# ---- design 1 ----
Design 1, signal wires on met2:
Cells faint in the background.
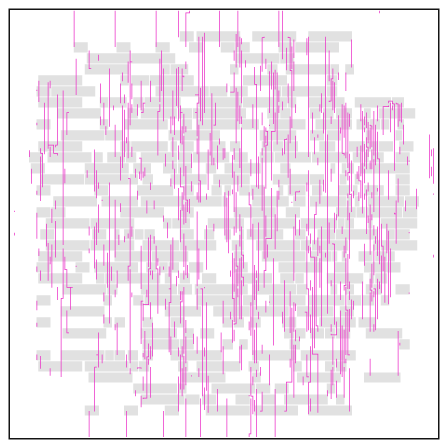

### src/rtl/out_ser_tx_if.sv
// Sample/strobe inputs and serial/status outputs of the stereo output serializer.
// The master side feeds sample pairs and frame strobes; the slave side is the serializer.
interface out_ser_tx_if #(
  parameter int WIDTH = 16
);
  logic [WIDTH-1:0] outL;
  logic [WIDTH-1:0] outR;
  logic             out_valid;
  logic             Frame;
  logic             OutputL;
  logic             OutputR;
  logic             OutReady;
  logic             buf_full;
  logic             overrun;
  logic             underrun;
  logic             frame_err;

  modport master (
    output outL, outR, out_valid, Frame,
    input  OutputL, OutputR, OutReady, buf_full, overrun, underrun, frame_err
  );

  modport slave (
    input  outL, outR, out_valid, Frame,
    output OutputL, OutputR, OutReady, buf_full, overrun, underrun, frame_err
  );
endinterface

### src/rtl/out_ser_tx.sv
// Stereo output serializer: buffers left/right sample pairs in a small FIFO and
// shifts one pair out MSB-first on two serial lines per frame strobe.
module out_ser_tx #(
  parameter int WIDTH = 16,
  parameter int DEPTH = 2
) (
  input  logic        Sclk,
  input  logic        Reset_n,
  input  logic        clear,
  out_ser_tx_if.slave bus
);
  localparam int CW = $clog2(WIDTH) + 1;
  localparam int PW = (DEPTH > 1) ? $clog2(DEPTH) : 1;
  localparam int NW = $clog2(DEPTH + 1);
  localparam logic [CW-1:0] LAST_BIT = CW'(WIDTH - 1);
  localparam logic [NW-1:0] FULL_CNT = NW'(DEPTH);
  localparam logic [PW-1:0] LAST_PTR = PW'(DEPTH - 1);

  typedef enum logic {IDLE, SHIFT} state_e;

  state_e           state_q, state_d;
  logic [CW-1:0]    bit_cnt_q, bit_cnt_d;
  logic [WIDTH-1:0] sh_l_q, sh_l_d, sh_r_q, sh_r_d;
  logic [PW-1:0]    wr_ptr_q, rd_ptr_q;
  logic [NW-1:0]    count_q, count_d;
  logic             buf_full_q;
  logic             overrun_q, underrun_q, frame_err_q;
  logic [WIDTH-1:0] mem_l [DEPTH];
  logic [WIDTH-1:0] mem_r [DEPTH];

  logic last_bit, can_pop, buf_empty, pop, push;

  // A frame is accepted while idle or on the final bit cycle, giving gapless words.
  assign last_bit  = (state_q == SHIFT) && (bit_cnt_q == LAST_BIT);
  assign can_pop   = (state_q == IDLE) || last_bit;
  assign buf_empty = (count_q == '0);
  assign pop       = bus.Frame && can_pop && !buf_empty;
  assign push      = bus.out_valid && ((count_q != FULL_CNT) || pop);

  always_comb begin
    // NOTE: every always_comb target gets a default first so no latch is inferred.
    state_d   = state_q;
    bit_cnt_d = bit_cnt_q;
    sh_l_d    = sh_l_q;
    sh_r_d    = sh_r_q;
    count_d   = count_q;

    if (state_q == SHIFT) begin
      sh_l_d    = {sh_l_q[WIDTH-2:0], 1'b0};
      sh_r_d    = {sh_r_q[WIDTH-2:0], 1'b0};
      bit_cnt_d = bit_cnt_q + 1'b1;
      if (last_bit) state_d = IDLE;
    end

    if (pop) begin
      sh_l_d    = mem_l[rd_ptr_q];
      sh_r_d    = mem_r[rd_ptr_q];
      bit_cnt_d = '0;
      state_d   = SHIFT;
    end

    case ({push, pop})
      2'b10:   count_d = count_q + 1'b1;
      2'b01:   count_d = count_q - 1'b1;
      default: count_d = count_q;
    endcase
  end

  // NOTE: sequential state uses non-blocking assignments so every flop samples pre-edge values.
  always_ff @(posedge Sclk or negedge Reset_n) begin
    if (!Reset_n) begin
      state_q     <= IDLE;
      bit_cnt_q   <= '0;
      sh_l_q      <= '0;
      sh_r_q      <= '0;
      wr_ptr_q    <= '0;
      rd_ptr_q    <= '0;
      count_q     <= '0;
      buf_full_q  <= 1'b0;
      overrun_q   <= 1'b0;
      underrun_q  <= 1'b0;
      frame_err_q <= 1'b0;
    end else if (clear) begin
      state_q     <= IDLE;
      bit_cnt_q   <= '0;
      sh_l_q      <= '0;
      sh_r_q      <= '0;
      wr_ptr_q    <= '0;
      rd_ptr_q    <= '0;
      count_q     <= '0;
      buf_full_q  <= 1'b0;
      overrun_q   <= 1'b0;
      underrun_q  <= 1'b0;
      frame_err_q <= 1'b0;
    end else begin
      state_q    <= state_d;
      bit_cnt_q  <= bit_cnt_d;
      sh_l_q     <= sh_l_d;
      sh_r_q     <= sh_r_d;
      count_q    <= count_d;
      buf_full_q <= (count_d == FULL_CNT);
      if (push) wr_ptr_q <= (wr_ptr_q == LAST_PTR) ? '0 : wr_ptr_q + 1'b1;
      if (pop)  rd_ptr_q <= (rd_ptr_q == LAST_PTR) ? '0 : rd_ptr_q + 1'b1;
      if (bus.out_valid && !push)            overrun_q   <= 1'b1;
      if (bus.Frame && can_pop && buf_empty) underrun_q  <= 1'b1;
      if (bus.Frame && !can_pop)             frame_err_q <= 1'b1;
    end
  end

  // NOTE: sample storage is not reset; the count and pointers alone define which entries are valid.
  always_ff @(posedge Sclk) begin
    if (push && !clear) begin
      mem_l[wr_ptr_q] <= bus.outL;
      mem_r[wr_ptr_q] <= bus.outR;
    end
  end

  assign bus.OutReady  = (state_q == SHIFT);
  assign bus.OutputL   = bus.OutReady & sh_l_q[WIDTH-1];
  assign bus.OutputR   = bus.OutReady & sh_r_q[WIDTH-1];
  assign bus.buf_full  = buf_full_q;
  assign bus.overrun   = overrun_q;
  assign bus.underrun  = underrun_q;
  assign bus.frame_err = frame_err_q;
endmodule

### src/flat_wrapper.sv
// flat-port wrapper written by rule: the top's interface ports become plain ports
module out_ser_tx_flat 
#(
  parameter int WIDTH = 16,
  parameter int DEPTH = 2
)
  (Sclk, Reset_n, clear, bus_outL, bus_outR, bus_out_valid, bus_Frame, bus_OutputL, bus_OutputR, bus_OutReady, bus_buf_full, bus_overrun, bus_underrun, bus_frame_err);
  out_ser_tx_if #(.WIDTH(WIDTH)) bus_i ();
  input  logic Sclk;
  input  logic Reset_n;
  input  logic clear;
  input wire logic [$bits(bus_i.outL)-1:0] bus_outL;
  input wire logic [$bits(bus_i.outR)-1:0] bus_outR;
  input wire logic [$bits(bus_i.out_valid)-1:0] bus_out_valid;
  input wire logic [$bits(bus_i.Frame)-1:0] bus_Frame;
  output wire logic [$bits(bus_i.OutputL)-1:0] bus_OutputL;
  output wire logic [$bits(bus_i.OutputR)-1:0] bus_OutputR;
  output wire logic [$bits(bus_i.OutReady)-1:0] bus_OutReady;
  output wire logic [$bits(bus_i.buf_full)-1:0] bus_buf_full;
  output wire logic [$bits(bus_i.overrun)-1:0] bus_overrun;
  output wire logic [$bits(bus_i.underrun)-1:0] bus_underrun;
  output wire logic [$bits(bus_i.frame_err)-1:0] bus_frame_err;
  assign bus_i.outL = bus_outL;
  assign bus_i.outR = bus_outR;
  assign bus_i.out_valid = bus_out_valid;
  assign bus_i.Frame = bus_Frame;
  assign bus_OutputL = bus_i.OutputL;
  assign bus_OutputR = bus_i.OutputR;
  assign bus_OutReady = bus_i.OutReady;
  assign bus_buf_full = bus_i.buf_full;
  assign bus_overrun = bus_i.overrun;
  assign bus_underrun = bus_i.underrun;
  assign bus_frame_err = bus_i.frame_err;
  out_ser_tx #(.WIDTH(WIDTH), .DEPTH(DEPTH)) u_core (.Sclk(Sclk), .Reset_n(Reset_n), .clear(clear), .bus(bus_i));
endmodule
### config.mk
export PLATFORM = sky130hd
export DESIGN_NAME = out_ser_tx_flat
export DESIGN_NICKNAME = d
export VERILOG_FILES = /design/src/rtl/out_ser_tx_if.sv /design/src/rtl/out_ser_tx.sv /design/src/flat_wrapper.sv
export SDC_FILE = /design/constraint.sdc
export NUM_CORES = 1
export LEC_CHECK = 0
export CORE_MARGIN = 4
export CORE_UTILIZATION = 48
export CTS_BUF_LIST = sky130_fd_sc_hd__clkbuf_16
export CTS_CLUSTER_DIAMETER = 50
export CTS_CLUSTER_SIZE = 20
export DETAILED_ROUTE_END_ITERATION = 10
export PLACE_DENSITY = 0.69
export SLEW_MARGIN = 30
export SYNTH_ARGS = -nofsm -noshare
export SYNTH_HDL_FRONTEND = slang
export SYNTH_SLANG_ARGS = --single-unit
export TNS_END_PERCENT = 30
### constraint.sdc
create_clock -name Sclk -period 8.36 [get_ports Sclk]
set_input_delay 0.836 -clock Sclk [delete_from_list [all_inputs] [get_ports Sclk]]
set_output_delay 0.836 -clock Sclk [all_outputs]
set_load 0.05 [all_outputs]
# ---- design 2 ----
<file path="src/rtl/fifo_arb_pkg.sv">
// Shared types for the FIFO write-port round-robin arbiter.
package fifo_arb_pkg;
    typedef enum logic {IDLE = 1'b0, GRANT = 1'b1} arb_state_t;
endpackage

</file>
<file path="src/rtl/sync_fifo_rr_arbiter_rr_picker.sv">
// Combinational round-robin search: first set request at or after base.
module rr_picker #(
    parameter int N = 4,
    parameter int W = $clog2(N)
) (
    input  logic [N-1:0] req,
    input  logic [W-1:0] base,
    output logic         found,
    output logic [W-1:0] idx
);
    always_comb begin
        int c;
        logic [W-1:0] ci;
        found = 1'b0;
        idx   = '0;
        c     = 0;
        ci    = '0;
        for (int i = 0; i < N; i++) begin
            c = int'(base) + i;
            if (c >= N) c = c - N;
            ci = W'(c);
            if (!found && req[ci]) begin
                found = 1'b1;
                idx   = ci;
            end
        end
    end
endmodule

</file>
<file path="src/rtl/sync_fifo_rr_arbiter.sv">
// Round-robin burst arbiter sharing one FIFO write port among NUM_REQ
// producers, with a registered output stage tagged by source index.
module sync_fifo_rr_arbiter
    import fifo_arb_pkg::*;
#(
    parameter int NUM_REQ    = 4,
    parameter int DATA_WIDTH = 8,
    parameter int MAX_BURST  = 4,
    parameter int LB_NUM_REQ = $clog2(NUM_REQ)
) (
    input  logic                          clk,
    input  logic                          rstn,
    input  logic                          clear,
    input  logic [NUM_REQ*DATA_WIDTH-1:0] in_data,
    input  logic [NUM_REQ-1:0]            in_valid,
    output logic [NUM_REQ-1:0]            in_ready,
    output logic [DATA_WIDTH-1:0]         out_data,
    output logic [LB_NUM_REQ-1:0]         out_id,
    output logic                          out_valid,
    input  logic                          out_ready,
    output logic                          grant_valid,
    output logic [LB_NUM_REQ-1:0]         grant_id
);
    localparam int CW = $clog2(MAX_BURST + 1);
    localparam logic [CW-1:0] LAST_BEAT = CW'(MAX_BURST - 1);
    localparam logic [LB_NUM_REQ-1:0] LAST_ID = LB_NUM_REQ'(NUM_REQ - 1);

    arb_state_t              state;
    logic [LB_NUM_REQ-1:0]   owner;
    logic [LB_NUM_REQ-1:0]   rr_ptr;
    logic [LB_NUM_REQ-1:0]   next_ptr;
    logic [CW-1:0]           beat_cnt;
    logic                    pick_found;
    logic [LB_NUM_REQ-1:0]   pick_idx;
    logic                    can_load;
    logic                    xfer;
    logic [DATA_WIDTH-1:0]   owner_data;

    rr_picker #(.N(NUM_REQ), .W(LB_NUM_REQ)) u_picker (
        .req   (in_valid),
        .base  (rr_ptr),
        .found (pick_found),
        .idx   (pick_idx)
    );

    assign can_load    = !out_valid || out_ready;
    assign xfer        = (state == GRANT) && in_valid[owner] && can_load;
    assign owner_data  = in_data[owner*DATA_WIDTH +: DATA_WIDTH];
    assign next_ptr    = (owner == LAST_ID) ? '0 : owner + 1'b1;
    assign grant_valid = (state == GRANT);
    assign grant_id    = owner;

    always_comb begin
        in_ready = '0;
        if (state == GRANT) in_ready[owner] = can_load;
    end

    always_ff @(posedge clk) begin
        if (!rstn || clear) begin
            state     <= IDLE;
            owner     <= '0;
            rr_ptr    <= '0;
            beat_cnt  <= '0;
            out_valid <= 1'b0;
            out_data  <= '0;
            out_id    <= '0;
        end else begin
            if (xfer) begin
                out_valid <= 1'b1;
                out_data  <= owner_data;
                out_id    <= owner;
            end else if (out_valid && out_ready) begin
                out_valid <= 1'b0;
            end
            unique case (state)
                IDLE: begin
                    if (pick_found) begin
                        owner    <= pick_idx;
                        beat_cnt <= '0;
                        state    <= GRANT;
                    end
                end
                GRANT: begin
                    // stall cycles leave beat_cnt and owner untouched
                    if (xfer) begin
                        beat_cnt <= beat_cnt + 1'b1;
                        if (beat_cnt == LAST_BEAT) begin
                            state  <= IDLE;
                            rr_ptr <= next_ptr;
                        end
                    end else if (!in_valid[owner]) begin
                        state  <= IDLE;
                        rr_ptr <= next_ptr;
                    end
                end
            endcase
        end
    end
endmodule

</file>
<file path="config.mk">
export PLATFORM = sky130hd
export DESIGN_NAME = sync_fifo_rr_arbiter
export DESIGN_NICKNAME = d
export VERILOG_FILES = /design/src/rtl/fifo_arb_pkg.sv /design/src/rtl/sync_fifo_rr_arbiter_rr_picker.sv /design/src/rtl/sync_fifo_rr_arbiter.sv
export SDC_FILE = /design/constraint.sdc
export NUM_CORES = 1
export LEC_CHECK = 0
export CORE_ASPECT_RATIO = 1.1
export CORE_MARGIN = 2
export CORE_UTILIZATION = 30
export CTS_BUF_LIST = sky130_fd_sc_hd__clkbuf_4 sky130_fd_sc_hd__clkbuf_8
export DETAILED_ROUTE_END_ITERATION = 7
export HOLD_SLACK_MARGIN = 0.03
export PLACE_DENSITY_LB_ADDON = 0.3
export SLEW_MARGIN = 10
export SYNTH_ARGS = -nofsm -noshare
export SYNTH_HDL_FRONTEND = slang
export SYNTH_HIERARCHICAL = 1
export SYNTH_SLANG_ARGS = --single-unit
</file>
<file path="constraint.sdc">
create_clock -name clk -period 3.1 [get_ports clk]
set_clock_uncertainty 0.15 [all_clocks]
set_input_delay 0.62 -clock clk [delete_from_list [all_inputs] [get_ports clk]]
set_output_delay 0.62 -clock clk [all_outputs]
set_load 0.01 [all_outputs]
</file>
# ---- design 3 ----
--- config.mk ---
export PLATFORM = sky130hd
export DESIGN_NAME = key_filter_multi_flat
export DESIGN_NICKNAME = d
export VERILOG_FILES = /design/src/rtl/key_filter_multi_if.sv /design/src/rtl/key_filter_multi.sv /design/src/flat_wrapper.sv
export SDC_FILE = /design/constraint.sdc
export NUM_CORES = 1
export LEC_CHECK = 0
export CAP_MARGIN = 20
export CORE_ASPECT_RATIO = 1.4
export CORE_UTILIZATION = 40
export DETAILED_ROUTE_END_ITERATION = 7
export SLEW_MARGIN = 25
export SYNTH_ARGS = -nofsm -noshare
export SYNTH_HDL_FRONTEND = slang
export SYNTH_SLANG_ARGS = --single-unit
--- constraint.sdc ---
create_clock -name clk -period 4.23 [get_ports clk]
set_input_delay 0.846 -clock clk [delete_from_list [all_inputs] [get_ports clk]]
set_output_delay 0.846 -clock clk [all_outputs]
set_load 0.01 [all_outputs]
--- src/rtl/key_filter_multi_if.sv ---
// Key bundle between raw key pins, the debouncer and its consumers.
// One bit per channel on every signal.
interface key_filter_multi_if #(
  parameter int N = 4
);
  logic [N-1:0] key_in;
  logic [N-1:0] key_out;
  logic [N-1:0] key_press;
  logic [N-1:0] key_release;
  logic [N-1:0] key_long;
  logic [N-1:0] key_rpt;

  modport master (
    output key_in,
    input  key_out,
    input  key_press,
    input  key_release,
    input  key_long,
    input  key_rpt
  );

  modport slave (
    input  key_in,
    output key_out,
    output key_press,
    output key_release,
    output key_long,
    output key_rpt
  );
endinterface

--- src/rtl/key_filter_multi.sv ---
// N-channel key debouncer with press/release strobes,
// long-press detection and auto-repeat.
module key_filter_multi #(
  parameter int N          = 4,
  parameter int T          = 1000000,
  parameter int LONG_T     = 50000000,
  parameter int REPEAT_T   = 10000000,
  parameter int IDLE_LEVEL = 1
) (
  input logic               clk,
  input logic               rst,
  key_filter_multi_if.slave kif
);

  localparam int CW  = (T > 1) ? $clog2(T) : 1;
  localparam int HM0 = (LONG_T > REPEAT_T) ? LONG_T : REPEAT_T;
  localparam int HM  = (HM0 > 2) ? HM0 : 2;
  localparam int HW  = $clog2(HM);

  localparam logic          IB   = (IDLE_LEVEL != 0);
  localparam logic [CW-1:0] CMAX = CW'(T - 1);
  localparam logic [HW-1:0] LMAX = HW'(LONG_T - 1);
  localparam logic [HW-1:0] RMAX =
    HW'((REPEAT_T > 0) ? REPEAT_T - 1 : 0);

  typedef enum logic [1:0] {
    ST_IDLE,
    ST_HOLD,
    ST_RPT,
    ST_WAIT
  } hold_e;

  logic [N-1:0]  s0_q, s1_q, out_q;
  logic [N-1:0]  prs_q, rel_q, lng_q, rpt_q;
  logic [N-1:0]  flip_d, prs_d, rel_d;
  logic [CW-1:0] cnt_q [N];
  logic [HW-1:0] hc_q  [N];
  hold_e         st_q  [N];

  always_comb begin
    flip_d = '0;
    prs_d  = '0;
    rel_d  = '0;
    for (int i = 0; i < N; i++) begin
      flip_d[i] = (s1_q[i] != out_q[i]) &&
                  (cnt_q[i] == CMAX);
      prs_d[i]  = flip_d[i] && (out_q[i] == IB);
      rel_d[i]  = flip_d[i] && (out_q[i] != IB);
    end
  end

  always_ff @(posedge clk) begin
    if (rst) begin
      s0_q  <= {N{IB}};
      s1_q  <= {N{IB}};
      out_q <= {N{IB}};
      prs_q <= '0;
      rel_q <= '0;
      lng_q <= '0;
      rpt_q <= '0;
      for (int i = 0; i < N; i++) begin
        cnt_q[i] <= '0;
        hc_q[i]  <= '0;
        st_q[i]  <= ST_IDLE;
      end
    end else begin
      s0_q  <= kif.key_in;
      s1_q  <= s0_q;
      prs_q <= prs_d;
      rel_q <= rel_d;
      lng_q <= '0;
      rpt_q <= '0;
      for (int i = 0; i < N; i++) begin
        if (s1_q[i] == out_q[i]) begin
          cnt_q[i] <= '0;
        end else if (flip_d[i]) begin
          out_q[i] <= s1_q[i];
          cnt_q[i] <= '0;
        end else begin
          cnt_q[i] <= cnt_q[i] + CW'(1);
        end
        // a release edge wins over any coincident threshold
        unique case (1'b1)
          rel_d[i]: begin
            st_q[i] <= ST_IDLE;
            hc_q[i] <= '0;
          end
          prs_d[i]: begin
            st_q[i] <= ST_HOLD;
            hc_q[i] <= '0;
          end
          default: begin
            unique case (st_q[i])
              ST_HOLD: begin
                if (hc_q[i] == LMAX) begin
                  lng_q[i] <= 1'b1;
                  hc_q[i]  <= '0;
                  st_q[i]  <= (REPEAT_T == 0) ? ST_WAIT
                                              : ST_RPT;
                end else begin
                  hc_q[i] <= hc_q[i] + HW'(1);
                end
              end
              ST_RPT: begin
                if (hc_q[i] == RMAX) begin
                  rpt_q[i] <= 1'b1;
                  hc_q[i]  <= '0;
                end else begin
                  hc_q[i] <= hc_q[i] + HW'(1);
                end
              end
              ST_IDLE, ST_WAIT: begin
                hc_q[i] <= '0;
              end
            endcase
          end
        endcase
      end
    end
  end

  assign kif.key_out     = out_q;
  assign kif.key_press   = prs_q;
  assign kif.key_release = rel_q;
  assign kif.key_long    = lng_q;
  assign kif.key_rpt     = rpt_q;

endmodule

--- src/flat_wrapper.sv ---
// flat-port wrapper written by rule: the top's interface ports become plain ports
module key_filter_multi_flat 
#(
  parameter int N          = 4,
  parameter int T          = 1000000,
  parameter int LONG_T     = 50000000,
  parameter int REPEAT_T   = 10000000,
  parameter int IDLE_LEVEL = 1
)
  (clk, rst, kif_key_in, kif_key_out, kif_key_press, kif_key_release, kif_key_long, kif_key_rpt);
  key_filter_multi_if #(.N(N)) kif_i ();
  input logic clk;
  input logic rst;
  input wire logic [$bits(kif_i.key_in)-1:0] kif_key_in;
  output wire logic [$bits(kif_i.key_out)-1:0] kif_key_out;
  output wire logic [$bits(kif_i.key_press)-1:0] kif_key_press;
  output wire logic [$bits(kif_i.key_release)-1:0] kif_key_release;
  output wire logic [$bits(kif_i.key_long)-1:0] kif_key_long;
  output wire logic [$bits(kif_i.key_rpt)-1:0] kif_key_rpt;
  assign kif_i.key_in = kif_key_in;
  assign kif_key_out = kif_i.key_out;
  assign kif_key_press = kif_i.key_press;
  assign kif_key_release = kif_i.key_release;
  assign kif_key_long = kif_i.key_long;
  assign kif_key_rpt = kif_i.key_rpt;
  key_filter_multi #(.N(N), .T(T), .LONG_T(LONG_T), .REPEAT_T(REPEAT_T), .IDLE_LEVEL(IDLE_LEVEL)) u_core (.clk(clk), .rst(rst), .kif(kif_i));
endmodule
Design 3, routed clock nets over the placement:
The bar under the picture is 50 um long.
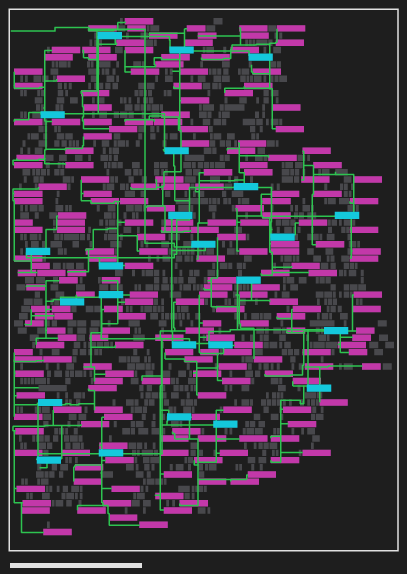
[cyan] cells driving clock nets | count: 24
[green] clock wires | length: 3030 um
[magenta] flip-flops | count: 220
flops lie: spread over the die
routed clock nets: 25
Post-Route Skew: 0.01870 ns
P_clk: 2.03 mW

==> flow_summary.yaml, design 3 <==
# implementation run metrics
status:
  run_status: "finished clean"
placed_design:
  buffer_ports.inserted: 25
  dp.final_hpwl_mm: 14.79
layout:
  lay_top_cells: "sky130_fd_sc_hd__nor2_1, sky130_fd_sc_hd__edfxtp_1, sky130_fd_sc_hd__xnor2_1, sky130_fd_sc_hd__nand2_1, sky130_fd_sc_hd__conb_1"
  register_share_of_the_cell_area_pct: 47.57
  design.final.nets: 1235
  final-comb-area_um2: 5331
  insertedDiodeCount: 0
  top_regs: "u_core.hc_q: 104 flops, u_core.cnt_q: 80 flops, u_core.st_q: 8 flops"
  multiInputCombCellCount: 903
  n_all_inverters: 35
  post_route_cells_drive_above_1_share_pct: 5.199
  area_share_clock_buf_inv_pct: 5.711
drt:
  met2RoutedLength_mm: 10.76
sta:
  totalNegativeSetupSlack_ns: 0
  final_setup_slack_of_the_worst_path_ns: 1.479
synth:
  ys_top_cells_by_area: "sky130_fd_sc_hd__edfxtp_1, sky130_fd_sc_hd__xnor2_1, sky130_fd_sc_hd__nor2_1"
  ys_area_um2: 11680
  and_or_nand_nor_cells_area_fraction_pct: 26.65
  yosys.area_share.aoi_pct: 1.618
clock_tree:
  cts.repair.resized: 0
  clock_path_buffers: 3
  h_tree_levels: 1
global_routing:
  global_route.peak_usage_layer: "met2"
  grt.overflow.total: 0
floorplanning:
  placeableCoreArea_um2: 28590
  die-height_um: 204.2
setup_path:
  crit-reg2reg-launch: "u_core.st_q[2][0]"
## design 3: where the power goes
group          internal (mW)  switching (mW)  total [mW]
Sequential              2.45           0.103        2.55
Clock                   1.20           0.830        2.03
Combinational         0.0853           0.110       0.195
## design 3: through the flow
step | std cells | hold slack (ns)
floorplan | 1191 | 0.3895
global placement | 1562 | 0.3926
detailed placement | 1562 | 0.3967
CTS | 1606 | 0.4103
global route | 1606 | 0.4247
finish | 1606 | 0.4086
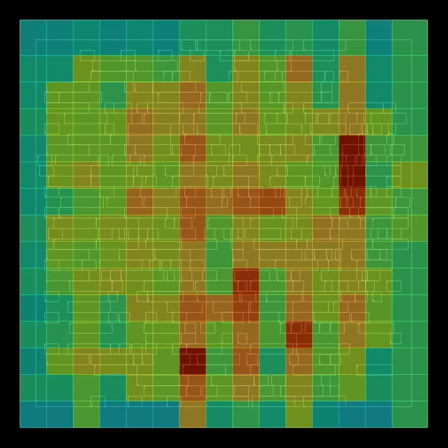
Design 1: congestion heat map
met2 layer usage reported by global route: 22.63%
average wire length per cell after detail routing: 15.91 um
Top Usage Layer GRT: met2
met3 Use GR: 3.858%

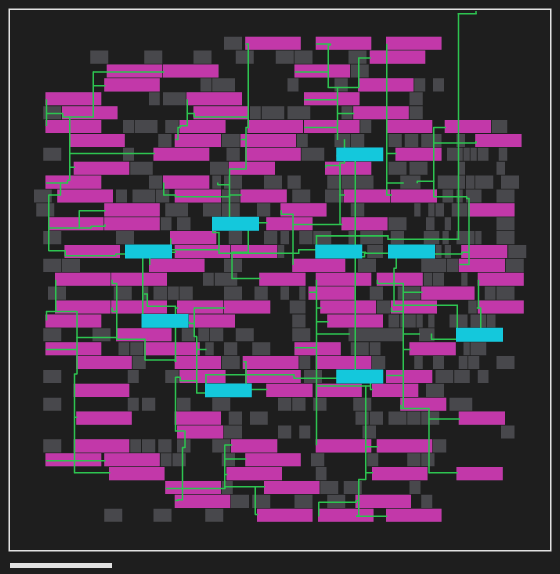
Design 1: routed clock nets over the placement
The bar under the picture is 20 um long.
[magenta] flip-flops | count: 110
[cyan] cells driving clock nets | count: 9
[green] clock wires | length: 1170 um
flops lie: spread over the die
clk ins delay skew pair: 0.34 ns
P_clk: 421 uW
Post-Route Skew: 0.005805 ns

About 'signal wires on met2' of design 1:
nets with wire on the layer: 324
share of all routed wire: 48%
wire length on this layer: 3720 um
longest straight run: 44.2 um
routed wire length: 7.683 mm
total via count in the routed design: 2612

==> flow_summary.yaml, design 1 <==
# implementation run metrics
status:
  run_status: "finished clean"
setup_path:
  timing.critical_path.cells: "and2_1 > clkdlybuf4s50_1"
  worst_path_dominant_cell_family: "flip-flops"
  r2r.worst_path.cells: 7
  data_arrival_at_the_endpoint_of_the_critical_path_ns: 2.21
  crit_fanout: 42
layout:
  buffer_area_share_pct: 8.136
  area_share_clock_buf_inv_pct: 5.532
clock_tree:
  root_buffer: "sky130_fd_sc_hd__clkbuf_16"
sta:
  setup_repair_after_global_routing_missed_its_margin: "no"
synth:
  yosysCellCount: 318
  ys_top_cells_by_area: "sky130_fd_sc_hd__edfxtp_1, sky130_fd_sc_hd__dfrtp_1, sky130_fd_sc_hd__a211oi_1"
  ys_area_um2: 4591
drt:
  met3_length_um: 279
pwr:
  cell_internal_pwr_uw: 899.9
placed_design:
  gp_congestion: 0.7590
[design 1: power groups by stage]
stage / registers, mW / logic [mW] / clock network, mW
floorplan: 0.641 / 0.0839 / 0
global placement: 0.654 / 0.111 / 0
detailed placement: 0.656 / 0.113 / 0
CTS: 0.644 / 0.114 / 0.433
global route: 0.649 / 0.124 / 0.453
finish: 0.644 / 0.111 / 0.421
[design 1: per-stage QoR]
step                      instance area, um2  instances  worst slack (ns)
after global placement                  5077        467             5.424
after detailed placement                5085        467             5.524
final                                   5383        483             5.314
after global routing                    5383        483             5.251
after floorplan                         4591        318             4.306
after CTS                               5383        483             5.290
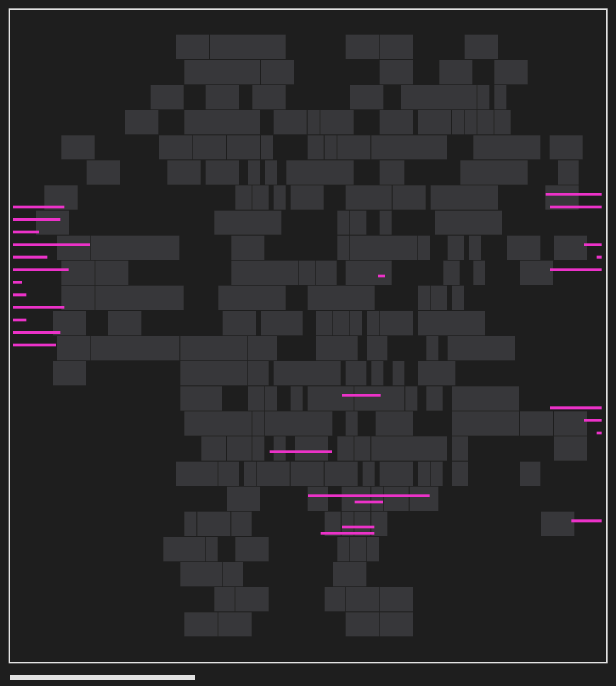
Design 2: metal 3
The bar under the picture is 20 um long. Cells faint in the background.
share of all routed wire: 3.6%
wire length on this layer: 111 um
longest straight run: 12.9 um
nets with wire on the layer: 27
routed wire length: 3.094 mm
met3 Use GR: 1.590%
total via count in the routed design: 1152

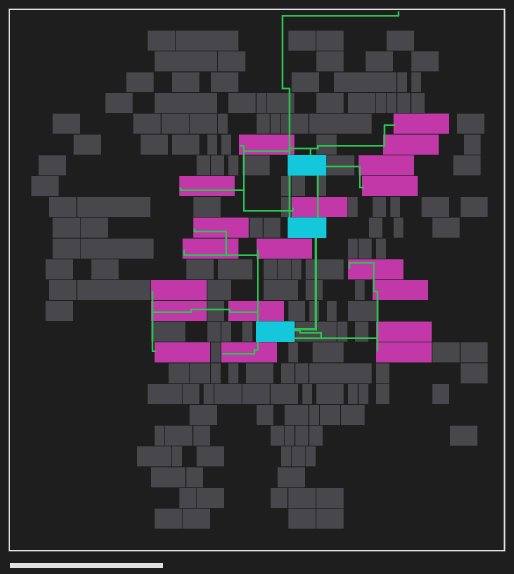
Design 2: routed clock nets over the placement
The bar under the picture is 20 um long.
[green] clock wires | length: 234 um
[magenta] flip-flops | count: 19
[cyan] cells driving clock nets | count: 3
routed clock nets: 4
share of total power in the clock network: 32.0%
P_clk: 176 uW
clk ins delay skew pair: 0.26 ns

==> flow_summary.yaml, design 2 <==
# implementation run metrics
sta:
  final-setup-viol-count: 0
  hold_violations: 0
  finalCriticalPeriod_ns: 2.744
global_routing:
  global_route.peak_usage_layer: "met2"
  first_global_vias: 1096
  use_met2_pct: 26.62
clock_tree:
  cts_tree: "done"
  cts.repair.resized: 0
status:
  run_status: "finished clean"
synth:
  synth_area_leader_cell: "sky130_fd_sc_hd__dfxtp_1"
  synth-async-reset-ratio_pct: 0
  netlist_area_um2: 1211
  yosys.area_share.aoi_pct: 12.60
  ys_top_cells_by_area: "sky130_fd_sc_hd__dfxtp_1, sky130_fd_sc_hd__mux4_2, sky130_fd_sc_hd__nand2_1"
layout:
  final-comb-area_um2: 730.7
  n_fill_cell: 381
setup_path:
  worst_setup_path_start_kind: "primary input"
  timing.critical_path.cells: "clkdlybuf4s50_1 > nand2b_1 > and3_1 > clkdlybuf4s50_1"
  r2r-end: "rr_ptr[0]"
min_path:
  min_to: "out_data[3]"
drt:
  detail_route.iter0.violations: 29
  maxUsedRoutingLayer: "met4"
pwr:
  comb_pwr_share_pct: 22.0
design 2: metrics by stage:
stage	util, %	total power, mW
floorplan	-	0.3139
global placement	45.93	0.3762
detailed placement	45.93	0.3809
CTS	47.17	0.5524
global route	47.17	0.5761
finish	47.17	0.5503
design 2: power groups by stage:
stage | registers (mW) | logic (mW) | clock network [mW]
floorplan | 0.258 | 0.0556 | 0
global placement | 0.259 | 0.118 | 0
detailed placement | 0.259 | 0.122 | 0
CTS | 0.254 | 0.122 | 0.177
global route | 0.254 | 0.131 | 0.190
finish | 0.253 | 0.121 | 0.176

# ---- design 4 ----
Design 4, metal 3:
The bar under the picture is 50 um long. Cells faint in the background.
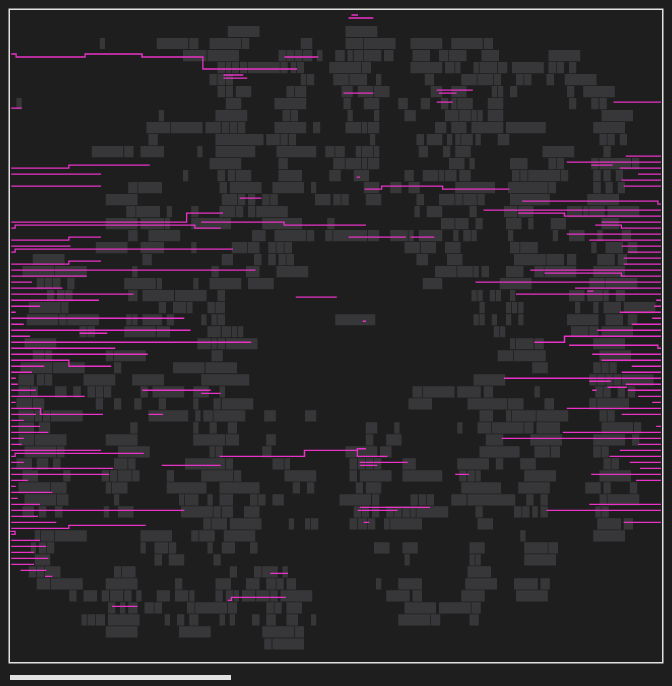

$ cat config.mk
export PLATFORM = sky130hd
export DESIGN_NAME = mem_wb_stage
export DESIGN_NICKNAME = d
export VERILOG_FILES = /design/src/rtl/rv32i_mem_pkg.sv /design/src/rtl/mem_wb_stage_load_align.sv /design/src/rtl/mem_wb_stage.sv
export SDC_FILE = /design/constraint.sdc
export NUM_CORES = 1
export LEC_CHECK = 0
export CAP_MARGIN = 30
export CORE_UTILIZATION = 32
export CTS_CLUSTER_SIZE = 20
export DETAILED_ROUTE_END_ITERATION = 8
export DONT_BUFFER_PORTS = 1
export PLACE_DENSITY = 0.45
export SYNTH_ARGS = -nofsm -noshare
export SYNTH_HDL_FRONTEND = slang
export SYNTH_HIERARCHICAL = 1
export SYNTH_SLANG_ARGS = --single-unit
$ cat constraint.sdc
create_clock -name clk -period 4.45 [get_ports clk]
set_clock_uncertainty 0.2 [all_clocks]
set_input_delay 0.89 -clock clk [delete_from_list [all_inputs] [get_ports clk]]
set_output_delay 0.89 -clock clk [all_outputs]
set_load 0.005 [all_outputs]
$ cat src/rtl/rv32i_mem_pkg.sv
// Shared definitions for the RV32I memory/write-back stage: access-size
// encodings, the stage FSM states and the byte-lane helpers.
package rv32i_mem_pkg;

    localparam logic [2:0] F3_B  = 3'b000;
    localparam logic [2:0] F3_H  = 3'b001;
    localparam logic [2:0] F3_W  = 3'b010;
    localparam logic [2:0] F3_BU = 3'b100;
    localparam logic [2:0] F3_HU = 3'b101;

    typedef enum logic [1:0] {
        IDLE,
        REQ,
        WAIT
    } state_t;

    function automatic logic [3:0] byte_enable(input logic [2:0] funct3, input logic [1:0] offset);
        case (funct3[1:0])
            2'b00:   return 4'b0001 << offset;
            2'b01:   return 4'b0011 << offset;
            default: return 4'b1111;
        endcase
    endfunction

    // Store data is replicated across all lanes so the byte enables alone pick the target bytes.
    function automatic logic [31:0] store_lanes(input logic [2:0] funct3, input logic [31:0] data);
        case (funct3[1:0])
            2'b00:   return {4{data[7:0]}};
            2'b01:   return {2{data[15:0]}};
            default: return data;
        endcase
    endfunction

endpackage

$ cat src/rtl/mem_wb_stage_load_align.sv
// Load data alignment: shifts the addressed lane down to bit 0 and applies
// sign or zero extension according to the access size.
module load_align
    import rv32i_mem_pkg::*;
(
    input  logic [31:0] rdata,
    input  logic [1:0]  addr,
    input  logic [2:0]  funct3,
    output logic [31:0] value
);

    logic [31:0] shifted;

    always_comb begin
        shifted = rdata >> {addr, 3'b000};
        case (funct3)
            F3_B:    value = {{24{shifted[7]}}, shifted[7:0]};
            F3_BU:   value = {24'd0, shifted[7:0]};
            F3_H:    value = {{16{shifted[15]}}, shifted[15:0]};
            F3_HU:   value = {16'd0, shifted[15:0]};
            default: value = shifted;
        endcase
    end

endmodule

$ cat src/rtl/mem_wb_stage.sv
// Memory/write-back stage: performs data-memory loads and stores and drives the
// register file write port; ALU results pass through with one cycle of latency.
module mem_wb_stage
    import rv32i_mem_pkg::*;
#(
    parameter int unsigned MAX_WAIT = 16
) (
    input  logic        clk,
    input  logic        rst,
    input  logic        ex_valid,
    input  logic        ex_reg_write,
    input  logic        ex_mem_read,
    input  logic        ex_mem_write,
    input  logic [2:0]  ex_funct3,
    input  logic [4:0]  ex_rd,
    input  logic [31:0] ex_alu_result,
    input  logic [31:0] ex_store_data,
    output logic        mem_stall,
    output logic        dmem_req,
    output logic        dmem_we,
    output logic [31:0] dmem_addr,
    output logic [3:0]  dmem_be,
    output logic [31:0] dmem_wdata,
    input  logic        dmem_gnt,
    input  logic        dmem_rvalid,
    input  logic [31:0] dmem_rdata,
    output logic        wb_write_enable,
    output logic [4:0]  wb_rd,
    output logic [31:0] wb_write_data,
    output logic        mem_misaligned,
    output logic        mem_fault
);

    state_t      state, state_next;
    logic [7:0]  wait_cnt;
    logic        hold_we;
    logic [2:0]  hold_funct3;
    logic [4:0]  hold_rd;
    logic [31:0] hold_addr, hold_wdata, load_value;
    logic        mem_op, illegal, misaligned, accept, timeout;

    load_align u_load_align (
        .rdata  (dmem_rdata),
        .addr   (hold_addr[1:0]),
        .funct3 (hold_funct3),
        .value  (load_value)
    );

    always_comb begin
        mem_op     = ex_mem_read || ex_mem_write;
        illegal    = (ex_mem_read && ex_mem_write)
                  || (ex_funct3 inside {3'b011, 3'b110, 3'b111})
                  || (ex_mem_write && ex_funct3[2]);
        misaligned = ((ex_funct3[1:0] == 2'b01) && ex_alu_result[0])
                  || ((ex_funct3[1:0] == 2'b10) && (ex_alu_result[1:0] != 2'b00));
        accept     = ex_valid && mem_op && !illegal && !misaligned;
        timeout    = (wait_cnt == 8'(MAX_WAIT - 1));
    end

    // NOTE: every always_comb output gets a default first so no path infers a latch.
    always_comb begin
        state_next = state;
        case (state)
            IDLE:    if (accept) state_next = REQ;
            REQ:     if (dmem_gnt && hold_we) state_next = IDLE;
                     else if (timeout)        state_next = IDLE;
                     else if (dmem_gnt)       state_next = WAIT;
            WAIT:    if (dmem_rvalid || timeout) state_next = IDLE;
            default: state_next = IDLE;
        endcase
    end

    // A completing store or load in the final allowed cycle wins over the timeout.
    always_ff @(posedge clk) begin
        if (rst) begin
            state           <= IDLE;
            wait_cnt        <= '0;
            hold_we         <= 1'b0;
            hold_funct3     <= '0;
            hold_rd         <= '0;
            hold_addr       <= '0;
            hold_wdata      <= '0;
            wb_write_enable <= 1'b0;
            wb_rd           <= '0;
            wb_write_data   <= '0;
            mem_misaligned  <= 1'b0;
            mem_fault       <= 1'b0;
        end else begin
            state           <= state_next;
            wait_cnt        <= (state == IDLE) ? 8'd0 : wait_cnt + 8'd1;
            wb_write_enable <= 1'b0;
            mem_misaligned  <= 1'b0;
            mem_fault       <= 1'b0;
            case (state)
                IDLE: if (ex_valid) begin
                    if (!mem_op) begin
                        if (ex_reg_write && (ex_rd != 5'd0)) begin
                            wb_write_enable <= 1'b1;
                            wb_rd           <= ex_rd;
                            wb_write_data   <= ex_alu_result;
                        end
                    end else if (illegal) begin
                        mem_fault <= 1'b1;
                    end else if (misaligned) begin
                        mem_misaligned <= 1'b1;
                    end else begin
                        hold_we     <= ex_mem_write;
                        hold_funct3 <= ex_funct3;
                        hold_rd     <= ex_rd;
                        hold_addr   <= ex_alu_result;
                        hold_wdata  <= store_lanes(ex_funct3, ex_store_data);
                    end
                end
                REQ: if (!(dmem_gnt && hold_we) && timeout) mem_fault <= 1'b1;
                WAIT: if (dmem_rvalid) begin
                    if (hold_rd != 5'd0) begin
                        wb_write_enable <= 1'b1;
                        wb_rd           <= hold_rd;
                        wb_write_data   <= load_value;
                    end
                end else if (timeout) begin
                    mem_fault <= 1'b1;
                end
                default: ;
            endcase
        end
    end

    assign mem_stall  = (state != IDLE);
    assign dmem_req   = (state == REQ);
    assign dmem_we    = dmem_req && hold_we;
    assign dmem_addr  = {hold_addr[31:2], 2'b00};
    assign dmem_be    = byte_enable(hold_funct3, hold_addr[1:0]);
    assign dmem_wdata = hold_wdata;

endmodule
# ---- design 5 ----
File: src/rtl/bcd_tick_pkg.sv
// Shared state encoding and BCD digit constants for the stopwatch counter.
package bcd_tick_pkg;

  typedef enum logic [1:0] {
    IDLE  = 2'd0,
    RUN   = 2'd1,
    PAUSE = 2'd2,
    DONE  = 2'd3
  } state_t;

  localparam int BCD_W = 4;
  localparam logic [BCD_W-1:0] BCD_MAX = 4'd9;

endpackage

File: src/rtl/bcd_digit.sv
// One decimal digit of the stopwatch: counts 0..9 and ripples a carry on 9->0.
module bcd_digit
  import bcd_tick_pkg::*;
(
  input  logic             clk,
  input  logic             rst,
  input  logic             inc,
  input  logic             clr,
  output logic [BCD_W-1:0] q,
  output logic             carry
);

  assign carry = inc & (q == BCD_MAX);

  always_ff @(posedge clk) begin
    if (!rst || clr) begin
      q <= '0;
    end else if (inc) begin
      q <= (q == BCD_MAX) ? '0 : q + 4'd1;
    end
  end

endmodule

File: src/rtl/bcd_tick_counter.sv
// Multi-digit BCD stopwatch: run/pause/clear FSM over a chain of bcd_digit cells.
// Optional lap freeze of the displayed count is enabled by BCD_TICK_LAP_HOLD_EN.
module bcd_tick_counter
  import bcd_tick_pkg::*;
#(
  parameter int DIGITS = 4,
  parameter int WRAP   = 1
) (
  input  logic                      clk,
  input  logic                      rst,
  input  logic                      tick,
  input  logic                      start_stop,
  input  logic                      clear,
`ifdef BCD_TICK_LAP_HOLD_EN
  input  logic                      lap,
  output logic                      lap_hold,
`endif
  output logic [BCD_W*DIGITS-1:0]   count,
  output logic                      running,
  output logic                      carry_out,
  output logic                      done
);

  state_t                    state;
  logic [BCD_W*DIGITS-1:0]   live;
  logic [DIGITS:0]           chain;
  logic [DIGITS-1:0]         nine;
  logic                      all_nines;
  logic                      hold_max;

  assign all_nines = &nine;
  // Without wrap the terminal tick must not roll the digits, so the increment is suppressed.
  assign hold_max  = (WRAP == 0) && all_nines;
  assign chain[0]  = (state == RUN) && tick && !hold_max;

  for (genvar i = 0; i < DIGITS; i++) begin : g_digit
    bcd_digit u_digit (
      .clk   (clk),
      .rst   (rst),
      .inc   (chain[i]),
      .clr   (clear),
      .q     (live[i*BCD_W +: BCD_W]),
      .carry (chain[i+1])
    );
    assign nine[i] = (live[i*BCD_W +: BCD_W] == BCD_MAX);
  end

  always_ff @(posedge clk) begin
    if (!rst || clear) begin
      state     <= IDLE;
      running   <= 1'b0;
      carry_out <= 1'b0;
      done      <= 1'b0;
    end else begin
      carry_out <= 1'b0;
      case (state)
        IDLE: begin
          if (start_stop) begin
            state   <= RUN;
            running <= 1'b1;
          end
        end
        RUN: begin
          if (tick && hold_max) begin
            state   <= DONE;
            running <= 1'b0;
            done    <= 1'b1;
          end else begin
            carry_out <= chain[DIGITS];
            if (start_stop) begin
              state   <= PAUSE;
              running <= 1'b0;
            end
          end
        end
        PAUSE: begin
          if (start_stop) begin
            state   <= RUN;
            running <= 1'b1;
          end
        end
        default: ;
      endcase
    end
  end

`ifdef BCD_TICK_LAP_HOLD_EN
  logic [BCD_W*DIGITS-1:0] frozen;

  always_ff @(posedge clk) begin
    if (!rst || clear) begin
      lap_hold <= 1'b0;
      frozen   <= '0;
    end else if (lap && state == RUN) begin
      lap_hold <= !lap_hold;
      frozen   <= live;
    end
  end

  assign count = lap_hold ? frozen : live;
`else
  assign count = live;
`endif

endmodule
File: config.mk
export PLATFORM = sky130hd
export DESIGN_NAME = bcd_tick_counter
export DESIGN_NICKNAME = d
export VERILOG_FILES = /design/src/rtl/bcd_tick_pkg.sv /design/src/rtl/bcd_digit.sv /design/src/rtl/bcd_tick_counter.sv
export SDC_FILE = /design/constraint.sdc
export NUM_CORES = 1
export LEC_CHECK = 0
export CELL_PAD_IN_SITES_DETAIL_PLACEMENT = 1
export CELL_PAD_IN_SITES_GLOBAL_PLACEMENT = 2
export CORE_AREA = 2 2 60 62
export DETAILED_ROUTE_END_ITERATION = 7
export DIE_AREA = 0 0 62 64
export PLACE_DENSITY_LB_ADDON = 0.25
export RECOVER_POWER = 50
export SYNTH_ARGS = -nofsm -noshare
export SYNTH_HDL_FRONTEND = slang
export SYNTH_HIERARCHICAL = 1
export SYNTH_SLANG_ARGS = --single-unit
export TNS_END_PERCENT = 10
File: constraint.sdc
create_clock -name clk -period 9.7 [get_ports clk]
set_clock_uncertainty 0.15 [all_clocks]
set_input_delay 2.91 -clock clk [delete_from_list [all_inputs] [get_ports clk]]
set_output_delay 2.91 -clock clk [all_outputs]
set_load 0.05 [all_outputs]
# ---- design 6 ----
**src/rtl/bcd_xs3_conv_pkg.sv**
```systemverilog
// code_conv_pkg: shared mode/state encodings and constants for bcd_xs3_conv.
// Rev 1.0
`default_nettype none

package code_conv_pkg;

  typedef enum logic [1:0] {
    MODE_BCD2XS3   = 2'b00,
    MODE_XS32BCD   = 2'b01,
    MODE_BCD2AIKEN = 2'b10,
    MODE_PASS      = 2'b11
  } mode_e;

  typedef enum logic [1:0] {
    IDLE = 2'b00,
    CONV = 2'b01,
    DONE = 2'b10
  } state_e;

  localparam logic [3:0] XS3_OFS       = 4'd3;
  localparam logic [3:0] AIKEN_OFS     = 4'd6;
  localparam logic [3:0] INVALID_DIGIT = 4'hF;

endpackage

`default_nettype wire

```
**src/rtl/bcd_xs3_conv_digit.sv**
```systemverilog
// code_conv_digit: combinational single-digit code converter with invalid flag.
// Rev 1.0
`default_nettype none

module code_conv_digit
  import code_conv_pkg::*;
(
  input  logic [3:0] digit,
  input  logic [1:0] mode,
  output logic [3:0] code,
  output logic       invalid
);

  always_comb begin
    code    = digit;
    invalid = 1'b0;
    case (mode_e'(mode))
      MODE_BCD2XS3: begin
        if (digit > 4'd9) invalid = 1'b1;
        else              code = digit + XS3_OFS;
      end
      MODE_XS32BCD: begin
        if (digit < XS3_OFS || digit > 4'd12) invalid = 1'b1;
        else                                  code = digit - XS3_OFS;
      end
      MODE_BCD2AIKEN: begin
        if (digit > 4'd9)      invalid = 1'b1;
        else if (digit > 4'd4) code = digit + AIKEN_OFS;
      end
      default: ;
    endcase
    // An invalid digit always reports the reserved code, regardless of mode.
    if (invalid) code = INVALID_DIGIT;
  end

endmodule

`default_nettype wire

```
**src/rtl/bcd_xs3_conv.sv**
```systemverilog
// bcd_xs3_conv: digit-serial BCD/XS-3/Aiken word converter with valid/ready handshakes.
// Optional saturating error counter via BCD_XS3_CONV_ERRCNT_EN. Rev 1.0
`default_nettype none

module bcd_xs3_conv
  import code_conv_pkg::*;
#(
  parameter int NDIG  = 4,
  parameter int ERR_W = 8
) (
  input  logic              clk,
  input  logic              rst_n,
  input  logic              in_valid,
  output logic              in_ready,
  input  logic [4*NDIG-1:0] in_data,
  input  logic [1:0]        in_mode,
  output logic              out_valid,
  input  logic              out_ready,
  output logic [4*NDIG-1:0] out_data,
  output logic [NDIG-1:0]   out_err,
  output logic [ERR_W-1:0]  err_cnt
);

  localparam int IDX_W = (NDIG > 1) ? $clog2(NDIG) : 1;

  state_e            state, state_nx;
  logic [4*NDIG-1:0] src_q, acc_q, acc_nx;
  logic [NDIG-1:0]   err_acc_q, err_acc_nx;
  logic [1:0]        mode_q;
  logic [IDX_W-1:0]  idx;
  logic [3:0]        cur_digit, cur_code;
  logic              cur_inv;
  logic              accept, release_out, last_digit;

  assign in_ready    = (state == IDLE);
  assign out_valid   = (state == DONE);
  assign accept      = in_valid & in_ready;
  assign release_out = out_valid & out_ready;
  assign last_digit  = (idx == IDX_W'(NDIG - 1));
  assign cur_digit   = src_q[idx*4 +: 4];

  code_conv_digit u_digit (
    .digit   (cur_digit),
    .mode    (mode_q),
    .code    (cur_code),
    .invalid (cur_inv)
  );

  always_comb begin
    acc_nx              = acc_q;
    err_acc_nx          = err_acc_q;
    acc_nx[idx*4 +: 4]  = cur_code;
    err_acc_nx[idx]     = cur_inv;
  end

  always_comb begin
    state_nx = state;
    case (state)
      IDLE:    if (accept)     state_nx = CONV;
      CONV:    if (last_digit) state_nx = DONE;
      DONE:    if (out_ready)  state_nx = IDLE;
      default: state_nx = IDLE;
    endcase
  end

  always_ff @(posedge clk or negedge rst_n) begin
    if (!rst_n) begin
      state     <= IDLE;
      src_q     <= '0;
      mode_q    <= '0;
      idx       <= '0;
      acc_q     <= '0;
      err_acc_q <= '0;
      out_data  <= '0;
      out_err   <= '0;
    end else begin
      state <= state_nx;
      if (accept) begin
        src_q  <= in_data;
        mode_q <= in_mode;
        idx    <= '0;
      end
      if (state == CONV) begin
        acc_q     <= acc_nx;
        err_acc_q <= err_acc_nx;
        idx       <= last_digit ? '0 : idx + 1'b1;
        // Outputs only change once the whole word is converted.
        if (last_digit) begin
          out_data <= acc_nx;
          out_err  <= err_acc_nx;
        end
      end
    end
  end

`ifdef BCD_XS3_CONV_ERRCNT_EN
  logic [ERR_W-1:0] err_cnt_q;

  always_ff @(posedge clk or negedge rst_n) begin
    if (!rst_n) begin
      err_cnt_q <= '0;
    end else if (release_out && (|out_err) && (err_cnt_q != {ERR_W{1'b1}})) begin
      err_cnt_q <= err_cnt_q + 1'b1;
    end
  end

  assign err_cnt = err_cnt_q;
`else
  logic unused_release;
  assign unused_release = release_out;
  assign err_cnt        = '0;
`endif

endmodule

`default_nettype wire

```
**config.mk**
```make
export PLATFORM = sky130hd
export DESIGN_NAME = bcd_xs3_conv
export DESIGN_NICKNAME = d
export VERILOG_FILES = /design/src/rtl/bcd_xs3_conv_pkg.sv /design/src/rtl/bcd_xs3_conv_digit.sv /design/src/rtl/bcd_xs3_conv.sv
export SDC_FILE = /design/constraint.sdc
export NUM_CORES = 1
export LEC_CHECK = 0
export CELL_PAD_IN_SITES_DETAIL_PLACEMENT = 1
export CELL_PAD_IN_SITES_GLOBAL_PLACEMENT = 1
export CORE_UTILIZATION = 44
export CTS_BUF_LIST = sky130_fd_sc_hd__clkbuf_16
export DETAILED_ROUTE_END_ITERATION = 10
export GPL_TIMING_DRIVEN = 0
export PLACE_DENSITY_LB_ADDON = 0.1
export SKIP_CTS_REPAIR_TIMING = 1
export SLEW_MARGIN = 20
export SYNTH_ARGS = -nofsm -noshare
export SYNTH_HDL_FRONTEND = slang
export SYNTH_SLANG_ARGS = --single-unit
```
**constraint.sdc**
```tcl
create_clock -name clk -period 8.59 [get_ports clk]
set_input_delay 1.718 -clock clk [delete_from_list [all_inputs] [get_ports clk]]
set_output_delay 1.718 -clock clk [all_outputs]
set_load 0.02 [all_outputs]
```
# ---- design 7 ----
==> src/rtl/stream_pkg.sv <==
// Shared definitions for valid/ready stream blocks: width defaults, flit type, clog2 helper.
package stream_pkg;

  localparam int unsigned DEFAULT_DATA_WIDTH = 32;

  typedef struct packed {
    logic                          valid;
    logic [DEFAULT_DATA_WIDTH-1:0] data;
  } flit_t;

  function automatic int unsigned clog2(input int unsigned v);
    int unsigned r;
    int unsigned x;
    r = 0;
    if (v > 1) begin
      x = v - 1;
      while (x > 0) begin
        r = r + 1;
        x = x >> 1;
      end
    end
    return r;
  endfunction

endpackage

==> src/rtl/stream_fifo_mem.sv <==
// DEPTH x DATA_WIDTH register array: one synchronous write port, one asynchronous read port.
module stream_fifo_mem #(
  parameter int unsigned DATA_WIDTH = 32,
  parameter int unsigned DEPTH      = 8,
  parameter int unsigned ADDR_W     = 3
) (
  input  logic                  clk,
  input  logic                  we,
  input  logic [ADDR_W-1:0]     waddr,
  input  logic [DATA_WIDTH-1:0] wdata,
  input  logic [ADDR_W-1:0]     raddr,
  output logic [DATA_WIDTH-1:0] rdata
);

  logic [DATA_WIDTH-1:0] mem_q [DEPTH];

  always_ff @(posedge clk) begin
    if (we) mem_q[waddr] <= wdata;
  end

  assign rdata = mem_q[raddr];

endmodule

==> src/rtl/stream_fifo.sv <==
// Valid/ready FIFO with occupancy, watermarks and synchronous flush.
// Optional zero-latency bypass through an empty buffer: define STREAM_FIFO_BYPASS_EN.
module stream_fifo
  import stream_pkg::*;
#(
  parameter  int unsigned DATA_WIDTH = DEFAULT_DATA_WIDTH,
  parameter  int unsigned DEPTH      = 8,
  parameter  int unsigned AFULL_LVL  = DEPTH - 2,
  parameter  int unsigned AEMPTY_LVL = 2,
  localparam int unsigned CNT_W      = clog2(DEPTH + 1)
) (
  input  logic                  clk,
  input  logic                  reset,
  input  logic                  i_flush,
  input  logic                  i_valid,
  input  logic [DATA_WIDTH-1:0] i_data,
  output logic                  i_ready,
  output logic                  o_valid,
  output logic [DATA_WIDTH-1:0] o_data,
  input  logic                  o_ready,
  output logic [CNT_W-1:0]      o_count,
  output logic                  o_almost_full,
  output logic                  o_almost_empty
);

  localparam int unsigned PTR_W = clog2(DEPTH);

  logic [PTR_W-1:0]      wr_ptr_q, wr_ptr_d;
  logic [PTR_W-1:0]      rd_ptr_q, rd_ptr_d;
  logic [CNT_W-1:0]      count_q, count_d;
  logic [DATA_WIDTH-1:0] rdata;
  logic                  stored_valid;
  logic                  bypass;
  logic                  push;
  logic                  pop;

  stream_fifo_mem #(
    .DATA_WIDTH (DATA_WIDTH),
    .DEPTH      (DEPTH),
    .ADDR_W     (PTR_W)
  ) u_mem (
    .clk   (clk),
    .we    (push),
    .waddr (wr_ptr_q),
    .wdata (i_data),
    .raddr (rd_ptr_q),
    .rdata (rdata)
  );

  assign stored_valid = (count_q != '0);
  assign i_ready      = (count_q != CNT_W'(DEPTH)) & ~i_flush;

`ifdef STREAM_FIFO_BYPASS_EN
  assign bypass = ~stored_valid & i_valid & o_ready & ~i_flush;
`else
  assign bypass = 1'b0;
`endif

  // A bypassed word counts as handshaken on both sides but never touches storage.
  assign push = i_valid & i_ready & ~bypass;
  assign pop  = stored_valid & o_ready;

  assign o_valid        = stored_valid | bypass;
  assign o_data         = stored_valid ? rdata : (bypass ? i_data : '0);
  assign o_count        = count_q;
  assign o_almost_full  = 32'(count_q) >= AFULL_LVL;
  assign o_almost_empty = 32'(count_q) <= AEMPTY_LVL;

  always_comb begin
    wr_ptr_d = wr_ptr_q;
    rd_ptr_d = rd_ptr_q;
    count_d  = count_q;
    if (push) wr_ptr_d = (wr_ptr_q == PTR_W'(DEPTH - 1)) ? '0 : wr_ptr_q + PTR_W'(1);
    if (pop)  rd_ptr_d = (rd_ptr_q == PTR_W'(DEPTH - 1)) ? '0 : rd_ptr_q + PTR_W'(1);
    if (push && !pop)      count_d = count_q + CNT_W'(1);
    else if (pop && !push) count_d = count_q - CNT_W'(1);
  end

  always_ff @(posedge clk) begin
    if (reset || i_flush) begin
      wr_ptr_q <= '0;
      rd_ptr_q <= '0;
      count_q  <= '0;
    end else begin
      wr_ptr_q <= wr_ptr_d;
      rd_ptr_q <= rd_ptr_d;
      count_q  <= count_d;
    end
  end

endmodule

==> config.mk <==
export PLATFORM = sky130hd
export DESIGN_NAME = stream_fifo
export DESIGN_NICKNAME = d
export VERILOG_FILES = /design/src/rtl/stream_pkg.sv /design/src/rtl/stream_fifo_mem.sv /design/src/rtl/stream_fifo.sv
export SDC_FILE = /design/constraint.sdc
export NUM_CORES = 1
export LEC_CHECK = 0
export CORE_MARGIN = 2
export CORE_UTILIZATION = 55
export CTS_BUF_LIST = sky130_fd_sc_hd__clkbuf_4
export DETAILED_ROUTE_END_ITERATION = 16
export PLACE_DENSITY = 0.75
export SLEW_MARGIN = 20
export SYNTH_ARGS = -nofsm -noshare
export SYNTH_HDL_FRONTEND = slang
export SYNTH_HIERARCHICAL = 1
export SYNTH_SLANG_ARGS = --single-unit
==> constraint.sdc <==
create_clock -name clk -period 6 [get_ports clk]
set_input_delay 1.5 -clock clk [delete_from_list [all_inputs] [get_ports clk]]
set_output_delay 1.5 -clock clk [all_outputs]
set_load 0.05 [all_outputs]
Design 7, metal 3:
The bar under the picture is 50 um long. Cells faint in the background.
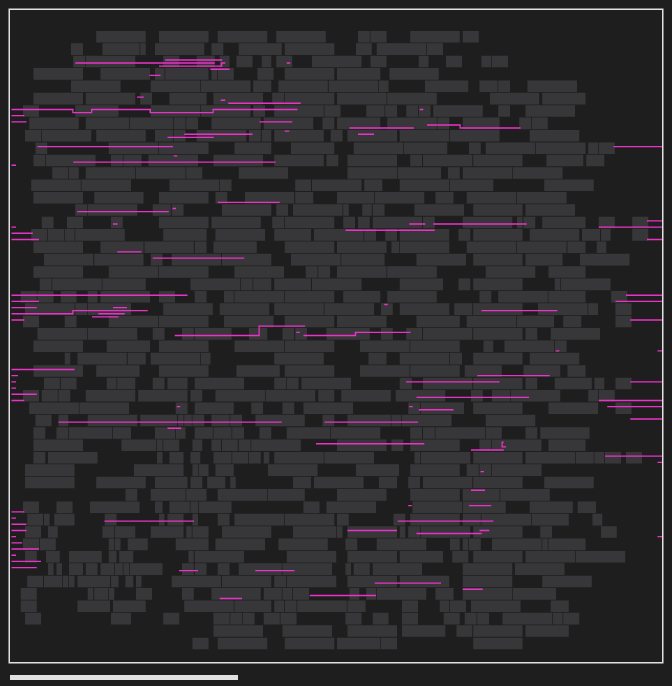
main direction: horizontal
share of all routed wire: 5.2%
routed wire length: 19.94 mm
total via count in the routed design: 5183
met3 Use GR: 4.661%

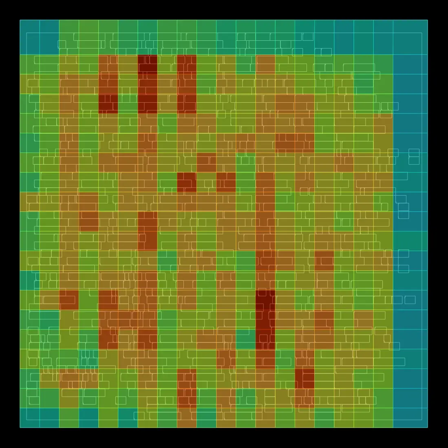
Design 7: congestion heat map
gr usage total: 21.07%
post-layout utilization of the core: 66.35%

==> flow_summary.yaml, design 7 <==
# implementation run metrics
placed_design:
  gp_congestion: 0.6832
layout:
  final-comb-area_um2: 2643
  multiInputCombCellCount: 190
  design.final.nets: 664
  nFlopsAndLatches: 266
  layoutNonFillerInstCount: 922
  area_share_clock_buf_inv_pct: 6.328
sta:
  final-setup-viol-count: 0
  hold_ws_ns: 0.5547
  setup_repair_after_global_routing_missed_its_margin: "no"
  final.setup_skew_ns: 0.04452
  slew_viol_final: 0
synth:
  yosysCellCount: 482
  synthMuxAreaShare_pct: 18.68
  yosys.area_share.aoi_pct: 0.5398
  ys_seq_elements: 266
  synth-async-reset-ratio_pct: 0
  mean_instance_size_in_the_synthesized_netlist_um2: 22.12
  synthTopCellsByCount: "sky130_fd_sc_hd__edfxtp_1, sky130_fd_sc_hd__mux4_1, sky130_fd_sc_hd__and2_1, sky130_fd_sc_hd__mux2_2, sky130_fd_sc_hd__mux4_2"
  and_or_nand_nor_cells_area_fraction_pct: 3.872
pwr:
  cell_internal_pwr_mw: 2.984
clock_tree:
  clock_path_buffers: 3
setup_path:
  worst_ep_required_time_ns: 4.50
  worstPathBufferInverterCount: 2
global_routing:
  global_route.usage.met1_pct: 26.61
  global_route.peak_usage_layer: "met2"
  first_global_vias: 5724
  grt_max_degree: 38
  grt.overflow.total: 0
  use_met2_pct: 35.83
floorplanning:
  die-area_um2: 20520
  floorplan.tapcells: 260
  num_rows: 50
status:
  run_status: "finished clean"
==> design 7: worst paths after layout <==
path	startpoint	end	depth (start not counted)
setup / recovery	rd_ptr_q[0]	o_data[7]	5
hold / removal	wr_ptr_q[2]	wr_ptr_q[2]	2
setup reg to reg	o_count[1]	u_mem/mem_q[2][3]	5
hold reg to reg	wr_ptr_q[2]	wr_ptr_q[2]	2
==> design 7: state kept, by name, indices dropped and copies added (netlist names) <==
signal,count
wr_ptr_q,3
o_count,4
rd_ptr_q,3
u_mem/mem_q,256
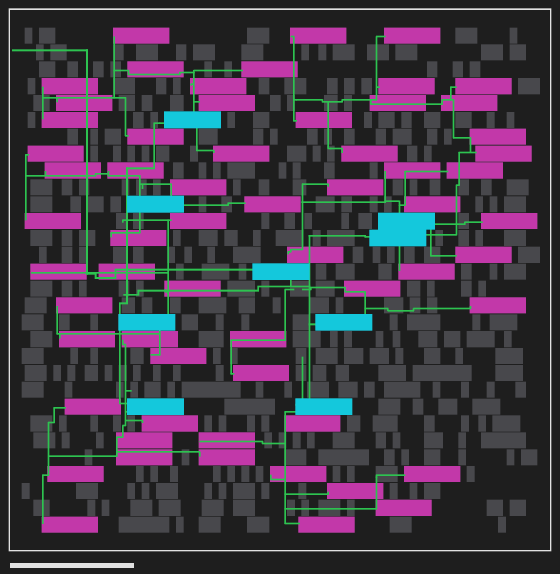
Design 6: routed clock nets over the placement
The bar under the picture is 20 um long.
[magenta] flip-flops | count: 61
[green] clock wires | length: 843 um
[cyan] cells driving clock nets | count: 9
routed clock nets: 10
flops lie: spread over the die
share of total power in the clock network: 17.1%
P_clk: 315 uW
Post-Route Skew: 0.006783 ns
clk ins delay skew pair: 0.32 ns

==> flow_summary.yaml, design 6 <==
# implementation run metrics
sta:
  hold_violations: 0
  totalNegativeSetupSlack_ns: 0
  final.period_utilization_pct: 41.84
  final_setup_slack_of_the_worst_path_ns: 4.996
  slew_viol_final: 0
  setup_repair_after_global_routing_missed_its_margin: "no"
layout:
  top_regs: "acc_q: 16 flops, out_data: 16 flops, src_q: 16 flops"
  lay_top_cells: "sky130_fd_sc_hd__nand2_1, sky130_fd_sc_hd__dfrtp_1, sky130_fd_sc_hd__clkdlybuf4s50_1, sky130_fd_sc_hd__o21ai_1, sky130_fd_sc_hd__a21oi_1"
  postLayoutCellArea_um2: 4036
  buffer_area_share_pct: 14.66
  comb_area_share_pct: 36.70
  biggestCellCategory: "sequential cells"
  post_route_cells_drive_above_1_share_pct: 9.420
  seq_area_um2: 1526
setup_path:
  cp-end-kind: "flip-flop"
  slowest_stage_cell_crit_path: "sky130_fd_sc_hd__o211ai_1"
  data_arrival_at_the_endpoint_of_the_critical_path_ns: 3.74
  crit-reg2reg-launch: "idx[0]"
  crit_fanout: 10
  timing.critical_path.from: "idx[0]"
  r2r.worst_path.cells: 9
  worst-setup-path-type: "flip-flop to flip-flop"
clock_tree:
  root_buffer: "sky130_fd_sc_hd__clkbuf_16"
  worst_setup_hold_path_clk_slew_ns: 0.05
  cts.sinks: 61
pwr:
  comb_pwr_share_pct: 57.2
  power.sequential.total_uw: 474
  fraction_of_power_consumed_by_sequential_logic_pct: 25.8
placed_design:
  buffer_ports.inserted: 43
  setup_slack_placement_ns: 5.025
drt:
  totalWireLength_mm: 8.801
  post_drt_wl_per_cell_um: 17.26
  post_route_drc_violation_count: 0
status:
  run_status: "finished clean"
global_routing:
  grt.overflow.total: 0
  grt_antenna_before_repair: 0
  grt_max_degree: 32
synth:
  netlist_area_um2: 3186
  syn-instance-count: 348
  ys_sh_adder_pct: 5.106
  synth-async-reset-ratio_pct: 100.0
  edf_count: 0
  synthMuxAreaShare_pct: 3.574
floorplanning:
  floorplan.tapcells: 96
  core_util_floorplan_pct: 46.12
run:
  log.warning_count: 36
  cap_violations: 0
[design 6: critical path, delay by kind of cell (launching register included)]
kind,cells,cell delay [ns]
simple gates,1,0.17
buf+inv,2,0.42
compound gates,4,1.42
fa+ha+maj,1,0.32
flops,1,0.45
mux,1,0.62
[design 6: routing by layer]
metal | global-route usage (%) | up-vias | wire length (um)
met1 | 34.40 | 1399 | 4036
met3 | 4.834 | 13 | 309
met5 | 0 | - | 0
li1 | - | 1303 | -
met2 | 42.30 | 54 | 4331
met4 | 8.939 | 0 | 124
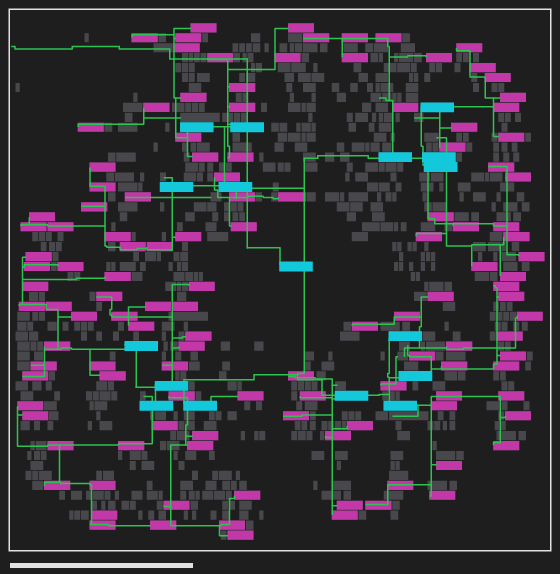
Design 4: routed clock nets over the placement
The bar under the picture is 50 um long.
[cyan] cells driving clock nets | count: 17
[magenta] flip-flops | count: 123
[green] clock wires | length: 1850 um
flops lie: spread over the die
share of total power in the clock network: 50.2%
P_clk: 1.46 mW
clk ins delay skew pair: 0.42 ns

## Picture notes: 'metal 3' of design 4
longest straight run: 55.0 um
main direction: horizontal
met3 Use GR: 8.549%
total via count in the routed design: 5459

==> flow_summary.yaml, design 4 <==
# implementation run metrics
clock_tree:
  postCtsSetupBuffers: 0
  clock_path_buffers: 2
  cts.repair.resized: 0
  numCtsBuffers: 17
  root_buffer: "sky130_fd_sc_hd__clkbuf_16"
synth:
  ys_sh_xor_pct: 0.5159
  yosys.area_share.aoi_pct: 17.47
  synthMuxAreaShare_pct: 17.95
  synthTopCellsByCount: "sky130_fd_sc_hd__dfxtp_1, sky130_fd_sc_hd__o21ai_0, sky130_fd_sc_hd__a21oi_1"
  synth_area_leader_cell: "sky130_fd_sc_hd__dfxtp_1"
  ys_seq_elements: 123
  top_flip_flop_cell_by_instance_count_after_synthesis: "sky130_fd_sc_hd__dfxtp_1"
  yosys_warnings: 6
  and_or_nand_nor_cells_area_fraction_pct: 18.13
  ys_area_um2: 6790
  yosysCellCount: 801
  netlist_area_um2: 6790
  synth-seq-area-share_pct: 36.26
placed_design:
  placed_area_um2: 6593
  dp.final_hpwl_mm: 14.77
  setup_slack_placement_ns: 1.469
drt:
  post_route_drc_violation_count: 0
  met3_length_mm: 2.144
  detail_route.iter0.violations: 372
  totalWireLength_mm: 21.01
  drt_pass1_iterations: 5
  avgViaCountPerCell: 5.400
floorplanning:
  ios: 223
  dieWidth_um: 147.7
  num_rows: 52
  placeableCoreArea_um2: 20490
  floorplan.tapcells: 270
  die-height_um: 147.7
layout:
  layout_top_cell: "sky130_fd_sc_hd__dfxtp_1"
  syn2layout_area_growth_pct: 6.118
  n_fill_cell: 2137
  postLayoutCellArea_um2: 7206
  buffer_area_share_pct: 0.9377
  nFlopsAndLatches: 123
  comb_area_share_pct: 51.36
  layoutNonFillerInstCount: 1011
  biggestCellCategory: "logic gates"
setup_path:
  worst_ep_required_time_ns: 3.36
  crit_fanout: 35
  r2r.worst_path.cells: 5
  worst_path_dominant_cell_family: "buffers and inverters"
  slowest_stage_cell_crit_path: "sky130_fd_sc_hd__buf_4"
  reg2reg_slack_ns: 1.79
global_routing:
  global_route.usage.met1_pct: 22.72
  use_met2_pct: 31.58
  first_global_vias: 5361
  grt_antenna_before_repair: 0
  grt.overflow.total: 0
min_path:
  min_to: "wait_cnt[0]"
sta:
  final_setup_slack_of_the_worst_path_ns: 1.775
  slew_viol_final: 0
  hold_ws_ns: 0.2521
status:
  run_status: "finished clean"
pwr:
  fin_total_pwr_mw: 2.899
  power.static_leakage_nw: 2.493
==> design 4: where the power goes <==
| group | switching (mW) | total [mW] | internal, mW | leakage [nW] |
|---|---|---|---|---|
| registers | 0.0347 | 1.18 | 1.14 | 0.998 |
| clock network | 0.562 | 1.46 | 0.893 | 0.297 |
| logic | 0.162 | 0.268 | 0.106 | 1.20 |
==> design 4: registers in the layout (all words and copies together) (netlist names) <==
name,cells
hold_funct3,3
mem_misaligned,1
state,2
mem_fault,1
hold_addr,32
wb_write_enable,1
hold_we,1
wait_cnt,8
dmem_wdata,32
hold_rd,5
wb_rd,5
wb_write_data,32
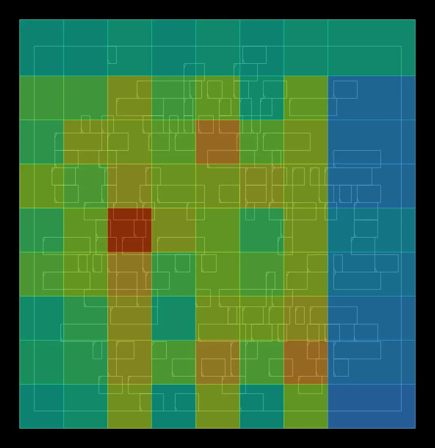
Design 5: congestion heat map
met3 Use GR: 4.251%
average wire length per cell after detail routing: 11.77 um
gr usage total: 11.43%
Top Usage Layer GRT: met1
post-layout utilization of the core: 36.65%

==> flow_summary.yaml, design 5 <==
# implementation run metrics
clock_tree:
  numCtsBuffers: 3
  worst_skew_pair.late_latency_ns: 0.31
  worst_setup_hold_path_clk_slew_ns: 0.12
  root_buffer: "sky130_fd_sc_hd__clkbuf_4"
layout:
  syn2layout_area_growth_pct: 31.78
  nFlopsAndLatches: 19
  lay_top_cells: "sky130_fd_sc_hd__dfxtp_1, sky130_fd_sc_hd__dlygate4sd3_1, sky130_fd_sc_hd__nor2_1, sky130_fd_sc_hd__clkdlybuf4s50_1"
  max_reg_flops: 16
  clkbuf_count: 3
  area_share_clock_buf_inv_pct: 2.287
  biggestCellCategory: "logic gates"
  top_regs: "g_digit.u_digit/q: 16 flops, state: 2 flops, carry_out: 1 flops"
placed_design:
  dp.final_hpwl_mm: 1.481
drt:
  dr_total_vias: 779
  maxUsedRoutingLayer: "met4"
  post_route_drc_violation_count: 0
floorplanning:
  dieWidth_um: 62
  die-height_um: 64
synth:
  yosysCellCount: 101
  ys_sh_adder_pct: 0
  yosys.area_share.aoi_pct: 15.62
  and_or_nand_nor_cells_area_fraction_pct: 31.10
  netlist.top_cell.by_instances: "sky130_fd_sc_hd__dfxtp_1"
  ys_sh_xor_pct: 7.671
setup_path:
  worst_setup_path_start_kind: "primary input"
  r2r-end: "carry_out"
  worst-setup-path-type: "primary input to flip-flop"
  crit_path_max_incr_delay_ns: 0.68
  worst_ep_required_time_ns: 9.80
status:
  run_status: "finished clean"
global_routing:
  grt_antenna_before_repair: 0
pwr:
  cellPowerDensity_nw_per_um2: 106.4
run:
  cap_violations: 0
sta:
  worst-slew-pin-transition_ns: 0.7612
min_path:
  hold_path_class: "flip-flop to flip-flop"
design 5: power by group:
group	internal [mW]	total (mW)	switching, mW
registers	0.0783	0.0787	0.000345
logic	0.00293	0.00762	0.00468
clock network	0.0154	0.0418	0.0264
total	0.0967	0.128	0.0314
design 5: stage by stage:
step	cell area [um2]	instances	power [mW]	utilization [%]	hold slack [ns]
floorplan	913.4	101	0.08539	-	0.3734
global placement	1184	168	0.08853	36.04	0.3752
detailed placement	1184	168	0.08863	36.04	0.3881
CTS	1211	172	0.1316	36.88	0.3951
global route	1204	172	0.1370	36.65	0.4045
finish	1204	172	0.1281	36.65	0.3868

==> screenshots <==
Routed metal, one color a layer.
panel A
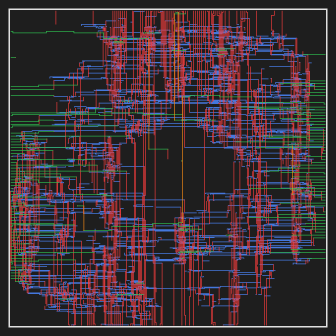
panel B
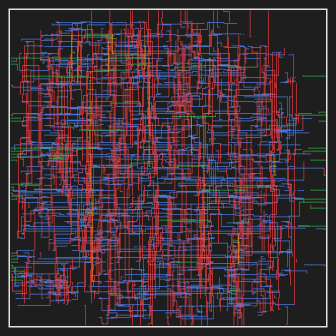
panel C
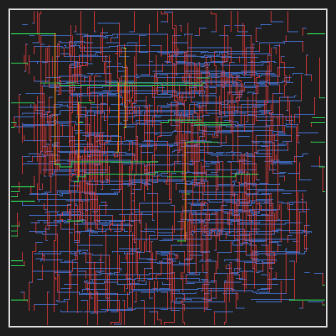
panel D
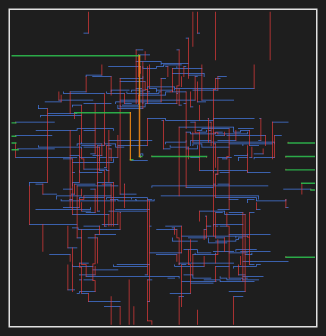
Of these, least wire: panel D
Design 6 is panel C.
Design 4 is panel A.
Design 5 is panel D.
Design 7 is panel B.


# ---- design 8 ----
Design 8, congestion heat map:
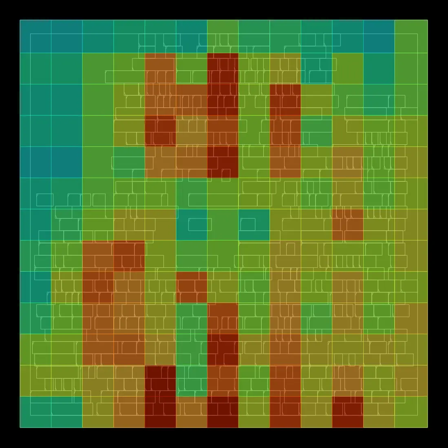

===== config.mk =====
export PLATFORM = sky130hd
export DESIGN_NAME = exp_sched
export DESIGN_NICKNAME = d
export VERILOG_FILES = /design/src/rtl/exp_sched_pkg.sv /design/src/rtl/exp_sched_rr_pick.sv /design/src/rtl/exp_sched.sv
export SDC_FILE = /design/constraint.sdc
export NUM_CORES = 1
export LEC_CHECK = 0
export CAP_MARGIN = 20
export CORE_MARGIN = 2
export CORE_UTILIZATION = 39
export CTS_BUF_LIST = sky130_fd_sc_hd__clkbuf_8
export CTS_CLUSTER_SIZE = 24
export DETAILED_ROUTE_END_ITERATION = 10
export MAX_ROUTING_LAYER = met4
export PLACE_DENSITY = 0.86
export SLEW_MARGIN = 10
export SYNTH_ARGS = -nofsm -noshare
export SYNTH_HDL_FRONTEND = slang
export SYNTH_SLANG_ARGS = --single-unit
export TNS_END_PERCENT = 10

===== constraint.sdc =====
create_clock -name clk -period 3.61 [get_ports clk]
set_clock_uncertainty 0.2 [all_clocks]
set_input_delay 1.083 -clock clk [delete_from_list [all_inputs] [get_ports clk]]
set_output_delay 1.083 -clock clk [all_outputs]
set_load 0.03 [all_outputs]

===== src/rtl/exp_sched_pkg.sv =====
// Shared types and constants for the exponentiation-engine scheduler.
package exp_sched_pkg;

  typedef enum logic [1:0] {
    IDLE  = 2'd0,
    START = 2'd1,
    WAIT  = 2'd2,
    RESP  = 2'd3
  } state_t;

  localparam int             CYC_W   = 16;
  localparam logic [CYC_W-1:0] CYC_MAX = 16'hFFFF;

  function automatic logic [CYC_W-1:0] sat_inc(input logic [CYC_W-1:0] v);
    return (v == CYC_MAX) ? v : v + 16'd1;
  endfunction

endpackage


===== src/rtl/exp_sched_rr_pick.sv =====
// Combinational round-robin picker: first valid requester at or above ptr, with wrap.
module rr_pick #(
  parameter  int N_REQ = 4,
  localparam int IDX_W = $clog2(N_REQ)
) (
  input  logic [N_REQ-1:0] req_valid,
  input  logic [IDX_W-1:0] ptr,
  output logic [N_REQ-1:0] grant,
  output logic [IDX_W-1:0] idx,
  output logic             any
);

  logic [IDX_W-1:0] cand;

  // Scan from the farthest offset down so the nearest valid requester wins last.
  always_comb begin
    grant = '0;
    idx   = '0;
    any   = 1'b0;
    cand  = '0;
    for (int k = N_REQ - 1; k >= 0; k--) begin
      cand = IDX_W'((int'(ptr) + k) % N_REQ);
      if (req_valid[cand]) begin
        any = 1'b1;
        idx = cand;
      end
    end
    grant = any ? (N_REQ'(1) << idx) : '0;
  end

endmodule


===== src/rtl/exp_sched.sv =====
// Round-robin scheduler sharing one exponentiation engine between N_REQ requesters.
module exp_sched
  import exp_sched_pkg::*;
#(
  parameter  int N_REQ = 4,
  parameter  int WIDTH = 8,
  localparam int IDX_W = $clog2(N_REQ)
) (
  input  logic                   clk,
  input  logic                   rst,
  input  logic [N_REQ-1:0]       req_valid,
  output logic [N_REQ-1:0]       req_ready,
  input  logic [N_REQ*WIDTH-1:0] req_base,
  input  logic [N_REQ*WIDTH-1:0] req_exp,
  output logic                   resp_valid,
  input  logic                   resp_ready,
  output logic [IDX_W-1:0]       resp_id,
  output logic [WIDTH-1:0]       resp_data,
  output logic [CYC_W-1:0]       resp_cycles,
  output logic                   eng_start,
  output logic [WIDTH-1:0]       eng_base,
  output logic [WIDTH-1:0]       eng_exp,
  input  logic                   eng_done,
  input  logic [WIDTH-1:0]       eng_result,
  output logic                   err_spurious
);

  state_t           state, next_state;
  logic [IDX_W-1:0] ptr;
  logic [N_REQ-1:0] pick_grant;
  logic [IDX_W-1:0] pick_idx;
  logic             pick_any;
  logic [WIDTH-1:0] sel_base, sel_exp;
  logic             grant_fire;

  rr_pick #(.N_REQ(N_REQ)) u_pick (
    .req_valid (req_valid),
    .ptr       (ptr),
    .grant     (pick_grant),
    .idx       (pick_idx),
    .any       (pick_any)
  );

  assign sel_base   = req_base[pick_idx*WIDTH +: WIDTH];
  assign sel_exp    = req_exp[pick_idx*WIDTH +: WIDTH];
  assign grant_fire = (state == IDLE) && pick_any;

  always_ff @(posedge clk or posedge rst) begin
    if (rst) state <= IDLE;
    else     state <= next_state;
  end

  // exp==0 needs no engine pass, so the grant goes straight to RESP.
  always_comb begin
    next_state = state;
    case (state)
      IDLE:    if (pick_any) next_state = (sel_exp == '0) ? RESP : START;
      START:   next_state = WAIT;
      WAIT:    if (eng_done) next_state = RESP;
      RESP:    if (resp_ready) next_state = IDLE;
      default: next_state = IDLE;
    endcase
  end

  // Grants are masked during reset so every output reads zero while rst is high.
  always_comb begin
    req_ready  = '0;
    resp_valid = 1'b0;
    eng_start  = 1'b0;
    case (state)
      IDLE:    if (!rst) req_ready = pick_grant;
      START:   eng_start = 1'b1;
      WAIT:    ;
      RESP:    resp_valid = 1'b1;
      default: ;
    endcase
  end

  always_ff @(posedge clk or posedge rst) begin
    if (rst) begin
      ptr          <= '0;
      resp_id      <= '0;
      resp_data    <= '0;
      resp_cycles  <= '0;
      eng_base     <= '0;
      eng_exp      <= '0;
      err_spurious <= 1'b0;
    end else begin
      if (grant_fire) begin
        resp_id  <= pick_idx;
        eng_base <= sel_base;
        eng_exp  <= sel_exp;
        ptr      <= (pick_idx == IDX_W'(N_REQ - 1)) ? '0 : pick_idx + IDX_W'(1);
        if (sel_exp == '0) begin
          resp_data   <= WIDTH'(1);
          resp_cycles <= '0;
        end
      end
      if (state == START) resp_cycles <= '0;
      // The done cycle itself is counted as a busy cycle.
      if (state == WAIT) begin
        resp_cycles <= sat_inc(resp_cycles);
        if (eng_done) resp_data <= eng_result;
      end
      if (eng_done && (state != WAIT)) err_spurious <= 1'b1;
    end
  end

endmodule


# ---- design 9 ----
## config.mk

```make
export PLATFORM = sky130hd
export DESIGN_NAME = breadboard_sweep_ctrl
export DESIGN_NICKNAME = d
export VERILOG_FILES = /design/src/rtl/breadboard_sweep_ctrl.sv
export SDC_FILE = /design/constraint.sdc
export NUM_CORES = 1
export LEC_CHECK = 0
export CORE_AREA = 2 2 95 97
export DETAILED_ROUTE_END_ITERATION = 16
export DIE_AREA = 0 0 97 99
export SLEW_MARGIN = 20
export SYNTH_ARGS = -nofsm -noshare
export SYNTH_HDL_FRONTEND = slang
export SYNTH_SLANG_ARGS = --single-unit
```

## constraint.sdc

```tcl
create_clock -name clk -period 2.7 [get_ports clk]
set_clock_uncertainty 0.2 [all_clocks]
set_input_delay 0.405 -clock clk [delete_from_list [all_inputs] [get_ports clk]]
set_output_delay 0.405 -clock clk [all_outputs]
set_load 0.005 [all_outputs]
```

## src/rtl/breadboard_sweep_ctrl.sv

```systemverilog
// Sweep controller for a 4-input breadboard function unit: applies a range of
// input vectors, waits a settle time, and hands each captured result to a consumer.
module breadboard_sweep_ctrl #(
  parameter int unsigned SETTLE = 2
) (
  input  logic        clk,
  input  logic        rst_n,
  input  logic        start,
  input  logic        abort,
  input  logic [3:0]  first,
  input  logic [3:0]  last,
  output logic [3:0]  fu_in,
  input  logic [9:0]  fu_out,
  output logic        busy,
  output logic        done,
  output logic        res_valid,
  input  logic        res_ready,
  output logic [3:0]  res_idx,
  output logic [9:0]  res_data,
  output logic [4:0]  count,
  output logic [15:0] sig
);

  // state | meaning
  // IDLE  | waiting for start; fu_in holds last vector
  // APPLY | fu_in driven with idx, settle timer counting down
  // OUT   | captured result offered on res_*, waiting for handshake
  // DONE  | one-cycle completion pulse
  typedef enum logic [1:0] {IDLE, APPLY, OUT, DONE} state_t;

  localparam logic [3:0] SETTLE_LD = 4'(SETTLE - 1);

  state_t     state, state_nxt;
  logic [3:0] idx;
  logic [3:0] last_q;
  logic [3:0] settle_cnt;
  logic [3:0] idx_inc;
  logic       do_start;
  logic       do_capture;
  logic       do_accept;
  logic       at_last;

  assign idx_inc = idx + 4'd1;
  assign at_last = (idx == last_q);

  always_ff @(posedge clk or negedge rst_n) begin
    if (!rst_n) begin
      state <= IDLE;
    end else begin
      state <= state_nxt;
    end
  end

  // abort suppresses every strobe, so it wins over a same-cycle handshake
  always_comb begin
    state_nxt  = state;
    do_start   = 1'b0;
    do_capture = 1'b0;
    do_accept  = 1'b0;
    case (state)
      IDLE: begin
        if (start && !abort) begin
          do_start  = 1'b1;
          state_nxt = APPLY;
        end
      end
      APPLY: begin
        if (abort) begin
          state_nxt = IDLE;
        end else if (settle_cnt == 4'd0) begin
          do_capture = 1'b1;
          state_nxt  = OUT;
        end
      end
      OUT: begin
        if (abort) begin
          state_nxt = IDLE;
        end else if (res_ready) begin
          do_accept = 1'b1;
          state_nxt = at_last ? DONE : APPLY;
        end
      end
      DONE: begin
        state_nxt = IDLE;
      end
      default: begin
        state_nxt = IDLE;
      end
    endcase
  end

  assign busy      = (state == APPLY) || (state == OUT);
  assign res_valid = (state == OUT);
  assign done      = (state == DONE) && !abort;

  always_ff @(posedge clk or negedge rst_n) begin
    if (!rst_n) begin
      idx        <= 4'd0;
      last_q     <= 4'd0;
      fu_in      <= 4'd0;
      settle_cnt <= 4'd0;
      res_idx    <= 4'd0;
      res_data   <= 10'd0;
      count      <= 5'd0;
      sig        <= 16'd0;
    end else begin
      if (do_start) begin
        idx        <= first;
        last_q     <= last;
        fu_in      <= first;
        settle_cnt <= SETTLE_LD;
        count      <= 5'd0;
        sig        <= 16'd0;
      end else if (do_accept) begin
        count <= count + 5'd1;
        sig   <= {sig[14:0], sig[15]} ^ {6'b0, res_data};
        if (!at_last) begin
          idx        <= idx_inc;
          fu_in      <= idx_inc;
          settle_cnt <= SETTLE_LD;
        end
      end else if (state == APPLY && settle_cnt != 4'd0 && !abort) begin
        settle_cnt <= settle_cnt - 4'd1;
      end
      if (do_capture) begin
        res_data <= fu_out;
        res_idx  <= idx;
      end
    end
  end

endmodule

```

# ---- design 10 ----
$ cat src/rtl/inv_mixcolumns_iter_if.sv
// Handshake bundle for the iterative InvMixColumns unit.
// Input state and result each travel on a valid/ready pair.
interface inv_mixcolumns_iter_if;
    logic         in_valid;
    logic         in_ready;
    logic [127:0] state_in;
    logic         out_valid;
    logic         out_ready;
    logic [127:0] state_out;

    modport master (
        output in_valid,
        output state_in,
        output out_ready,
        input  in_ready,
        input  out_valid,
        input  state_out
    );

    modport slave (
        input  in_valid,
        input  state_in,
        input  out_ready,
        output in_ready,
        output out_valid,
        output state_out
    );
endinterface

$ cat src/rtl/inv_mixcolumns_iter.sv
// Iterative AES InvMixColumns: one shared column datapath,
// one 32-bit column per clock, registered result held until taken.
module inv_mixcolumns_iter (
    input  logic clk,
    input  logic rst,
    inv_mixcolumns_iter_if.slave io
);

    typedef enum logic [1:0] {
        IDLE = 2'd0,
        RUN  = 2'd1,
        DONE = 2'd2
    } state_t;

    state_t           state;
    state_t           state_nxt;
    logic [1:0]       col;
    logic [3:0][31:0] work;
    logic [31:0]      col_in;
    logic [31:0]      col_out;

    function automatic logic [7:0] xt(input logic [7:0] a);
        return {a[6:0], 1'b0} ^ (a[7] ? 8'h1b : 8'h00);
    endfunction

    function automatic logic [31:0] inv_col(input logic [31:0] c);
        logic [7:0] s  [4];
        logic [7:0] m9 [4];
        logic [7:0] mb [4];
        logic [7:0] md [4];
        logic [7:0] me [4];
        logic [7:0] x2;
        logic [7:0] x4;
        logic [7:0] x8;
        for (int i = 0; i < 4; i++) begin
            s[i]  = c[31-8*i -: 8];
            x2    = xt(s[i]);
            x4    = xt(x2);
            x8    = xt(x4);
            m9[i] = x8 ^ s[i];
            mb[i] = x8 ^ x2 ^ s[i];
            md[i] = x8 ^ x4 ^ s[i];
            me[i] = x8 ^ x4 ^ x2;
        end
        return {me[0] ^ mb[1] ^ md[2] ^ m9[3],
                m9[0] ^ me[1] ^ mb[2] ^ md[3],
                md[0] ^ m9[1] ^ me[2] ^ mb[3],
                mb[0] ^ md[1] ^ m9[2] ^ me[3]};
    endfunction

    // column 0 sits in the top word, so column c is work[3-c]
    always_comb begin
        col_in  = work[2'd3 - col];
        col_out = inv_col(col_in);
    end

    // state register
    always_ff @(posedge clk) begin
        if (rst) begin
            state <= IDLE;
        end else begin
            state <= state_nxt;
        end
    end

    // next-state logic
    always_comb begin
        state_nxt = state;
        unique case (state)
            IDLE: if (io.in_valid)  state_nxt = RUN;
            RUN:  if (col == 2'd3)  state_nxt = DONE;
            DONE: if (io.out_ready) state_nxt = IDLE;
            default:                state_nxt = IDLE;
        endcase
    end

    // capture the block, then rewrite one column in place per cycle
    always_ff @(posedge clk) begin
        if (rst) begin
            col  <= 2'd0;
            work <= '0;
        end else if (state == IDLE && io.in_valid) begin
            col  <= 2'd0;
            work <= io.state_in;
        end else if (state == RUN) begin
            work[2'd3 - col] <= col_out;
            col              <= col + 2'd1;
        end
    end

    // handshake outputs; in_ready is masked during reset
    always_comb begin
        io.in_ready  = (state == IDLE) && !rst;
        io.out_valid = (state == DONE);
        io.state_out = work;
    end

endmodule

$ cat src/flat_wrapper.sv
// flat-port wrapper written by rule: the top's interface ports become plain ports
module inv_mixcolumns_iter_flat 
  (clk, rst, io_in_valid, io_state_in, io_out_ready, io_in_ready, io_out_valid, io_state_out);
  inv_mixcolumns_iter_if io_i ();
  input  logic clk;
  input  logic rst;
  input wire logic [$bits(io_i.in_valid)-1:0] io_in_valid;
  input wire logic [$bits(io_i.state_in)-1:0] io_state_in;
  input wire logic [$bits(io_i.out_ready)-1:0] io_out_ready;
  output wire logic [$bits(io_i.in_ready)-1:0] io_in_ready;
  output wire logic [$bits(io_i.out_valid)-1:0] io_out_valid;
  output wire logic [$bits(io_i.state_out)-1:0] io_state_out;
  assign io_i.in_valid = io_in_valid;
  assign io_i.state_in = io_state_in;
  assign io_i.out_ready = io_out_ready;
  assign io_in_ready = io_i.in_ready;
  assign io_out_valid = io_i.out_valid;
  assign io_state_out = io_i.state_out;
  inv_mixcolumns_iter u_core (.clk(clk), .rst(rst), .io(io_i));
endmodule
$ cat config.mk
export PLATFORM = sky130hd
export DESIGN_NAME = inv_mixcolumns_iter_flat
export DESIGN_NICKNAME = d
export VERILOG_FILES = /design/src/rtl/inv_mixcolumns_iter_if.sv /design/src/rtl/inv_mixcolumns_iter.sv /design/src/flat_wrapper.sv
export SDC_FILE = /design/constraint.sdc
export NUM_CORES = 1
export LEC_CHECK = 0
export CORE_MARGIN = 2
export CORE_UTILIZATION = 51
export DETAILED_ROUTE_END_ITERATION = 7
export GPL_ROUTABILITY_DRIVEN = 0
export PLACE_DENSITY = 0.89
export SLEW_MARGIN = 20
export SYNTH_ARGS = -nofsm -noshare
export SYNTH_HDL_FRONTEND = slang
export SYNTH_SLANG_ARGS = --single-unit
$ cat constraint.sdc
create_clock -name clk -period 6.8 [get_ports clk]
set_input_delay 1.02 -clock clk [delete_from_list [all_inputs] [get_ports clk]]
set_output_delay 1.02 -clock clk [all_outputs]
set_load 0.01 [all_outputs]
# ---- design 11 ----
## src/rtl/fifo_pkg.sv

```systemverilog
// Shared constants, helpers and status payload for the synchronous FIFO family.
package fifo_pkg;

  localparam int unsigned FIFO_DATA_W = 8;
  localparam int unsigned FIFO_DEPTH  = 16;

  // Occupancy needs one extra bit so that DEPTH itself is representable
  function automatic int unsigned cnt_w(input int unsigned depth);
    return 32'($clog2(depth) + 1);
  endfunction

  typedef struct packed {
    logic empty;
    logic alm_empty;
    logic full;
    logic alm_full;
  } fifo_status_t;

endpackage

```

## src/rtl/fifo_mem.sv

```systemverilog
// DEPTH x DATA_W flop storage: synchronous write, asynchronous read, no reset.
module fifo_mem #(
  parameter int unsigned DATA_W = 8,
  parameter int unsigned DEPTH  = 16
) (
  input  logic                     clk,
  input  logic                     wr_en,
  input  logic [$clog2(DEPTH)-1:0] wr_addr,
  input  logic [DATA_W-1:0]        wr_data,
  input  logic [$clog2(DEPTH)-1:0] rd_addr,
  output logic [DATA_W-1:0]        rd_data
);

  logic [DATA_W-1:0] mem [DEPTH];

  always_ff @(posedge clk) begin
    if (wr_en) mem[wr_addr] <= wr_data;
  end

  assign rd_data = mem[rd_addr];

endmodule

```

## src/rtl/sync_fifo_prog.sv

```systemverilog
// Single-clock FIFO with programmable thresholds, occupancy count and sticky errors.
// Define SYNC_FIFO_FWFT_EN for first-word-fall-through reads; default is registered read.
module sync_fifo_prog
  import fifo_pkg::*;
#(
  parameter int unsigned DATA_W       = FIFO_DATA_W,
  parameter int unsigned DEPTH        = FIFO_DEPTH,
  parameter int unsigned ALM_FULL_TH  = DEPTH - 2,
  parameter int unsigned ALM_EMPTY_TH = 2
) (
  input  logic                      clk,
  input  logic                      rst,
  input  logic                      i_wren,
  input  logic [DATA_W-1:0]         i_wrdata,
  input  logic                      i_rden,
  input  logic                      i_clr_err,
  output logic [DATA_W-1:0]         o_rddata,
  output logic                      o_empty,
  output logic                      o_alm_empty,
  output logic                      o_full,
  output logic                      o_alm_full,
  output logic [cnt_w(DEPTH)-1:0]   o_count,
  output logic                      o_overflow,
  output logic                      o_underflow
);

  localparam int unsigned PTR_W = $clog2(DEPTH);
  localparam int unsigned CNT_W = cnt_w(DEPTH);

  if (DATA_W < 1 || DEPTH < 4 || (DEPTH & (DEPTH - 1)) != 0 ||
      ALM_EMPTY_TH < 1 || ALM_EMPTY_TH >= ALM_FULL_TH || ALM_FULL_TH >= DEPTH) begin : g_param_err
    $fatal(1, "sync_fifo_prog: illegal DATA_W/DEPTH/threshold parameters");
  end

  logic [PTR_W-1:0]  wr_ptr;
  logic [PTR_W-1:0]  rd_ptr;
  logic [CNT_W-1:0]  count;
  logic [DATA_W-1:0] mem_rdata;
  logic              wr_acc;
  logic              rd_acc;
  logic              overflow;
  logic              underflow;
  fifo_status_t      status;

  // Status decodes only from the count register
  always_comb begin
    status           = '0;
    status.empty     = (count == '0);
    status.alm_empty = (count <= CNT_W'(ALM_EMPTY_TH));
    status.full      = (count == CNT_W'(DEPTH));
    status.alm_full  = (count >= CNT_W'(ALM_FULL_TH));
  end

  assign wr_acc = i_wren && !status.full;
  assign rd_acc = i_rden && !status.empty;

  always_ff @(posedge clk) begin
    if (rst) begin
      wr_ptr <= '0;
      rd_ptr <= '0;
      count  <= '0;
    end else begin
      if (wr_acc) wr_ptr <= wr_ptr + PTR_W'(1);
      if (rd_acc) rd_ptr <= rd_ptr + PTR_W'(1);
      case ({wr_acc, rd_acc})
        2'b10:   count <= count + CNT_W'(1);
        2'b01:   count <= count - CNT_W'(1);
        default: count <= count;
      endcase
    end
  end

  // Sticky errors; a new rejection beats a same-cycle clear
  always_ff @(posedge clk) begin
    if (rst) begin
      overflow  <= 1'b0;
      underflow <= 1'b0;
    end else begin
      if (i_wren && !wr_acc)   overflow <= 1'b1;
      else if (i_clr_err)      overflow <= 1'b0;
      if (i_rden && !rd_acc)   underflow <= 1'b1;
      else if (i_clr_err)      underflow <= 1'b0;
    end
  end

  fifo_mem #(
    .DATA_W (DATA_W),
    .DEPTH  (DEPTH)
  ) u_mem (
    .clk     (clk),
    .wr_en   (wr_acc),
    .wr_addr (wr_ptr),
    .wr_data (i_wrdata),
    .rd_addr (rd_ptr),
    .rd_data (mem_rdata)
  );

`ifdef SYNC_FIFO_FWFT_EN
  assign o_rddata = status.empty ? '0 : mem_rdata;
`else
  logic [DATA_W-1:0] rddata_q;

  always_ff @(posedge clk) begin
    if (rst)         rddata_q <= '0;
    else if (rd_acc) rddata_q <= mem_rdata;
  end

  assign o_rddata = rddata_q;
`endif

  assign o_empty     = status.empty;
  assign o_alm_empty = status.alm_empty;
  assign o_full      = status.full;
  assign o_alm_full  = status.alm_full;
  assign o_count     = count;
  assign o_overflow  = overflow;
  assign o_underflow = underflow;

endmodule

```

## config.mk

```make
export PLATFORM = sky130hd
export DESIGN_NAME = sync_fifo_prog
export DESIGN_NICKNAME = d
export VERILOG_FILES = /design/src/rtl/fifo_pkg.sv /design/src/rtl/fifo_mem.sv /design/src/rtl/sync_fifo_prog.sv
export SDC_FILE = /design/constraint.sdc
export NUM_CORES = 1
export LEC_CHECK = 0
export CORE_MARGIN = 4
export CORE_UTILIZATION = 33
export DETAILED_ROUTE_END_ITERATION = 8
export PLACE_DENSITY = 0.51
export SLEW_MARGIN = 25
export SYNTH_ARGS = -nofsm -noshare
export SYNTH_HDL_FRONTEND = slang
export SYNTH_SLANG_ARGS = --single-unit
export TNS_END_PERCENT = 10
```

## constraint.sdc

```tcl
create_clock -name clk -period 3.6 [get_ports clk]
set_clock_uncertainty 0.05 [all_clocks]
set_input_delay 0.72 -clock clk [delete_from_list [all_inputs] [get_ports clk]]
set_output_delay 0.72 -clock clk [all_outputs]
set_load 0.05 [all_outputs]
```

# ---- design 12 ----
==> src/rtl/uart_rx_cfg.sv <==
// uart_rx_cfg: configurable UART receiver with 2-flop line synchronizer,
// mid-bit alignment, 3-sample majority voting, parity/framing/break status,
// a single-entry output holding register and a sticky overrun flag.
//
// Output handshake (valid/ready): o_valid rises when a frame is loaded and
// holds, with o_data and the status flags stable, until a cycle where
// o_valid && i_ready; o_valid then drops on the next edge unless a new frame
// completes in that same cycle, in which case the new frame is loaded and
// o_valid stays high. A frame completing while o_valid && !i_ready is
// dropped and o_overrun is set until the next accepting handshake.
module uart_rx_cfg #(
  parameter int CLKS_PER_BAUD = 434,
  parameter int DATA_BITS     = 8,
  parameter int PARITY_MODE   = 0,
  parameter int STOP_BITS     = 1,
  parameter int MSB_FIRST     = 0
) (
  input  logic                 i_clk,
  input  logic                 i_rst_n,
  input  logic                 i_rx_data_line,
  input  logic                 i_ready,
  output logic                 o_valid,
  output logic [DATA_BITS-1:0] o_data,
  output logic                 o_parity_err,
  output logic                 o_frame_err,
  output logic                 o_break,
  output logic                 o_overrun,
  output logic                 o_busy,
  output logic [2:0]           o_dbg_state
);

  localparam int CW = $clog2(CLKS_PER_BAUD);
  localparam logic [CW-1:0] HALF_C     = CW'(CLKS_PER_BAUD / 2 - 1);
  localparam logic [CW-1:0] SAMP0_C    = CW'(CLKS_PER_BAUD - 3);
  localparam logic [CW-1:0] SAMP1_C    = CW'(CLKS_PER_BAUD - 2);
  localparam logic [CW-1:0] LAST_C     = CW'(CLKS_PER_BAUD - 1);
  localparam logic [3:0]    LAST_BIT_C = 4'(DATA_BITS - 1);

  typedef enum logic [2:0] {
    IDLE     = 3'd0,
    START    = 3'd1,
    DATA     = 3'd2,
    PARITY   = 3'd3,
    STOP     = 3'd4,
    BRK_WAIT = 3'd5
  } state_t;

  state_t                 state;
  logic                   rx_meta;
  logic                   rx_s;
  logic [CW-1:0]          cnt;
  logic [3:0]             bit_idx;
  logic [DATA_BITS-1:0]   shreg;
  logic [DATA_BITS-1:0]   shift_next;
  logic                   par_bit;
  logic                   zero_run;   // every bit so far in this frame was 0
  logic                   stop_idx;
  logic                   stop_bad;
  logic                   brk_r;
  logic                   samp0;
  logic                   samp1;
  logic                   maj;
  logic                   bit_end;
  logic                   last_stop;
  logic                   perr_calc;

  // Frame result handed from the receive FSM to the holding register
  logic                   done;
  logic [DATA_BITS-1:0]   f_data;
  logic                   f_perr;
  logic                   f_ferr;
  logic                   f_brk;

  assign maj         = (samp0 & samp1) | (samp0 & rx_s) | (samp1 & rx_s);
  assign bit_end     = (cnt == LAST_C);
  assign last_stop   = (STOP_BITS == 1) ? 1'b1 : stop_idx;
  assign o_busy      = (state != IDLE);
  assign o_dbg_state = state;

  // Next shift-register value for the bit resolving this cycle
  always_comb begin
    shift_next = shreg;
    if (MSB_FIRST != 0) shift_next = {shreg[DATA_BITS-2:0], maj};
    else                shift_next = {maj, shreg[DATA_BITS-1:1]};
  end

  // Parity check of the assembled word against the received parity bit
  always_comb begin
    perr_calc = 1'b0;
    if (PARITY_MODE == 1)      perr_calc = ~(^shreg ^ par_bit);
    else if (PARITY_MODE == 2) perr_calc = ^shreg ^ par_bit;
  end

  // Two-flop synchronizer, reset to the idle (high) line level
  always_ff @(posedge i_clk or negedge i_rst_n) begin
    if (!i_rst_n) begin
      rx_meta <= 1'b1;
      rx_s    <= 1'b1;
    end else begin
      rx_meta <= i_rx_data_line;
      rx_s    <= rx_meta;
    end
  end

  // Receive FSM: start qualification, bit timing, voting and frame status
  always_ff @(posedge i_clk or negedge i_rst_n) begin
    if (!i_rst_n) begin
      state    <= IDLE;
      cnt      <= '0;
      bit_idx  <= '0;
      shreg    <= '0;
      par_bit  <= 1'b0;
      zero_run <= 1'b1;
      stop_idx <= 1'b0;
      stop_bad <= 1'b0;
      brk_r    <= 1'b0;
      samp0    <= 1'b1;
      samp1    <= 1'b1;
      done     <= 1'b0;
      f_data   <= '0;
      f_perr   <= 1'b0;
      f_ferr   <= 1'b0;
      f_brk    <= 1'b0;
    end else begin
      done <= 1'b0;
      if (state == DATA || state == PARITY || state == STOP) begin
        if (cnt == SAMP0_C) samp0 <= rx_s;
        if (cnt == SAMP1_C) samp1 <= rx_s;
        if (bit_end) cnt <= '0;
        else         cnt <= cnt + 1'b1;
      end
      case (state)
        IDLE: begin
          if (!rx_s) begin
            state <= START;
            cnt   <= '0;
          end
        end
        START: begin
          if (rx_s) begin
            // Line returned high before mid-start: treat as noise
            state <= IDLE;
            cnt   <= '0;
          end else if (cnt == HALF_C) begin
            state    <= DATA;
            cnt      <= '0;
            bit_idx  <= '0;
            zero_run <= 1'b1;
            stop_idx <= 1'b0;
            stop_bad <= 1'b0;
            brk_r    <= 1'b0;
            par_bit  <= 1'b0;
          end else begin
            cnt <= cnt + 1'b1;
          end
        end
        DATA: begin
          if (bit_end) begin
            shreg    <= shift_next;
            zero_run <= zero_run & ~maj;
            if (bit_idx == LAST_BIT_C) begin
              state <= (PARITY_MODE != 0) ? PARITY : STOP;
            end else begin
              bit_idx <= bit_idx + 4'd1;
            end
          end
        end
        PARITY: begin
          if (bit_end) begin
            par_bit  <= maj;
            zero_run <= zero_run & ~maj;
            state    <= STOP;
          end
        end
        STOP: begin
          if (bit_end) begin
            if (last_stop) begin
              done   <= 1'b1;
              f_data <= shreg;
              f_perr <= perr_calc;
              f_ferr <= stop_bad | ~maj;
              f_brk  <= stop_idx ? brk_r : (zero_run & ~maj);
              // A low final stop bit means the line may still be held low
              state  <= maj ? IDLE : BRK_WAIT;
            end else begin
              stop_idx <= 1'b1;
              stop_bad <= ~maj;
              brk_r    <= zero_run & ~maj;
            end
          end
        end
        BRK_WAIT: begin
          if (rx_s) state <= IDLE;
        end
        default: state <= IDLE;
      endcase
    end
  end

  // Output holding register, handshake and sticky overrun
  always_ff @(posedge i_clk or negedge i_rst_n) begin
    if (!i_rst_n) begin
      o_valid      <= 1'b0;
      o_data       <= '0;
      o_parity_err <= 1'b0;
      o_frame_err  <= 1'b0;
      o_break      <= 1'b0;
      o_overrun    <= 1'b0;
    end else begin
      if (done && (!o_valid || i_ready)) begin
        o_valid      <= 1'b1;
        o_data       <= f_data;
        o_parity_err <= f_perr;
        o_frame_err  <= f_ferr;
        o_break      <= f_brk;
      end else if (o_valid && i_ready) begin
        o_valid <= 1'b0;
      end
      if (done && o_valid && !i_ready) o_overrun <= 1'b1;
      else if (o_valid && i_ready)     o_overrun <= 1'b0;
    end
  end

endmodule

==> config.mk <==
export PLATFORM = sky130hd
export DESIGN_NAME = uart_rx_cfg
export DESIGN_NICKNAME = d
export VERILOG_FILES = /design/src/rtl/uart_rx_cfg.sv
export SDC_FILE = /design/constraint.sdc
export NUM_CORES = 1
export LEC_CHECK = 0
export ABC_AREA = 1
export CAP_MARGIN = 10
export CORE_ASPECT_RATIO = 1.5
export CORE_MARGIN = 2
export CORE_UTILIZATION = 40
export CTS_CLUSTER_DIAMETER = 80
export CTS_CLUSTER_SIZE = 40
export DETAILED_ROUTE_END_ITERATION = 10
export SYNTH_ARGS = -nofsm -noshare
export SYNTH_HDL_FRONTEND = slang
export SYNTH_SLANG_ARGS = --single-unit
export TNS_END_PERCENT = 10
==> constraint.sdc <==
create_clock -name i_clk -period 1.8 [get_ports i_clk]
set_input_delay 0.36 -clock i_clk [delete_from_list [all_inputs] [get_ports i_clk]]
set_output_delay 0.36 -clock i_clk [all_outputs]
set_load 0.02 [all_outputs]

==> screenshots <==
Routed clock nets over the placement.
image #1
The bar under the picture is 20 um long.
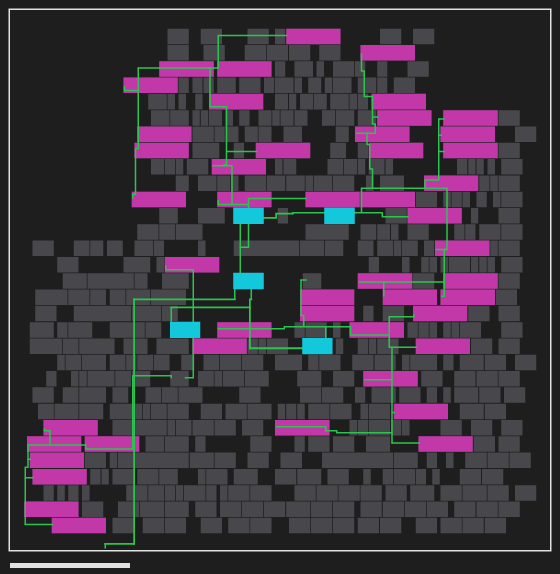
image #2
The bar under the picture is 50 um long.
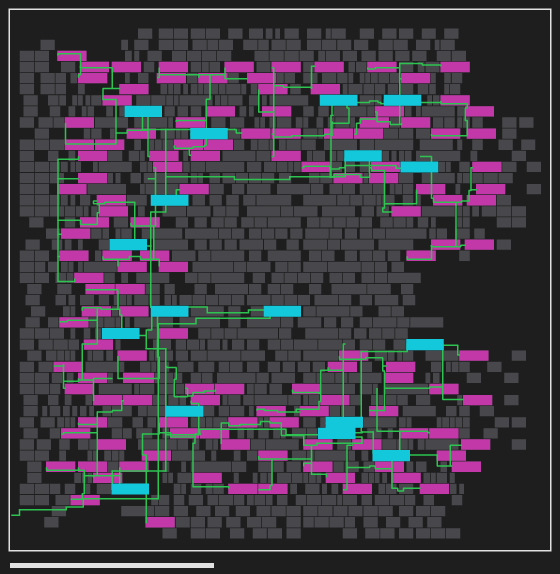
image #3
The bar under the picture is 20 um long.
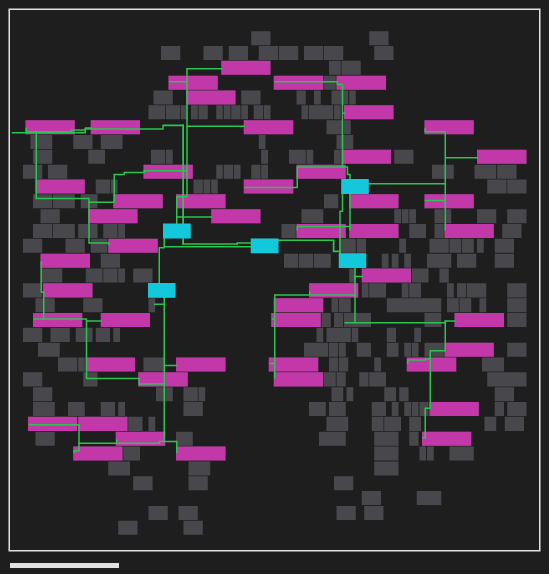
image #4
The bar under the picture is 20 um long.
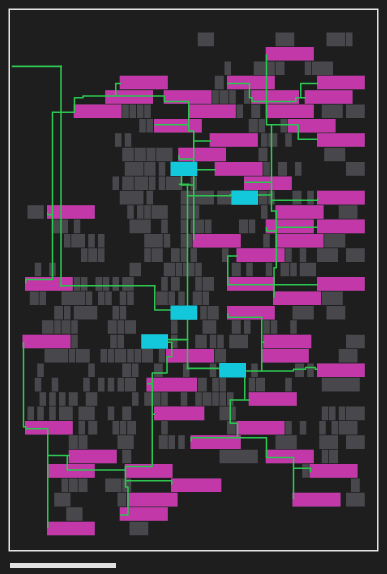
image #5
The bar under the picture is 50 um long.
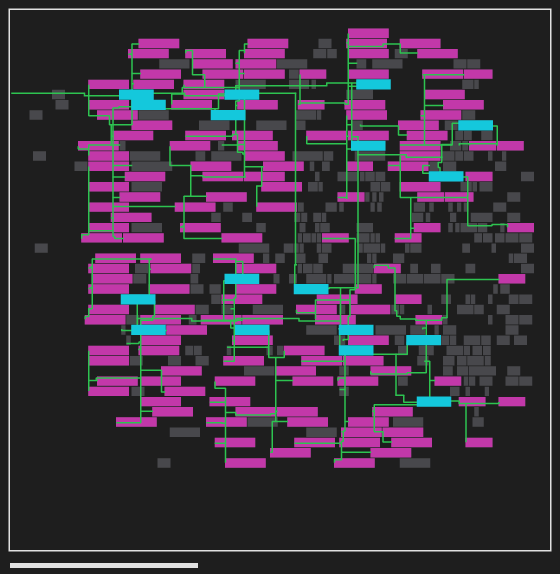
- design 9 = image #3
- design 8 = image #1
- design 10 = image #2
- design 12 = image #4
- design 11 = image #5

Design 12, metal 3:
The bar under the picture is 20 um long. Cells faint in the background.
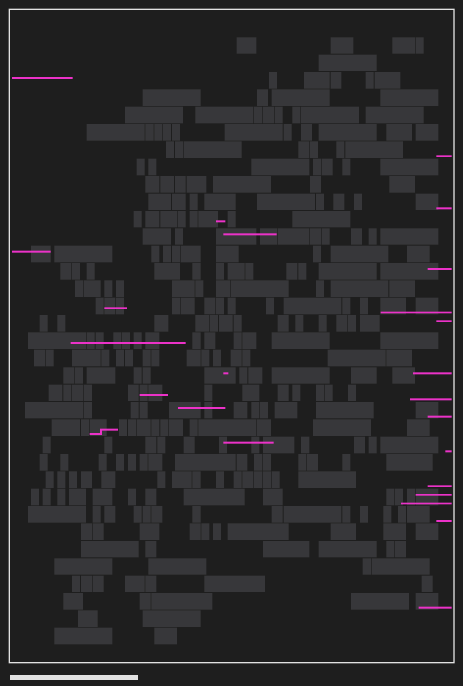
nets with wire on the layer: 20
longest straight run: 17.7 um
share of all routed wire: 2.6%
main direction: horizontal
wire length on this layer: 129 um
routed wire length: 4.972 mm
total via count in the routed design: 1966

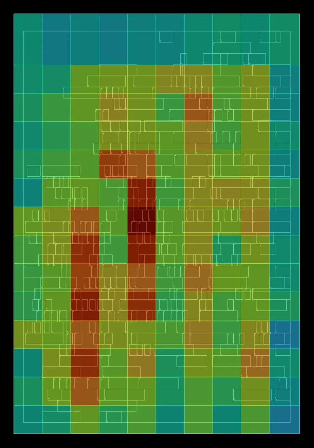
Design 12: congestion heat map
Top Usage Layer GRT: met2
gr usage total: 15.30%
met2 layer usage reported by global route: 29.51%
post-layout utilization of the core: 47.78%
average wire length per cell after detail routing: 12.46 um

==> flow_summary.yaml, design 12 <==
# implementation run metrics
layout:
  buffer_area_share_pct: 8.609
  post_route_cells_drive_above_1_share_pct: 14.46
  seq_area_um2: 1308
  nonClockBufferCount: 25
  postLayoutCellArea_um2: 2950
  max_reg_flops: 9
setup_path:
  r2r-end: "f_ferr"
  crit_fanout: 5
  timing.critical_path.cells: "nor2_2 > nand2_1 > dlygate4sd2_1"
  r2r.worst_path.cells: 10
clock_tree:
  postCtsSetupBuffers: 0
  cts.sinks: 52
drt:
  post_route_drc_violation_count: 0
  drt_pass1_iterations: 4
sta:
  hold_ws_ns: 0.3606
  hold_violations: 0
  final.setup_skew_ns: 0.01033
  final-setup-viol-count: 0
synth:
  synth-seq-area-share_pct: 50.93
  synthTopCellsByCount: "sky130_fd_sc_hd__nand2_1, sky130_fd_sc_hd__dfrtp_1, sky130_fd_sc_hd__inv_1"
  ys_sh_xor_pct: 1.706
  syn-num-nets: 307
global_routing:
  grt.overflow.total: 0
  grt_antenna_before_repair: 0
  global_route.usage.met1_pct: 16.33
placed_design:
  dpl.cell_count: 390
  placed_area_um2: 2849
status:
  run_status: "finished clean"
min_path:
  hold_path_class: "flip-flop to flip-flop"
  min_to: "rx_s"
design 12: placed cells by master (no fill, tap or decap), drive strengths merged, types with 2 or more instances in the layout:
cell type      instances
ha                     4
inv                   34
mux2                   9
clkinv                 2
xor2                   4
clkbuf                 5
nand2                100
dlygate4sd2            3
nor3                   3
buf                    6
nand4                 10
o21ai                 27
dfrtp                 47
nand3                 20
nor2                  23
dfstp                  5
clkdlybuf4s50         15
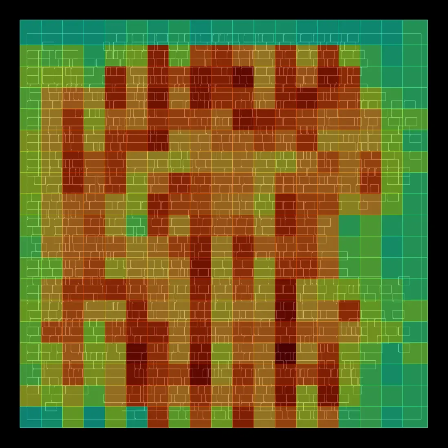
Design 10: congestion heat map
met2 layer usage reported by global route: 56.60%
Top Usage Layer GRT: met2

==> flow_summary.yaml, design 10 <==
# implementation run metrics
status:
  run_status: "finished clean"
drt:
  drt_pass1_iterations: 7
layout:
  syn2layout_area_growth_pct: 38.15
  layoutNonFillerInstCount: 1289
  post_route_cells_drive_above_1_share_pct: 9.599
  post-route-util_pct: 72.47
  layout_top_cell: "sky130_fd_sc_hd__clkdlybuf4s50_1"
sta:
  worst-slew-pin-transition_ns: 1.109
  final_setup_slack_of_the_worst_path_ns: 2.853
setup_path:
  r2r.worst_path.cells: 8
  worst_path_dominant_cell_family: "XOR/XNOR gates"
  reg2reg_slack_ns: 2.85
placed_design:
  buffer_ports.inserted: 261
synth:
  ys_sh_adder_pct: 0.5963
  ys_seq_elements: 132
  and_or_nand_nor_cells_area_fraction_pct: 6.738
  ys_area_um2: 8393
floorplanning:
  num_rows: 46
  die-area_um2: 17500
  core_util_floorplan_pct: 52.46
min_path:
  worstHoldStart: "u_core.io.state_out[126]"
clock_tree:
  postCtsSetupBuffers: 0
[design 10: metal layers]
layer / vias to the layer above / track usage, % / share of wire [%]
li1: 3461 / - / -
met1: 3821 / 40.89 / 36
met2: 600 / 56.60 / 49
met3: 114 / 9.343 / 11
met4: 0 / 14.58 / 3.9
met5: - / 0 / 0
[design 10: area by class of cell]
cell class / count / area, um2
Clock buffer: 21 / 460.4
Multi-Input combinational cell: 639 / 5388
Sequential cell: 132 / 2645
Timing Repair Buffer: 269 / 2690
Clock inverter: 9 / 130.1
Tap cell: 216 / 270.3
Inverter: 3 / 11.26
Fill cell: 1112 / 4405
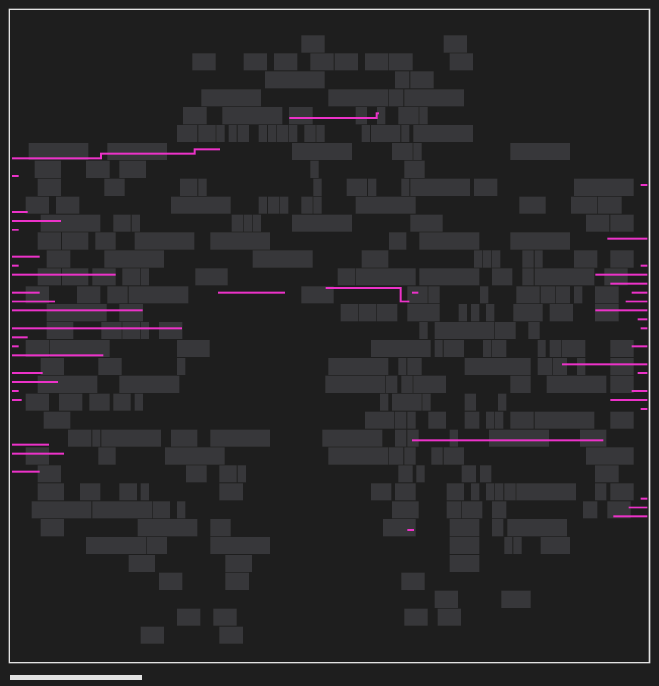
Design 9: metal 3
The bar under the picture is 20 um long. Cells faint in the background.
main direction: horizontal
wire length on this layer: 299 um
nets with wire on the layer: 44
met3 Use GR: 3.546%
total via count in the routed design: 1750
routed wire length: 5.199 mm

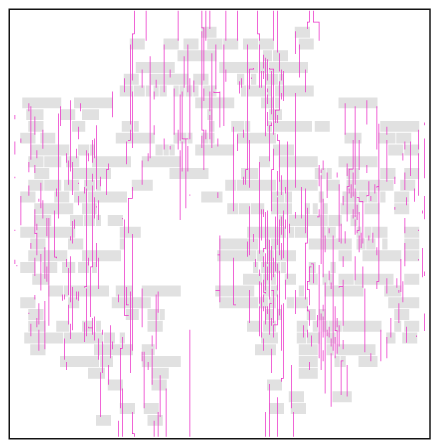
Design 9: signal wires on met2
Cells faint in the background.
nets with wire on the layer: 251
share of all routed wire: 47%
longest straight run: 36.4 um
met2 layer usage reported by global route: 18.80%

==> flow_summary.yaml, design 9 <==
# implementation run metrics
clock_tree:
  cts.repair.resized: 0
  hold_buffers: 1
  worst_skew_pair.late_latency_ns: 0.29
layout:
  final-comb-area_um2: 1026
  nFlopsAndLatches: 49
  area_share_clock_buf_inv_pct: 2.698
  n_all_inverters: 6
  comb_area_share_pct: 32.07
  post-route-util_pct: 37.42
drt:
  drt_pass1_iterations: 4
placed_design:
  placed_area_um2: 3103
  buffer_ports.inserted: 64
synth:
  ys_top_cells_by_area: "sky130_fd_sc_hd__dfrtp_1, sky130_fd_sc_hd__mux2_2, sky130_fd_sc_hd__ha_1"
  synth_area_leader_cell: "sky130_fd_sc_hd__dfrtp_1"
  ys_area_um2: 2325
status:
  run_status: "finished clean"
floorplanning:
  die-height_um: 99
setup_path:
  worst-setup-path-type: "flip-flop to primary output"
sta:
  setup_repair_after_global_routing_missed_its_margin: "no"
==> design 9: state kept, by name (all words and copies together), names as in the netlist <==
name,count
sig,16
res_data,10
count,5
idx,4
last_q,4
res_idx,4
settle_cnt,4
state,2
==> design 9: worst min-delay path by stage <==
stage	start	endpoint	cells after the start
floorplan	rst_n	count[0]	0
global placement	rst_n	state[0]	2
detailed placement	rst_n	state[0]	2
CTS	last_q[1]	last_q[1]	2
global route	last_q[1]	last_q[1]	2
finish	last_q[2]	last_q[2]	2
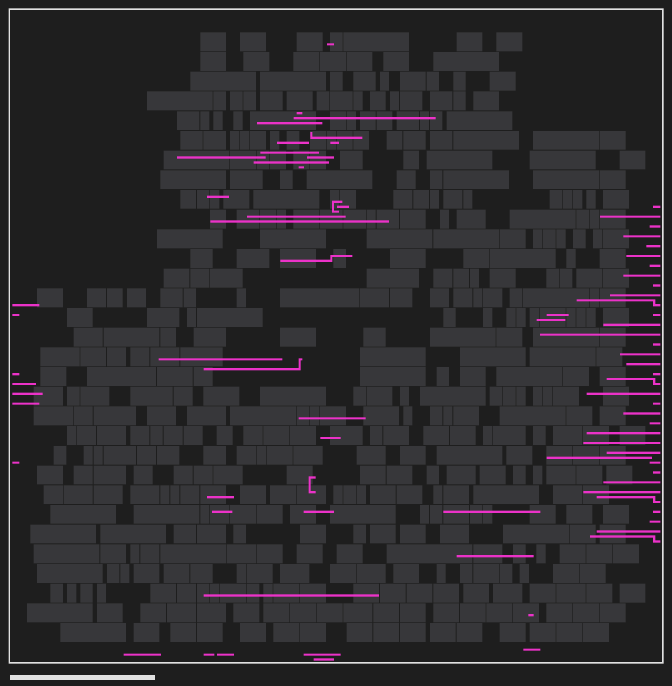
Design 8: metal 3
The bar under the picture is 20 um long. Cells faint in the background.
share of all routed wire: 5.6%
wire length on this layer: 471 um
longest straight run: 24.4 um
met3 Use GR: 4.359%
total via count in the routed design: 2822
routed wire length: 8.361 mm

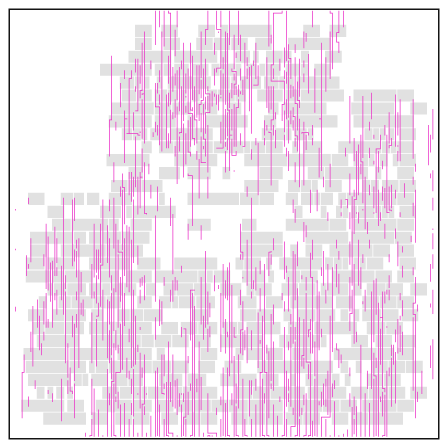
Design 8: signal wires on met2
Cells faint in the background.
nets with wire on the layer: 458
wire length on this layer: 4280 um
met2 layer usage reported by global route: 37.03%

## Picture notes: 'congestion heat map' of design 8
GR Util met1: 25.20%
post-layout utilization of the core: 64.97%
average wire length per cell after detail routing: 15.20 um
Top Usage Layer GRT: met2

==> flow_summary.yaml, design 8 <==
# implementation run metrics
status:
  run_status: "finished clean"
setup_path:
  worst_path_dominant_cell_family: "simple AND/OR/NAND/NOR gates"
  timing.critical_path.cells: "clkdlybuf4s15_1 > a21oi_1 > or3_4 > buf_6 > clkinv_8 > ha_4 > and2_4 > buf_6"
min_path:
  hold_path_class: "flip-flop to flip-flop"
synth:
  top_logic_kind: "simple AND/OR/NAND/NOR gates"
  syn-instance-count: 304
  syn-num-nets: 393
drt:
  detail_route.iter0.violations: 173
  count_of_antenna_violating_nets_left_after_detailed_routing: 0
global_routing:
  first_global_vias: 2774
clock_tree:
  worst_setup_hold_path_clk_slew_ns: 0.09
  cts.sinks: 47
layout:
  layoutNonFillerInstCount: 550
  post_route_cells_drive_above_1_share_pct: 17.96
floorplanning:
  placeableCoreArea_um2: 7214
-- design 8: final cells by class --
| class | instances | area [um2] | area share [%] |
|---|---|---|---|
| multi-input cells | 231 | 1664 | 35.50 |
| repair buffers | 155 | 1556 | 33.21 |
| flip-flops and latches | 47 | 1176 | 25.09 |
| well taps | 99 | 123.9 | 2.643 |
| clock buffers | 5 | 68.82 | 1.468 |
| inverters | 10 | 50.05 | 1.068 |
| clock inverters | 3 | 47.55 | 1.014 |
-- design 8: registers in the layout, indices dropped and copies added (netlist names) --
register      flops
resp_cycles      16
eng_base          8
eng_exp           8
resp_data         8
ptr               2
resp_id           2
state             2
err_spurious      1
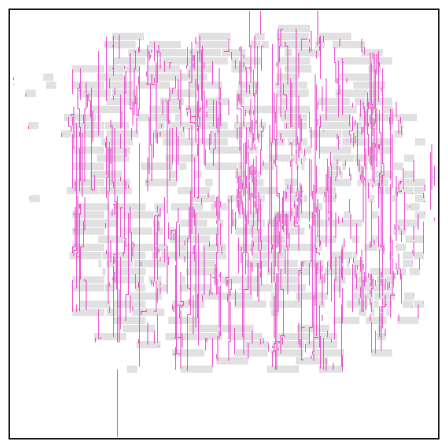
Design 11: signal wires on met2
Cells faint in the background.
wire length on this layer: 6240 um
longest straight run: 74.8 um
total via count in the routed design: 3250
met2 layer usage reported by global route: 21.12%
routed wire length: 13.05 mm

==> flow_summary.yaml, design 11 <==
# implementation run metrics
synth:
  ys_sh_xor_pct: 1.301
  yosysCellCount: 357
  edf_count: 128
  syn-num-nets: 380
  ys_top_cells_by_area: "sky130_fd_sc_hd__edfxtp_1, sky130_fd_sc_hd__mux4_2, sky130_fd_sc_hd__dfxtp_1"
  synth_cell_types: 40
layout:
  n_all_inverters: 6
  max_reg_flops: 128
  area_share_clock_buf_inv_pct: 7.596
  comb_area_share_pct: 22.43
  syn2layout_area_growth_pct: 20.40
  postLayoutCellArea_um2: 7297
clock_tree:
  postCtsSetupBuffers: 0
  h_tree_levels: 4
  cts.sinks: 151
setup_path:
  timing.critical_path.cells: "or4_1 > nor2_1 > clkdlybuf4s50_1"
  worst-setup-path-type: "flip-flop to primary output"
  r2r.worst_path.cells: 9
  reg2reg_slack_ns: 0.40
  worst_setup_path_start_kind: "flip-flop"
  r2r-end: "o_count[4]"
floorplanning:
  die-area_um2: 20600
  placeableCoreArea_um2: 18020
  num_rows: 49
min_path:
  hold_path_class: "flip-flop to flip-flop"
  min_to: "o_rddata[6]"
status:
  run_status: "finished clean"
global_routing:
  grt_antenna_before_repair: 0
  global_route.usage.met3_pct: 3.960
placed_design:
  gp_congestion: 0.7282
  setup_slack_placement_ns: 0.2751
sta:
  setup_repair_after_global_routing_missed_its_margin: "no"
==> design 11: Yosys cell counts (all sizes together), types with 4 or more instances <==
| cell type | instances |
|---|---|
| edfxtp | 128 |
| nor2 | 42 |
| mux4 | 24 |
| dfxtp | 23 |
| mux2i | 19 |
| buf | 12 |
| a22oi | 10 |
| nand2 | 10 |
| a21oi | 9 |
| ha | 9 |
| a311oi | 8 |
| clkbuf | 8 |
| o22ai | 8 |
| inv | 6 |
| xor2 | 6 |
| nor3 | 4 |
| o211ai | 4 |

# ---- design 13 ----
Design 13, metal 3:
The bar under the picture is 20 um long. Cells faint in the background.
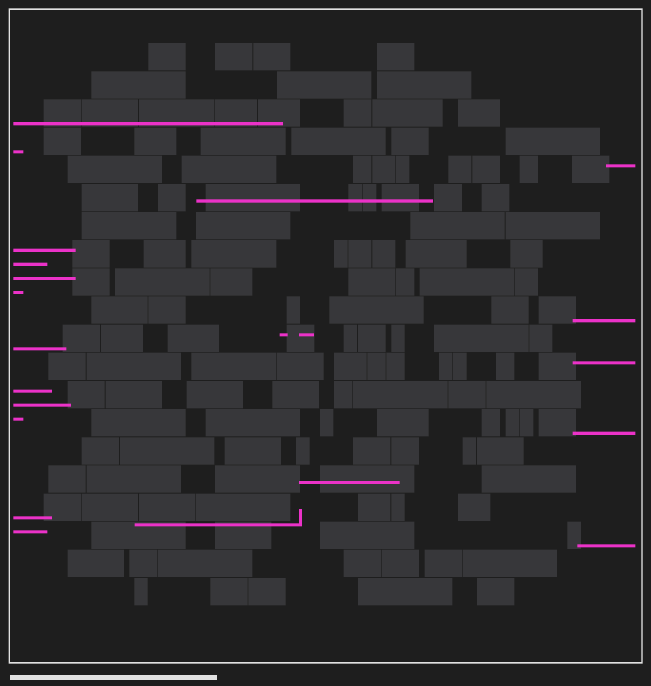

==> src/rtl/comp_pkg.sv <==
// Shared encodings for the serial magnitude comparator: FSM states and
// bit positions of the {gt,eq,lt} result bundle.
package comp_pkg;

  typedef enum logic [1:0] {
    ST_IDLE = 2'd0,
    ST_RUN  = 2'd1,
    ST_DONE = 2'd2
  } state_t;

  localparam int unsigned FLAG_W  = 3;
  localparam int unsigned FLAG_GT = 2;
  localparam int unsigned FLAG_EQ = 1;
  localparam int unsigned FLAG_LT = 0;

endpackage

==> src/rtl/comp_2bit.sv <==
// Combinational 2-bit unsigned comparator slice.
module comp_2bit (
  input  logic [1:0] a,
  input  logic [1:0] b,
  output logic       s1,
  output logic       s2,
  output logic       s3
);

  assign s1 = (a > b);
  assign s2 = (a == b);
  assign s3 = (a < b);

endmodule

==> src/rtl/comp_serial_ctrl.sv <==
// Serial WIDTH-bit magnitude comparator: walks 2-bit slices MSB first through
// one comp_2bit and stops at the first unequal slice.
module comp_serial_ctrl
  import comp_pkg::*;
#(
  parameter int unsigned WIDTH = 8
) (
  input  logic                      clk,
  input  logic                      rst_n,
  input  logic                      start,
  input  logic [WIDTH-1:0]          a,
  input  logic [WIDTH-1:0]          b,
  output logic                      busy,
  output logic                      done,
  output logic                      gt,
  output logic                      eq,
  output logic                      lt,
  output logic [$clog2(WIDTH/2):0]  slices
);

  localparam int unsigned NSLICE = WIDTH / 2;
  localparam int unsigned CNT_W  = $clog2(NSLICE) + 1;
  localparam int unsigned IDX_W  = (NSLICE > 1) ? $clog2(NSLICE) : 1;

  state_t             state, state_d;
  logic [WIDTH-1:0]   a_r, a_d, b_r, b_d;
  logic [IDX_W-1:0]   idx, idx_d;
  logic [CNT_W-1:0]   cnt, cnt_d, slices_d;
  logic [FLAG_W-1:0]  flags, flags_d;
  logic               busy_d, done_d;
  logic [1:0]         a_sl, b_sl;
  logic               s1, s2, s3;

  // Current slice, selected by idx from the latched operands
  assign a_sl = 2'(a_r >> {idx, 1'b0});
  assign b_sl = 2'(b_r >> {idx, 1'b0});

  comp_2bit u_comp (
    .a  (a_sl),
    .b  (b_sl),
    .s1 (s1),
    .s2 (s2),
    .s3 (s3)
  );

  always_ff @(posedge clk or negedge rst_n) begin
    if (!rst_n) begin
      state  <= ST_IDLE;
      a_r    <= '0;
      b_r    <= '0;
      idx    <= '0;
      cnt    <= '0;
      flags  <= '0;
      slices <= '0;
      busy   <= 1'b0;
      done   <= 1'b0;
    end else begin
      state  <= state_d;
      a_r    <= a_d;
      b_r    <= b_d;
      idx    <= idx_d;
      cnt    <= cnt_d;
      flags  <= flags_d;
      slices <= slices_d;
      busy   <= busy_d;
      done   <= done_d;
    end
  end

  always_comb begin
    state_d  = state;
    a_d      = a_r;
    b_d      = b_r;
    idx_d    = idx;
    cnt_d    = cnt;
    flags_d  = flags;
    slices_d = slices;
    case (state)
      ST_IDLE: begin
        if (start) begin
          a_d     = a;
          b_d     = b;
          idx_d   = IDX_W'(NSLICE - 1);
          cnt_d   = '0;
          state_d = ST_RUN;
        end
      end
      ST_RUN: begin
        cnt_d = cnt + CNT_W'(1);
        if (!s2) begin
          flags_d          = FLAG_W'(0);
          flags_d[FLAG_GT] = s1;
          flags_d[FLAG_LT] = s3;
          slices_d         = cnt + CNT_W'(1);
          state_d          = ST_DONE;
        end else if (idx == '0) begin
          flags_d          = FLAG_W'(0);
          flags_d[FLAG_EQ] = 1'b1;
          slices_d         = CNT_W'(NSLICE);
          state_d          = ST_DONE;
        end else begin
          idx_d = idx - IDX_W'(1);
        end
      end
      ST_DONE: state_d = ST_IDLE;
      default: state_d = ST_IDLE;
    endcase
    // Status flags are registered from the next state so they line up with it
    busy_d = (state_d != ST_IDLE);
    done_d = (state_d == ST_DONE);
  end

  assign gt = flags[FLAG_GT];
  assign eq = flags[FLAG_EQ];
  assign lt = flags[FLAG_LT];

endmodule

==> config.mk <==
export PLATFORM = sky130hd
export DESIGN_NAME = comp_serial_ctrl
export DESIGN_NICKNAME = d
export VERILOG_FILES = /design/src/rtl/comp_pkg.sv /design/src/rtl/comp_2bit.sv /design/src/rtl/comp_serial_ctrl.sv
export SDC_FILE = /design/constraint.sdc
export NUM_CORES = 1
export LEC_CHECK = 0
export CAP_MARGIN = 20
export CORE_AREA = 3 3 58 60
export DETAILED_ROUTE_END_ITERATION = 12
export DIE_AREA = 0 0 61 63
export GPL_ROUTABILITY_DRIVEN = 1
export GPL_TIMING_DRIVEN = 0
export PLACE_DENSITY_LB_ADDON = 0.1
export RECOVER_POWER = 25
export SLEW_MARGIN = 25
export SYNTH_ARGS = -nofsm -noshare
export SYNTH_HDL_FRONTEND = slang
export SYNTH_SLANG_ARGS = --single-unit
==> constraint.sdc <==
create_clock -name clk -period 2.4 [get_ports clk]
set_input_delay 0.6 -clock clk [delete_from_list [all_inputs] [get_ports clk]]
set_output_delay 0.6 -clock clk [all_outputs]
set_load 0.03 [all_outputs]
# ---- design 14 ----
===== src/rtl/fp_shift_scheduler.sv =====
// Round-robin shared 24-bit shifter for the FP add pipe: align (logical right) and normalize (logical left).
// Optional sticky output for right shifts is enabled by defining SHIFT_STICKY_EN.
module fp_shift_scheduler #(
  parameter int WIDTH = 24,
  parameter int SHW   = 5
) (
  input  logic             clk,
  input  logic             rst,
  input  logic             a_valid,
  output logic             a_ready,
  input  logic [WIDTH-1:0] a_data,
  input  logic [SHW-1:0]   a_amt,
  input  logic             n_valid,
  output logic             n_ready,
  input  logic [WIDTH-1:0] n_data,
  input  logic [SHW-1:0]   n_amt,
  output logic             res_valid,
  input  logic             res_ready,
  output logic [WIDTH-1:0] res_data,
  output logic             res_id,
  output logic             res_sticky
);

  typedef enum logic {ID_ALIGN = 1'b0, ID_NORM = 1'b1} req_id_t;

  logic             s1_valid;
  req_id_t          s1_id;
  logic [WIDTH-1:0] s1_data;
  logic [SHW-1:0]   s1_amt;

  logic             s2_valid;
  req_id_t          s2_id;
  logic [WIDTH-1:0] s2_data;

  req_id_t          last;
  req_id_t          grant;
  logic             accept;
  logic             s1_adv;
  logic             s2_adv;
  logic [WIDTH-1:0] shifted;

  always_comb begin
    s2_adv  = !s2_valid || res_ready;
    s1_adv  = !s1_valid || s2_adv;
    // On a tie the requester that did not win last time is granted.
    if (a_valid && n_valid) grant = (last == ID_ALIGN) ? ID_NORM : ID_ALIGN;
    else if (n_valid)       grant = ID_NORM;
    else                    grant = ID_ALIGN;
    accept  = !rst && s1_adv && (a_valid || n_valid);
    shifted = (s1_id == ID_NORM) ? (s1_data << s1_amt) : (s1_data >> s1_amt);
  end

  assign a_ready = accept && (grant == ID_ALIGN);
  assign n_ready = accept && (grant == ID_NORM);

  always_ff @(posedge clk) begin
    if (rst) begin
      s1_valid <= 1'b0;
      s1_id    <= ID_ALIGN;
      s1_data  <= '0;
      s1_amt   <= '0;
      s2_valid <= 1'b0;
      s2_id    <= ID_ALIGN;
      s2_data  <= '0;
      last     <= ID_NORM;
    end else begin
      if (s2_adv) begin
        s2_valid <= s1_valid;
        if (s1_valid) begin
          s2_id   <= s1_id;
          s2_data <= shifted;
        end
      end
      if (s1_adv) begin
        s1_valid <= accept;
        if (accept) begin
          s1_id   <= grant;
          s1_data <= (grant == ID_NORM) ? n_data : a_data;
          s1_amt  <= (grant == ID_NORM) ? n_amt : a_amt;
          last    <= grant;
        end
      end
    end
  end

  assign res_valid = s2_valid;
  assign res_data  = s2_data;
  assign res_id    = s2_id;

`ifdef SHIFT_STICKY_EN
  localparam logic [WIDTH-1:0] ALL_ONES = '1;
  logic s2_sticky;
  logic sticky_nxt;

  // Mask of bits dropped by the right shift; saturates to all ones once amt >= WIDTH.
  always_comb begin
    sticky_nxt = (s1_id == ID_ALIGN) && (|(s1_data & ~(ALL_ONES << s1_amt)));
  end

  always_ff @(posedge clk) begin
    if (rst)                      s2_sticky <= 1'b0;
    else if (s2_adv && s1_valid)  s2_sticky <= sticky_nxt;
  end

  assign res_sticky = s2_sticky;
`else
  assign res_sticky = 1'b0;
`endif

endmodule

===== config.mk =====
export PLATFORM = sky130hd
export DESIGN_NAME = fp_shift_scheduler
export DESIGN_NICKNAME = d
export VERILOG_FILES = /design/src/rtl/fp_shift_scheduler.sv
export SDC_FILE = /design/constraint.sdc
export NUM_CORES = 1
export LEC_CHECK = 0
export ABC_CLOCK_PERIOD_IN_PS = 2900
export CAP_MARGIN = 20
export CELL_PAD_IN_SITES_DETAIL_PLACEMENT = 1
export CELL_PAD_IN_SITES_GLOBAL_PLACEMENT = 1
export CORE_MARGIN = 4
export CORE_UTILIZATION = 41
export CTS_CLUSTER_SIZE = 8
export DETAILED_ROUTE_END_ITERATION = 7
export PLACE_DENSITY = 0.83
export SLEW_MARGIN = 10
export SYNTH_ARGS = -nofsm -noshare
export SYNTH_HDL_FRONTEND = slang
export SYNTH_SLANG_ARGS = --single-unit
export TNS_END_PERCENT = 20

===== constraint.sdc =====
create_clock -name clk -period 2.9 [get_ports clk]
set_clock_uncertainty 0.1 [all_clocks]
set_input_delay 0.58 -clock clk [delete_from_list [all_inputs] [get_ports clk]]
set_output_delay 0.58 -clock clk [all_outputs]
set_load 0.005 [all_outputs]

# ---- design 15 ----
File: src/rtl/pc_sequencer.sv
// Program-counter sequencer: reset/hold/load/branch/call/ret/+STEP next-PC select.
// Define PC_RAS_EN to add a circular return-address stack for call/ret.
module pc_sequencer #(
  parameter int WIDTH = 16,
  parameter int unsigned STEP = 1,
  parameter int OFF_W = 8,
  parameter logic [WIDTH-1:0] RESET_VECTOR = '0,
  parameter int RAS_DEPTH = 4
) (
  input  logic             clk,
  input  logic             reset,
  input  logic             stall,
  input  logic             load,
  input  logic [WIDTH-1:0] target,
  input  logic             branch,
  input  logic [OFF_W-1:0] offset,
  input  logic             call,
  input  logic             ret,
  output logic [WIDTH-1:0] pc,
  output logic [WIDTH-1:0] pc_inc,
  output logic             wrapped,
  output logic             ras_empty,
  output logic             ras_full,
  output logic             ras_underflow
);

  if (WIDTH < 4 || WIDTH > 32 || OFF_W < 2 || OFF_W > WIDTH ||
      RAS_DEPTH < 2 || RAS_DEPTH > 16) begin : g_bad_cfg
    $error("pc_sequencer: illegal parameter set");
  end

  logic [WIDTH:0]   sum;
  logic [WIDTH-1:0] off_ext;
  logic [WIDTH-1:0] pc_d;
  logic             wrap_d;
  logic             uf_d;

  assign sum     = {1'b0, pc} + (WIDTH+1)'(STEP);
  assign pc_inc  = sum[WIDTH-1:0];
  assign off_ext = WIDTH'($signed(offset));

`ifdef PC_RAS_EN
  localparam int PW = $clog2(RAS_DEPTH);

  logic [WIDTH-1:0] ras [RAS_DEPTH];
  logic [PW-1:0]    sp;
  logic [PW-1:0]    sp_m1;
  logic [PW:0]      cnt;
  logic             push;
  logic             pop;

  assign sp_m1     = sp - PW'(1);
  assign ras_empty = (cnt == '0);
  assign ras_full  = (cnt == (PW+1)'(RAS_DEPTH));

  always_comb begin
    pc_d   = pc;
    wrap_d = 1'b0;
    uf_d   = 1'b0;
    push   = 1'b0;
    pop    = 1'b0;
    if (stall) begin
      pc_d = pc;
    end else if (load) begin
      pc_d = target;
    end else if (call) begin
      pc_d = target;
      push = 1'b1;
    end else if (ret) begin
      if (ras_empty) begin
        pc_d = pc_inc;
        uf_d = 1'b1;
      end else begin
        pc_d = ras[sp_m1];
        pop  = 1'b1;
      end
    end else if (branch) begin
      pc_d = pc + off_ext;
    end else begin
      pc_d   = pc_inc;
      wrap_d = sum[WIDTH];
    end
  end

  // sp addresses the next free slot; when full it also points at the
  // oldest entry, so a push simply overwrites it.
  always_ff @(posedge clk) begin
    if (reset) begin
      sp  <= '0;
      cnt <= '0;
    end else if (push) begin
      ras[sp] <= pc_inc;
      sp      <= sp + PW'(1);
      if (!ras_full) cnt <= cnt + (PW+1)'(1);
    end else if (pop) begin
      sp  <= sp_m1;
      cnt <= cnt - (PW+1)'(1);
    end
  end

  always_ff @(posedge clk) begin
    if (reset) ras_underflow <= 1'b0;
    else       ras_underflow <= uf_d;
  end
`else
  assign ras_empty     = 1'b1;
  assign ras_full      = 1'b0;
  assign ras_underflow = 1'b0;

  always_comb begin
    pc_d   = pc;
    wrap_d = 1'b0;
    uf_d   = 1'b0;
    if (stall) begin
      pc_d = pc;
    end else if (load || call) begin
      pc_d = target;
    end else if (ret) begin
      pc_d   = pc_inc;
      wrap_d = sum[WIDTH];
    end else if (branch) begin
      pc_d = pc + off_ext;
    end else begin
      pc_d   = pc_inc;
      wrap_d = sum[WIDTH];
    end
  end

  logic unused_uf;
  assign unused_uf = uf_d;
`endif

  always_ff @(posedge clk) begin
    if (reset) begin
      pc      <= RESET_VECTOR;
      wrapped <= 1'b0;
    end else begin
      pc      <= pc_d;
      wrapped <= wrap_d;
    end
  end

endmodule

File: config.mk
export PLATFORM = sky130hd
export DESIGN_NAME = pc_sequencer
export DESIGN_NICKNAME = d
export VERILOG_FILES = /design/src/rtl/pc_sequencer.sv
export SDC_FILE = /design/constraint.sdc
export NUM_CORES = 1
export LEC_CHECK = 0
export CAP_MARGIN = 25
export CELL_PAD_IN_SITES_DETAIL_PLACEMENT = 1
export CELL_PAD_IN_SITES_GLOBAL_PLACEMENT = 2
export CORE_MARGIN = 1.5
export CORE_UTILIZATION = 26
export CTS_CLUSTER_DIAMETER = 50
export DETAILED_ROUTE_END_ITERATION = 6
export GPL_TIMING_DRIVEN = 0
export PLACE_DENSITY = 0.81
export SETUP_SLACK_MARGIN = 0.2
export SYNTH_ARGS = -nofsm -noshare
export SYNTH_HDL_FRONTEND = slang
export SYNTH_SLANG_ARGS = --single-unit
File: constraint.sdc
create_clock -name clk -period 4.95 [get_ports clk]
set_clock_uncertainty 0.1 [all_clocks]
set_input_delay 0.495 -clock clk [delete_from_list [all_inputs] [get_ports clk]]
set_output_delay 0.495 -clock clk [all_outputs]
set_load 0.02 [all_outputs]
Design 15, congestion heat map:
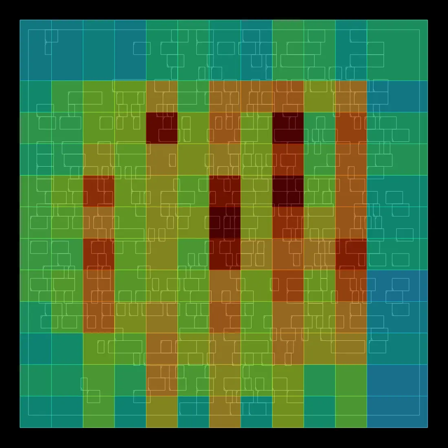
GR Util met1: 25.64%
gr usage total: 19.30%
Top Usage Layer GRT: met2
met2 layer usage reported by global route: 32.81%

==> flow_summary.yaml, design 15 <==
# implementation run metrics
status:
  run_status: "finished clean"
setup_path:
  worst-setup-path-type: "primary input to flip-flop"
  critical_path_depth: 8
  worstPathBufferInverterCount: 1
  timing.critical_path.from: "offset[7]"
  r2r-end: "pc[14]"
  slowest_stage_cell_crit_path: "sky130_fd_sc_hd__clkdlybuf4s50_1"
  worst_path_dominant_cell_family: "AND-OR/OR-AND gates"
  crit_fanout: 9
sta:
  worst-slew-pin-transition_ns: 0.6147
  finalCriticalPeriod_ns: 3.140
  timing.slew.headroom_pct: 58.64
  totalNegativeSetupSlack_ns: 0
  final_setup_slack_of_the_worst_path_ns: 1.810
  final.period_utilization_pct: 63.43
  hold_ws_ns: 0.4426
pwr:
  comb_pwr_share_pct: 48.1
  cellPowerDensity_nw_per_um2: 198.7
placed_design:
  buffer_ports.inserted: 62
  gp_congestion: 0.9173
synth:
  synthMuxAreaShare_pct: 1.102
  netlist_area_um2: 1931
  mean_instance_size_in_the_synthesized_netlist_um2: 7.258
  yosys_warnings: 0
  syn-instance-count: 266
  top_flip_flop_cell_by_instance_count_after_synthesis: "sky130_fd_sc_hd__dfxtp_1"
  post-synth-top-area-fraction_pct: 17.63
layout:
  area_share_clock_buf_inv_pct: 1.654
  insertedDiodeCount: 0
  design.final.nets: 382
  nonClockBufferCount: 78
  clkbuf_count: 4
  syn2layout_area_growth_pct: 41.09
  nFlopsAndLatches: 17
clock_tree:
  root_buffer: "sky130_fd_sc_hd__clkbuf_8"
  numCtsBuffers: 3
min_path:
  hold_path_class: "flip-flop to flip-flop"
drt:
  drt_pass1_iterations: 4
  avgViaCountPerCell: 5.220
global_routing:
  global_route_wire_length_before_repair_mm: 11.72
  grt_max_degree: 11
floorplanning:
  num_rows: 31
==> design 15: registers in the layout (all words and copies together), names as in the netlist <==
signal   count
wrapped      1
pc          16
==> design 15: worst register-to-register path, delay by kind of cell, from the launching register on <==
| family | cells | cell delay, ns |
|---|---|---|
| XOR/XNOR | 1 | 0.10 |
| flip-flops | 1 | 0.42 |
| adder cells (fa/ha/maj) | 2 | 0.73 |
| AND-OR/OR-AND | 5 | 1.47 |
==> design 15: layer usage <==
layer	wire length [um]	track usage, %	part of all wire (%)
met5	0	0	0
met4	143	5.874	1.9
met3	308	2.124	4.2
met2	3467	32.81	47
met1	3466	25.64	47
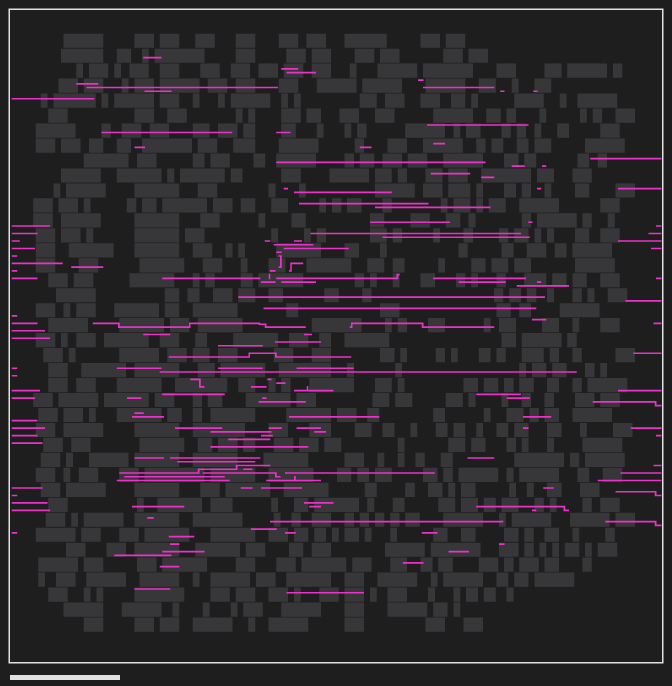
Design 14: metal 3
The bar under the picture is 20 um long. Cells faint in the background.
longest straight run: 75.4 um
main direction: horizontal
share of all routed wire: 6.7%
routed wire length: 21.06 mm
met3 Use GR: 5.694%
total via count in the routed design: 5224

==> flow_summary.yaml, design 14 <==
# implementation run metrics
setup_path:
  cpMostUsedCell: "sky130_fd_sc_hd__clkdlybuf4s50_1"
  slowest_stage_cell_crit_path: "sky130_fd_sc_hd__clkdlybuf4s50_1"
  reg2reg_slack_ns: 0.18
  critical_path_depth: 5
synth:
  yosys_warnings: 0
  netlist_area_um2: 5004
  mean_instance_size_in_the_synthesized_netlist_um2: 9.300
  top_flip_flop_cell_by_instance_count_after_synthesis: "sky130_fd_sc_hd__dfxtp_1"
  synth_cell_types: 64
  syn-num-nets: 601
drt:
  post_route_drc_violation_count: 0
  post_drt_wl_per_cell_um: 27.74
placed_design:
  buffer_ports.inserted: 90
sta:
  setup_repair_after_global_routing_missed_its_margin: "no"
  final.period_utilization_pct: 97.13
pwr:
  cell_internal_pwr_mw: 1.986
  share_of_total_power_in_the_clock_network_pct: 35.5
  powerClk_mw: 1.06
  power_switching_uw: 995.4
  fraction_of_power_consumed_by_sequential_logic_pct: 32.4
  power_combinational_uw: 957
  power.sequential.total_uw: 966
layout:
  nFlopsAndLatches: 58
  n_all_inverters: 7
  clkbuf_count: 13
  final-comb-area_um2: 3493
  biggestCellCategory: "logic gates"
  layout_top_cell: "sky130_fd_sc_hd__clkdlybuf4s50_1"
  register_share_of_the_cell_area_pct: 18.10
  seq_area_um2: 1165
  post-route-util_pct: 53.80
clock_tree:
  numCtsBuffers: 9
  cts_tree: "done"
  worst_setup_hold_path_clk_slew_ns: 0.05
status:
  run_status: "finished clean"
floorplanning:
  dieWidth_um: 118.5
  num_rows: 40
  core_util_floorplan_pct: 41.83
  die-height_um: 118.5
  placeableCoreArea_um2: 11960
min_path:
  hold_path_class: "flip-flop to flip-flop"
## design 14: repair_timing
item	CTS	global route
resized	1	2
endpoints found under the setup margin	1	2
gates cloned	0	0
buffers inserted	0	0
## design 14: per-layer routing
metal / GRT usage (%) / wire length [um]
met1: 37.96 / 8518
met2: 49.77 / 10240
met3: 5.694 / 1418
met4: 13.54 / 883
met5: 0 / 0
## design 14: tightest hold or removal path, delay by kind of cell, from the launching register on
kind,cells,cell delay [ns]
flip-flops,1,0.30
AND-OR/OR-AND,1,0.06
AND/OR/NAND/NOR,1,0.05
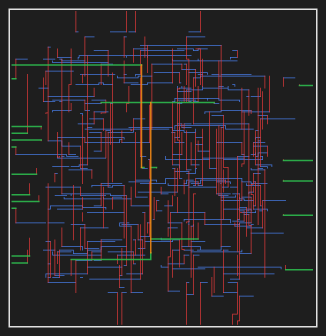
Design 13: routed metal, one color a layer
[blue] met1 | wire length: 1050 um
[orange] met4 | wire length: 50.3 um
[green] met3 | wire length: 138 um
[red] met2 | wire length: 1200 um
gr usage total: 15.50%
average wire length per cell after detail routing: 14.52 um

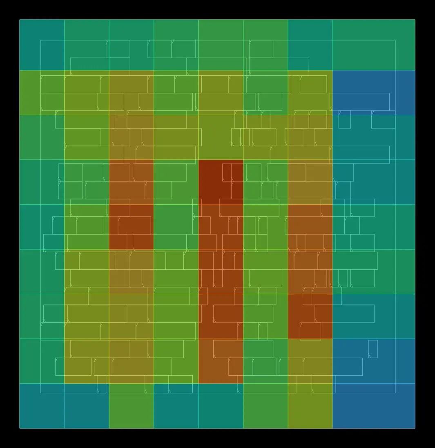
Design 13: congestion heat map
met3 Use GR: 6.818%
met2 layer usage reported by global route: 24.73%
Top Usage Layer GRT: met2
post-layout utilization of the core: 60.88%

Notes on 'metal 3' of design 13 above:
share of all routed wire: 5.7%
nets with wire on the layer: 18
longest straight run: 25.8 um
main direction: horizontal
wire length on this layer: 138 um
routed wire length: 2.439 mm
total via count in the routed design: 908

==> flow_summary.yaml, design 13 <==
# implementation run metrics
global_routing:
  global_route_wire_length_before_repair_mm: 4.333
clock_tree:
  worst_skew_pair.late_latency_ns: 0.33
  cts.repair.resized: 0
  hold_buffers: 0
pwr:
  power.static_leakage_nw: 0.8220
  largestPowerGroup: "combinational cells"
  power_combinational_mw: 1.20
layout:
  area_share_clock_buf_inv_pct: 3.796
  nFlopsAndLatches: 31
sta:
  slew_viol_final: 32
  finalCriticalPeriod_ns: 2.238
setup_path:
  data_arrival_at_the_endpoint_of_the_critical_path_ns: 2.46
  worstPathBufferInverterCount: 1
floorplanning:
  dieWidth_um: 61
  floorplan.tapcells: 33
status:
  run_status: "finished with violations"
  failed_checks: "max-capacitance violations, max-slew violations"
synth:
  syn-num-nets: 124
  synth_cell_types: 27
  mean_instance_size_in_the_synthesized_netlist_um2: 14.27
run:
  cap_violations: 1
[design 13: layer usage]
layer	track usage, %	share of wire, %	vias up
li1	-	-	425
met1	17.65	43	455
met2	24.73	49	22
met3	6.818	5.6	6
met4	6.504	2.1	0
met5	0	0	-
[design 13: kinds of logic after synthesis]
kind of cell,count (synthesis),synth area share [%]
compound gates,18,8.941
mux,21,22.05
simple gates,15,6.597
buf+inv,12,5.121
flops,31,53.82
fa+ha+maj,4,3.472
[design 13: sequential cells by signal, summed over array words and instances, names as in the netlist]
signal,count
idx,2
flags,3
slices,3
done,1
busy,1
state,2
cnt,3
b_r,8
a_r,8

==> gallery <==
Routed clock nets over the placement.
The bar under the picture is 20 um long.
picture 1
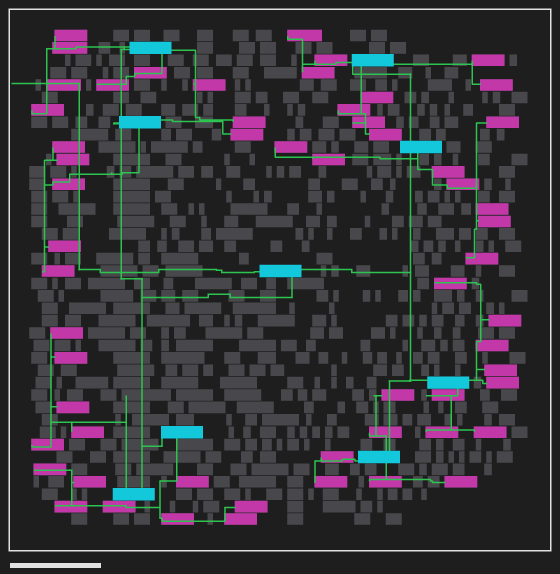
picture 2
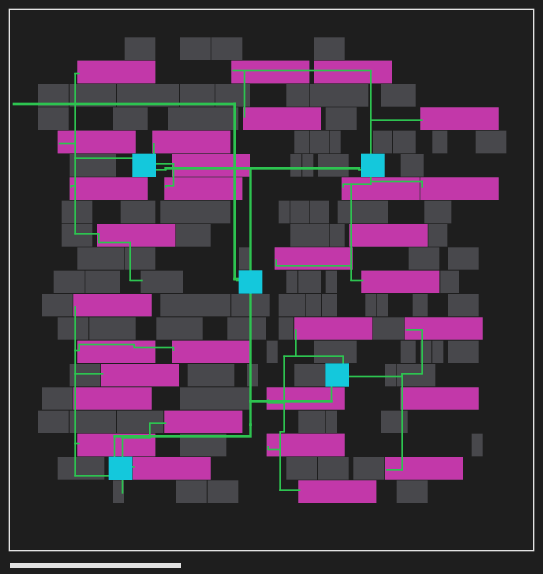
picture 3
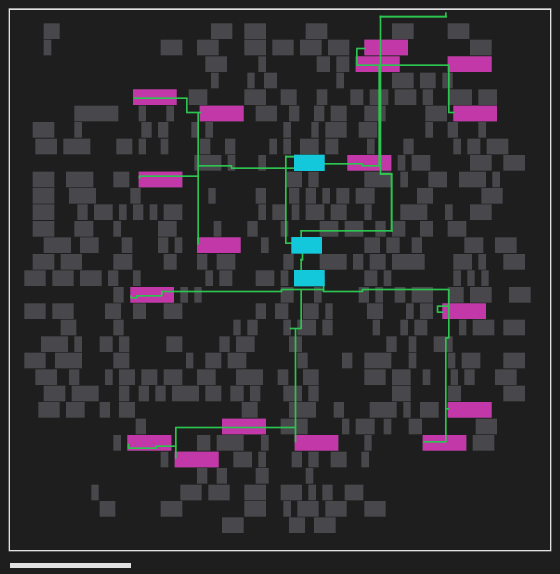
- fewest sequential cells: picture 3
Picture 2 is design 13.
Picture 3 is design 15.
Picture 1 is design 14.


# ---- design 16 ----
### src/rtl/pwm_pkg.sv
// pwm_pkg -- constants and types shared by the PWM blocks.
//   CNT_W / CNT_MAX : width and saturation value of the capture counters.
//   state_e         : capture FSM state encoding.
//   GEN_*           : settings of the existing PWM generator.
//   cnt_inc()       : counter increment that never wraps past CNT_MAX.
package pwm_pkg;

    localparam int CNT_W = 10;
    localparam logic [CNT_W-1:0] CNT_MAX = 10'd1023;

    typedef enum logic [1:0] {
        IDLE = 2'd0,
        HIGH = 2'd1,
        LOW  = 2'd2
    } state_e;

    // PWM generator: free-running counter 0..GEN_PERIOD-1,
    // output high while the count is below GEN_THRESHOLD.
    localparam int GEN_PERIOD    = 1000;
    localparam int GEN_THRESHOLD = 250;

    function automatic logic [CNT_W-1:0] cnt_inc(input logic [CNT_W-1:0] cnt);
        return (cnt == CNT_MAX) ? CNT_MAX : cnt + 10'd1;
    endfunction

endpackage

### src/rtl/sync_edge.sv
// sync_edge -- brings an asynchronous level into the clk domain and flags
// its edges.
//   clk_i   : system clock
//   rst_ni  : asynchronous active-low reset, clears all three flops
//   d_i     : asynchronous input level
//   level_o : synchronized level (s2)
//   rise_o  : s2 & ~s3, one cycle per rising edge
//   fall_o  : ~s2 & s3, one cycle per falling edge
module sync_edge (
    input  logic clk_i,
    input  logic rst_ni,
    input  logic d_i,
    output logic level_o,
    output logic rise_o,
    output logic fall_o
);

    // sync_q[0] = s1 (metastability catcher), sync_q[1] = s2, sync_q[2] = s3
    logic [2:0] sync_q;
    logic [2:0] sync_d;

    assign sync_d = {sync_q[1], sync_q[0], d_i};

    always_ff @(posedge clk_i or negedge rst_ni) begin
        if (!rst_ni) begin
            sync_q <= 3'b000;
        end else begin
            sync_q <= sync_d;
        end
    end

    assign level_o = sync_q[1];
    // s3 resets to 0, so an input already high at reset release shows up
    // as a rise.
    assign rise_o  =  sync_q[1] & ~sync_q[2];
    assign fall_o  = ~sync_q[1] &  sync_q[2];

endmodule

### src/rtl/pwm_capture.sv
// pwm_capture -- measures period and high-time of an external PWM signal.
//   clk     : system clock
//   reset   : asynchronous active-low reset
//   pwm_in  : PWM input, asynchronous to clk
//   duty    : high cycles of the last complete period
//   period  : length of the last complete period in clk cycles
//   valid   : one-cycle pulse when duty/period are refreshed
//   timeout : sticky, set when no period completes within CNT_MAX cycles;
//             cleared by the next valid measurement
module pwm_capture
    import pwm_pkg::*;
(
    input  logic             clk,
    input  logic             reset,
    input  logic             pwm_in,
    output logic [CNT_W-1:0] duty,
    output logic [CNT_W-1:0] period,
    output logic             valid,
    output logic             timeout
);

    logic s2_lvl;
    logic rise;
    logic fall;

    sync_edge u_sync_edge (
        .clk_i   (clk),
        .rst_ni  (reset),
        .d_i     (pwm_in),
        .level_o (s2_lvl),
        .rise_o  (rise),
        .fall_o  (fall)
    );

    state_e           state_q;
    logic [CNT_W-1:0] per_cnt_q;
    logic [CNT_W-1:0] high_cnt_q;
    logic [CNT_W-1:0] duty_q;
    logic [CNT_W-1:0] period_q;
    logic             valid_q;
    logic             timeout_q;

    logic [CNT_W-1:0] per_cnt_d;
    logic [CNT_W-1:0] high_cnt_d;

    assign per_cnt_d  = cnt_inc(per_cnt_q);
    assign high_cnt_d = cnt_inc(high_cnt_q);

    always_ff @(posedge clk or negedge reset) begin
        if (!reset) begin
            state_q    <= IDLE;
            per_cnt_q  <= '0;
            high_cnt_q <= '0;
            duty_q     <= '0;
            period_q   <= '0;
            valid_q    <= 1'b0;
            timeout_q  <= 1'b0;
        end else begin
            valid_q <= 1'b0;
            case (state_q)
                IDLE: begin
                    // The rise cycle itself is the first cycle of the period.
                    if (rise) begin
                        per_cnt_q  <= 10'd1;
                        high_cnt_q <= 10'd1;
                        state_q    <= HIGH;
                    end
                end
                HIGH: begin
                    // A rise cannot occur while s2 is already high, so a full
                    // counter here always means saturation.
                    if (per_cnt_q == CNT_MAX) begin
                        timeout_q <= 1'b1;
                        state_q   <= IDLE;
                    end else if (fall) begin
                        // s2 is already low in the fall cycle: not counted as high.
                        per_cnt_q <= per_cnt_d;
                        state_q   <= LOW;
                    end else begin
                        per_cnt_q <= per_cnt_d;
                        if (s2_lvl) begin
                            high_cnt_q <= high_cnt_d;
                        end
                    end
                end
                LOW: begin
                    if (rise) begin
                        // The rise cycle closes this period and opens the next.
                        duty_q     <= high_cnt_q;
                        period_q   <= per_cnt_q;
                        valid_q    <= 1'b1;
                        timeout_q  <= 1'b0;
                        per_cnt_q  <= 10'd1;
                        high_cnt_q <= 10'd1;
                        state_q    <= HIGH;
                    end else if (per_cnt_q == CNT_MAX) begin
                        timeout_q <= 1'b1;
                        state_q   <= IDLE;
                    end else begin
                        per_cnt_q <= per_cnt_d;
                    end
                end
                default: begin
                    state_q <= IDLE;
                end
            endcase
        end
    end

    assign duty    = duty_q;
    assign period  = period_q;
    assign valid   = valid_q;
    assign timeout = timeout_q;

endmodule
### config.mk
export PLATFORM = sky130hd
export DESIGN_NAME = pwm_capture
export DESIGN_NICKNAME = d
export VERILOG_FILES = /design/src/rtl/pwm_pkg.sv /design/src/rtl/sync_edge.sv /design/src/rtl/pwm_capture.sv
export SDC_FILE = /design/constraint.sdc
export NUM_CORES = 1
export LEC_CHECK = 0
export CAP_MARGIN = 10
export CORE_ASPECT_RATIO = 1.4
export CORE_UTILIZATION = 58
export CTS_BUF_LIST = sky130_fd_sc_hd__clkbuf_4 sky130_fd_sc_hd__clkbuf_8
export DETAILED_ROUTE_END_ITERATION = 16
export PLACE_DENSITY = 0.84
export SETUP_SLACK_MARGIN = 0.3
export SLEW_MARGIN = 20
export SYNTH_ARGS = -nofsm -noshare
export SYNTH_HDL_FRONTEND = slang
export SYNTH_SLANG_ARGS = --single-unit
export TNS_END_PERCENT = 1
### constraint.sdc
create_clock -name clk -period 2.1 [get_ports clk]
set_clock_uncertainty 0.15 [all_clocks]
set_input_delay 0.525 -clock clk [delete_from_list [all_inputs] [get_ports clk]]
set_output_delay 0.525 -clock clk [all_outputs]
set_load 0.05 [all_outputs]
# ---- design 17 ----
`src/rtl/ce_delay_pkg.sv`:
```
// ce_delay_pkg: shared definitions for the clock-enabled delay line.
//   - occ_width(): width of the occupancy counter, clog2(DEPTH+1)
//   - rec_width(): width of one stage record, laid out {parity, valid, data}
//   - REC_* offsets: bit positions of the record fields relative to WIDTH
//   - DEFAULT_RESET_BIT: bit replicated to form the default RESET_VAL
// Optional feature macro: CE_DELAY_PARITY_EN (per-stage parity bit).
package ce_delay_pkg;

   localparam bit DEFAULT_RESET_BIT = 1'b0;

   // Field offsets inside a stage record of a given data width W:
   // data = [W-1:0], valid = [W], parity = [W+1].
   localparam int unsigned REC_VALID_OFS  = 0;
   localparam int unsigned REC_PARITY_OFS = 1;

   function automatic int unsigned occ_width(input int unsigned depth);
      return $clog2(depth + 1);
   endfunction

   function automatic int unsigned rec_width(input int unsigned width);
      return width + 2;
   endfunction

endpackage

```
`src/rtl/ce_stage.sv`:
```
// ce_stage: one WIDTH-bit enable/flush register stage with a valid bit and,
// when CE_DELAY_PARITY_EN is defined, a parity bit travelling with the data.
// Ports:
//   clk_i      rising-edge clock
//   rst_ni     synchronous active-low reset
//   enable_i   1 = capture the inputs, 0 = hold
//   flush_i    1 = load RESET_VAL / invalid (wins over enable_i)
//   data_i     incoming data word
//   valid_i    qualifier of data_i (data moves regardless of valid)
//   parity_i   parity bit to store alongside data_i (ignored without the macro)
//   rec_o      registered record {parity, valid, data}; parity reads 0
//              when no parity storage is built
module ce_stage
   import ce_delay_pkg::*;
#(
   parameter int unsigned       WIDTH     = 8,
   parameter logic [WIDTH-1:0]  RESET_VAL = '0
) (
   input  logic                        clk_i,
   input  logic                        rst_ni,
   input  logic                        enable_i,
   input  logic                        flush_i,
   input  logic [WIDTH-1:0]            data_i,
   input  logic                        valid_i,
   input  logic                        parity_i,
   output logic [rec_width(WIDTH)-1:0] rec_o
);

   logic [WIDTH-1:0] data_q, data_d;
   logic             valid_q, valid_d;
   logic             parity_bit;

   // Priority below reset: flush > enable > hold.
   always_comb begin
      data_d  = data_q;
      valid_d = valid_q;
      if (flush_i) begin
         data_d  = RESET_VAL;
         valid_d = 1'b0;
      end else if (enable_i) begin
         data_d  = data_i;
         valid_d = valid_i;
      end
   end

   always_ff @(posedge clk_i) begin
      if (!rst_ni) begin
         data_q  <= RESET_VAL;
         valid_q <= 1'b0;
      end else begin
         data_q  <= data_d;
         valid_q <= valid_d;
      end
   end

`ifdef CE_DELAY_PARITY_EN
   logic parity_q, parity_d;

   always_comb begin
      parity_d = parity_q;
      if (flush_i) begin
         parity_d = ^RESET_VAL;
      end else if (enable_i) begin
         parity_d = parity_i;
      end
   end

   always_ff @(posedge clk_i) begin
      if (!rst_ni) begin
         parity_q <= ^RESET_VAL;
      end else begin
         parity_q <= parity_d;
      end
   end

   assign parity_bit = parity_q;
`else
   logic unused_parity_i;
   assign unused_parity_i = parity_i;
   assign parity_bit      = 1'b0;
`endif

   assign rec_o = {parity_bit, valid_q, data_q};

endmodule

```
`src/rtl/ce_delay_line.sv`:
```
// ce_delay_line: DEPTH cascaded clock-enabled stages with valid bits, flush,
// live occupancy count and optional per-stage parity (CE_DELAY_PARITY_EN).
// Ports:
//   clk, rst_n (sync, active-low), enable (shift all stages), flush
//   data_in / valid_in   word and qualifier entering stage 0
//   err_inject           invert the stored parity of the incoming word
//   data_out / valid_out contents of stage DEPTH-1
//   taps                 stage k at bits [k*WIDTH +: WIDTH]
//   occupancy            number of valid stages
//   parity_err           valid_out & parity mismatch on the output stage
// valid_in/valid_out are plain qualifiers: there is no back-pressure, a word
// is accepted on every edge with enable=1 and flush=0, valid or not.
module ce_delay_line
   import ce_delay_pkg::*;
#(
   parameter int unsigned      WIDTH     = 8,
   parameter int unsigned      DEPTH     = 4,
   parameter logic [WIDTH-1:0] RESET_VAL = {WIDTH{DEFAULT_RESET_BIT}}
) (
   input  logic                        clk,
   input  logic                        rst_n,
   input  logic                        enable,
   input  logic                        flush,
   input  logic [WIDTH-1:0]            data_in,
   input  logic                        valid_in,
   input  logic                        err_inject,
   output logic [WIDTH-1:0]            data_out,
   output logic                        valid_out,
   output logic [DEPTH*WIDTH-1:0]      taps,
   output logic [occ_width(DEPTH)-1:0] occupancy,
   output logic                        parity_err
);

   localparam int unsigned REC_W = rec_width(WIDTH);
   localparam int unsigned OCC_W = occ_width(DEPTH);
   localparam int unsigned V_BIT = WIDTH + REC_VALID_OFS;
   localparam int unsigned P_BIT = WIDTH + REC_PARITY_OFS;

   logic [REC_W-1:0] rec [DEPTH];
   logic             parity_in;

`ifdef CE_DELAY_PARITY_EN
   assign parity_in = (^data_in) ^ err_inject;
`else
   logic unused_err_inject;
   logic unused_last_parity;
   assign unused_err_inject  = err_inject;
   assign unused_last_parity = rec[DEPTH-1][P_BIT];
   assign parity_in          = 1'b0;
`endif

   for (genvar k = 0; k < DEPTH; k++) begin : g_stage
      if (k == 0) begin : g_head
         ce_stage #(.WIDTH(WIDTH), .RESET_VAL(RESET_VAL)) u_stage (
            .clk_i    (clk),
            .rst_ni   (rst_n),
            .enable_i (enable),
            .flush_i  (flush),
            .data_i   (data_in),
            .valid_i  (valid_in),
            .parity_i (parity_in),
            .rec_o    (rec[k])
         );
      end else begin : g_body
         ce_stage #(.WIDTH(WIDTH), .RESET_VAL(RESET_VAL)) u_stage (
            .clk_i    (clk),
            .rst_ni   (rst_n),
            .enable_i (enable),
            .flush_i  (flush),
            .data_i   (rec[k-1][WIDTH-1:0]),
            .valid_i  (rec[k-1][V_BIT]),
            .parity_i (rec[k-1][P_BIT]),
            .rec_o    (rec[k])
         );
      end
      assign taps[k*WIDTH +: WIDTH] = rec[k][WIDTH-1:0];
   end

   assign data_out  = rec[DEPTH-1][WIDTH-1:0];
   assign valid_out = rec[DEPTH-1][V_BIT];

`ifdef CE_DELAY_PARITY_EN
   assign parity_err = valid_out & ((^data_out) != rec[DEPTH-1][P_BIT]);
`else
   assign parity_err = 1'b0;
`endif

   // Occupancy tracks entries minus exits; simultaneous entry and exit
   // cancel, so the count stays within 0..DEPTH by construction.
   logic [OCC_W-1:0] occ_q, occ_d;

   always_comb begin
      occ_d = occ_q;
      if (flush) begin
         occ_d = '0;
      end else if (enable) begin
         occ_d = occ_q + OCC_W'(valid_in) - OCC_W'(valid_out);
      end
   end

   always_ff @(posedge clk) begin
      if (!rst_n) begin
         occ_q <= '0;
      end else begin
         occ_q <= occ_d;
      end
   end

   assign occupancy = occ_q;

endmodule

```
`config.mk`:
```
export PLATFORM = sky130hd
export DESIGN_NAME = ce_delay_line
export DESIGN_NICKNAME = d
export VERILOG_FILES = /design/src/rtl/ce_delay_pkg.sv /design/src/rtl/ce_stage.sv /design/src/rtl/ce_delay_line.sv
export SDC_FILE = /design/constraint.sdc
export NUM_CORES = 1
export LEC_CHECK = 0
export ABC_CLOCK_PERIOD_IN_PS = 2450
export CAP_MARGIN = 5
export CORE_MARGIN = 2
export CORE_UTILIZATION = 39
export DETAILED_ROUTE_END_ITERATION = 12
export PLACE_DENSITY = 0.72
export SLEW_MARGIN = 20
export SYNTH_ARGS = -nofsm -noshare
export SYNTH_HDL_FRONTEND = slang
export SYNTH_SLANG_ARGS = --single-unit
```
`constraint.sdc`:
```
create_clock -name clk -period 2.45 [get_ports clk]
set_clock_uncertainty 0.1 [all_clocks]
set_input_delay 0.49 -clock clk [delete_from_list [all_inputs] [get_ports clk]]
set_output_delay 0.49 -clock clk [all_outputs]
set_load 0.005 [all_outputs]
```
# ---- design 18 ----
**src/rtl/i2c0_arb_pkg.sv**
```systemverilog
// Shared types and default sizing for the I2C_0 bus arbiter between the MSS
// and fabric masters.
package i2c0_arb_pkg;

    typedef enum logic [1:0] {
        ST_IDLE    = 2'd0,
        ST_GNT_MSS = 2'd1,
        ST_GNT_FAB = 2'd2,
        ST_RELEASE = 2'd3
    } arb_state_e;

    localparam int unsigned DEF_FILT_CYCLES    = 3;
    localparam int unsigned DEF_IDLE_CYCLES    = 50;
    localparam int unsigned DEF_TIMEOUT_CYCLES = 100000;

    // Open-drain enable: the pad is pulled low only when driven with a 0.
    function automatic logic od_enable(input logic oe, input logic m2f);
        return oe & ~m2f;
    endfunction

endpackage

```
**src/rtl/i2c0_bus_arbiter_if.sv**
```systemverilog
// Link between the arbiter core and its bus monitor: raw pad readback in,
// filtered levels and bus state out.
interface i2c0_bus_arbiter_if;

    logic scl_y;
    logic sda_y;
    logic clr_busy;
    logic scl_f;
    logic sda_f;
    logic start;
    logic busy;

    modport master (
        output scl_y, sda_y, clr_busy,
        input  scl_f, sda_f, start, busy
    );

    modport slave (
        input  scl_y, sda_y, clr_busy,
        output scl_f, sda_f, start, busy
    );

endinterface

```
**src/rtl/i2c0_bus_monitor.sv**
```systemverilog
// Pad synchroniser, glitch filter, START/STOP detection and BUS_BUSY tracking.
module i2c0_bus_monitor
    import i2c0_arb_pkg::*;
#(
    parameter int unsigned FILT_CYCLES = DEF_FILT_CYCLES
) (
    input  logic                 clk_i,
    input  logic                 rst_ni,
    i2c0_bus_arbiter_if.slave    mon
);

    localparam int unsigned FW = $clog2(FILT_CYCLES + 1);

    // Index 0 is SCL, index 1 is SDA throughout.
    logic [1:0]   sync0_q, sync1_q;
    logic [1:0]   filt_q, filt_d;
    logic [1:0]   prev_q;
    logic [FW-1:0] fcnt_q [2];
    logic [FW-1:0] fcnt_d [2];
    logic         busy_q, busy_d;
    logic         start_det, stop_det;

    always_ff @(posedge clk_i or negedge rst_ni) begin
        if (!rst_ni) begin
            sync0_q <= '1;
            sync1_q <= '1;
            filt_q  <= '1;
            prev_q  <= '1;
            fcnt_q[0] <= '0;
            fcnt_q[1] <= '0;
            busy_q  <= 1'b0;
        end else begin
            sync0_q <= {mon.sda_y, mon.scl_y};
            sync1_q <= sync0_q;
            filt_q  <= filt_d;
            prev_q  <= filt_q;
            fcnt_q[0] <= fcnt_d[0];
            fcnt_q[1] <= fcnt_d[1];
            busy_q  <= busy_d;
        end
    end

    // A line's filtered level flips only after FILT_CYCLES consecutive differing samples.
    always_comb begin
        filt_d = filt_q;
        for (int unsigned i = 0; i < 2; i++) begin
            fcnt_d[i] = '0;
            if (sync1_q[i] != filt_q[i]) begin
                if (fcnt_q[i] == FW'(FILT_CYCLES - 1)) begin
                    filt_d[i] = sync1_q[i];
                end else begin
                    fcnt_d[i] = fcnt_q[i] + 1'b1;
                end
            end
        end
    end

    assign start_det =  prev_q[1] & ~filt_q[1] & prev_q[0] & filt_q[0];
    assign stop_det  = ~prev_q[1] &  filt_q[1] & prev_q[0] & filt_q[0];

    always_comb begin
        busy_d = busy_q;
        if (mon.clr_busy) begin
            busy_d = 1'b0;
        end else if (start_det) begin
            busy_d = 1'b1;
        end else if (stop_det) begin
            busy_d = 1'b0;
        end
    end

    assign mon.scl_f = filt_q[0];
    assign mon.sda_f = filt_q[1];
    assign mon.start = start_det;
    assign mon.busy  = busy_q;

endmodule

```
**src/rtl/i2c0_bus_arbiter.sv**
```systemverilog
// Arbitrates the shared I2C_0 pads between the MSS and fabric masters with
// round-robin grants, bus-idle guard time and stuck-bus timeout.
module i2c0_bus_arbiter
    import i2c0_arb_pkg::*;
#(
    parameter int unsigned FILT_CYCLES    = DEF_FILT_CYCLES,
    parameter int unsigned IDLE_CYCLES    = DEF_IDLE_CYCLES,
    parameter int unsigned TIMEOUT_CYCLES = DEF_TIMEOUT_CYCLES
) (
    input  logic FAB_CCC_GL0,
    input  logic FAB_RESET_N,
    input  logic MSS_REQ,
    input  logic FAB_REQ,
    output logic MSS_GNT,
    output logic FAB_GNT,
    input  logic MSS_SCL_M2F,
    input  logic MSS_SCL_M2F_OE,
    input  logic MSS_SDA_M2F,
    input  logic MSS_SDA_M2F_OE,
    input  logic FAB_SCL_M2F,
    input  logic FAB_SCL_M2F_OE,
    input  logic FAB_SDA_M2F,
    input  logic FAB_SDA_M2F_OE,
    output logic MSS_SCL_F2M,
    output logic MSS_SDA_F2M,
    output logic FAB_SCL_F2M,
    output logic FAB_SDA_F2M,
    output logic PAD_SCL_D,
    output logic PAD_SCL_E,
    output logic PAD_SDA_D,
    output logic PAD_SDA_E,
    input  logic PAD_SCL_Y,
    input  logic PAD_SDA_Y,
    output logic BUS_BUSY,
    output logic TIMEOUT_ERR
);

    localparam int unsigned IW = $clog2(IDLE_CYCLES + 1);
    localparam int unsigned TW = $clog2(TIMEOUT_CYCLES + 1);

    arb_state_e     state_q, state_d;
    logic [IW-1:0]  cnt_q, cnt_d;
    logic [TW-1:0]  to_q, to_d;
    logic           last_fab_q, last_fab_d;
    logic           tmo_err_q;
    logic           busy, start, scl_f, sda_f;
    logic           in_grant, idle_ok, rel_done, timeout_hit;

    i2c0_bus_arbiter_if u_mon_if ();

    assign u_mon_if.scl_y    = PAD_SCL_Y;
    assign u_mon_if.sda_y    = PAD_SDA_Y;
    assign u_mon_if.clr_busy = timeout_hit;
    assign scl_f = u_mon_if.scl_f;
    assign sda_f = u_mon_if.sda_f;
    assign start = u_mon_if.start;
    assign busy  = u_mon_if.busy;

    i2c0_bus_monitor #(
        .FILT_CYCLES (FILT_CYCLES)
    ) u_monitor (
        .clk_i  (FAB_CCC_GL0),
        .rst_ni (FAB_RESET_N),
        .mon    (u_mon_if.slave)
    );

    assign in_grant    = (state_q == ST_GNT_MSS) || (state_q == ST_GNT_FAB);
    assign idle_ok     = (cnt_q == IW'(IDLE_CYCLES));
    assign rel_done    = (cnt_q == IW'(IDLE_CYCLES - 1));
    assign timeout_hit = in_grant && busy && (to_q == TW'(TIMEOUT_CYCLES - 1));

    always_ff @(posedge FAB_CCC_GL0 or negedge FAB_RESET_N) begin
        if (!FAB_RESET_N) begin
            state_q <= ST_IDLE;
        end else begin
            state_q <= state_d;
        end
    end

    always_comb begin
        state_d = state_q;
        case (state_q)
            ST_IDLE: begin
                if (idle_ok && (MSS_REQ || FAB_REQ)) begin
                    if (MSS_REQ && (!FAB_REQ || last_fab_q)) begin
                        state_d = ST_GNT_MSS;
                    end else begin
                        state_d = ST_GNT_FAB;
                    end
                end
            end
            ST_GNT_MSS: begin
                if (timeout_hit || (!MSS_REQ && !busy)) begin
                    state_d = ST_RELEASE;
                end
            end
            ST_GNT_FAB: begin
                if (timeout_hit || (!FAB_REQ && !busy)) begin
                    state_d = ST_RELEASE;
                end
            end
            ST_RELEASE: begin
                if (rel_done) begin
                    state_d = ST_IDLE;
                end
            end
            default: state_d = ST_IDLE;
        endcase
    end

    // Pads and returns follow the registered state, so reset releases them asynchronously.
    always_comb begin
        MSS_GNT     = 1'b0;
        FAB_GNT     = 1'b0;
        PAD_SCL_D   = 1'b0;
        PAD_SDA_D   = 1'b0;
        PAD_SCL_E   = 1'b0;
        PAD_SDA_E   = 1'b0;
        MSS_SCL_F2M = 1'b1;
        MSS_SDA_F2M = 1'b1;
        FAB_SCL_F2M = 1'b1;
        FAB_SDA_F2M = 1'b1;
        case (state_q)
            ST_GNT_MSS: begin
                MSS_GNT     = 1'b1;
                PAD_SCL_E   = od_enable(MSS_SCL_M2F_OE, MSS_SCL_M2F);
                PAD_SDA_E   = od_enable(MSS_SDA_M2F_OE, MSS_SDA_M2F);
                MSS_SCL_F2M = scl_f;
                MSS_SDA_F2M = sda_f;
            end
            ST_GNT_FAB: begin
                FAB_GNT     = 1'b1;
                PAD_SCL_E   = od_enable(FAB_SCL_M2F_OE, FAB_SCL_M2F);
                PAD_SDA_E   = od_enable(FAB_SDA_M2F_OE, FAB_SDA_M2F);
                FAB_SCL_F2M = scl_f;
                FAB_SDA_F2M = sda_f;
            end
            default: ;
        endcase
    end

    // One counter serves both the IDLE guard time and the RELEASE duration.
    always_comb begin
        cnt_d = cnt_q;
        if (state_d != state_q) begin
            cnt_d = '0;
        end else begin
            case (state_q)
                ST_IDLE: begin
                    if (busy || start) begin
                        cnt_d = '0;
                    end else if (!idle_ok) begin
                        cnt_d = cnt_q + 1'b1;
                    end
                end
                ST_RELEASE: cnt_d = cnt_q + 1'b1;
                default:    cnt_d = '0;
            endcase
        end
    end

    always_comb begin
        to_d = '0;
        if (in_grant && (state_d == state_q) && busy) begin
            to_d = (to_q == TW'(TIMEOUT_CYCLES)) ? to_q : to_q + 1'b1;
        end
    end

    always_comb begin
        last_fab_d = last_fab_q;
        if (state_d == ST_GNT_FAB) begin
            last_fab_d = 1'b1;
        end else if (state_d == ST_GNT_MSS) begin
            last_fab_d = 1'b0;
        end
    end

    always_ff @(posedge FAB_CCC_GL0 or negedge FAB_RESET_N) begin
        if (!FAB_RESET_N) begin
            cnt_q      <= '0;
            to_q       <= '0;
            last_fab_q <= 1'b1;
            tmo_err_q  <= 1'b0;
        end else begin
            cnt_q      <= cnt_d;
            to_q       <= to_d;
            last_fab_q <= last_fab_d;
            tmo_err_q  <= timeout_hit;
        end
    end

    assign BUS_BUSY    = busy;
    assign TIMEOUT_ERR = tmo_err_q;

endmodule

```
**config.mk**
```make
export PLATFORM = sky130hd
export DESIGN_NAME = i2c0_bus_arbiter
export DESIGN_NICKNAME = d
export VERILOG_FILES = /design/src/rtl/i2c0_arb_pkg.sv /design/src/rtl/i2c0_bus_arbiter_if.sv /design/src/rtl/i2c0_bus_monitor.sv /design/src/rtl/i2c0_bus_arbiter.sv
export SDC_FILE = /design/constraint.sdc
export NUM_CORES = 1
export LEC_CHECK = 0
export CORE_MARGIN = 2
export CORE_UTILIZATION = 30
export CTS_CLUSTER_DIAMETER = 120
export CTS_CLUSTER_SIZE = 8
export DETAILED_ROUTE_END_ITERATION = 8
export PLACE_DENSITY = 0.58
export SLEW_MARGIN = 20
export SYNTH_ARGS = -nofsm -noshare
export SYNTH_HDL_FRONTEND = slang
export SYNTH_SLANG_ARGS = --single-unit
```
**constraint.sdc**
```tcl
create_clock -name FAB_CCC_GL0 -period 2.6 [get_ports FAB_CCC_GL0]
set_clock_uncertainty 0.05 [all_clocks]
set_input_delay 0.78 -clock FAB_CCC_GL0 [delete_from_list [all_inputs] [get_ports FAB_CCC_GL0]]
set_output_delay 0.78 -clock FAB_CCC_GL0 [all_outputs]
set_load 0.05 [all_outputs]
```
Design 17, routed clock nets over the placement:
The bar under the picture is 20 um long.
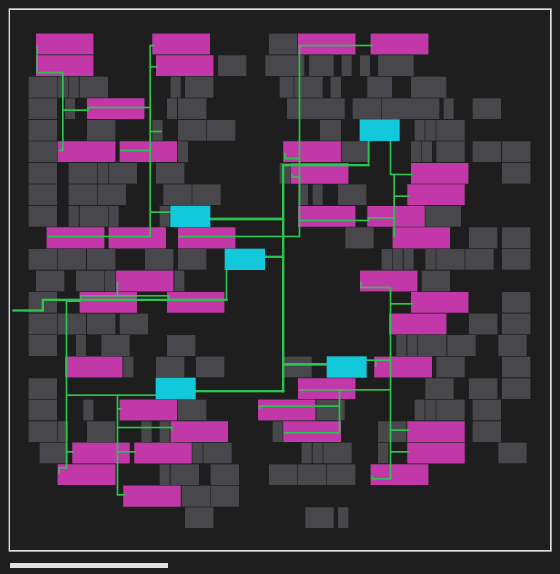
[cyan] cells driving clock nets | count: 5
[green] clock wires | length: 434 um
[magenta] flip-flops | count: 39
routed clock nets: 6
clk ins delay skew pair: 0.28 ns
P_clk: 381 uW
share of total power in the clock network: 33.9%

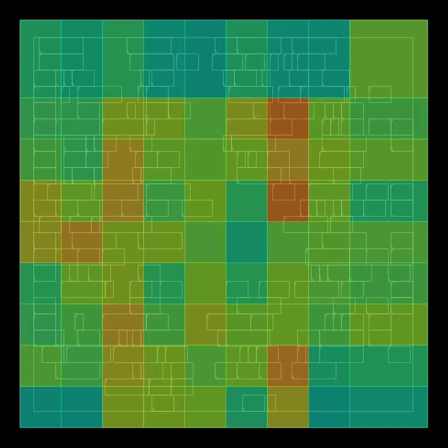
Design 17: congestion heat map
gr usage total: 14.14%
GR Util met1: 15.49%
met3 Use GR: 6.414%

==> flow_summary.yaml, design 17 <==
# implementation run metrics
synth:
  synth-async-reset-ratio_pct: 0
  yosys.area_share.aoi_pct: 1.788
  top_logic_kind: "multiplexers"
  ys_seq_elements: 39
  edf_count: 0
layout:
  nFlopsAndLatches: 39
  lay_top_cells: "sky130_fd_sc_hd__clkdlybuf4s50_1, sky130_fd_sc_hd__nor2_1, sky130_fd_sc_hd__dfxtp_1, sky130_fd_sc_hd__mux2i_1, sky130_fd_sc_hd__clkbuf_8"
  buffer_area_share_pct: 27.11
  nonClockBufferCount: 57
  final-comb-area_um2: 616.8
  postLayoutCellArea_um2: 2123
  seq_area_um2: 780.7
drt:
  met2RoutedLength_mm: 1.355
  post_route_drc_violation_count: 0
  met3_length_um: 261
floorplanning:
  floorplan.tapcells: 50
  ios: 59
placed_design:
  gp_congestion: 0.6609
  buffer_ports.inserted: 56
sta:
  hold_violations: 0
  final-setup-viol-count: 0
  totalNegativeSetupSlack_ns: 0
clock_tree:
  root_buffer: "sky130_fd_sc_hd__clkbuf_8"
  hold_buffers: 0
pwr:
  cell_internal_pwr_uw: 884.6
  power.static_leakage_nw: 0.8642
  power_combinational_uw: 95.2
  fin_total_pwr_mw: 1.125
global_routing:
  global_route_wire_length_before_repair_mm: 4.836
  grt_max_degree: 42
setup_path:
  timing.critical_path.cells: "clkdlybuf4s50_1 > ha_1 > inv_1 > fa_1 > xor2_1 > a211oi_1 > a31o_1"
status:
  run_status: "finished clean"
run:
  cap_violations: 0
design 17: per-stage QoR:
stage / util, % / hold slack (ns) / instances / setup WS, ns
2_1_floorplan: - / 0.3601 / 146 / 0.5895
5_1_grt: 53.47 / 0.4325 / 241 / 0.2966
3_5_place_dp: 51.64 / 0.3869 / 235 / 0.1582
4_1_cts: 53.47 / 0.4040 / 241 / 0.4369
6_report: 53.47 / 0.4008 / 241 / 0.4398
3_3_place_gp: 51.64 / 0.3750 / 235 / 0.2347
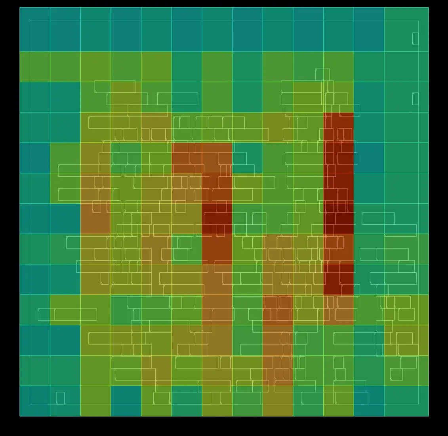
Design 18: congestion heat map
Top Usage Layer GRT: met2
met3 Use GR: 2.604%

==> flow_summary.yaml, design 18 <==
# implementation run metrics
synth:
  synth_area_leader_cell: "sky130_fd_sc_hd__dfrtp_1"
  ys_top_cells_by_area: "sky130_fd_sc_hd__dfrtp_1, sky130_fd_sc_hd__dfstp_2, sky130_fd_sc_hd__ha_1"
  yosys_warnings: 0
  top_logic_kind: "simple AND/OR/NAND/NOR gates"
setup_path:
  r2r-end: "last_fab_q"
  reg2reg_slack_ns: 0.11
  worst_setup_path_start_kind: "primary input"
floorplanning:
  die-height_um: 92.86
clock_tree:
  cts.repair.resized: 2
  numCtsBuffers: 5
layout:
  nFlopsAndLatches: 40
  n_all_inverters: 9
  final-comb-area_um2: 1267
  post_route_cells_drive_above_1_share_pct: 24.81
placed_design:
  setup_slack_placement_ns: -0.1120
sta:
  hold_violations: 0
  finalCriticalPeriod_ns: 2.563
  timing.slew.headroom_pct: 63.82
run:
  log.warning_count: 33
pwr:
  cellPowerDensity_nw_per_um2: 469.1
  fin_total_pwr_mw: 1.391
drt:
  post_route_drc_violation_count: 0
status:
  run_status: "finished clean"
## design 18: layer usage
| metal | vias to the layer above | GRT usage [%] | part of all wire (%) |
|---|---|---|---|
| li1 | 898 | - | - |
| met1 | 877 | 16.47 | 47 |
| met2 | 36 | 19.44 | 46 |
| met3 | 9 | 2.604 | 4.6 |
| met4 | 0 | 5.515 | 2.5 |
| met5 | - | 0 | 0 |
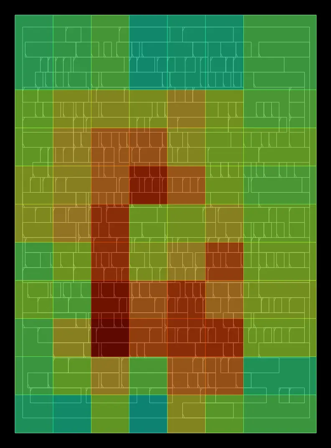
Design 16: congestion heat map
Top Usage Layer GRT: met2
average wire length per cell after detail routing: 15.13 um
met3 Use GR: 4.990%
met2 layer usage reported by global route: 44.17%
GR Util met1: 29.97%

==> flow_summary.yaml, design 16 <==
# implementation run metrics
synth:
  mean_instance_size_in_the_synthesized_netlist_um2: 9.275
  yosys_warnings: 0
  ys_area_um2: 2245
  syn-instance-count: 242
  synth_cell_types: 41
  synthMuxAreaShare_pct: 0.9476
  synthTopCellsByCount: "sky130_fd_sc_hd__nand2_1, sky130_fd_sc_hd__dfrtp_1, sky130_fd_sc_hd__a21oi_1"
  post-synth-top-area-fraction_pct: 52.40
pwr:
  ir_worst_vdd_mv: 1.026
  cellPowerDensity_nw_per_um2: 1255
  largestPowerGroup: "combinational cells"
  power.sequential.total_mw: 1.20
sta:
  timing.slew.headroom_pct: 61.08
  final-setup-viol-count: 0
  setup_repair_after_global_routing_missed_its_margin: "yes"
  worst-slew-pin-transition_ns: 0.5838
  hold_violations: 0
placed_design:
  dp.final_hpwl_mm: 3.274
  buffer_ports.inserted: 24
setup_path:
  worst_setup_path_start_kind: "flip-flop"
  slowest_stage_cell_crit_path: "sky130_fd_sc_hd__dfrtp_1"
  r2r-end: "high_cnt_q[1]"
  cp-end-kind: "flip-flop"
  crit-reg2reg-launch: "state_q[1]"
  worst_ep_required_time_ns: 2.14
  crit_path_end: "high_cnt_q[1]"
  crit_fanout: 5
global_routing:
  global_route_wire_length_before_repair_mm: 7.479
floorplanning:
  core_util_floorplan_pct: 61.06
  num_rows: 26
  ios: 25
layout:
  lay_top_cells: "sky130_fd_sc_hd__nand2_1, sky130_fd_sc_hd__dfrtp_1, sky130_fd_sc_hd__buf_4, sky130_fd_sc_hd__a21oi_1"
  n_all_inverters: 9
  comb_area_share_pct: 39.66
  area_share_clock_buf_inv_pct: 4.058
  final-comb-area_um2: 1137
  biggestCellCategory: "sequential cells"
drt:
  drt_pass1_iterations: 4
  maxUsedRoutingLayer: "met4"
  post_route_drc_violation_count: 0
  count_of_antenna_violating_nets_left_after_detailed_routing: 0
  dr_total_vias: 1894
status:
  run_status: "finished clean"
clock_tree:
  worst_skew_pair.late_latency_ns: 0.30
  worst_setup_hold_path_clk_slew_ns: 0.09
  numCtsBuffers: 5
[design 16: metrics by stage]
stage                     power (mW)  instances  hold slack, ns  setup WS, ns  cell area, um2
after global placement         2.476        309          0.1844       0.08175            2535
after global routing           3.802        329          0.2238        0.1558            2868
after detailed placement       2.513        309          0.1928       0.06693            2535
final                          3.598        329          0.1419        0.2262            2868
after CTS                      3.198        319          0.1653        0.1178            2669
after floorplan                2.146        242         0.07941        0.2846            2280
[design 16: state kept, by name, summed over array words and instances, names as in the netlist]
signal / cells
valid: 1
per_cnt_q: 10
period: 10
high_cnt_q: 10
duty: 10
u_sync_edge.sync_q: 3
timeout: 1
state_q: 2

==> gallery <==
Signal wires on met2.
Cells faint in the background.
Plate I
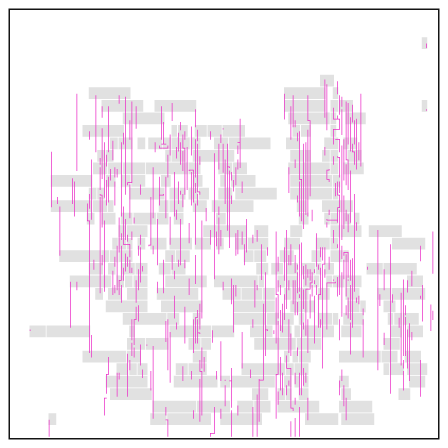
Plate II
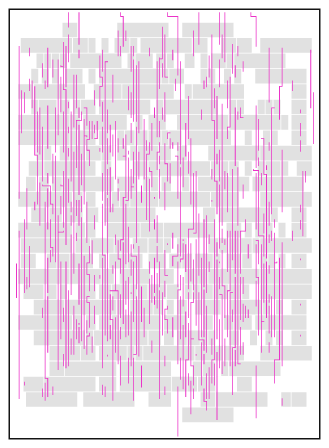
Plate III
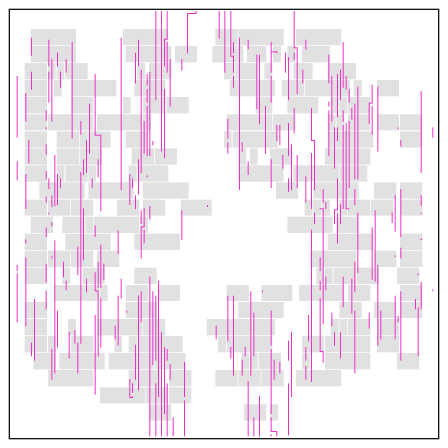
Plate II is design 16.
Plate III is design 17.
Plate I is design 18.


# ---- design 19 ----
===== src/rtl/timer_pkg.sv =====
// Shared constants for the multi-channel APB timer: register offsets,
// TCR/TSR bit positions, clock-select encoding and the per-channel mode decode.
// No logic of its own; imported by timer_ch and timer_multi_ch.
package timer_pkg;

  // Register offsets within a channel's 4-byte window
  localparam logic [1:0] TDR_OFF  = 2'd0;
  localparam logic [1:0] TCR_OFF  = 2'd1;
  localparam logic [1:0] TSR_OFF  = 2'd2;
  localparam logic [1:0] TCNT_OFF = 2'd3;

  // TCR bit indices
  localparam int TCR_LOAD   = 7;
  localparam int TCR_AR     = 6;
  localparam int TCR_DOWN   = 5;
  localparam int TCR_EN     = 4;
  localparam int TCR_UDF_IE = 3;
  localparam int TCR_OVF_IE = 2;
  localparam int TCR_CKS_HI = 1;
  localparam int TCR_CKS_LO = 0;

  // TSR bit indices
  localparam int TSR_OVF = 0;
  localparam int TSR_UDF = 1;

  // Tick source selected by TCR[1:0]
  typedef enum logic [1:0] {
    CKS_DIV2  = 2'd0,
    CKS_DIV4  = 2'd1,
    CKS_DIV8  = 2'd2,
    CKS_DIV16 = 2'd3
  } cks_e;

  // Counter operating mode
  typedef enum logic [1:0] {
    MODE_IDLE = 2'd0,
    MODE_LOAD = 2'd1,
    MODE_RUN  = 2'd2
  } mode_e;

  // Load has priority over enable
  function automatic mode_e tcr_mode(input logic load, input logic en);
    if (load)    return MODE_LOAD;
    else if (en) return MODE_RUN;
    else         return MODE_IDLE;
  endfunction

endpackage


===== src/rtl/timer_multi_ch_if.sv =====
// APB slave bus bundle for timer_multi_ch (psel/penable/pwrite/paddr/pwdata in,
// prdata/pready/pslverr out). Zero-latency, no backpressure (pready tied high).
// DW: data width, matches the timer's CNT_W.
interface timer_multi_ch_if #(
  parameter int DW = 8
);
  logic          psel;
  logic          penable;
  logic          pwrite;
  logic [7:0]    paddr;
  logic [DW-1:0] pwdata;
  logic [DW-1:0] prdata;
  logic          pready;
  logic          pslverr;

  modport master (
    output psel, penable, pwrite, paddr, pwdata,
    input  prdata, pready, pslverr
  );

  modport slave (
    input  psel, penable, pwrite, paddr, pwdata,
    output prdata, pready, pslverr
  );
endinterface


===== src/rtl/timer_ch.sv =====
// One timer channel: TDR/TCR/TSR/TCNT registers, up/down counter, sticky flags, irq.
// Latency: register writes land on the commit edge; irq is registered one cycle after its flag.
// Backpressure: none; writes are always accepted. Ports: clk/rst_n, shared tick_vec,
// wr_en/wr_off/wr_dat write strobe, rd_off/rd_dat combinational read, irq out.
module timer_ch
  import timer_pkg::*;
#(
  parameter int CNT_W = 8
) (
  input  logic             clk,
  input  logic             rst_n,
  input  logic [3:0]       tick_vec,
  input  logic             wr_en,
  input  logic [1:0]       wr_off,
  input  logic [CNT_W-1:0] wr_dat,
  input  logic [1:0]       rd_off,
  output logic [CNT_W-1:0] rd_dat,
  output logic             irq
);

  localparam logic [CNT_W-1:0] CNT_MAX = '1;
  localparam logic [CNT_W-1:0] CNT_ONE = 1;

  logic [CNT_W-1:0] tdr_q, tdr_d;
  logic [7:0]       tcr_q, tcr_d;
  logic [1:0]       tsr_q, tsr_d;
  logic [CNT_W-1:0] tcnt_q, tcnt_d;
  logic             irq_q, irq_d;

  // The mode register is TCR itself, so the next-state process below only
  // decodes it; the count state lives in tcnt_q.
  mode_e mode;
  cks_e  cks;
  logic  tick;
  logic  ovf_set, udf_set;
  logic [1:0] clr_keep;

  assign mode = tcr_mode(tcr_q[TCR_LOAD], tcr_q[TCR_EN]);
  assign cks  = cks_e'(tcr_q[TCR_CKS_HI:TCR_CKS_LO]);
  assign tick = tick_vec[cks];

  always_comb begin
    tdr_d    = tdr_q;
    tcr_d    = tcr_q;
    tcnt_d   = tcnt_q;
    ovf_set  = 1'b0;
    udf_set  = 1'b0;
    clr_keep = 2'b11;

    if (wr_en) begin
      unique case (wr_off)
        TDR_OFF: tdr_d    = wr_dat;
        TCR_OFF: tcr_d    = wr_dat[7:0];
        TSR_OFF: clr_keep = wr_dat[1:0];  // bits written 0 are cleared
        default: ;
      endcase
    end

    unique case (mode)
      MODE_LOAD: tcnt_d = tdr_q;
      MODE_RUN: begin
        if (tick) begin
          if (tcr_q[TCR_DOWN]) begin
            if (tcnt_q == '0) begin
              tcnt_d  = tcr_q[TCR_AR] ? tdr_q : CNT_MAX;
              udf_set = 1'b1;
            end else begin
              tcnt_d = tcnt_q - CNT_ONE;
            end
          end else begin
            if (tcnt_q == CNT_MAX) begin
              tcnt_d  = tcr_q[TCR_AR] ? tdr_q : '0;
              ovf_set = 1'b1;
            end else begin
              tcnt_d = tcnt_q + CNT_ONE;
            end
          end
        end
      end
      default: ;
    endcase

    // Hardware set is ORed after the clear so a same-cycle set wins
    tsr_d = (tsr_q & clr_keep) | {udf_set, ovf_set};

    irq_d = (tsr_q[TSR_OVF] & tcr_q[TCR_OVF_IE]) |
            (tsr_q[TSR_UDF] & tcr_q[TCR_UDF_IE]);
  end

  always_ff @(posedge clk or negedge rst_n) begin
    if (!rst_n) begin
      tdr_q  <= '0;
      tcr_q  <= '0;
      tsr_q  <= '0;
      tcnt_q <= '0;
      irq_q  <= 1'b0;
    end else begin
      tdr_q  <= tdr_d;
      tcr_q  <= tcr_d;
      tsr_q  <= tsr_d;
      tcnt_q <= tcnt_d;
      irq_q  <= irq_d;
    end
  end

  always_comb begin
    rd_dat = '0;
    unique case (rd_off)
      TDR_OFF:  rd_dat = tdr_q;
      TCR_OFF:  rd_dat = CNT_W'(tcr_q);
      TSR_OFF:  rd_dat = CNT_W'(tsr_q);
      TCNT_OFF: rd_dat = tcnt_q;
      default:  ;
    endcase
  end

  assign irq = irq_q;

endmodule


===== src/rtl/timer_multi_ch.sv =====
// CH_NUM-channel APB timer: address decode, read mux, shared prescaler, irq OR.
// Latency: zero-wait APB (pready=1); reads combinational in the access phase.
// Backpressure: none. Ports: pclk, presetn, apb slave bundle, irq[CH_NUM], irq_any.
module timer_multi_ch
  import timer_pkg::*;
#(
  parameter int CH_NUM = 2,
  parameter int CNT_W  = 8,
  parameter int DIV_W  = 4
) (
  input  logic              pclk,
  input  logic              presetn,
  timer_multi_ch_if.slave   apb,
  output logic [CH_NUM-1:0] irq,
  output logic              irq_any
);

  logic [5:0] ch_idx;
  logic [1:0] reg_off;
  logic       ch_ok;
  logic       access;
  logic       wr_ok;
  logic       rd_ok;

  assign ch_idx  = apb.paddr[7:2];
  assign reg_off = apb.paddr[1:0];
  assign ch_ok   = (int'(ch_idx) < CH_NUM);
  assign access  = apb.psel & apb.penable;
  assign wr_ok   = access & apb.pwrite & ch_ok & (reg_off != TCNT_OFF);
  assign rd_ok   = access & ~apb.pwrite & ch_ok;

  assign apb.pready  = 1'b1;
  assign apb.pslverr = access & (~ch_ok | (apb.pwrite & (reg_off == TCNT_OFF)));

  // Free-running prescaler; a tick is the cycle right after a bit rises
  logic [DIV_W-1:0] presc_q, presc_d;
  logic [DIV_W-1:0] presc_prev_q, presc_prev_d;
  logic [DIV_W-1:0] tick_edge;
  logic [3:0]       tick_sel;

  always_comb begin
    presc_d      = presc_q + 1'b1;
    presc_prev_d = presc_q;
  end

  always_ff @(posedge pclk or negedge presetn) begin
    if (!presetn) begin
      presc_q      <= '0;
      presc_prev_q <= '0;
    end else begin
      presc_q      <= presc_d;
      presc_prev_q <= presc_prev_d;
    end
  end

  assign tick_edge = presc_q & ~presc_prev_q;

  // cks can name a divider the prescaler is too narrow for; that source never ticks
  for (genvar k = 0; k < 4; k++) begin : g_tick
    if (k < DIV_W) begin : g_on
      assign tick_sel[k] = tick_edge[k];
    end else begin : g_off
      assign tick_sel[k] = 1'b0;
    end
  end

  logic [CNT_W-1:0] rd_dat [CH_NUM];

  for (genvar c = 0; c < CH_NUM; c++) begin : g_ch
    timer_ch #(.CNT_W(CNT_W)) u_ch (
      .clk      (pclk),
      .rst_n    (presetn),
      .tick_vec (tick_sel),
      .wr_en    (wr_ok && (ch_idx == 6'(c))),
      .wr_off   (reg_off),
      .wr_dat   (apb.pwdata),
      .rd_off   (reg_off),
      .rd_dat   (rd_dat[c]),
      .irq      (irq[c])
    );
  end

  logic [CNT_W-1:0] rdata_mux;

  always_comb begin
    rdata_mux = '0;
    if (rd_ok) begin
      for (int c = 0; c < CH_NUM; c++) begin
        if (ch_idx == 6'(c)) rdata_mux = rd_dat[c];
      end
    end
  end

  assign apb.prdata = rdata_mux;
  assign irq_any    = |irq;

endmodule

===== src/flat_wrapper.sv =====
// flat-port wrapper written by rule: the top's interface ports become plain ports
module timer_multi_ch_flat import timer_pkg::*;
#(
  parameter int CH_NUM = 2,
  parameter int CNT_W  = 8,
  parameter int DIV_W  = 4
)
  (pclk, presetn, irq, irq_any, apb_psel, apb_penable, apb_pwrite, apb_paddr, apb_pwdata, apb_prdata, apb_pready, apb_pslverr);
  timer_multi_ch_if apb_i ();
  input  logic pclk;
  input  logic presetn;
  output logic [CH_NUM-1:0] irq;
  output logic irq_any;
  input wire logic [$bits(apb_i.psel)-1:0] apb_psel;
  input wire logic [$bits(apb_i.penable)-1:0] apb_penable;
  input wire logic [$bits(apb_i.pwrite)-1:0] apb_pwrite;
  input wire logic [$bits(apb_i.paddr)-1:0] apb_paddr;
  input wire logic [$bits(apb_i.pwdata)-1:0] apb_pwdata;
  output wire logic [$bits(apb_i.prdata)-1:0] apb_prdata;
  output wire logic [$bits(apb_i.pready)-1:0] apb_pready;
  output wire logic [$bits(apb_i.pslverr)-1:0] apb_pslverr;
  assign apb_i.psel = apb_psel;
  assign apb_i.penable = apb_penable;
  assign apb_i.pwrite = apb_pwrite;
  assign apb_i.paddr = apb_paddr;
  assign apb_i.pwdata = apb_pwdata;
  assign apb_prdata = apb_i.prdata;
  assign apb_pready = apb_i.pready;
  assign apb_pslverr = apb_i.pslverr;
  timer_multi_ch #(.CH_NUM(CH_NUM), .CNT_W(CNT_W), .DIV_W(DIV_W)) u_core (.pclk(pclk), .presetn(presetn), .apb(apb_i), .irq(irq), .irq_any(irq_any));
endmodule

===== config.mk =====
export PLATFORM = sky130hd
export DESIGN_NAME = timer_multi_ch_flat
export DESIGN_NICKNAME = d
export VERILOG_FILES = /design/src/rtl/timer_pkg.sv /design/src/rtl/timer_multi_ch_if.sv /design/src/rtl/timer_ch.sv /design/src/rtl/timer_multi_ch.sv /design/src/flat_wrapper.sv
export SDC_FILE = /design/constraint.sdc
export NUM_CORES = 1
export LEC_CHECK = 0
export ABC_AREA = 1
export ABC_CLOCK_PERIOD_IN_PS = 5700
export CAP_MARGIN = 10
export CORE_MARGIN = 2
export CORE_UTILIZATION = 33
export DETAILED_ROUTE_END_ITERATION = 10
export SETUP_SLACK_MARGIN = 0.4
export SYNTH_ARGS = -nofsm -noshare
export SYNTH_HDL_FRONTEND = slang
export SYNTH_SLANG_ARGS = --single-unit

===== constraint.sdc =====
create_clock -name pclk -period 5.7 [get_ports pclk]
set_clock_uncertainty 0.2 [all_clocks]
set_input_delay 0.57 -clock pclk [delete_from_list [all_inputs] [get_ports pclk]]
set_output_delay 0.57 -clock pclk [all_outputs]
set_load 0.01 [all_outputs]

# ---- design 20 ----
File: config.mk
export PLATFORM = sky130hd
export DESIGN_NAME = slave_i2c
export DESIGN_NICKNAME = d
export VERILOG_FILES = /design/src/rtl/slave_i2c.sv
export SDC_FILE = /design/constraint.sdc
export NUM_CORES = 1
export LEC_CHECK = 0
export CAP_MARGIN = 10
export CORE_ASPECT_RATIO = 0.7
export CORE_MARGIN = 2
export CORE_UTILIZATION = 59
export DETAILED_ROUTE_END_ITERATION = 7
export GPL_TIMING_DRIVEN = 0
export HOLD_SLACK_MARGIN = 0.05
export PLACE_DENSITY_LB_ADDON = 0.2
export SLEW_MARGIN = 20
export SYNTH_ARGS = -nofsm -noshare
export SYNTH_HDL_FRONTEND = slang
export SYNTH_SLANG_ARGS = --single-unit
File: constraint.sdc
create_clock -name CLK -period 3.52 [get_ports CLK]
set_input_delay 0.704 -clock CLK [delete_from_list [all_inputs] [get_ports CLK]]
set_output_delay 0.704 -clock CLK [all_outputs]
set_load 0.02 [all_outputs]
File: src/rtl/slave_i2c.sv
// slave_i2c: I2C target, oversamples SCL/SDA and answers 16-bit reads/writes.
// Ports: CLK, RESET (sync, high), I2C_ADDR, RD_DATA, SCL, SDA_IN in;
//        SDA_OUT, SDA_OE, WR_DATA, WR_STB, RD_STB, BUSY out.
// Optional: define SLAVE_I2C_GENERAL_CALL_EN to accept write to address 7'h00.
`timescale 1ns/1ps
module slave_i2c #(
  parameter int SYNC_STAGES = 2
) (
  input  logic        CLK,
  input  logic        RESET,
  input  logic [6:0]  I2C_ADDR,
  input  logic [15:0] RD_DATA,
  input  logic        SCL,
  input  logic        SDA_IN,
  output logic        SDA_OUT,
  output logic        SDA_OE,
  output logic [15:0] WR_DATA,
  output logic        WR_STB,
  output logic        RD_STB,
  output logic        BUSY
);

  localparam logic [2:0] S_IDLE     = 3'd0;
  localparam logic [2:0] S_ADDR     = 3'd1;
  localparam logic [2:0] S_ADDR_ACK = 3'd2;
  localparam logic [2:0] S_WR_BYTE  = 3'd3;
  localparam logic [2:0] S_WR_ACK   = 3'd4;
  localparam logic [2:0] S_RD_BYTE  = 3'd5;
  localparam logic [2:0] S_RD_ACK   = 3'd6;
  localparam logic [2:0] S_WAIT_STOP = 3'd7;

  logic [SYNC_STAGES-1:0] scl_sync_q, scl_sync_d;
  logic [SYNC_STAGES-1:0] sda_sync_q, sda_sync_d;
  logic scl_prev_q, sda_prev_q;

  logic [2:0]  state_q, state_d;
  logic [2:0]  bit_cnt_q, bit_cnt_d;
  logic [1:0]  byte_cnt_q, byte_cnt_d;
  logic [7:0]  rx_q, rx_d;
  logic        rnw_q, rnw_d;
  logic [7:0]  shadow_q, shadow_d;
  logic [15:0] wr_data_q, wr_data_d;
  logic [15:0] tx_q, tx_d;
  logic        sda_oe_q, sda_oe_d;
  logic        sda_out_q, sda_out_d;
  logic        busy_q, busy_d;
  logic        wr_stb_q, wr_stb_d;
  logic        rd_stb_q, rd_stb_d;

  logic scl_s, sda_s;
  logic scl_rise, scl_fall;
  logic bus_start, bus_stop;
  logic [7:0] rx_byte;
  logic last_bit;
  logic addr_hit;

  always_comb begin
    scl_sync_d[0] = SCL;
    sda_sync_d[0] = SDA_IN;
    for (int i = 1; i < SYNC_STAGES; i++) begin
      scl_sync_d[i] = scl_sync_q[i-1];
      sda_sync_d[i] = sda_sync_q[i-1];
    end
  end

  assign scl_s = scl_sync_q[SYNC_STAGES-1];
  assign sda_s = sda_sync_q[SYNC_STAGES-1];

  assign scl_rise  = scl_s & ~scl_prev_q;
  assign scl_fall  = ~scl_s & scl_prev_q;
  assign bus_start = scl_s & scl_prev_q & sda_prev_q & ~sda_s;
  assign bus_stop  = scl_s & scl_prev_q & ~sda_prev_q & sda_s;

  assign rx_byte  = {rx_q[6:0], sda_s};
  assign last_bit = (bit_cnt_q == 3'd7);

  // Address 0 never matches I2C_ADDR; it is the general-call address.
  always_comb begin
    addr_hit = (rx_byte[7:1] == I2C_ADDR) &&
               (rx_byte[7:1] != 7'h00);
`ifdef SLAVE_I2C_GENERAL_CALL_EN
    if (rx_byte == 8'h00) addr_hit = 1'b1;
`endif
  end

  always_comb begin
    state_d    = state_q;
    bit_cnt_d  = bit_cnt_q;
    byte_cnt_d = byte_cnt_q;
    rx_d       = rx_q;
    rnw_d      = rnw_q;
    shadow_d   = shadow_q;
    wr_data_d  = wr_data_q;
    tx_d       = tx_q;
    sda_oe_d   = sda_oe_q;
    sda_out_d  = sda_out_q;
    busy_d     = busy_q;
    wr_stb_d   = 1'b0;
    rd_stb_d   = 1'b0;

    if (bus_start) begin
      state_d    = S_ADDR;
      bit_cnt_d  = 3'd0;
      byte_cnt_d = 2'd0;
      sda_oe_d   = 1'b0;
      sda_out_d  = 1'b1;
    end else if (bus_stop) begin
      state_d    = S_IDLE;
      bit_cnt_d  = 3'd0;
      byte_cnt_d = 2'd0;
      sda_oe_d   = 1'b0;
      sda_out_d  = 1'b1;
      busy_d     = 1'b0;
    end else begin
      unique case (state_q)
        S_ADDR: begin
          if (scl_rise) begin
            rx_d      = rx_byte;
            bit_cnt_d = bit_cnt_q + 3'd1;
            if (last_bit) begin
              rnw_d   = sda_s;
              state_d = addr_hit ? S_ADDR_ACK : S_WAIT_STOP;
            end
          end
        end
        // First fall drives the ACK; second fall ends it.
        S_ADDR_ACK: begin
          if (scl_fall) begin
            if (!sda_oe_q) begin
              sda_oe_d  = 1'b1;
              sda_out_d = 1'b0;
              busy_d    = 1'b1;
            end else if (!rnw_q) begin
              sda_oe_d  = 1'b0;
              sda_out_d = 1'b1;
              state_d   = S_WR_BYTE;
            end else begin
              tx_d      = RD_DATA;
              sda_out_d = RD_DATA[15];
              rd_stb_d  = 1'b1;
              state_d   = S_RD_BYTE;
            end
          end
        end
        S_WR_BYTE: begin
          if (scl_rise) begin
            rx_d      = rx_byte;
            bit_cnt_d = bit_cnt_q + 3'd1;
            if (last_bit) begin
              state_d = S_WR_ACK;
              if (byte_cnt_q == 2'd0) begin
                shadow_d = rx_byte;
              end else if (byte_cnt_q == 2'd1) begin
                wr_data_d = {shadow_q, rx_byte};
                wr_stb_d  = 1'b1;
              end
            end
          end
        end
        S_WR_ACK: begin
          if (scl_fall) begin
            if (sda_oe_q) begin
              sda_oe_d   = 1'b0;
              sda_out_d  = 1'b1;
              byte_cnt_d = (byte_cnt_q == 2'd2) ? 2'd2
                         : byte_cnt_q + 2'd1;
              state_d    = S_WR_BYTE;
            end else if (byte_cnt_q != 2'd2) begin
              sda_oe_d  = 1'b1;
              sda_out_d = 1'b0;
            end else begin
              state_d = S_WAIT_STOP;
            end
          end
        end
        // tx_q[15] always holds the bit currently on the bus.
        S_RD_BYTE: begin
          if (scl_fall) begin
            bit_cnt_d = bit_cnt_q + 3'd1;
            tx_d      = {tx_q[14:0], 1'b0};
            if (last_bit) begin
              sda_oe_d  = 1'b0;
              sda_out_d = 1'b1;
              state_d   = S_RD_ACK;
            end else begin
              sda_out_d = tx_q[14];
            end
          end
        end
        // Entered on a fall, so a fall here always follows an ACKed rise.
        S_RD_ACK: begin
          if (scl_rise) begin
            if (!sda_s && byte_cnt_q == 2'd0) begin
              byte_cnt_d = 2'd1;
            end else begin
              state_d = S_WAIT_STOP;
            end
          end else if (scl_fall) begin
            sda_oe_d  = 1'b1;
            sda_out_d = tx_q[15];
            state_d   = S_RD_BYTE;
          end
        end
        S_IDLE, S_WAIT_STOP: begin
          state_d = state_q;
        end
        default: state_d = S_IDLE;
      endcase
    end
  end

  always_ff @(posedge CLK) begin
    if (RESET) begin
      scl_sync_q <= '1;
      sda_sync_q <= '1;
      scl_prev_q <= 1'b1;
      sda_prev_q <= 1'b1;
      state_q    <= S_IDLE;
      bit_cnt_q  <= 3'd0;
      byte_cnt_q <= 2'd0;
      rx_q       <= 8'h00;
      rnw_q      <= 1'b0;
      shadow_q   <= 8'h00;
      wr_data_q  <= 16'h0000;
      tx_q       <= 16'h0000;
      sda_oe_q   <= 1'b0;
      sda_out_q  <= 1'b1;
      busy_q     <= 1'b0;
      wr_stb_q   <= 1'b0;
      rd_stb_q   <= 1'b0;
    end else begin
      scl_sync_q <= scl_sync_d;
      sda_sync_q <= sda_sync_d;
      scl_prev_q <= scl_s;
      sda_prev_q <= sda_s;
      state_q    <= state_d;
      bit_cnt_q  <= bit_cnt_d;
      byte_cnt_q <= byte_cnt_d;
      rx_q       <= rx_d;
      rnw_q      <= rnw_d;
      shadow_q   <= shadow_d;
      wr_data_q  <= wr_data_d;
      tx_q       <= tx_d;
      sda_oe_q   <= sda_oe_d;
      sda_out_q  <= sda_out_d;
      busy_q     <= busy_d;
      wr_stb_q   <= wr_stb_d;
      rd_stb_q   <= rd_stb_d;
    end
  end

  assign SDA_OUT = sda_out_q;
  assign SDA_OE  = sda_oe_q;
  assign WR_DATA = wr_data_q;
  assign WR_STB  = wr_stb_q;
  assign RD_STB  = rd_stb_q;
  assign BUSY    = busy_q;

endmodule

# ---- design 21 ----
## src/rtl/auteur_delay_align.sv

```systemverilog
// -----------------------------------------------------------------------------
// auteur_delay_align
//   Handshaked delay-balancing pipeline with a delay that can be changed at
//   runtime. It aligns one datapath branch with a sibling branch, for example
//   the exponent path against the mantissa path, or the scale path against the
//   input path. NumLanes lanes of Width bits move through a lockstep shift
//   pipeline, and the output tap is stage D-1 for an active delay D. With D=0
//   the block is a combinational bypass. Bubbles are never compressed, so the
//   alignment with sibling paths is preserved.
//
// Optional feature (macro AUTEUR_DELAY_ALIGN_OCCUPANCY_EN):
//   Adds occupancy_o, a count of the valid beats currently held in the stages.
//
// Ports:
//   clk_i        clock
//   rst_ni       synchronous active-low reset (control state only)
//   flush_i      drop all in-flight beats at the next edge
//   in_valid_i   input beat valid
//   in_ready_o   input beat accepted when high together with in_valid_i
//   in_data_i    input payload, lane k at [k*Width +: Width]
//   out_valid_o  output beat valid
//   out_ready_i  downstream accepts the output beat
//   out_data_o   output payload
//   cfg_valid_i  request to load a new delay
//   cfg_ready_o  delay load accepted (only when the pipe is empty and idle)
//   cfg_delay_i  requested delay; values above MaxDelay saturate
//   delay_o      currently active delay
//   empty_o      no valid beat in any stage
//   occupancy_o  (optional) number of valid stages
// -----------------------------------------------------------------------------
module auteur_delay_align #(
    parameter int NumLanes     = 4,
    parameter int Width        = 16,
    parameter int MaxDelay     = 8,
    parameter int DefaultDelay = 2
) (
    input  logic                              clk_i,
    input  logic                              rst_ni,
    input  logic                              flush_i,
    input  logic                              in_valid_i,
    output logic                              in_ready_o,
    input  logic [NumLanes*Width-1:0]         in_data_i,
    output logic                              out_valid_o,
    input  logic                              out_ready_i,
    output logic [NumLanes*Width-1:0]         out_data_o,
    input  logic                              cfg_valid_i,
    output logic                              cfg_ready_o,
    input  logic [$clog2(MaxDelay+1)-1:0]     cfg_delay_i,
    output logic [$clog2(MaxDelay+1)-1:0]     delay_o,
    output logic                              empty_o
`ifdef AUTEUR_DELAY_ALIGN_OCCUPANCY_EN
    ,
    output logic [$clog2(MaxDelay+1)-1:0]     occupancy_o
`endif
);

    localparam int DW = $clog2(MaxDelay + 1);
    localparam int BW = NumLanes * Width;

    function automatic logic [DW-1:0] sat_delay(input logic [DW-1:0] d);
        return (d > DW'(MaxDelay)) ? DW'(MaxDelay) : d;
    endfunction

    logic [DW-1:0]   delay_q;
    logic [MaxDelay-1:0] vld_p;
    logic [BW-1:0]   data_p [MaxDelay];

    logic            bypass;
    logic            tap_vld;
    logic [BW-1:0]   tap_data;
    logic            advance;
    logic            in_acc;
    logic            cfg_acc;

    assign bypass = (delay_q == '0);

    // Output tap: stage D-1 for the active delay D.
    always_comb begin
        tap_vld  = 1'b0;
        tap_data = '0;
        for (int i = 0; i < MaxDelay; i++) begin
            if (DW'(i + 1) == delay_q) begin
                tap_vld  = vld_p[i];
                tap_data = data_p[i];
            end
        end
    end

    assign out_valid_o = bypass ? in_valid_i : tap_vld;
    assign out_data_o  = bypass ? in_data_i  : tap_data;

    // A stall anywhere freezes the whole pipe, which keeps lanes in lockstep.
    assign advance    = !out_valid_o || out_ready_i;
    assign in_ready_o = bypass ? out_ready_i : (advance && !flush_i);
    assign in_acc     = in_valid_i && in_ready_o;

    assign empty_o     = ~|vld_p;
    assign cfg_ready_o = empty_o && !in_valid_i && !flush_i;
    assign cfg_acc     = cfg_valid_i && cfg_ready_o;
    assign delay_o     = delay_q;

    // Stage boundary p0..p(MaxDelay-1): valid bits, reset and flushed.
    // Stages at or beyond the active delay are forced invalid.
    always_ff @(posedge clk_i) begin
        if (!rst_ni) begin
            vld_p <= '0;
        end else if (flush_i) begin
            vld_p <= '0;
        end else if (!bypass && advance) begin
            vld_p[0] <= in_acc;
            for (int i = 1; i < MaxDelay; i++) begin
                vld_p[i] <= (DW'(i) < delay_q) ? vld_p[i-1] : 1'b0;
            end
        end
    end

    // Stage boundary p0..p(MaxDelay-1): payload, shifted with the valids.
    always_ff @(posedge clk_i) begin
        if (!bypass && advance) begin
            data_p[0] <= in_data_i;
            for (int i = 1; i < MaxDelay; i++) begin
                data_p[i] <= data_p[i-1];
            end
        end
    end

    // A new delay is loaded only while the pipe is empty and idle.
    always_ff @(posedge clk_i) begin
        if (!rst_ni) begin
            delay_q <= DW'(DefaultDelay);
        end else if (cfg_acc) begin
            delay_q <= sat_delay(cfg_delay_i);
        end
    end

`ifdef AUTEUR_DELAY_ALIGN_OCCUPANCY_EN
    logic [DW-1:0] occ_q;
    logic          out_hs;

    assign out_hs      = out_valid_o && out_ready_i;
    assign occupancy_o = occ_q;

    // In bypass an accept and an output handshake always coincide, so the
    // count stays at zero there.
    always_ff @(posedge clk_i) begin
        if (!rst_ni || flush_i) begin
            occ_q <= '0;
        end else begin
            case ({in_acc, out_hs})
                2'b10:   occ_q <= occ_q + 1'b1;
                2'b01:   occ_q <= occ_q - 1'b1;
                default: occ_q <= occ_q;
            endcase
        end
    end
`endif

endmodule
```

## config.mk

```make
export PLATFORM = sky130hd
export DESIGN_NAME = auteur_delay_align
export DESIGN_NICKNAME = d
export VERILOG_FILES = /design/src/rtl/auteur_delay_align.sv
export SDC_FILE = /design/constraint.sdc
export NUM_CORES = 1
export LEC_CHECK = 0
export CAP_MARGIN = 10
export CORE_AREA = 8 8 216 218
export CTS_CLUSTER_SIZE = 20
export DETAILED_ROUTE_END_ITERATION = 10
export DIE_AREA = 0 0 224 226
export PLACE_DENSITY = 0.69
export SETUP_SLACK_MARGIN = 0.2
export SYNTH_ARGS = -nofsm -noshare
export SYNTH_HDL_FRONTEND = slang
export SYNTH_SLANG_ARGS = --single-unit
```

## constraint.sdc

```tcl
create_clock -name clk_i -period 49.1 [get_ports clk_i]
set_clock_uncertainty 0.15 [all_clocks]
set_input_delay 14.73 -clock clk_i [delete_from_list [all_inputs] [get_ports clk_i]]
set_output_delay 14.73 -clock clk_i [all_outputs]
set_load 0.01 [all_outputs]
```

Design 21, signal wires on met2:
Cells faint in the background.
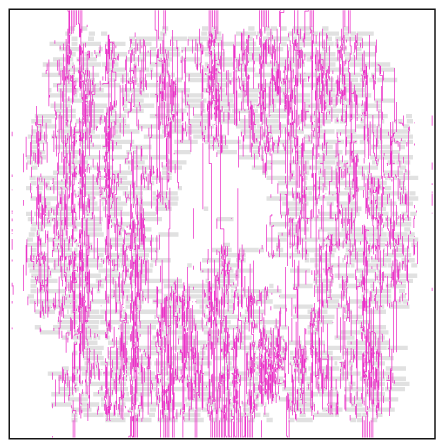
longest straight run: 120 um
share of all routed wire: 48%
total via count in the routed design: 12614
routed wire length: 48.61 mm
met2 layer usage reported by global route: 29.87%

==> flow_summary.yaml, design 21 <==
# implementation run metrics
sta:
  final.period_utilization_pct: 63.66
  hold_violations: 0
synth:
  synth-async-reset-ratio_pct: 0
  ys_seq_elements: 524
  synthTopCellsByCount: "sky130_fd_sc_hd__edfxtp_1, sky130_fd_sc_hd__a22oi_1, sky130_fd_sc_hd__clkbuf_1"
pwr:
  power_switching_uw: 253.2
  fraction_of_power_consumed_by_sequential_logic_pct: 55.5
setup_path:
  data_arrival_at_the_endpoint_of_the_critical_path_ns: 16.38
  cp-end-kind: "primary output"
floorplanning:
  die-height_um: 226
  dieWidth_um: 224
  floorplan.tapcells: 592
layout:
  postLayoutCellArea_um2: 24980
  buffer_area_share_pct: 6.470
  n_fill_cell: 3375
clock_tree:
  worst_skew_pair.late_latency_ns: 0.59
global_routing:
  global_route.usage.met1_pct: 26.36
  global_route_wire_length_before_repair_mm: 75.43
  grt_max_degree: 96
run:
  cap_violations: 0
drt:
  maxUsedRoutingLayer: "met4"
status:
  run_status: "finished clean"
[design 21: worst paths after layout]
kind / end / slack, ns / cells past startpoint
worst max-delay path: cfg_ready_o / 17.84 / 3
worst min-delay path: data_p[1][131] / 0.29 / 0
worst max register to register: data_p[0][8] / 41.93 / 8
worst min register to register: data_p[1][131] / 0.29 / 0
[design 21: kinds of logic (layout without fill, tap and decap cells)]
family                 Yosys count  count (layout)  synth area share (%)
buffers and inverters          110             267                 2.008
AOI/OAI and AO/OA              412             412                 12.95
and+or+nand+nor                190             190                 5.352
muxes                          133             133                 6.611
DFF                            524             524                 73.08
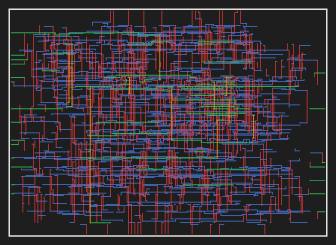
Design 20: routed metal, one color a layer
[green] met3 | wire length: 558 um
[red] met2 | wire length: 3460 um
[orange] met4 | wire length: 149 um
[blue] met1 | wire length: 3950 um
gr usage total: 25.97%
average wire length per cell after detail routing: 16.17 um
routed wire length: 8.119 mm
total via count in the routed design: 2962

==> flow_summary.yaml, design 20 <==
# implementation run metrics
floorplanning:
  num_rows: 23
  die-height_um: 68.49
  placeableCoreArea_um2: 5727
  die-area_um2: 6583
  dieWidth_um: 96.12
status:
  run_status: "finished clean"
synth:
  mean_instance_size_in_the_synthesized_netlist_um2: 9.628
  and_or_nand_nor_cells_area_fraction_pct: 20.92
  netlist.top_cell.by_instances: "sky130_fd_sc_hd__dfxtp_1"
  synthMuxAreaShare_pct: 10.03
  yosysCellCount: 364
  edf_count: 0
  synth-seq-area-share_pct: 38.27
  ys_sh_xor_pct: 3.035
  top_flip_flop_cell_by_instance_count_after_synthesis: "sky130_fd_sc_hd__dfxtp_1"
min_path:
  min_to: "scl_sync_q[1]"
  worstHoldStart: "scl_sync_q[0]"
  hold_path_class: "flip-flop to flip-flop"
layout:
  nFlopsAndLatches: 67
  n_all_inverters: 9
  postLayoutCellArea_um2: 4263
  multiInputCombCellCount: 256
  nonClockBufferCount: 79
  area_share_clock_buf_inv_pct: 4.549
  biggestCellCategory: "logic gates"
  buffer_area_share_pct: 15.38
  insertedDiodeCount: 0
sta:
  max_freq_mhz: 467.3
  timing.slew.headroom_pct: 53.55
  slew_viol_final: 0
  final_setup_slack_of_the_worst_path_ns: 1.380
  final.setup_skew_ns: 0.005536
  final-setup-viol-count: 0
clock_tree:
  worst_skew_pair.late_latency_ns: 0.34
  postCtsSetupBuffers: 0
  cts.repair.resized: 0
  clock_path_buffers: 2
  cts_tree: "done"
  h_tree_levels: 3
run:
  cap_violations: 0
  log.warning_count: 31
drt:
  met1Wirelength_mm: 3.950
  post_route_drc_violation_count: 0
  drt_pass1_iterations: 5
  avgViaCountPerCell: 5.900
pwr:
  power_switching_share_pct: 30.73
  comb_pwr_share_pct: 23.1
  powerClk_uw: 640
  power_combinational_uw: 429
  power.static_leakage_nw: 1.567
  cellPowerDensity_nw_per_um2: 435.4
  power.sequential.total_uw: 787
  fin_total_pwr_mw: 1.856
setup_path:
  worst_setup_path_start_kind: "flip-flop"
  data_arrival_at_the_endpoint_of_the_critical_path_ns: 2.40
  crit_path_end: "state_q[1]"
  reg2reg_slack_ns: 1.38
  worst-setup-path-type: "flip-flop to flip-flop"
  cp-end-kind: "flip-flop"
global_routing:
  grt.overflow.total: 0
  global_route.peak_usage_layer: "met2"
  grt_max_degree: 12
  global_route.usage.met3_pct: 6.608
  first_global_vias: 2713
placed_design:
  buffer_ports.inserted: 47
-- design 20: critical path, stage by stage, from the launching register on --
cell                       delay [ns]
sky130_fd_sc_hd__dfxtp_1         0.36
sky130_fd_sc_hd__ha_1            0.16
sky130_fd_sc_hd__ha_1            0.14
sky130_fd_sc_hd__clkbuf_1        0.44
sky130_fd_sc_hd__o21ai_0         0.26
sky130_fd_sc_hd__a32oi_2         0.26
sky130_fd_sc_hd__nand3_1         0.19
sky130_fd_sc_hd__a211oi_1        0.25
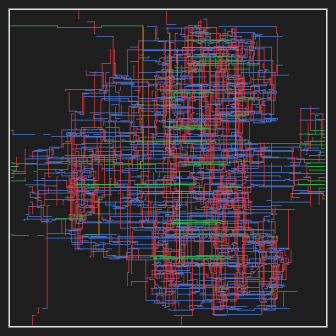
Design 19: routed metal, one color a layer
[orange] met4 | wire length: 217 um
[green] met3 | wire length: 1110 um
[red] met2 | wire length: 5850 um
[blue] met1 | wire length: 6520 um
routed wire length: 13.69 mm
total via count in the routed design: 4572
average wire length per cell after detail routing: 15.65 um

==> flow_summary.yaml, design 19 <==
# implementation run metrics
synth:
  synth_cell_types: 31
  synthTopCellsByCount: "sky130_fd_sc_hd__nand2_1, sky130_fd_sc_hd__nand3_1, sky130_fd_sc_hd__inv_1"
  synth-async-reset-ratio_pct: 100.0
  ys_seq_elements: 62
  syn-instance-count: 672
layout:
  post-route-util_pct: 39.08
  comb_area_share_pct: 47.10
  nFlopsAndLatches: 62
  syn2layout_area_growth_pct: 16.74
global_routing:
  use_met2_pct: 29.35
  global_route.usage.met1_pct: 28.81
floorplanning:
  floorplan.tapcells: 176
clock_tree:
  worst_setup_hold_path_clk_slew_ns: 0.06
sta:
  worst-slew-pin-transition_ns: 0.8110
  setup_repair_after_global_routing_missed_its_margin: "no"
  hold_violations: 0
setup_path:
  critical_path_depth: 9
  data_arrival_at_the_endpoint_of_the_critical_path_ns: 3.05
  worst_ep_required_time_ns: 4.93
  reg2reg_slack_ns: 3.21
status:
  run_status: "finished clean"
run:
  log.warning_count: 30
-- design 19: metrics by stage --
| stage | hold WS [ns] | instances | power, mW |
|---|---|---|---|
| final | 0.2102 | 875 | 1.563 |
| after global routing | 0.2909 | 875 | 1.655 |
| after CTS | 0.2582 | 875 | 1.566 |
| after detailed placement | 0.2649 | 859 | 0.9658 |
| after global placement | 0.2601 | 859 | 0.9633 |
| after floorplan | 0.07441 | 672 | 0.8497 |
-- design 19: where the power goes --
part	switching (mW)	leakage [nW]	total, mW	internal, mW
logic	0.268	1.33	0.416	0.148
registers	0.0733	0.827	0.549	0.475
clock network	0.203	0.150	0.599	0.395

# ---- design 22 ----
Design 22, signal wires on met2:
Cells faint in the background.
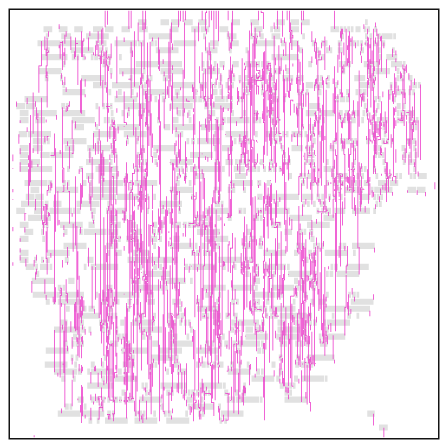

## config.mk

```make
export PLATFORM = sky130hd
export DESIGN_NAME = pipe_core_param
export DESIGN_NICKNAME = d
export VERILOG_FILES = /design/src/rtl/pipe_core_param.sv
export SDC_FILE = /design/constraint.sdc
export NUM_CORES = 1
export LEC_CHECK = 0
export ABC_AREA = 1
export CORE_MARGIN = 2
export CORE_UTILIZATION = 30
export CTS_CLUSTER_DIAMETER = 120
export CTS_CLUSTER_SIZE = 14
export DETAILED_ROUTE_END_ITERATION = 8
export PLACE_DENSITY = 0.43
export SYNTH_ARGS = -nofsm -noshare
export SYNTH_HDL_FRONTEND = slang
export SYNTH_SLANG_ARGS = --single-unit
```

## constraint.sdc

```tcl
create_clock -name clk -period 8.2 [get_ports clk]
set_input_delay 1.64 -clock clk [delete_from_list [all_inputs] [get_ports clk]]
set_output_delay 1.64 -clock clk [all_outputs]
set_load 0.005 [all_outputs]
```

## src/rtl/pipe_core_param.sv

```systemverilog
// pipe_core_param: three-stage (Decode / Execute / Writeback) integer pipeline.
// Instructions arrive on a valid/ready stream. EX results are forwarded to D,
// and an OUT instruction sitting in EX stalls the pipe until out_ready.
`timescale 1ns/1ps
module pipe_core_param #(
    parameter int WIDTH = 8,
    parameter int NREG  = 8,
    parameter int RA_W  = 3,
    parameter int IW    = 4 + 2*RA_W + WIDTH
) (
    input  logic             clk,
    input  logic             reset,
    input  logic [IW-1:0]    ins,
    input  logic             ins_valid,
    output logic             ins_ready,
    input  logic [WIDTH-1:0] data_in,
    output logic [WIDTH-1:0] data_out,
    output logic             out_valid,
    input  logic             out_ready,
    output logic             wb_valid,
    output logic [RA_W-1:0]  wb_rd,
    output logic [WIDTH-1:0] wb_data,
    output logic [3:0]       flags
);
    localparam int MSB = WIDTH - 1;

    typedef enum logic [3:0] {
        OP_NOP  = 4'h0,
        OP_ADD  = 4'h1,
        OP_SUB  = 4'h2,
        OP_AND  = 4'h3,
        OP_OR   = 4'h4,
        OP_XOR  = 4'h5,
        OP_LDI  = 4'h6,
        OP_MOV  = 4'h7,
        OP_SHL  = 4'h8,
        OP_SHR  = 4'h9,
        OP_IN   = 4'hA,
        OP_OUT  = 4'hB,
        OP_ADDI = 4'hC
    } op_e;

    function automatic logic writes_rf(input op_e op);
        return op inside {OP_ADD, OP_SUB, OP_AND, OP_OR, OP_XOR, OP_LDI,
                          OP_MOV, OP_SHL, OP_SHR, OP_IN, OP_ADDI};
    endfunction

    // Register file and pipeline registers
    logic [WIDTH-1:0] r_rf [NREG];
    logic             r_d_valid;
    logic [IW-1:0]    r_d_ins;
    logic             r_ex_valid;
    op_e              r_ex_op;
    logic [RA_W-1:0]  r_ex_rd;
    logic [WIDTH-1:0] r_ex_a;
    logic [WIDTH-1:0] r_ex_b;
    logic             r_wb_valid;
    logic [RA_W-1:0]  r_wb_rd;
    logic [WIDTH-1:0] r_wb_data;
    logic [3:0]       r_flags;

    // Decode-stage fields
    logic [3:0]       w_d_raw;
    op_e              w_d_op;
    logic [RA_W-1:0]  w_d_rd;
    logic [RA_W-1:0]  w_d_rs1;
    logic [RA_W-1:0]  w_d_rs2;
    logic [WIDTH-1:0] w_d_f;
    logic [WIDTH-1:0] w_d_a;
    logic [WIDTH-1:0] w_d_b;

    // Execute-stage results
    logic [WIDTH:0]   w_sum;
    logic [WIDTH:0]   w_diff;
    logic [WIDTH-1:0] w_res;
    logic             w_c;
    logic             w_v;
    logic             w_upd;
    logic             w_ex_wr;
    logic             w_stall;

    assign w_d_raw = r_d_ins[IW-1 -: 4];
    // Opcodes D-F carry no behaviour; folding them to NOP here keeps EX decode simple.
    assign w_d_op  = (w_d_raw > 4'hC) ? OP_NOP : op_e'(w_d_raw);
    assign w_d_rd  = r_d_ins[IW-5 -: RA_W];
    assign w_d_rs1 = r_d_ins[IW-5-RA_W -: RA_W];
    assign w_d_f   = r_d_ins[WIDTH-1:0];
    assign w_d_rs2 = w_d_f[RA_W-1:0];

    assign w_sum   = {1'b0, r_ex_a} + {1'b0, r_ex_b};
    assign w_diff  = {1'b0, r_ex_a} - {1'b0, r_ex_b};
    assign w_ex_wr = r_ex_valid & writes_rf(r_ex_op);
    assign w_stall = r_ex_valid & (r_ex_op == OP_OUT) & ~out_ready;

    assign ins_ready = ~w_stall;
    assign out_valid = r_ex_valid & (r_ex_op == OP_OUT);
    assign data_out  = out_valid ? r_ex_a : '0;
    assign wb_valid  = r_wb_valid;
    assign wb_rd     = r_wb_rd;
    assign wb_data   = r_wb_data;
    assign flags     = r_flags;

    // Decode operand fetch with EX->D forwarding; the RF write lands on the same
    // edge the producer leaves EX, so no separate RF bypass is required.
    always_comb begin
        w_d_a = r_rf[w_d_rs1];
        w_d_b = r_rf[w_d_rs2];
        if (w_ex_wr && (r_ex_rd == w_d_rs1)) w_d_a = w_res;
        if (w_ex_wr && (r_ex_rd == w_d_rs2)) w_d_b = w_res;
        if ((w_d_op == OP_LDI) || (w_d_op == OP_ADDI)) w_d_b = w_d_f;
    end

    // Execute ALU: result plus carry/overflow and whether flags update
    always_comb begin
        w_res = '0;
        w_c   = 1'b0;
        w_v   = 1'b0;
        w_upd = 1'b0;
        case (r_ex_op)
            OP_ADD, OP_ADDI: begin
                w_res = w_sum[MSB:0];
                w_c   = w_sum[WIDTH];
                w_v   = (r_ex_a[MSB] == r_ex_b[MSB]) && (w_sum[MSB] != r_ex_a[MSB]);
                w_upd = 1'b1;
            end
            OP_SUB: begin
                w_res = w_diff[MSB:0];
                w_c   = w_diff[WIDTH];
                w_v   = (r_ex_a[MSB] != r_ex_b[MSB]) && (w_diff[MSB] != r_ex_a[MSB]);
                w_upd = 1'b1;
            end
            OP_AND: begin
                w_res = r_ex_a & r_ex_b;
                w_upd = 1'b1;
            end
            OP_OR: begin
                w_res = r_ex_a | r_ex_b;
                w_upd = 1'b1;
            end
            OP_XOR: begin
                w_res = r_ex_a ^ r_ex_b;
                w_upd = 1'b1;
            end
            OP_SHL: begin
                w_res = {r_ex_a[MSB-1:0], 1'b0};
                w_c   = r_ex_a[MSB];
                w_upd = 1'b1;
            end
            OP_SHR: begin
                w_res = {1'b0, r_ex_a[MSB:1]};
                w_c   = r_ex_a[0];
                w_upd = 1'b1;
            end
            OP_LDI:  w_res = r_ex_b;
            OP_MOV:  w_res = r_ex_a;
            OP_IN:   w_res = data_in;
            default: w_res = '0;
        endcase
    end

    // D and EX stage registers; both hold while an OUT waits for out_ready
    always_ff @(posedge clk or posedge reset) begin
        if (reset) begin
            r_d_valid  <= 1'b0;
            r_d_ins    <= '0;
            r_ex_valid <= 1'b0;
            r_ex_op    <= OP_NOP;
            r_ex_rd    <= '0;
            r_ex_a     <= '0;
            r_ex_b     <= '0;
        end else if (!w_stall) begin
            r_d_valid  <= ins_valid;
            if (ins_valid) r_d_ins <= ins;
            r_ex_valid <= r_d_valid;
            r_ex_op    <= w_d_op;
            r_ex_rd    <= w_d_rd;
            r_ex_a     <= w_d_a;
            r_ex_b     <= w_d_b;
        end
    end

    // WB register: retires register-writing ops, bubble otherwise
    always_ff @(posedge clk or posedge reset) begin
        if (reset) begin
            r_wb_valid <= 1'b0;
            r_wb_rd    <= '0;
            r_wb_data  <= '0;
        end else begin
            r_wb_valid <= w_ex_wr & ~w_stall;
            if (w_ex_wr && !w_stall) begin
                r_wb_rd   <= r_ex_rd;
                r_wb_data <= w_res;
            end
        end
    end

    // Register file write on the edge the producer leaves EX
    always_ff @(posedge clk or posedge reset) begin
        if (reset) begin
            for (int unsigned i = 0; i < NREG; i++) r_rf[i] <= '0;
        end else if (w_ex_wr && !w_stall) begin
            r_rf[r_ex_rd] <= w_res;
        end
    end

    // Flags {Z,N,C,V} update only for arithmetic, logic and shift ops
    always_ff @(posedge clk or posedge reset) begin
        if (reset) begin
            r_flags <= '0;
        end else if (r_ex_valid && w_upd && !w_stall) begin
            r_flags <= {(w_res == '0), w_res[MSB], w_c, w_v};
        end
    end
endmodule

```

# ---- design 23 ----
## config.mk

```make
export PLATFORM = sky130hd
export DESIGN_NAME = pacman_move_ctrl
export DESIGN_NICKNAME = d
export VERILOG_FILES = /design/src/rtl/pacman_pkg.sv /design/src/rtl/tile_step.sv /design/src/rtl/pacman_move_ctrl.sv
export SDC_FILE = /design/constraint.sdc
export NUM_CORES = 1
export LEC_CHECK = 0
export CAP_MARGIN = 20
export CORE_ASPECT_RATIO = 0.6
export CORE_MARGIN = 2
export CORE_UTILIZATION = 50
export CTS_CLUSTER_SIZE = 20
export DETAILED_ROUTE_END_ITERATION = 7
export GPL_TIMING_DRIVEN = 0
export HOLD_SLACK_MARGIN = 0.12
export PLACE_DENSITY = 0.77
export REMOVE_ABC_BUFFERS = 1
export SETUP_SLACK_MARGIN = 0.15
export SYNTH_ARGS = -nofsm -noshare
export SYNTH_HDL_FRONTEND = slang
export SYNTH_SLANG_ARGS = --single-unit
```

## constraint.sdc

```tcl
create_clock -name clock_50 -period 3.64 [get_ports clock_50]
set_input_delay 0.728 -clock clock_50 [delete_from_list [all_inputs] [get_ports clock_50]]
set_output_delay 0.728 -clock clock_50 [all_outputs]
set_load 0.05 [all_outputs]
```

## src/rtl/pacman_pkg.sv

```systemverilog
// rtl/pacman_pkg.sv - shared sprite codes, directions and FSM states for Pac-Man movement
package pacman_pkg;

    localparam int MAP_W_DEF = 20;
    localparam int MAP_H_DEF = 15;

    localparam logic [2:0] SPR_EMPTY  = 3'd0;
    localparam logic [2:0] SPR_WALL   = 3'd1;
    localparam logic [2:0] SPR_PELLET = 3'd2;
    localparam logic [2:0] SPR_POWER  = 3'd3;

    localparam logic [1:0] DIR_RIGHT = 2'd0;
    localparam logic [1:0] DIR_LEFT  = 2'd1;
    localparam logic [1:0] DIR_DOWN  = 2'd2;
    localparam logic [1:0] DIR_UP    = 2'd3;

    typedef enum logic [2:0] {
        ST_IDLE,
        ST_ADDR,
        ST_WAIT,
        ST_EVAL,
        ST_WRITE
    } move_state_t;

    // Lowest-index pressed key wins: right > left > down > up.
    function automatic logic [1:0] pick_dir(input logic [3:0] pressed);
        if (pressed[0]) return DIR_RIGHT;
        else if (pressed[1]) return DIR_LEFT;
        else if (pressed[2]) return DIR_DOWN;
        else return DIR_UP;
    endfunction

endpackage

```

## src/rtl/tile_step.sv

```systemverilog
// rtl/tile_step.sv - combinational one-tile step with wrap-around at the map edges
module tile_step
    import pacman_pkg::*;
#(
    parameter int MAP_W = MAP_W_DEF,
    parameter int MAP_H = MAP_H_DEF
) (
    input  logic [4:0] x,
    input  logic [4:0] y,
    input  logic [1:0] dir,
    output logic [4:0] tx,
    output logic [4:0] ty
);

    localparam logic [4:0] X_MAX = 5'(MAP_W - 1);
    localparam logic [4:0] Y_MAX = 5'(MAP_H - 1);

    // Step one tile in dir; leaving one edge re-enters at the opposite edge.
    always_comb begin
        tx = x;
        ty = y;
        case (dir)
            DIR_RIGHT: tx = (x == X_MAX) ? 5'd0 : x + 5'd1;
            DIR_LEFT:  tx = (x == 5'd0) ? X_MAX : x - 5'd1;
            DIR_DOWN:  ty = (y == Y_MAX) ? 5'd0 : y + 5'd1;
            DIR_UP:    ty = (y == 5'd0) ? Y_MAX : y - 5'd1;
            default: ;
        endcase
    end

endmodule

```

## src/rtl/pacman_move_ctrl.sv

```systemverilog
// rtl/pacman_move_ctrl.sv - per-tick Pac-Man move sequencer with map read and pellet clear
module pacman_move_ctrl
    import pacman_pkg::*;
#(
    parameter int MAP_W    = MAP_W_DEF,
    parameter int MAP_H    = MAP_H_DEF,
    parameter int PAC_X0   = 9,
    parameter int PAC_Y0   = 11,
    parameter int READ_LAT = 1
) (
    input  logic       clock_50,
    input  logic       reset,
    input  logic       tick,
    input  logic       en,
    input  logic [3:0] dir_keys,
    input  logic [2:0] map_rdata,
    output logic [4:0] map_x,
    output logic [4:0] map_y,
    output logic [2:0] map_wdata,
    output logic       map_readwrite,
    output logic [4:0] pacman_x,
    output logic [4:0] pacman_y,
    output logic [1:0] pacman_orientation,
    output logic [9:0] score,
    output logic       busy,
    output logic       moved
);

    localparam logic [1:0] WAIT_LAST = 2'(READ_LAT - 1);
    localparam logic [9:0] SCORE_MAX = 10'd1023;

    move_state_t state, state_next;
    logic [1:0]  dir_q;
    logic        dir_valid;
    logic [1:0]  wait_cnt;
    logic [3:0]  pressed;
    logic        key_any;
    logic        start;
    logic [1:0]  dir_sel;
    logic [4:0]  tgt_x, tgt_y;
    logic        tgt_wall, tgt_food;

    assign pressed  = ~dir_keys;
    assign key_any  = |pressed;
    assign dir_sel  = key_any ? pick_dir(pressed) : dir_q;
    assign start    = tick && en && (key_any || dir_valid);
    assign tgt_wall = (map_rdata == SPR_WALL);
    assign tgt_food = (map_rdata == SPR_PELLET) || (map_rdata == SPR_POWER);

    tile_step #(
        .MAP_W(MAP_W),
        .MAP_H(MAP_H)
    ) u_tile_step (
        .x  (pacman_x),
        .y  (pacman_y),
        .dir(dir_q),
        .tx (tgt_x),
        .ty (tgt_y)
    );

    // State register; reset aborts any sequence in flight.
    always_ff @(posedge clock_50 or posedge reset) begin
        if (reset) state <= ST_IDLE;
        else       state <= state_next;
    end

    // Next-state decode and busy flag.
    always_comb begin
        state_next = state;
        busy       = (state != ST_IDLE);
        case (state)
            ST_IDLE:  if (start) state_next = ST_ADDR;
            ST_ADDR:  state_next = ST_WAIT;
            ST_WAIT:  if (wait_cnt == WAIT_LAST) state_next = ST_EVAL;
            ST_EVAL: begin
                if (tgt_wall)      state_next = ST_IDLE;
                else if (tgt_food) state_next = ST_WRITE;
                else               state_next = ST_IDLE;
            end
            ST_WRITE: state_next = ST_IDLE;
            default:  state_next = ST_IDLE;
        endcase
    end

    // Datapath: direction latch, map address, position, write strobe and score.
    always_ff @(posedge clock_50 or posedge reset) begin
        if (reset) begin
            dir_q              <= DIR_RIGHT;
            dir_valid          <= 1'b0;
            wait_cnt           <= 2'd0;
            map_x              <= 5'd0;
            map_y              <= 5'd0;
            map_wdata          <= SPR_EMPTY;
            map_readwrite      <= 1'b0;
            pacman_x           <= 5'(PAC_X0);
            pacman_y           <= 5'(PAC_Y0);
            pacman_orientation <= DIR_RIGHT;
            score              <= 10'd0;
            moved              <= 1'b0;
        end else begin
            moved         <= 1'b0;
            map_readwrite <= 1'b0;
            case (state)
                ST_IDLE: begin
                    if (start) begin
                        dir_q              <= dir_sel;
                        pacman_orientation <= dir_sel;
                        dir_valid          <= 1'b1;
                    end
                end
                ST_ADDR: begin
                    map_x    <= tgt_x;
                    map_y    <= tgt_y;
                    wait_cnt <= 2'd0;
                end
                ST_WAIT: wait_cnt <= wait_cnt + 2'd1;
                ST_EVAL: begin
                    if (!tgt_wall) begin
                        pacman_x <= map_x;
                        pacman_y <= map_y;
                        moved    <= 1'b1;
                        if (tgt_food) begin
                            map_readwrite <= 1'b1;
                            map_wdata     <= SPR_EMPTY;
                        end
                    end
                end
                ST_WRITE: begin
                    if (score != SCORE_MAX) score <= score + 10'd1;
                end
                default: ;
            endcase
        end
    end

endmodule
```

# ---- design 24 ----
File: src/rtl/vector_pkg.sv
// vector_pkg: shared opcodes, vtype field layout, issue-entry format and FSM states.
package vector_pkg;
  localparam logic [6:0] OP_VL = 7'h07;
  localparam logic [6:0] OP_VS = 7'h27;
  localparam logic [6:0] OP_V = 7'h57;
  localparam logic [2:0] FUNCT3_CFG = 3'b111;
  localparam int VT_W = 11;
  localparam int VSEW_LSB = 3;
  localparam int VLMUL_LSB = 0;
  localparam int VT_RSV_LSB = 6;
  typedef struct packed {
    logic [6:0] opcode;
    logic [5:0] funct6;
    logic [2:0] funct3;
    logic [4:0] vs1a;
    logic [4:0] vs2a;
    logic [4:0] vs3a;
    logic [31:0] rs1;
    logic [31:0] rs2;
    logic [10:0] sew;
    logic [3:0] lmul;
    logic [31:0] vl;
  } entry_t;
  localparam int ENTRY_W = $bits(entry_t);
  typedef enum logic [1:0] {IDLE, WAIT1, WAITB} state_e;
  function automatic logic [31:0] umin(input logic [31:0] a, input logic [31:0] b);
    return (a < b) ? a : b;
  endfunction
endpackage

File: src/rtl/vector_issue_fifo.sv
// vector_issue_fifo: DEPTH-entry instruction queue; a pop frees the head slot for a same-cycle push.
module vector_issue_fifo #(
  parameter int DEPTH = 4,
  parameter int W = 8
) (
  input  logic         clk,
  input  logic         rst,
  input  logic         push_i,
  input  logic [W-1:0] wdata_i,
  input  logic         pop_i,
  output logic [W-1:0] rdata_o,
  output logic         full_o,
  output logic         empty_o
);
  localparam int AW = $clog2(DEPTH);
  logic [AW:0] wr_q, rd_q;
  logic [W-1:0] mem_q [DEPTH];
  logic do_push, do_pop;
  assign empty_o = wr_q == rd_q;
  assign full_o = (wr_q ^ rd_q) == {1'b1, {AW{1'b0}}};
  assign do_pop = pop_i && !empty_o;
  assign do_push = push_i && (!full_o || do_pop);
  assign rdata_o = mem_q[rd_q[AW-1:0]];
  always_ff @(posedge clk or negedge rst)
    if (!rst) begin
      wr_q <= '0;
      rd_q <= '0;
    end else begin
      if (do_push) wr_q <= wr_q + (AW+1)'(1);
      if (do_pop) rd_q <= rd_q + (AW+1)'(1);
    end
  always_ff @(posedge clk)
    if (do_push) mem_q[wr_q[AW-1:0]] <= wdata_i;
endmodule

File: src/rtl/vector_issue.sv
// vector_issue: executes vset{i}vl{i} locally and queues/issues other vector instructions
// one at a time to the execute stage.
module vector_issue
  import vector_pkg::*;
#(
  parameter int VLEN = 128,
  parameter int DEPTH = 4
) (
  input  logic        clk,
  input  logic        rst,
  input  logic        i_valid,
  output logic        o_ready,
  input  logic [31:0] i_instr,
  input  logic [31:0] i_rs1,
  input  logic [31:0] i_rs2,
  output logic        o_rd_we,
  output logic [4:0]  o_rd_addr,
  output logic [31:0] o_rd_data,
  output logic [6:0]  o_ops,
  output logic [5:0]  o_funct6,
  output logic [2:0]  o_funct3,
  output logic [31:0] o_rs1,
  output logic [31:0] o_rs2,
  output logic [4:0]  o_vs1a,
  output logic [4:0]  o_vs2a,
  output logic [4:0]  o_vs3a,
  output logic [10:0] o_sew,
  output logic [3:0]  o_lmul,
  output logic [31:0] o_venum,
  input  logic        i_ex_busy,
  output logic        o_vill,
  output logic        o_empty
);
  state_e state_q;
  logic vill_q, rd_we_q, fire_q;
  logic [2:0] vsew_q, vlmul_q;
  logic [31:0] vl_q;
  logic [4:0] rd_addr_q;
  entry_t iss_q, wr_e, rd_e;
  logic [6:0] opc;
  logic [4:0] rs1f, rdf;
  logic cfg, is_vli, is_ivli, is_vl, cfg_we, vec, legal, push, pop, acc, full, fifo_empty;
  logic [VT_W-1:0] vt;
  logic [2:0] nsew, nlmul;
  logic [31:0] vlmax, avl, vl_new;
  logic [10:0] new_sew;
  logic [3:0] new_lmul;
  logic unused_vm;
  assign unused_vm = i_instr[25];
  assign opc = i_instr[6:0];
  assign rs1f = i_instr[19:15];
  assign rdf = i_instr[11:7];
  assign cfg = opc == OP_V && i_instr[14:12] == FUNCT3_CFG;
  assign is_vli = cfg && !i_instr[31];
  assign is_ivli = cfg && i_instr[31:30] == 2'b11;
  assign is_vl = cfg && i_instr[31:25] == 7'b1000000;
  assign vec = (opc == OP_VL || opc == OP_VS || opc == OP_V) && !cfg;
  assign vt = is_vl ? i_rs2[VT_W-1:0] : is_ivli ? {1'b0, i_instr[29:20]} : i_instr[30:20];
  assign nsew = vt[VSEW_LSB+:3];
  assign nlmul = vt[VLMUL_LSB+:3];
  // Fractional LMUL and SEW above 64 are reported as vill rather than supported.
  assign legal = vt[VT_W-1:VT_RSV_LSB] == '0 && !nsew[2] && !nlmul[2];
  assign vlmax = (32'(VLEN) << nlmul) >> (4'(nsew) + 4'd3);
  assign avl = is_ivli ? 32'(rs1f) : i_rs1;
  always_comb begin
    vl_new = !legal ? 32'd0 : (is_ivli || rs1f != 5'd0) ? umin(avl, vlmax) : (rdf != 5'd0) ? vlmax : umin(vl_q, vlmax);
    new_sew = legal ? 11'd8 << nsew : 11'd0;
    new_lmul = legal ? (4'd1 << nlmul) - 4'd1 : 4'd0;
  end
  assign o_ready = rst && (!full || pop || !vec);
  assign acc = i_valid && o_ready;
  assign cfg_we = acc && (is_vli || is_ivli || is_vl);
  assign push = acc && vec && !vill_q;
  assign pop = state_q == IDLE && !fifo_empty && !i_ex_busy;
  assign wr_e = '{opcode: opc, funct6: i_instr[31:26], funct3: i_instr[14:12], vs1a: rs1f,
                  vs2a: i_instr[24:20], vs3a: rdf, rs1: i_rs1, rs2: i_rs2,
                  sew: 11'd8 << vsew_q, lmul: (4'd1 << vlmul_q) - 4'd1, vl: vl_q};
  vector_issue_fifo #(.DEPTH(DEPTH), .W(ENTRY_W)) u_fifo (
    .clk(clk),
    .rst(rst),
    .push_i(push),
    .wdata_i(wr_e),
    .pop_i(pop),
    .rdata_o(rd_e),
    .full_o(full),
    .empty_o(fifo_empty)
  );
  always_ff @(posedge clk or negedge rst)
    if (!rst) begin
      state_q <= IDLE;
      vill_q <= 1'b1;
      vsew_q <= '0;
      vlmul_q <= '0;
      vl_q <= '0;
      rd_we_q <= 1'b0;
      rd_addr_q <= '0;
      fire_q <= 1'b0;
      iss_q <= '0;
    end else begin
      rd_we_q <= cfg_we;
      fire_q <= pop;
      if (cfg_we) begin
        vill_q <= !legal;
        vsew_q <= legal ? nsew : 3'd0;
        vlmul_q <= legal ? nlmul : 3'd0;
        vl_q <= vl_new;
        rd_addr_q <= rdf;
      end
      state_q <= pop ? WAIT1 : state_q == WAIT1 ? WAITB : (state_q == WAITB && !i_ex_busy) ? IDLE : state_q;
      // With nothing queued or executing, the data ports track the live config.
      if (pop) iss_q <= rd_e;
      else if (cfg_we && o_empty) begin
        iss_q.sew <= new_sew;
        iss_q.lmul <= new_lmul;
        iss_q.vl <= vl_new;
      end
    end
  assign o_rd_we = rd_we_q;
  assign o_rd_addr = rd_addr_q;
  assign o_rd_data = vl_q;
  assign o_ops = fire_q ? iss_q.opcode : 7'h00;
  assign o_funct6 = iss_q.funct6;
  assign o_funct3 = iss_q.funct3;
  assign o_rs1 = iss_q.rs1;
  assign o_rs2 = iss_q.rs2;
  assign o_vs1a = iss_q.vs1a;
  assign o_vs2a = iss_q.vs2a;
  assign o_vs3a = iss_q.vs3a;
  assign o_sew = iss_q.sew;
  assign o_lmul = iss_q.lmul;
  assign o_venum = iss_q.vl;
  assign o_vill = vill_q;
  assign o_empty = fifo_empty && state_q == IDLE;
endmodule

File: config.mk
export PLATFORM = sky130hd
export DESIGN_NAME = vector_issue
export DESIGN_NICKNAME = d
export VERILOG_FILES = /design/src/rtl/vector_pkg.sv /design/src/rtl/vector_issue_fifo.sv /design/src/rtl/vector_issue.sv
export SDC_FILE = /design/constraint.sdc
export NUM_CORES = 1
export LEC_CHECK = 0
export CORE_ASPECT_RATIO = 1.5
export CORE_MARGIN = 4
export CORE_UTILIZATION = 50
export DETAILED_ROUTE_END_ITERATION = 8
export PLACE_DENSITY = 0.85
export SLEW_MARGIN = 20
export SYNTH_ARGS = -nofsm -noshare
export SYNTH_HDL_FRONTEND = slang
export SYNTH_SLANG_ARGS = --single-unit
File: constraint.sdc
create_clock -name clk -period 5.1 [get_ports clk]
set_input_delay 0.765 -clock clk [delete_from_list [all_inputs] [get_ports clk]]
set_output_delay 0.765 -clock clk [all_outputs]
set_load 0.03 [all_outputs]

==> screenshots <==
Routed clock nets over the placement.
shot_01.png
The bar under the picture is 50 um long.
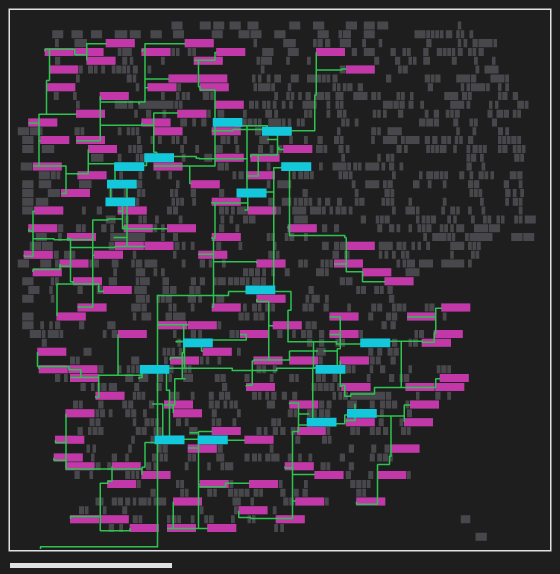
shot_02.png
The bar under the picture is 20 um long.
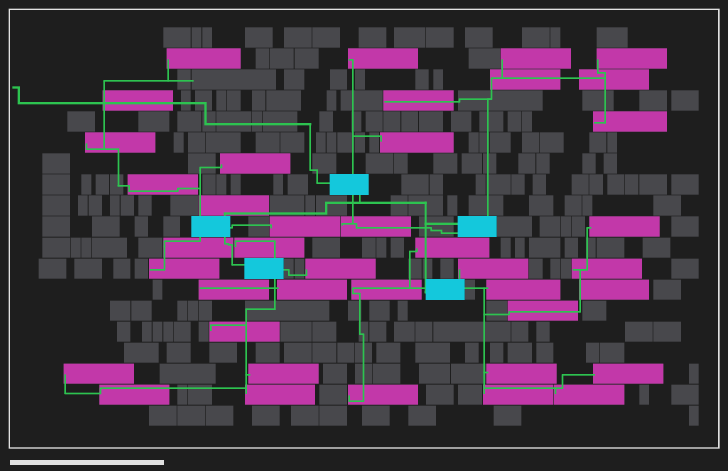
shot_03.png
The bar under the picture is 50 um long.
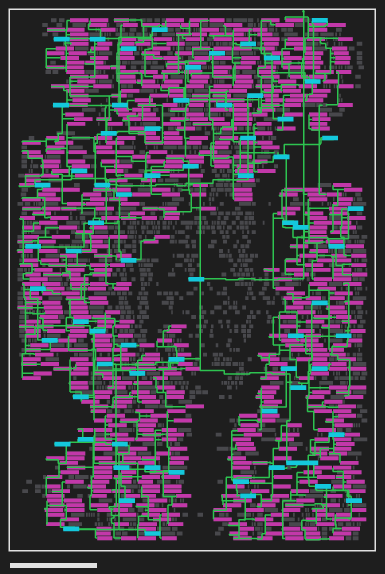
| picture | from |
|---|---|
| shot_03.png | design 24 |
| shot_01.png | design 22 |
| shot_02.png | design 23 |

Design 22, congestion heat map:
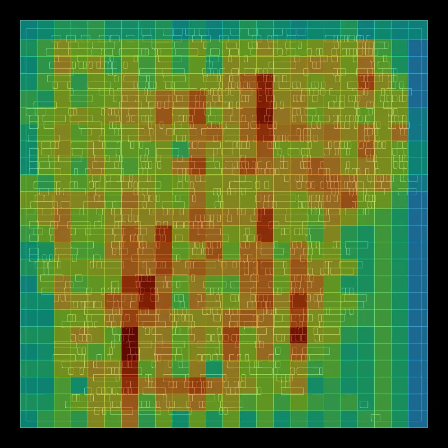
met3 Use GR: 2.780%
Top Usage Layer GRT: met1
met2 layer usage reported by global route: 29.88%
GR Util met1: 31.41%
post-layout utilization of the core: 35.75%

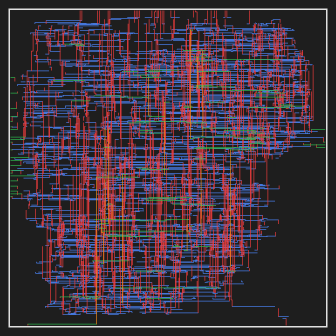
Design 22: routed metal, one color a layer
[green] met3 | wire length: 1200 um
[blue] met1 | wire length: 14400 um
[red] met2 | wire length: 11800 um
[orange] met4 | wire length: 575 um
average wire length per cell after detail routing: 18.57 um
routed wire length: 28.02 mm
total via count in the routed design: 7488
gr usage total: 20.52%

About 'signal wires on met2' of design 22:
nets with wire on the layer: 881
longest straight run: 67.7 um
wire length on this layer: 11800 um
main direction: vertical

==> flow_summary.yaml, design 22 <==
# implementation run metrics
sta:
  slew_viol_final: 0
  timing.slew.headroom_pct: 20.97
drt:
  met2RoutedLength_mm: 11.84
  met1Wirelength_mm: 14.41
clock_tree:
  h_tree_levels: 4
  postCtsSetupBuffers: 0
  numCtsBuffers: 17
  root_buffer: "sky130_fd_sc_hd__clkbuf_16"
pwr:
  power.static_leakage_nw: 4.420
  power_switching_mw: 1.427
  comb_pwr_share_pct: 43.2
  share_of_total_power_in_the_clock_network_pct: 24.9
  power_combinational_mw: 1.38
  ir_worst_vdd_mv: 0.1319
run:
  cap_violations: 0
setup_path:
  slowest_stage_cell_crit_path: "sky130_fd_sc_hd__clkdlybuf4s50_1"
  worst-setup-path-type: "primary input to primary output"
  data_arrival_at_the_endpoint_of_the_critical_path_ns: 2.82
synth:
  top_flip_flop_cell_by_instance_count_after_synthesis: "sky130_fd_sc_hd__dfrtp_1"
  ys_area_um2: 7934
  synth_area_leader_cell: "sky130_fd_sc_hd__dfrtp_1"
  ys_seq_elements: 123
  post-synth-top-area-fraction_pct: 38.80
  syn-instance-count: 1135
  synth_cell_types: 35
global_routing:
  grt_max_degree: 69
floorplanning:
  ios: 56
  dieWidth_um: 166.6
  die-area_um2: 27760
layout:
  layoutNonFillerInstCount: 1509
  postLayoutCellArea_um2: 9290
  final-comb-area_um2: 4064
  register_share_of_the_cell_area_pct: 33.13
status:
  run_status: "finished clean"
placed_design:
  setup_slack_placement_ns: 3.723
==> design 22: path summary, 6_finish.rpt <==
path	startpoint	endpoint	slack (ns)	cells past startpoint
max	out_ready	ins_ready	3.74	4
min	r_d_valid	r_ex_valid	0.45	2
max reg2reg	r_ex_op[0]	r_rf[11]	4.43	10
min reg2reg	r_d_valid	r_ex_valid	0.45	2
max in group asynchronous	reset	r_rf[57]	5.20	3
min in group asynchronous	reset	r_rf[17]	1.66	2
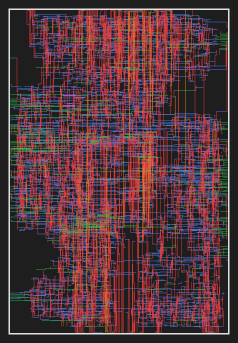
Design 24: routed metal, one color a layer
[green] met3 | wire length: 4640 um
[red] met2 | wire length: 41.3 mm
[blue] met1 | wire length: 28.3 mm
[orange] met4 | wire length: 2930 um
[purple] met5 | wire length: 20.2 um
gr usage total: 23.50%
routed wire length: 77.19 mm

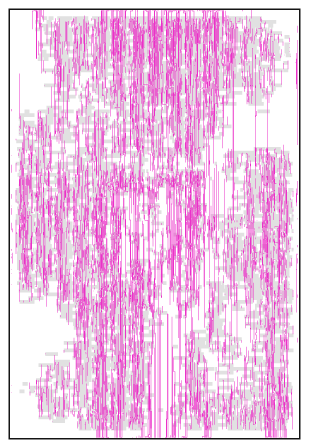
Design 24: signal wires on met2
Cells faint in the background.
share of all routed wire: 53%
longest straight run: 144 um
main direction: vertical
total via count in the routed design: 17413
met2 layer usage reported by global route: 41.23%

==> flow_summary.yaml, design 24 <==
# implementation run metrics
pwr:
  fin_total_pwr_mw: 18.35
  power.static_leakage_nw: 13.81
  power_combinational_mw: 5.19
  largestPowerGroup: "registers"
  power_switching_mw: 5.695
  power.sequential.total_mw: 7.60
  share_of_total_power_in_the_clock_network_pct: 30.3
setup_path:
  crit_path_max_incr_delay_ns: 0.68
  timing.critical_path.from: "i_instr[14]"
  cp-end-kind: "flip-flop"
  worst_setup_path_start_kind: "primary input"
  crit_path_end: "o_venum[3]"
  r2r.worst_path.cells: 8
  data_arrival_at_the_endpoint_of_the_critical_path_ns: 5.47
  worst-setup-path-type: "primary input to flip-flop"
  crit-reg2reg-launch: "u_fifo.rd_q[1]"
synth:
  synthTopCellsByCount: "sky130_fd_sc_hd__edfxtp_1, sky130_fd_sc_hd__nand2_1, sky130_fd_sc_hd__dfrtp_1"
  edf_count: 556
  synth-async-reset-ratio_pct: 25.77
  yosys_warnings: 0
  syn-instance-count: 1968
  ys_sh_xor_pct: 0.3413
  ys_top_cells_by_area: "sky130_fd_sc_hd__edfxtp_1, sky130_fd_sc_hd__dfrtp_1, sky130_fd_sc_hd__mux4_2"
  ys_area_um2: 30790
  top_flip_flop_cell_by_instance_count_after_synthesis: "sky130_fd_sc_hd__edfxtp_1"
sta:
  hold_ws_ns: 0.4683
  totalNegativeSetupSlack_ns: 0
placed_design:
  dp.final_hpwl_mm: 50.39
  placed_area_um2: 33940
  gp_congestion: 0.8981
floorplanning:
  die-height_um: 311.9
status:
  run_status: "finished clean"
clock_tree:
  hold_buffers: 1
  h_tree_levels: 3
  clock_path_buffers: 3
  cts.repair.resized: 0
min_path:
  min_to: "iss_q[141]"
drt:
  avgViaCountPerCell: 5.730
layout:
  syn2layout_area_growth_pct: 18.56
  postLayoutCellArea_um2: 36510
global_routing:
  global_route.peak_usage_layer: "met2"
  first_global_vias: 18615
-- design 24: area by class of cell --
class,instances,share of cell area [%]
tap,791,2.711
antenna,9,0.06169
sequential,749,58.99
clock inverter,36,1.494
multi-input combinational,948,20.87
timing repair buffer,399,10.46
clock buffer,93,5.261
inverter,14,0.1577
-- design 24: per-layer routing --
| metal | vias up | wire, um |
|---|---|---|
| met5 | - | 20 |
| met1 | 9065 | 28320 |
| met3 | 135 | 4644 |
| met2 | 623 | 41280 |
| met4 | 4 | 2927 |
| li1 | 7586 | - |
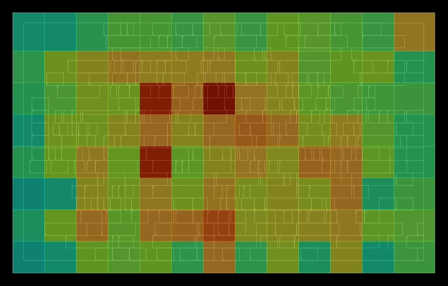
Design 23: congestion heat map
Top Usage Layer GRT: met1
gr usage total: 19.71%

==> flow_summary.yaml, design 23 <==
# implementation run metrics
status:
  run_status: "finished clean"
clock_tree:
  hold_buffers: 0
  h_tree_levels: 2
  cts.sinks: 40
  cts_tree: "done"
layout:
  post-route-util_pct: 64.97
  biggestCellCategory: "logic gates"
  n_fill_cell: 374
  register_containing_the_most_flip_flops_in_the_final_layout: "score"
  layout_top_cell: "sky130_fd_sc_hd__clkdlybuf4s50_1"
  final-comb-area_um2: 1182
  lay_top_cells: "sky130_fd_sc_hd__clkdlybuf4s50_1, sky130_fd_sc_hd__dfrtp_1, sky130_fd_sc_hd__nand2_1, sky130_fd_sc_hd__o21ai_0, sky130_fd_sc_hd__nor2_1"
synth:
  top_flip_flop_cell_by_instance_count_after_synthesis: "sky130_fd_sc_hd__dfrtp_1"
  synth-seq-area-share_pct: 43.68
  and_or_nand_nor_cells_area_fraction_pct: 19.37
run:
  log.warning_count: 31
  cap_violations: 0
pwr:
  share_of_total_power_in_the_clock_network_pct: 17.8
  power_combinational_mw: 1.41
placed_design:
  dpl.cell_count: 332
  buffer_ports.inserted: 45
  placed_area_um2: 2760
  gp_congestion: 0.7960
setup_path:
  slowest_stage_cell_crit_path: "sky130_fd_sc_hd__clkdlybuf4s50_1"
  crit_path_max_incr_delay_ns: 0.72
  cp-end-kind: "primary output"
floorplanning:
  dieWidth_um: 91.67
sta:
  final.setup_skew_ns: 0.007777
  finalCriticalPeriod_ns: 2.702
  worst-slew-pin-transition_ns: 0.8149
  final-setup-viol-count: 0
drt:
  avgViaCountPerCell: 5.441
  dr_total_vias: 1850
## design 23: path summary, 6_finish.rpt
check,startpoint,to,slack (ns),cells after the start
max,state[1],busy,0.94,2
min,dir_valid,dir_valid,0.50,1
max reg2reg,state[1],pacman_x[2],1.58,3
min reg2reg,dir_valid,dir_valid,0.50,1
max in group asynchronous,reset,state[0],2.20,2
min in group asynchronous,reset,score[9],0.92,2
## design 23: layer usage
metal  GRT usage [%]  up-vias  part of all wire [%]
met5               0        -                     0
met4           3.680        0                  0.23
met3           4.966        3                   6.1
met2           27.52       54                    41
met1           30.94      876                    53
li1                -      917                     -


==> layout pictures side by side <==
Routed clock nets over the placement.
(a)
The bar under the picture is 20 um long.
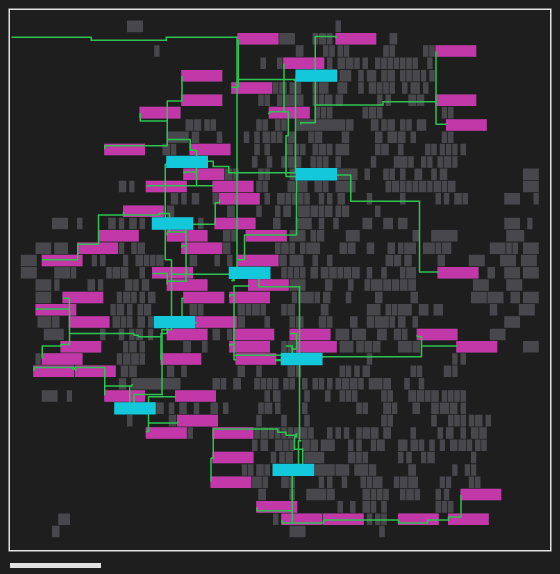
(b)
The bar under the picture is 20 um long.
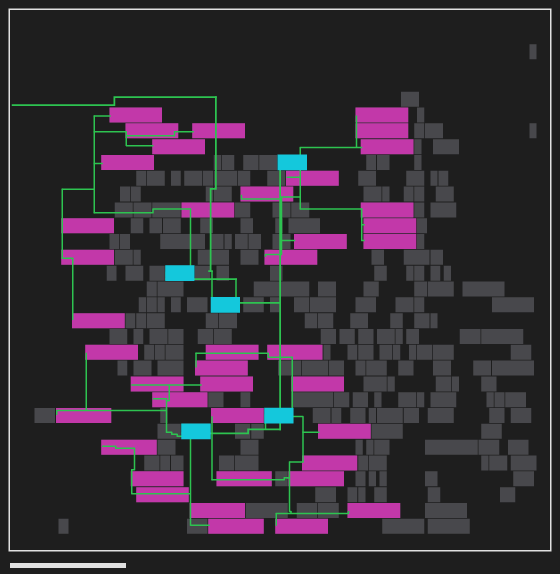
(c)
The bar under the picture is 20 um long.
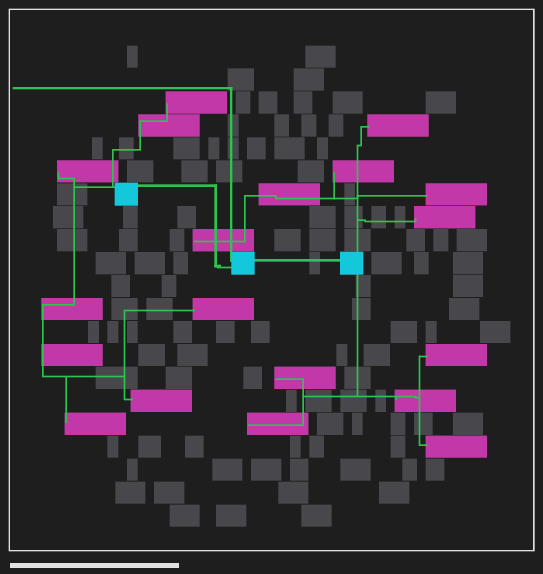
(d)
The bar under the picture is 50 um long.
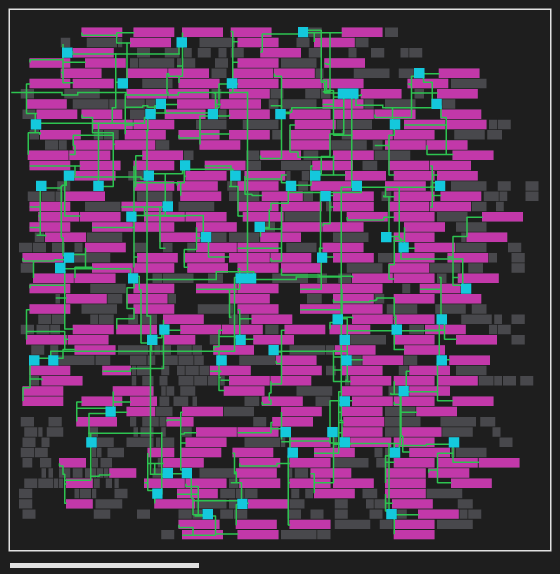
(e)
The bar under the picture is 50 um long.
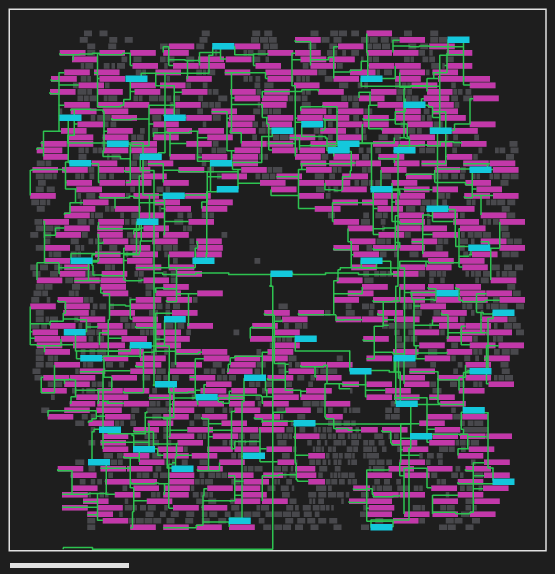
(f)
The bar under the picture is 20 um long.
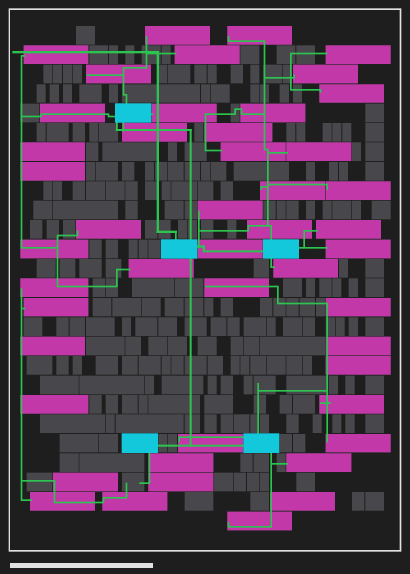
- (c) = design 5
- (b) = design 18
- (a) = design 19
- (e) = design 21
- (d) = design 7
- (f) = design 16
Of these, fewest sequential cells: (c)
Of these, largest die: (e)


==> notes/layouts.md <==
Pictures saved along the way, in no particular order.

Signal wires on met2.
Cells faint in the background.
shot_01.png
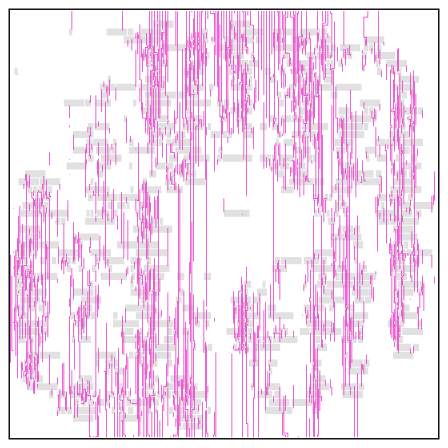
shot_02.png
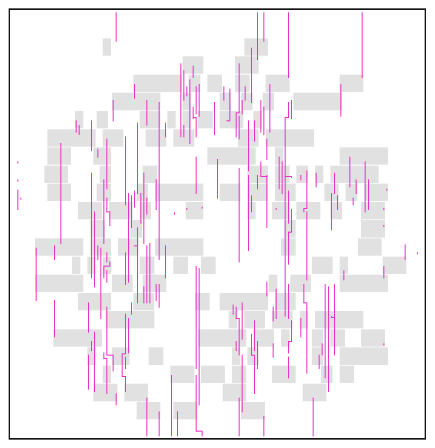
shot_03.png
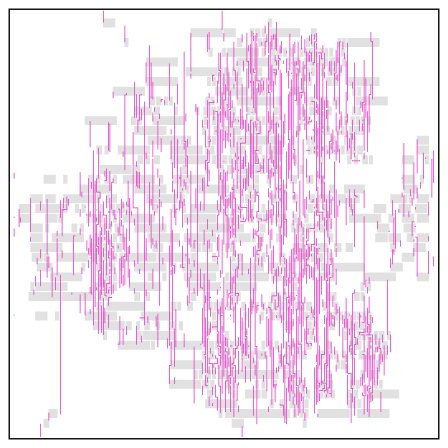
shot_04.png
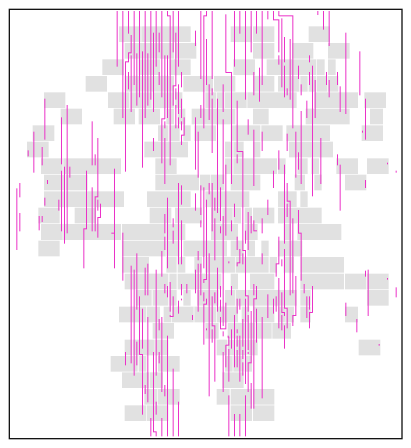
shot_05.png
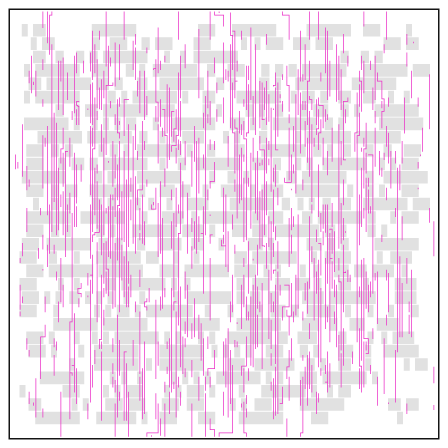
- shot_05.png = design 6
- shot_02.png = design 5
- shot_04.png = design 2
- shot_03.png = design 19
- shot_01.png = design 4

Key to shot_03.png:
share of all routed wire: 43%
nets with wire on the layer: 553
main direction: vertical
wire length on this layer: 5850 um

Power is estimated from default activity; no workload was simulated.
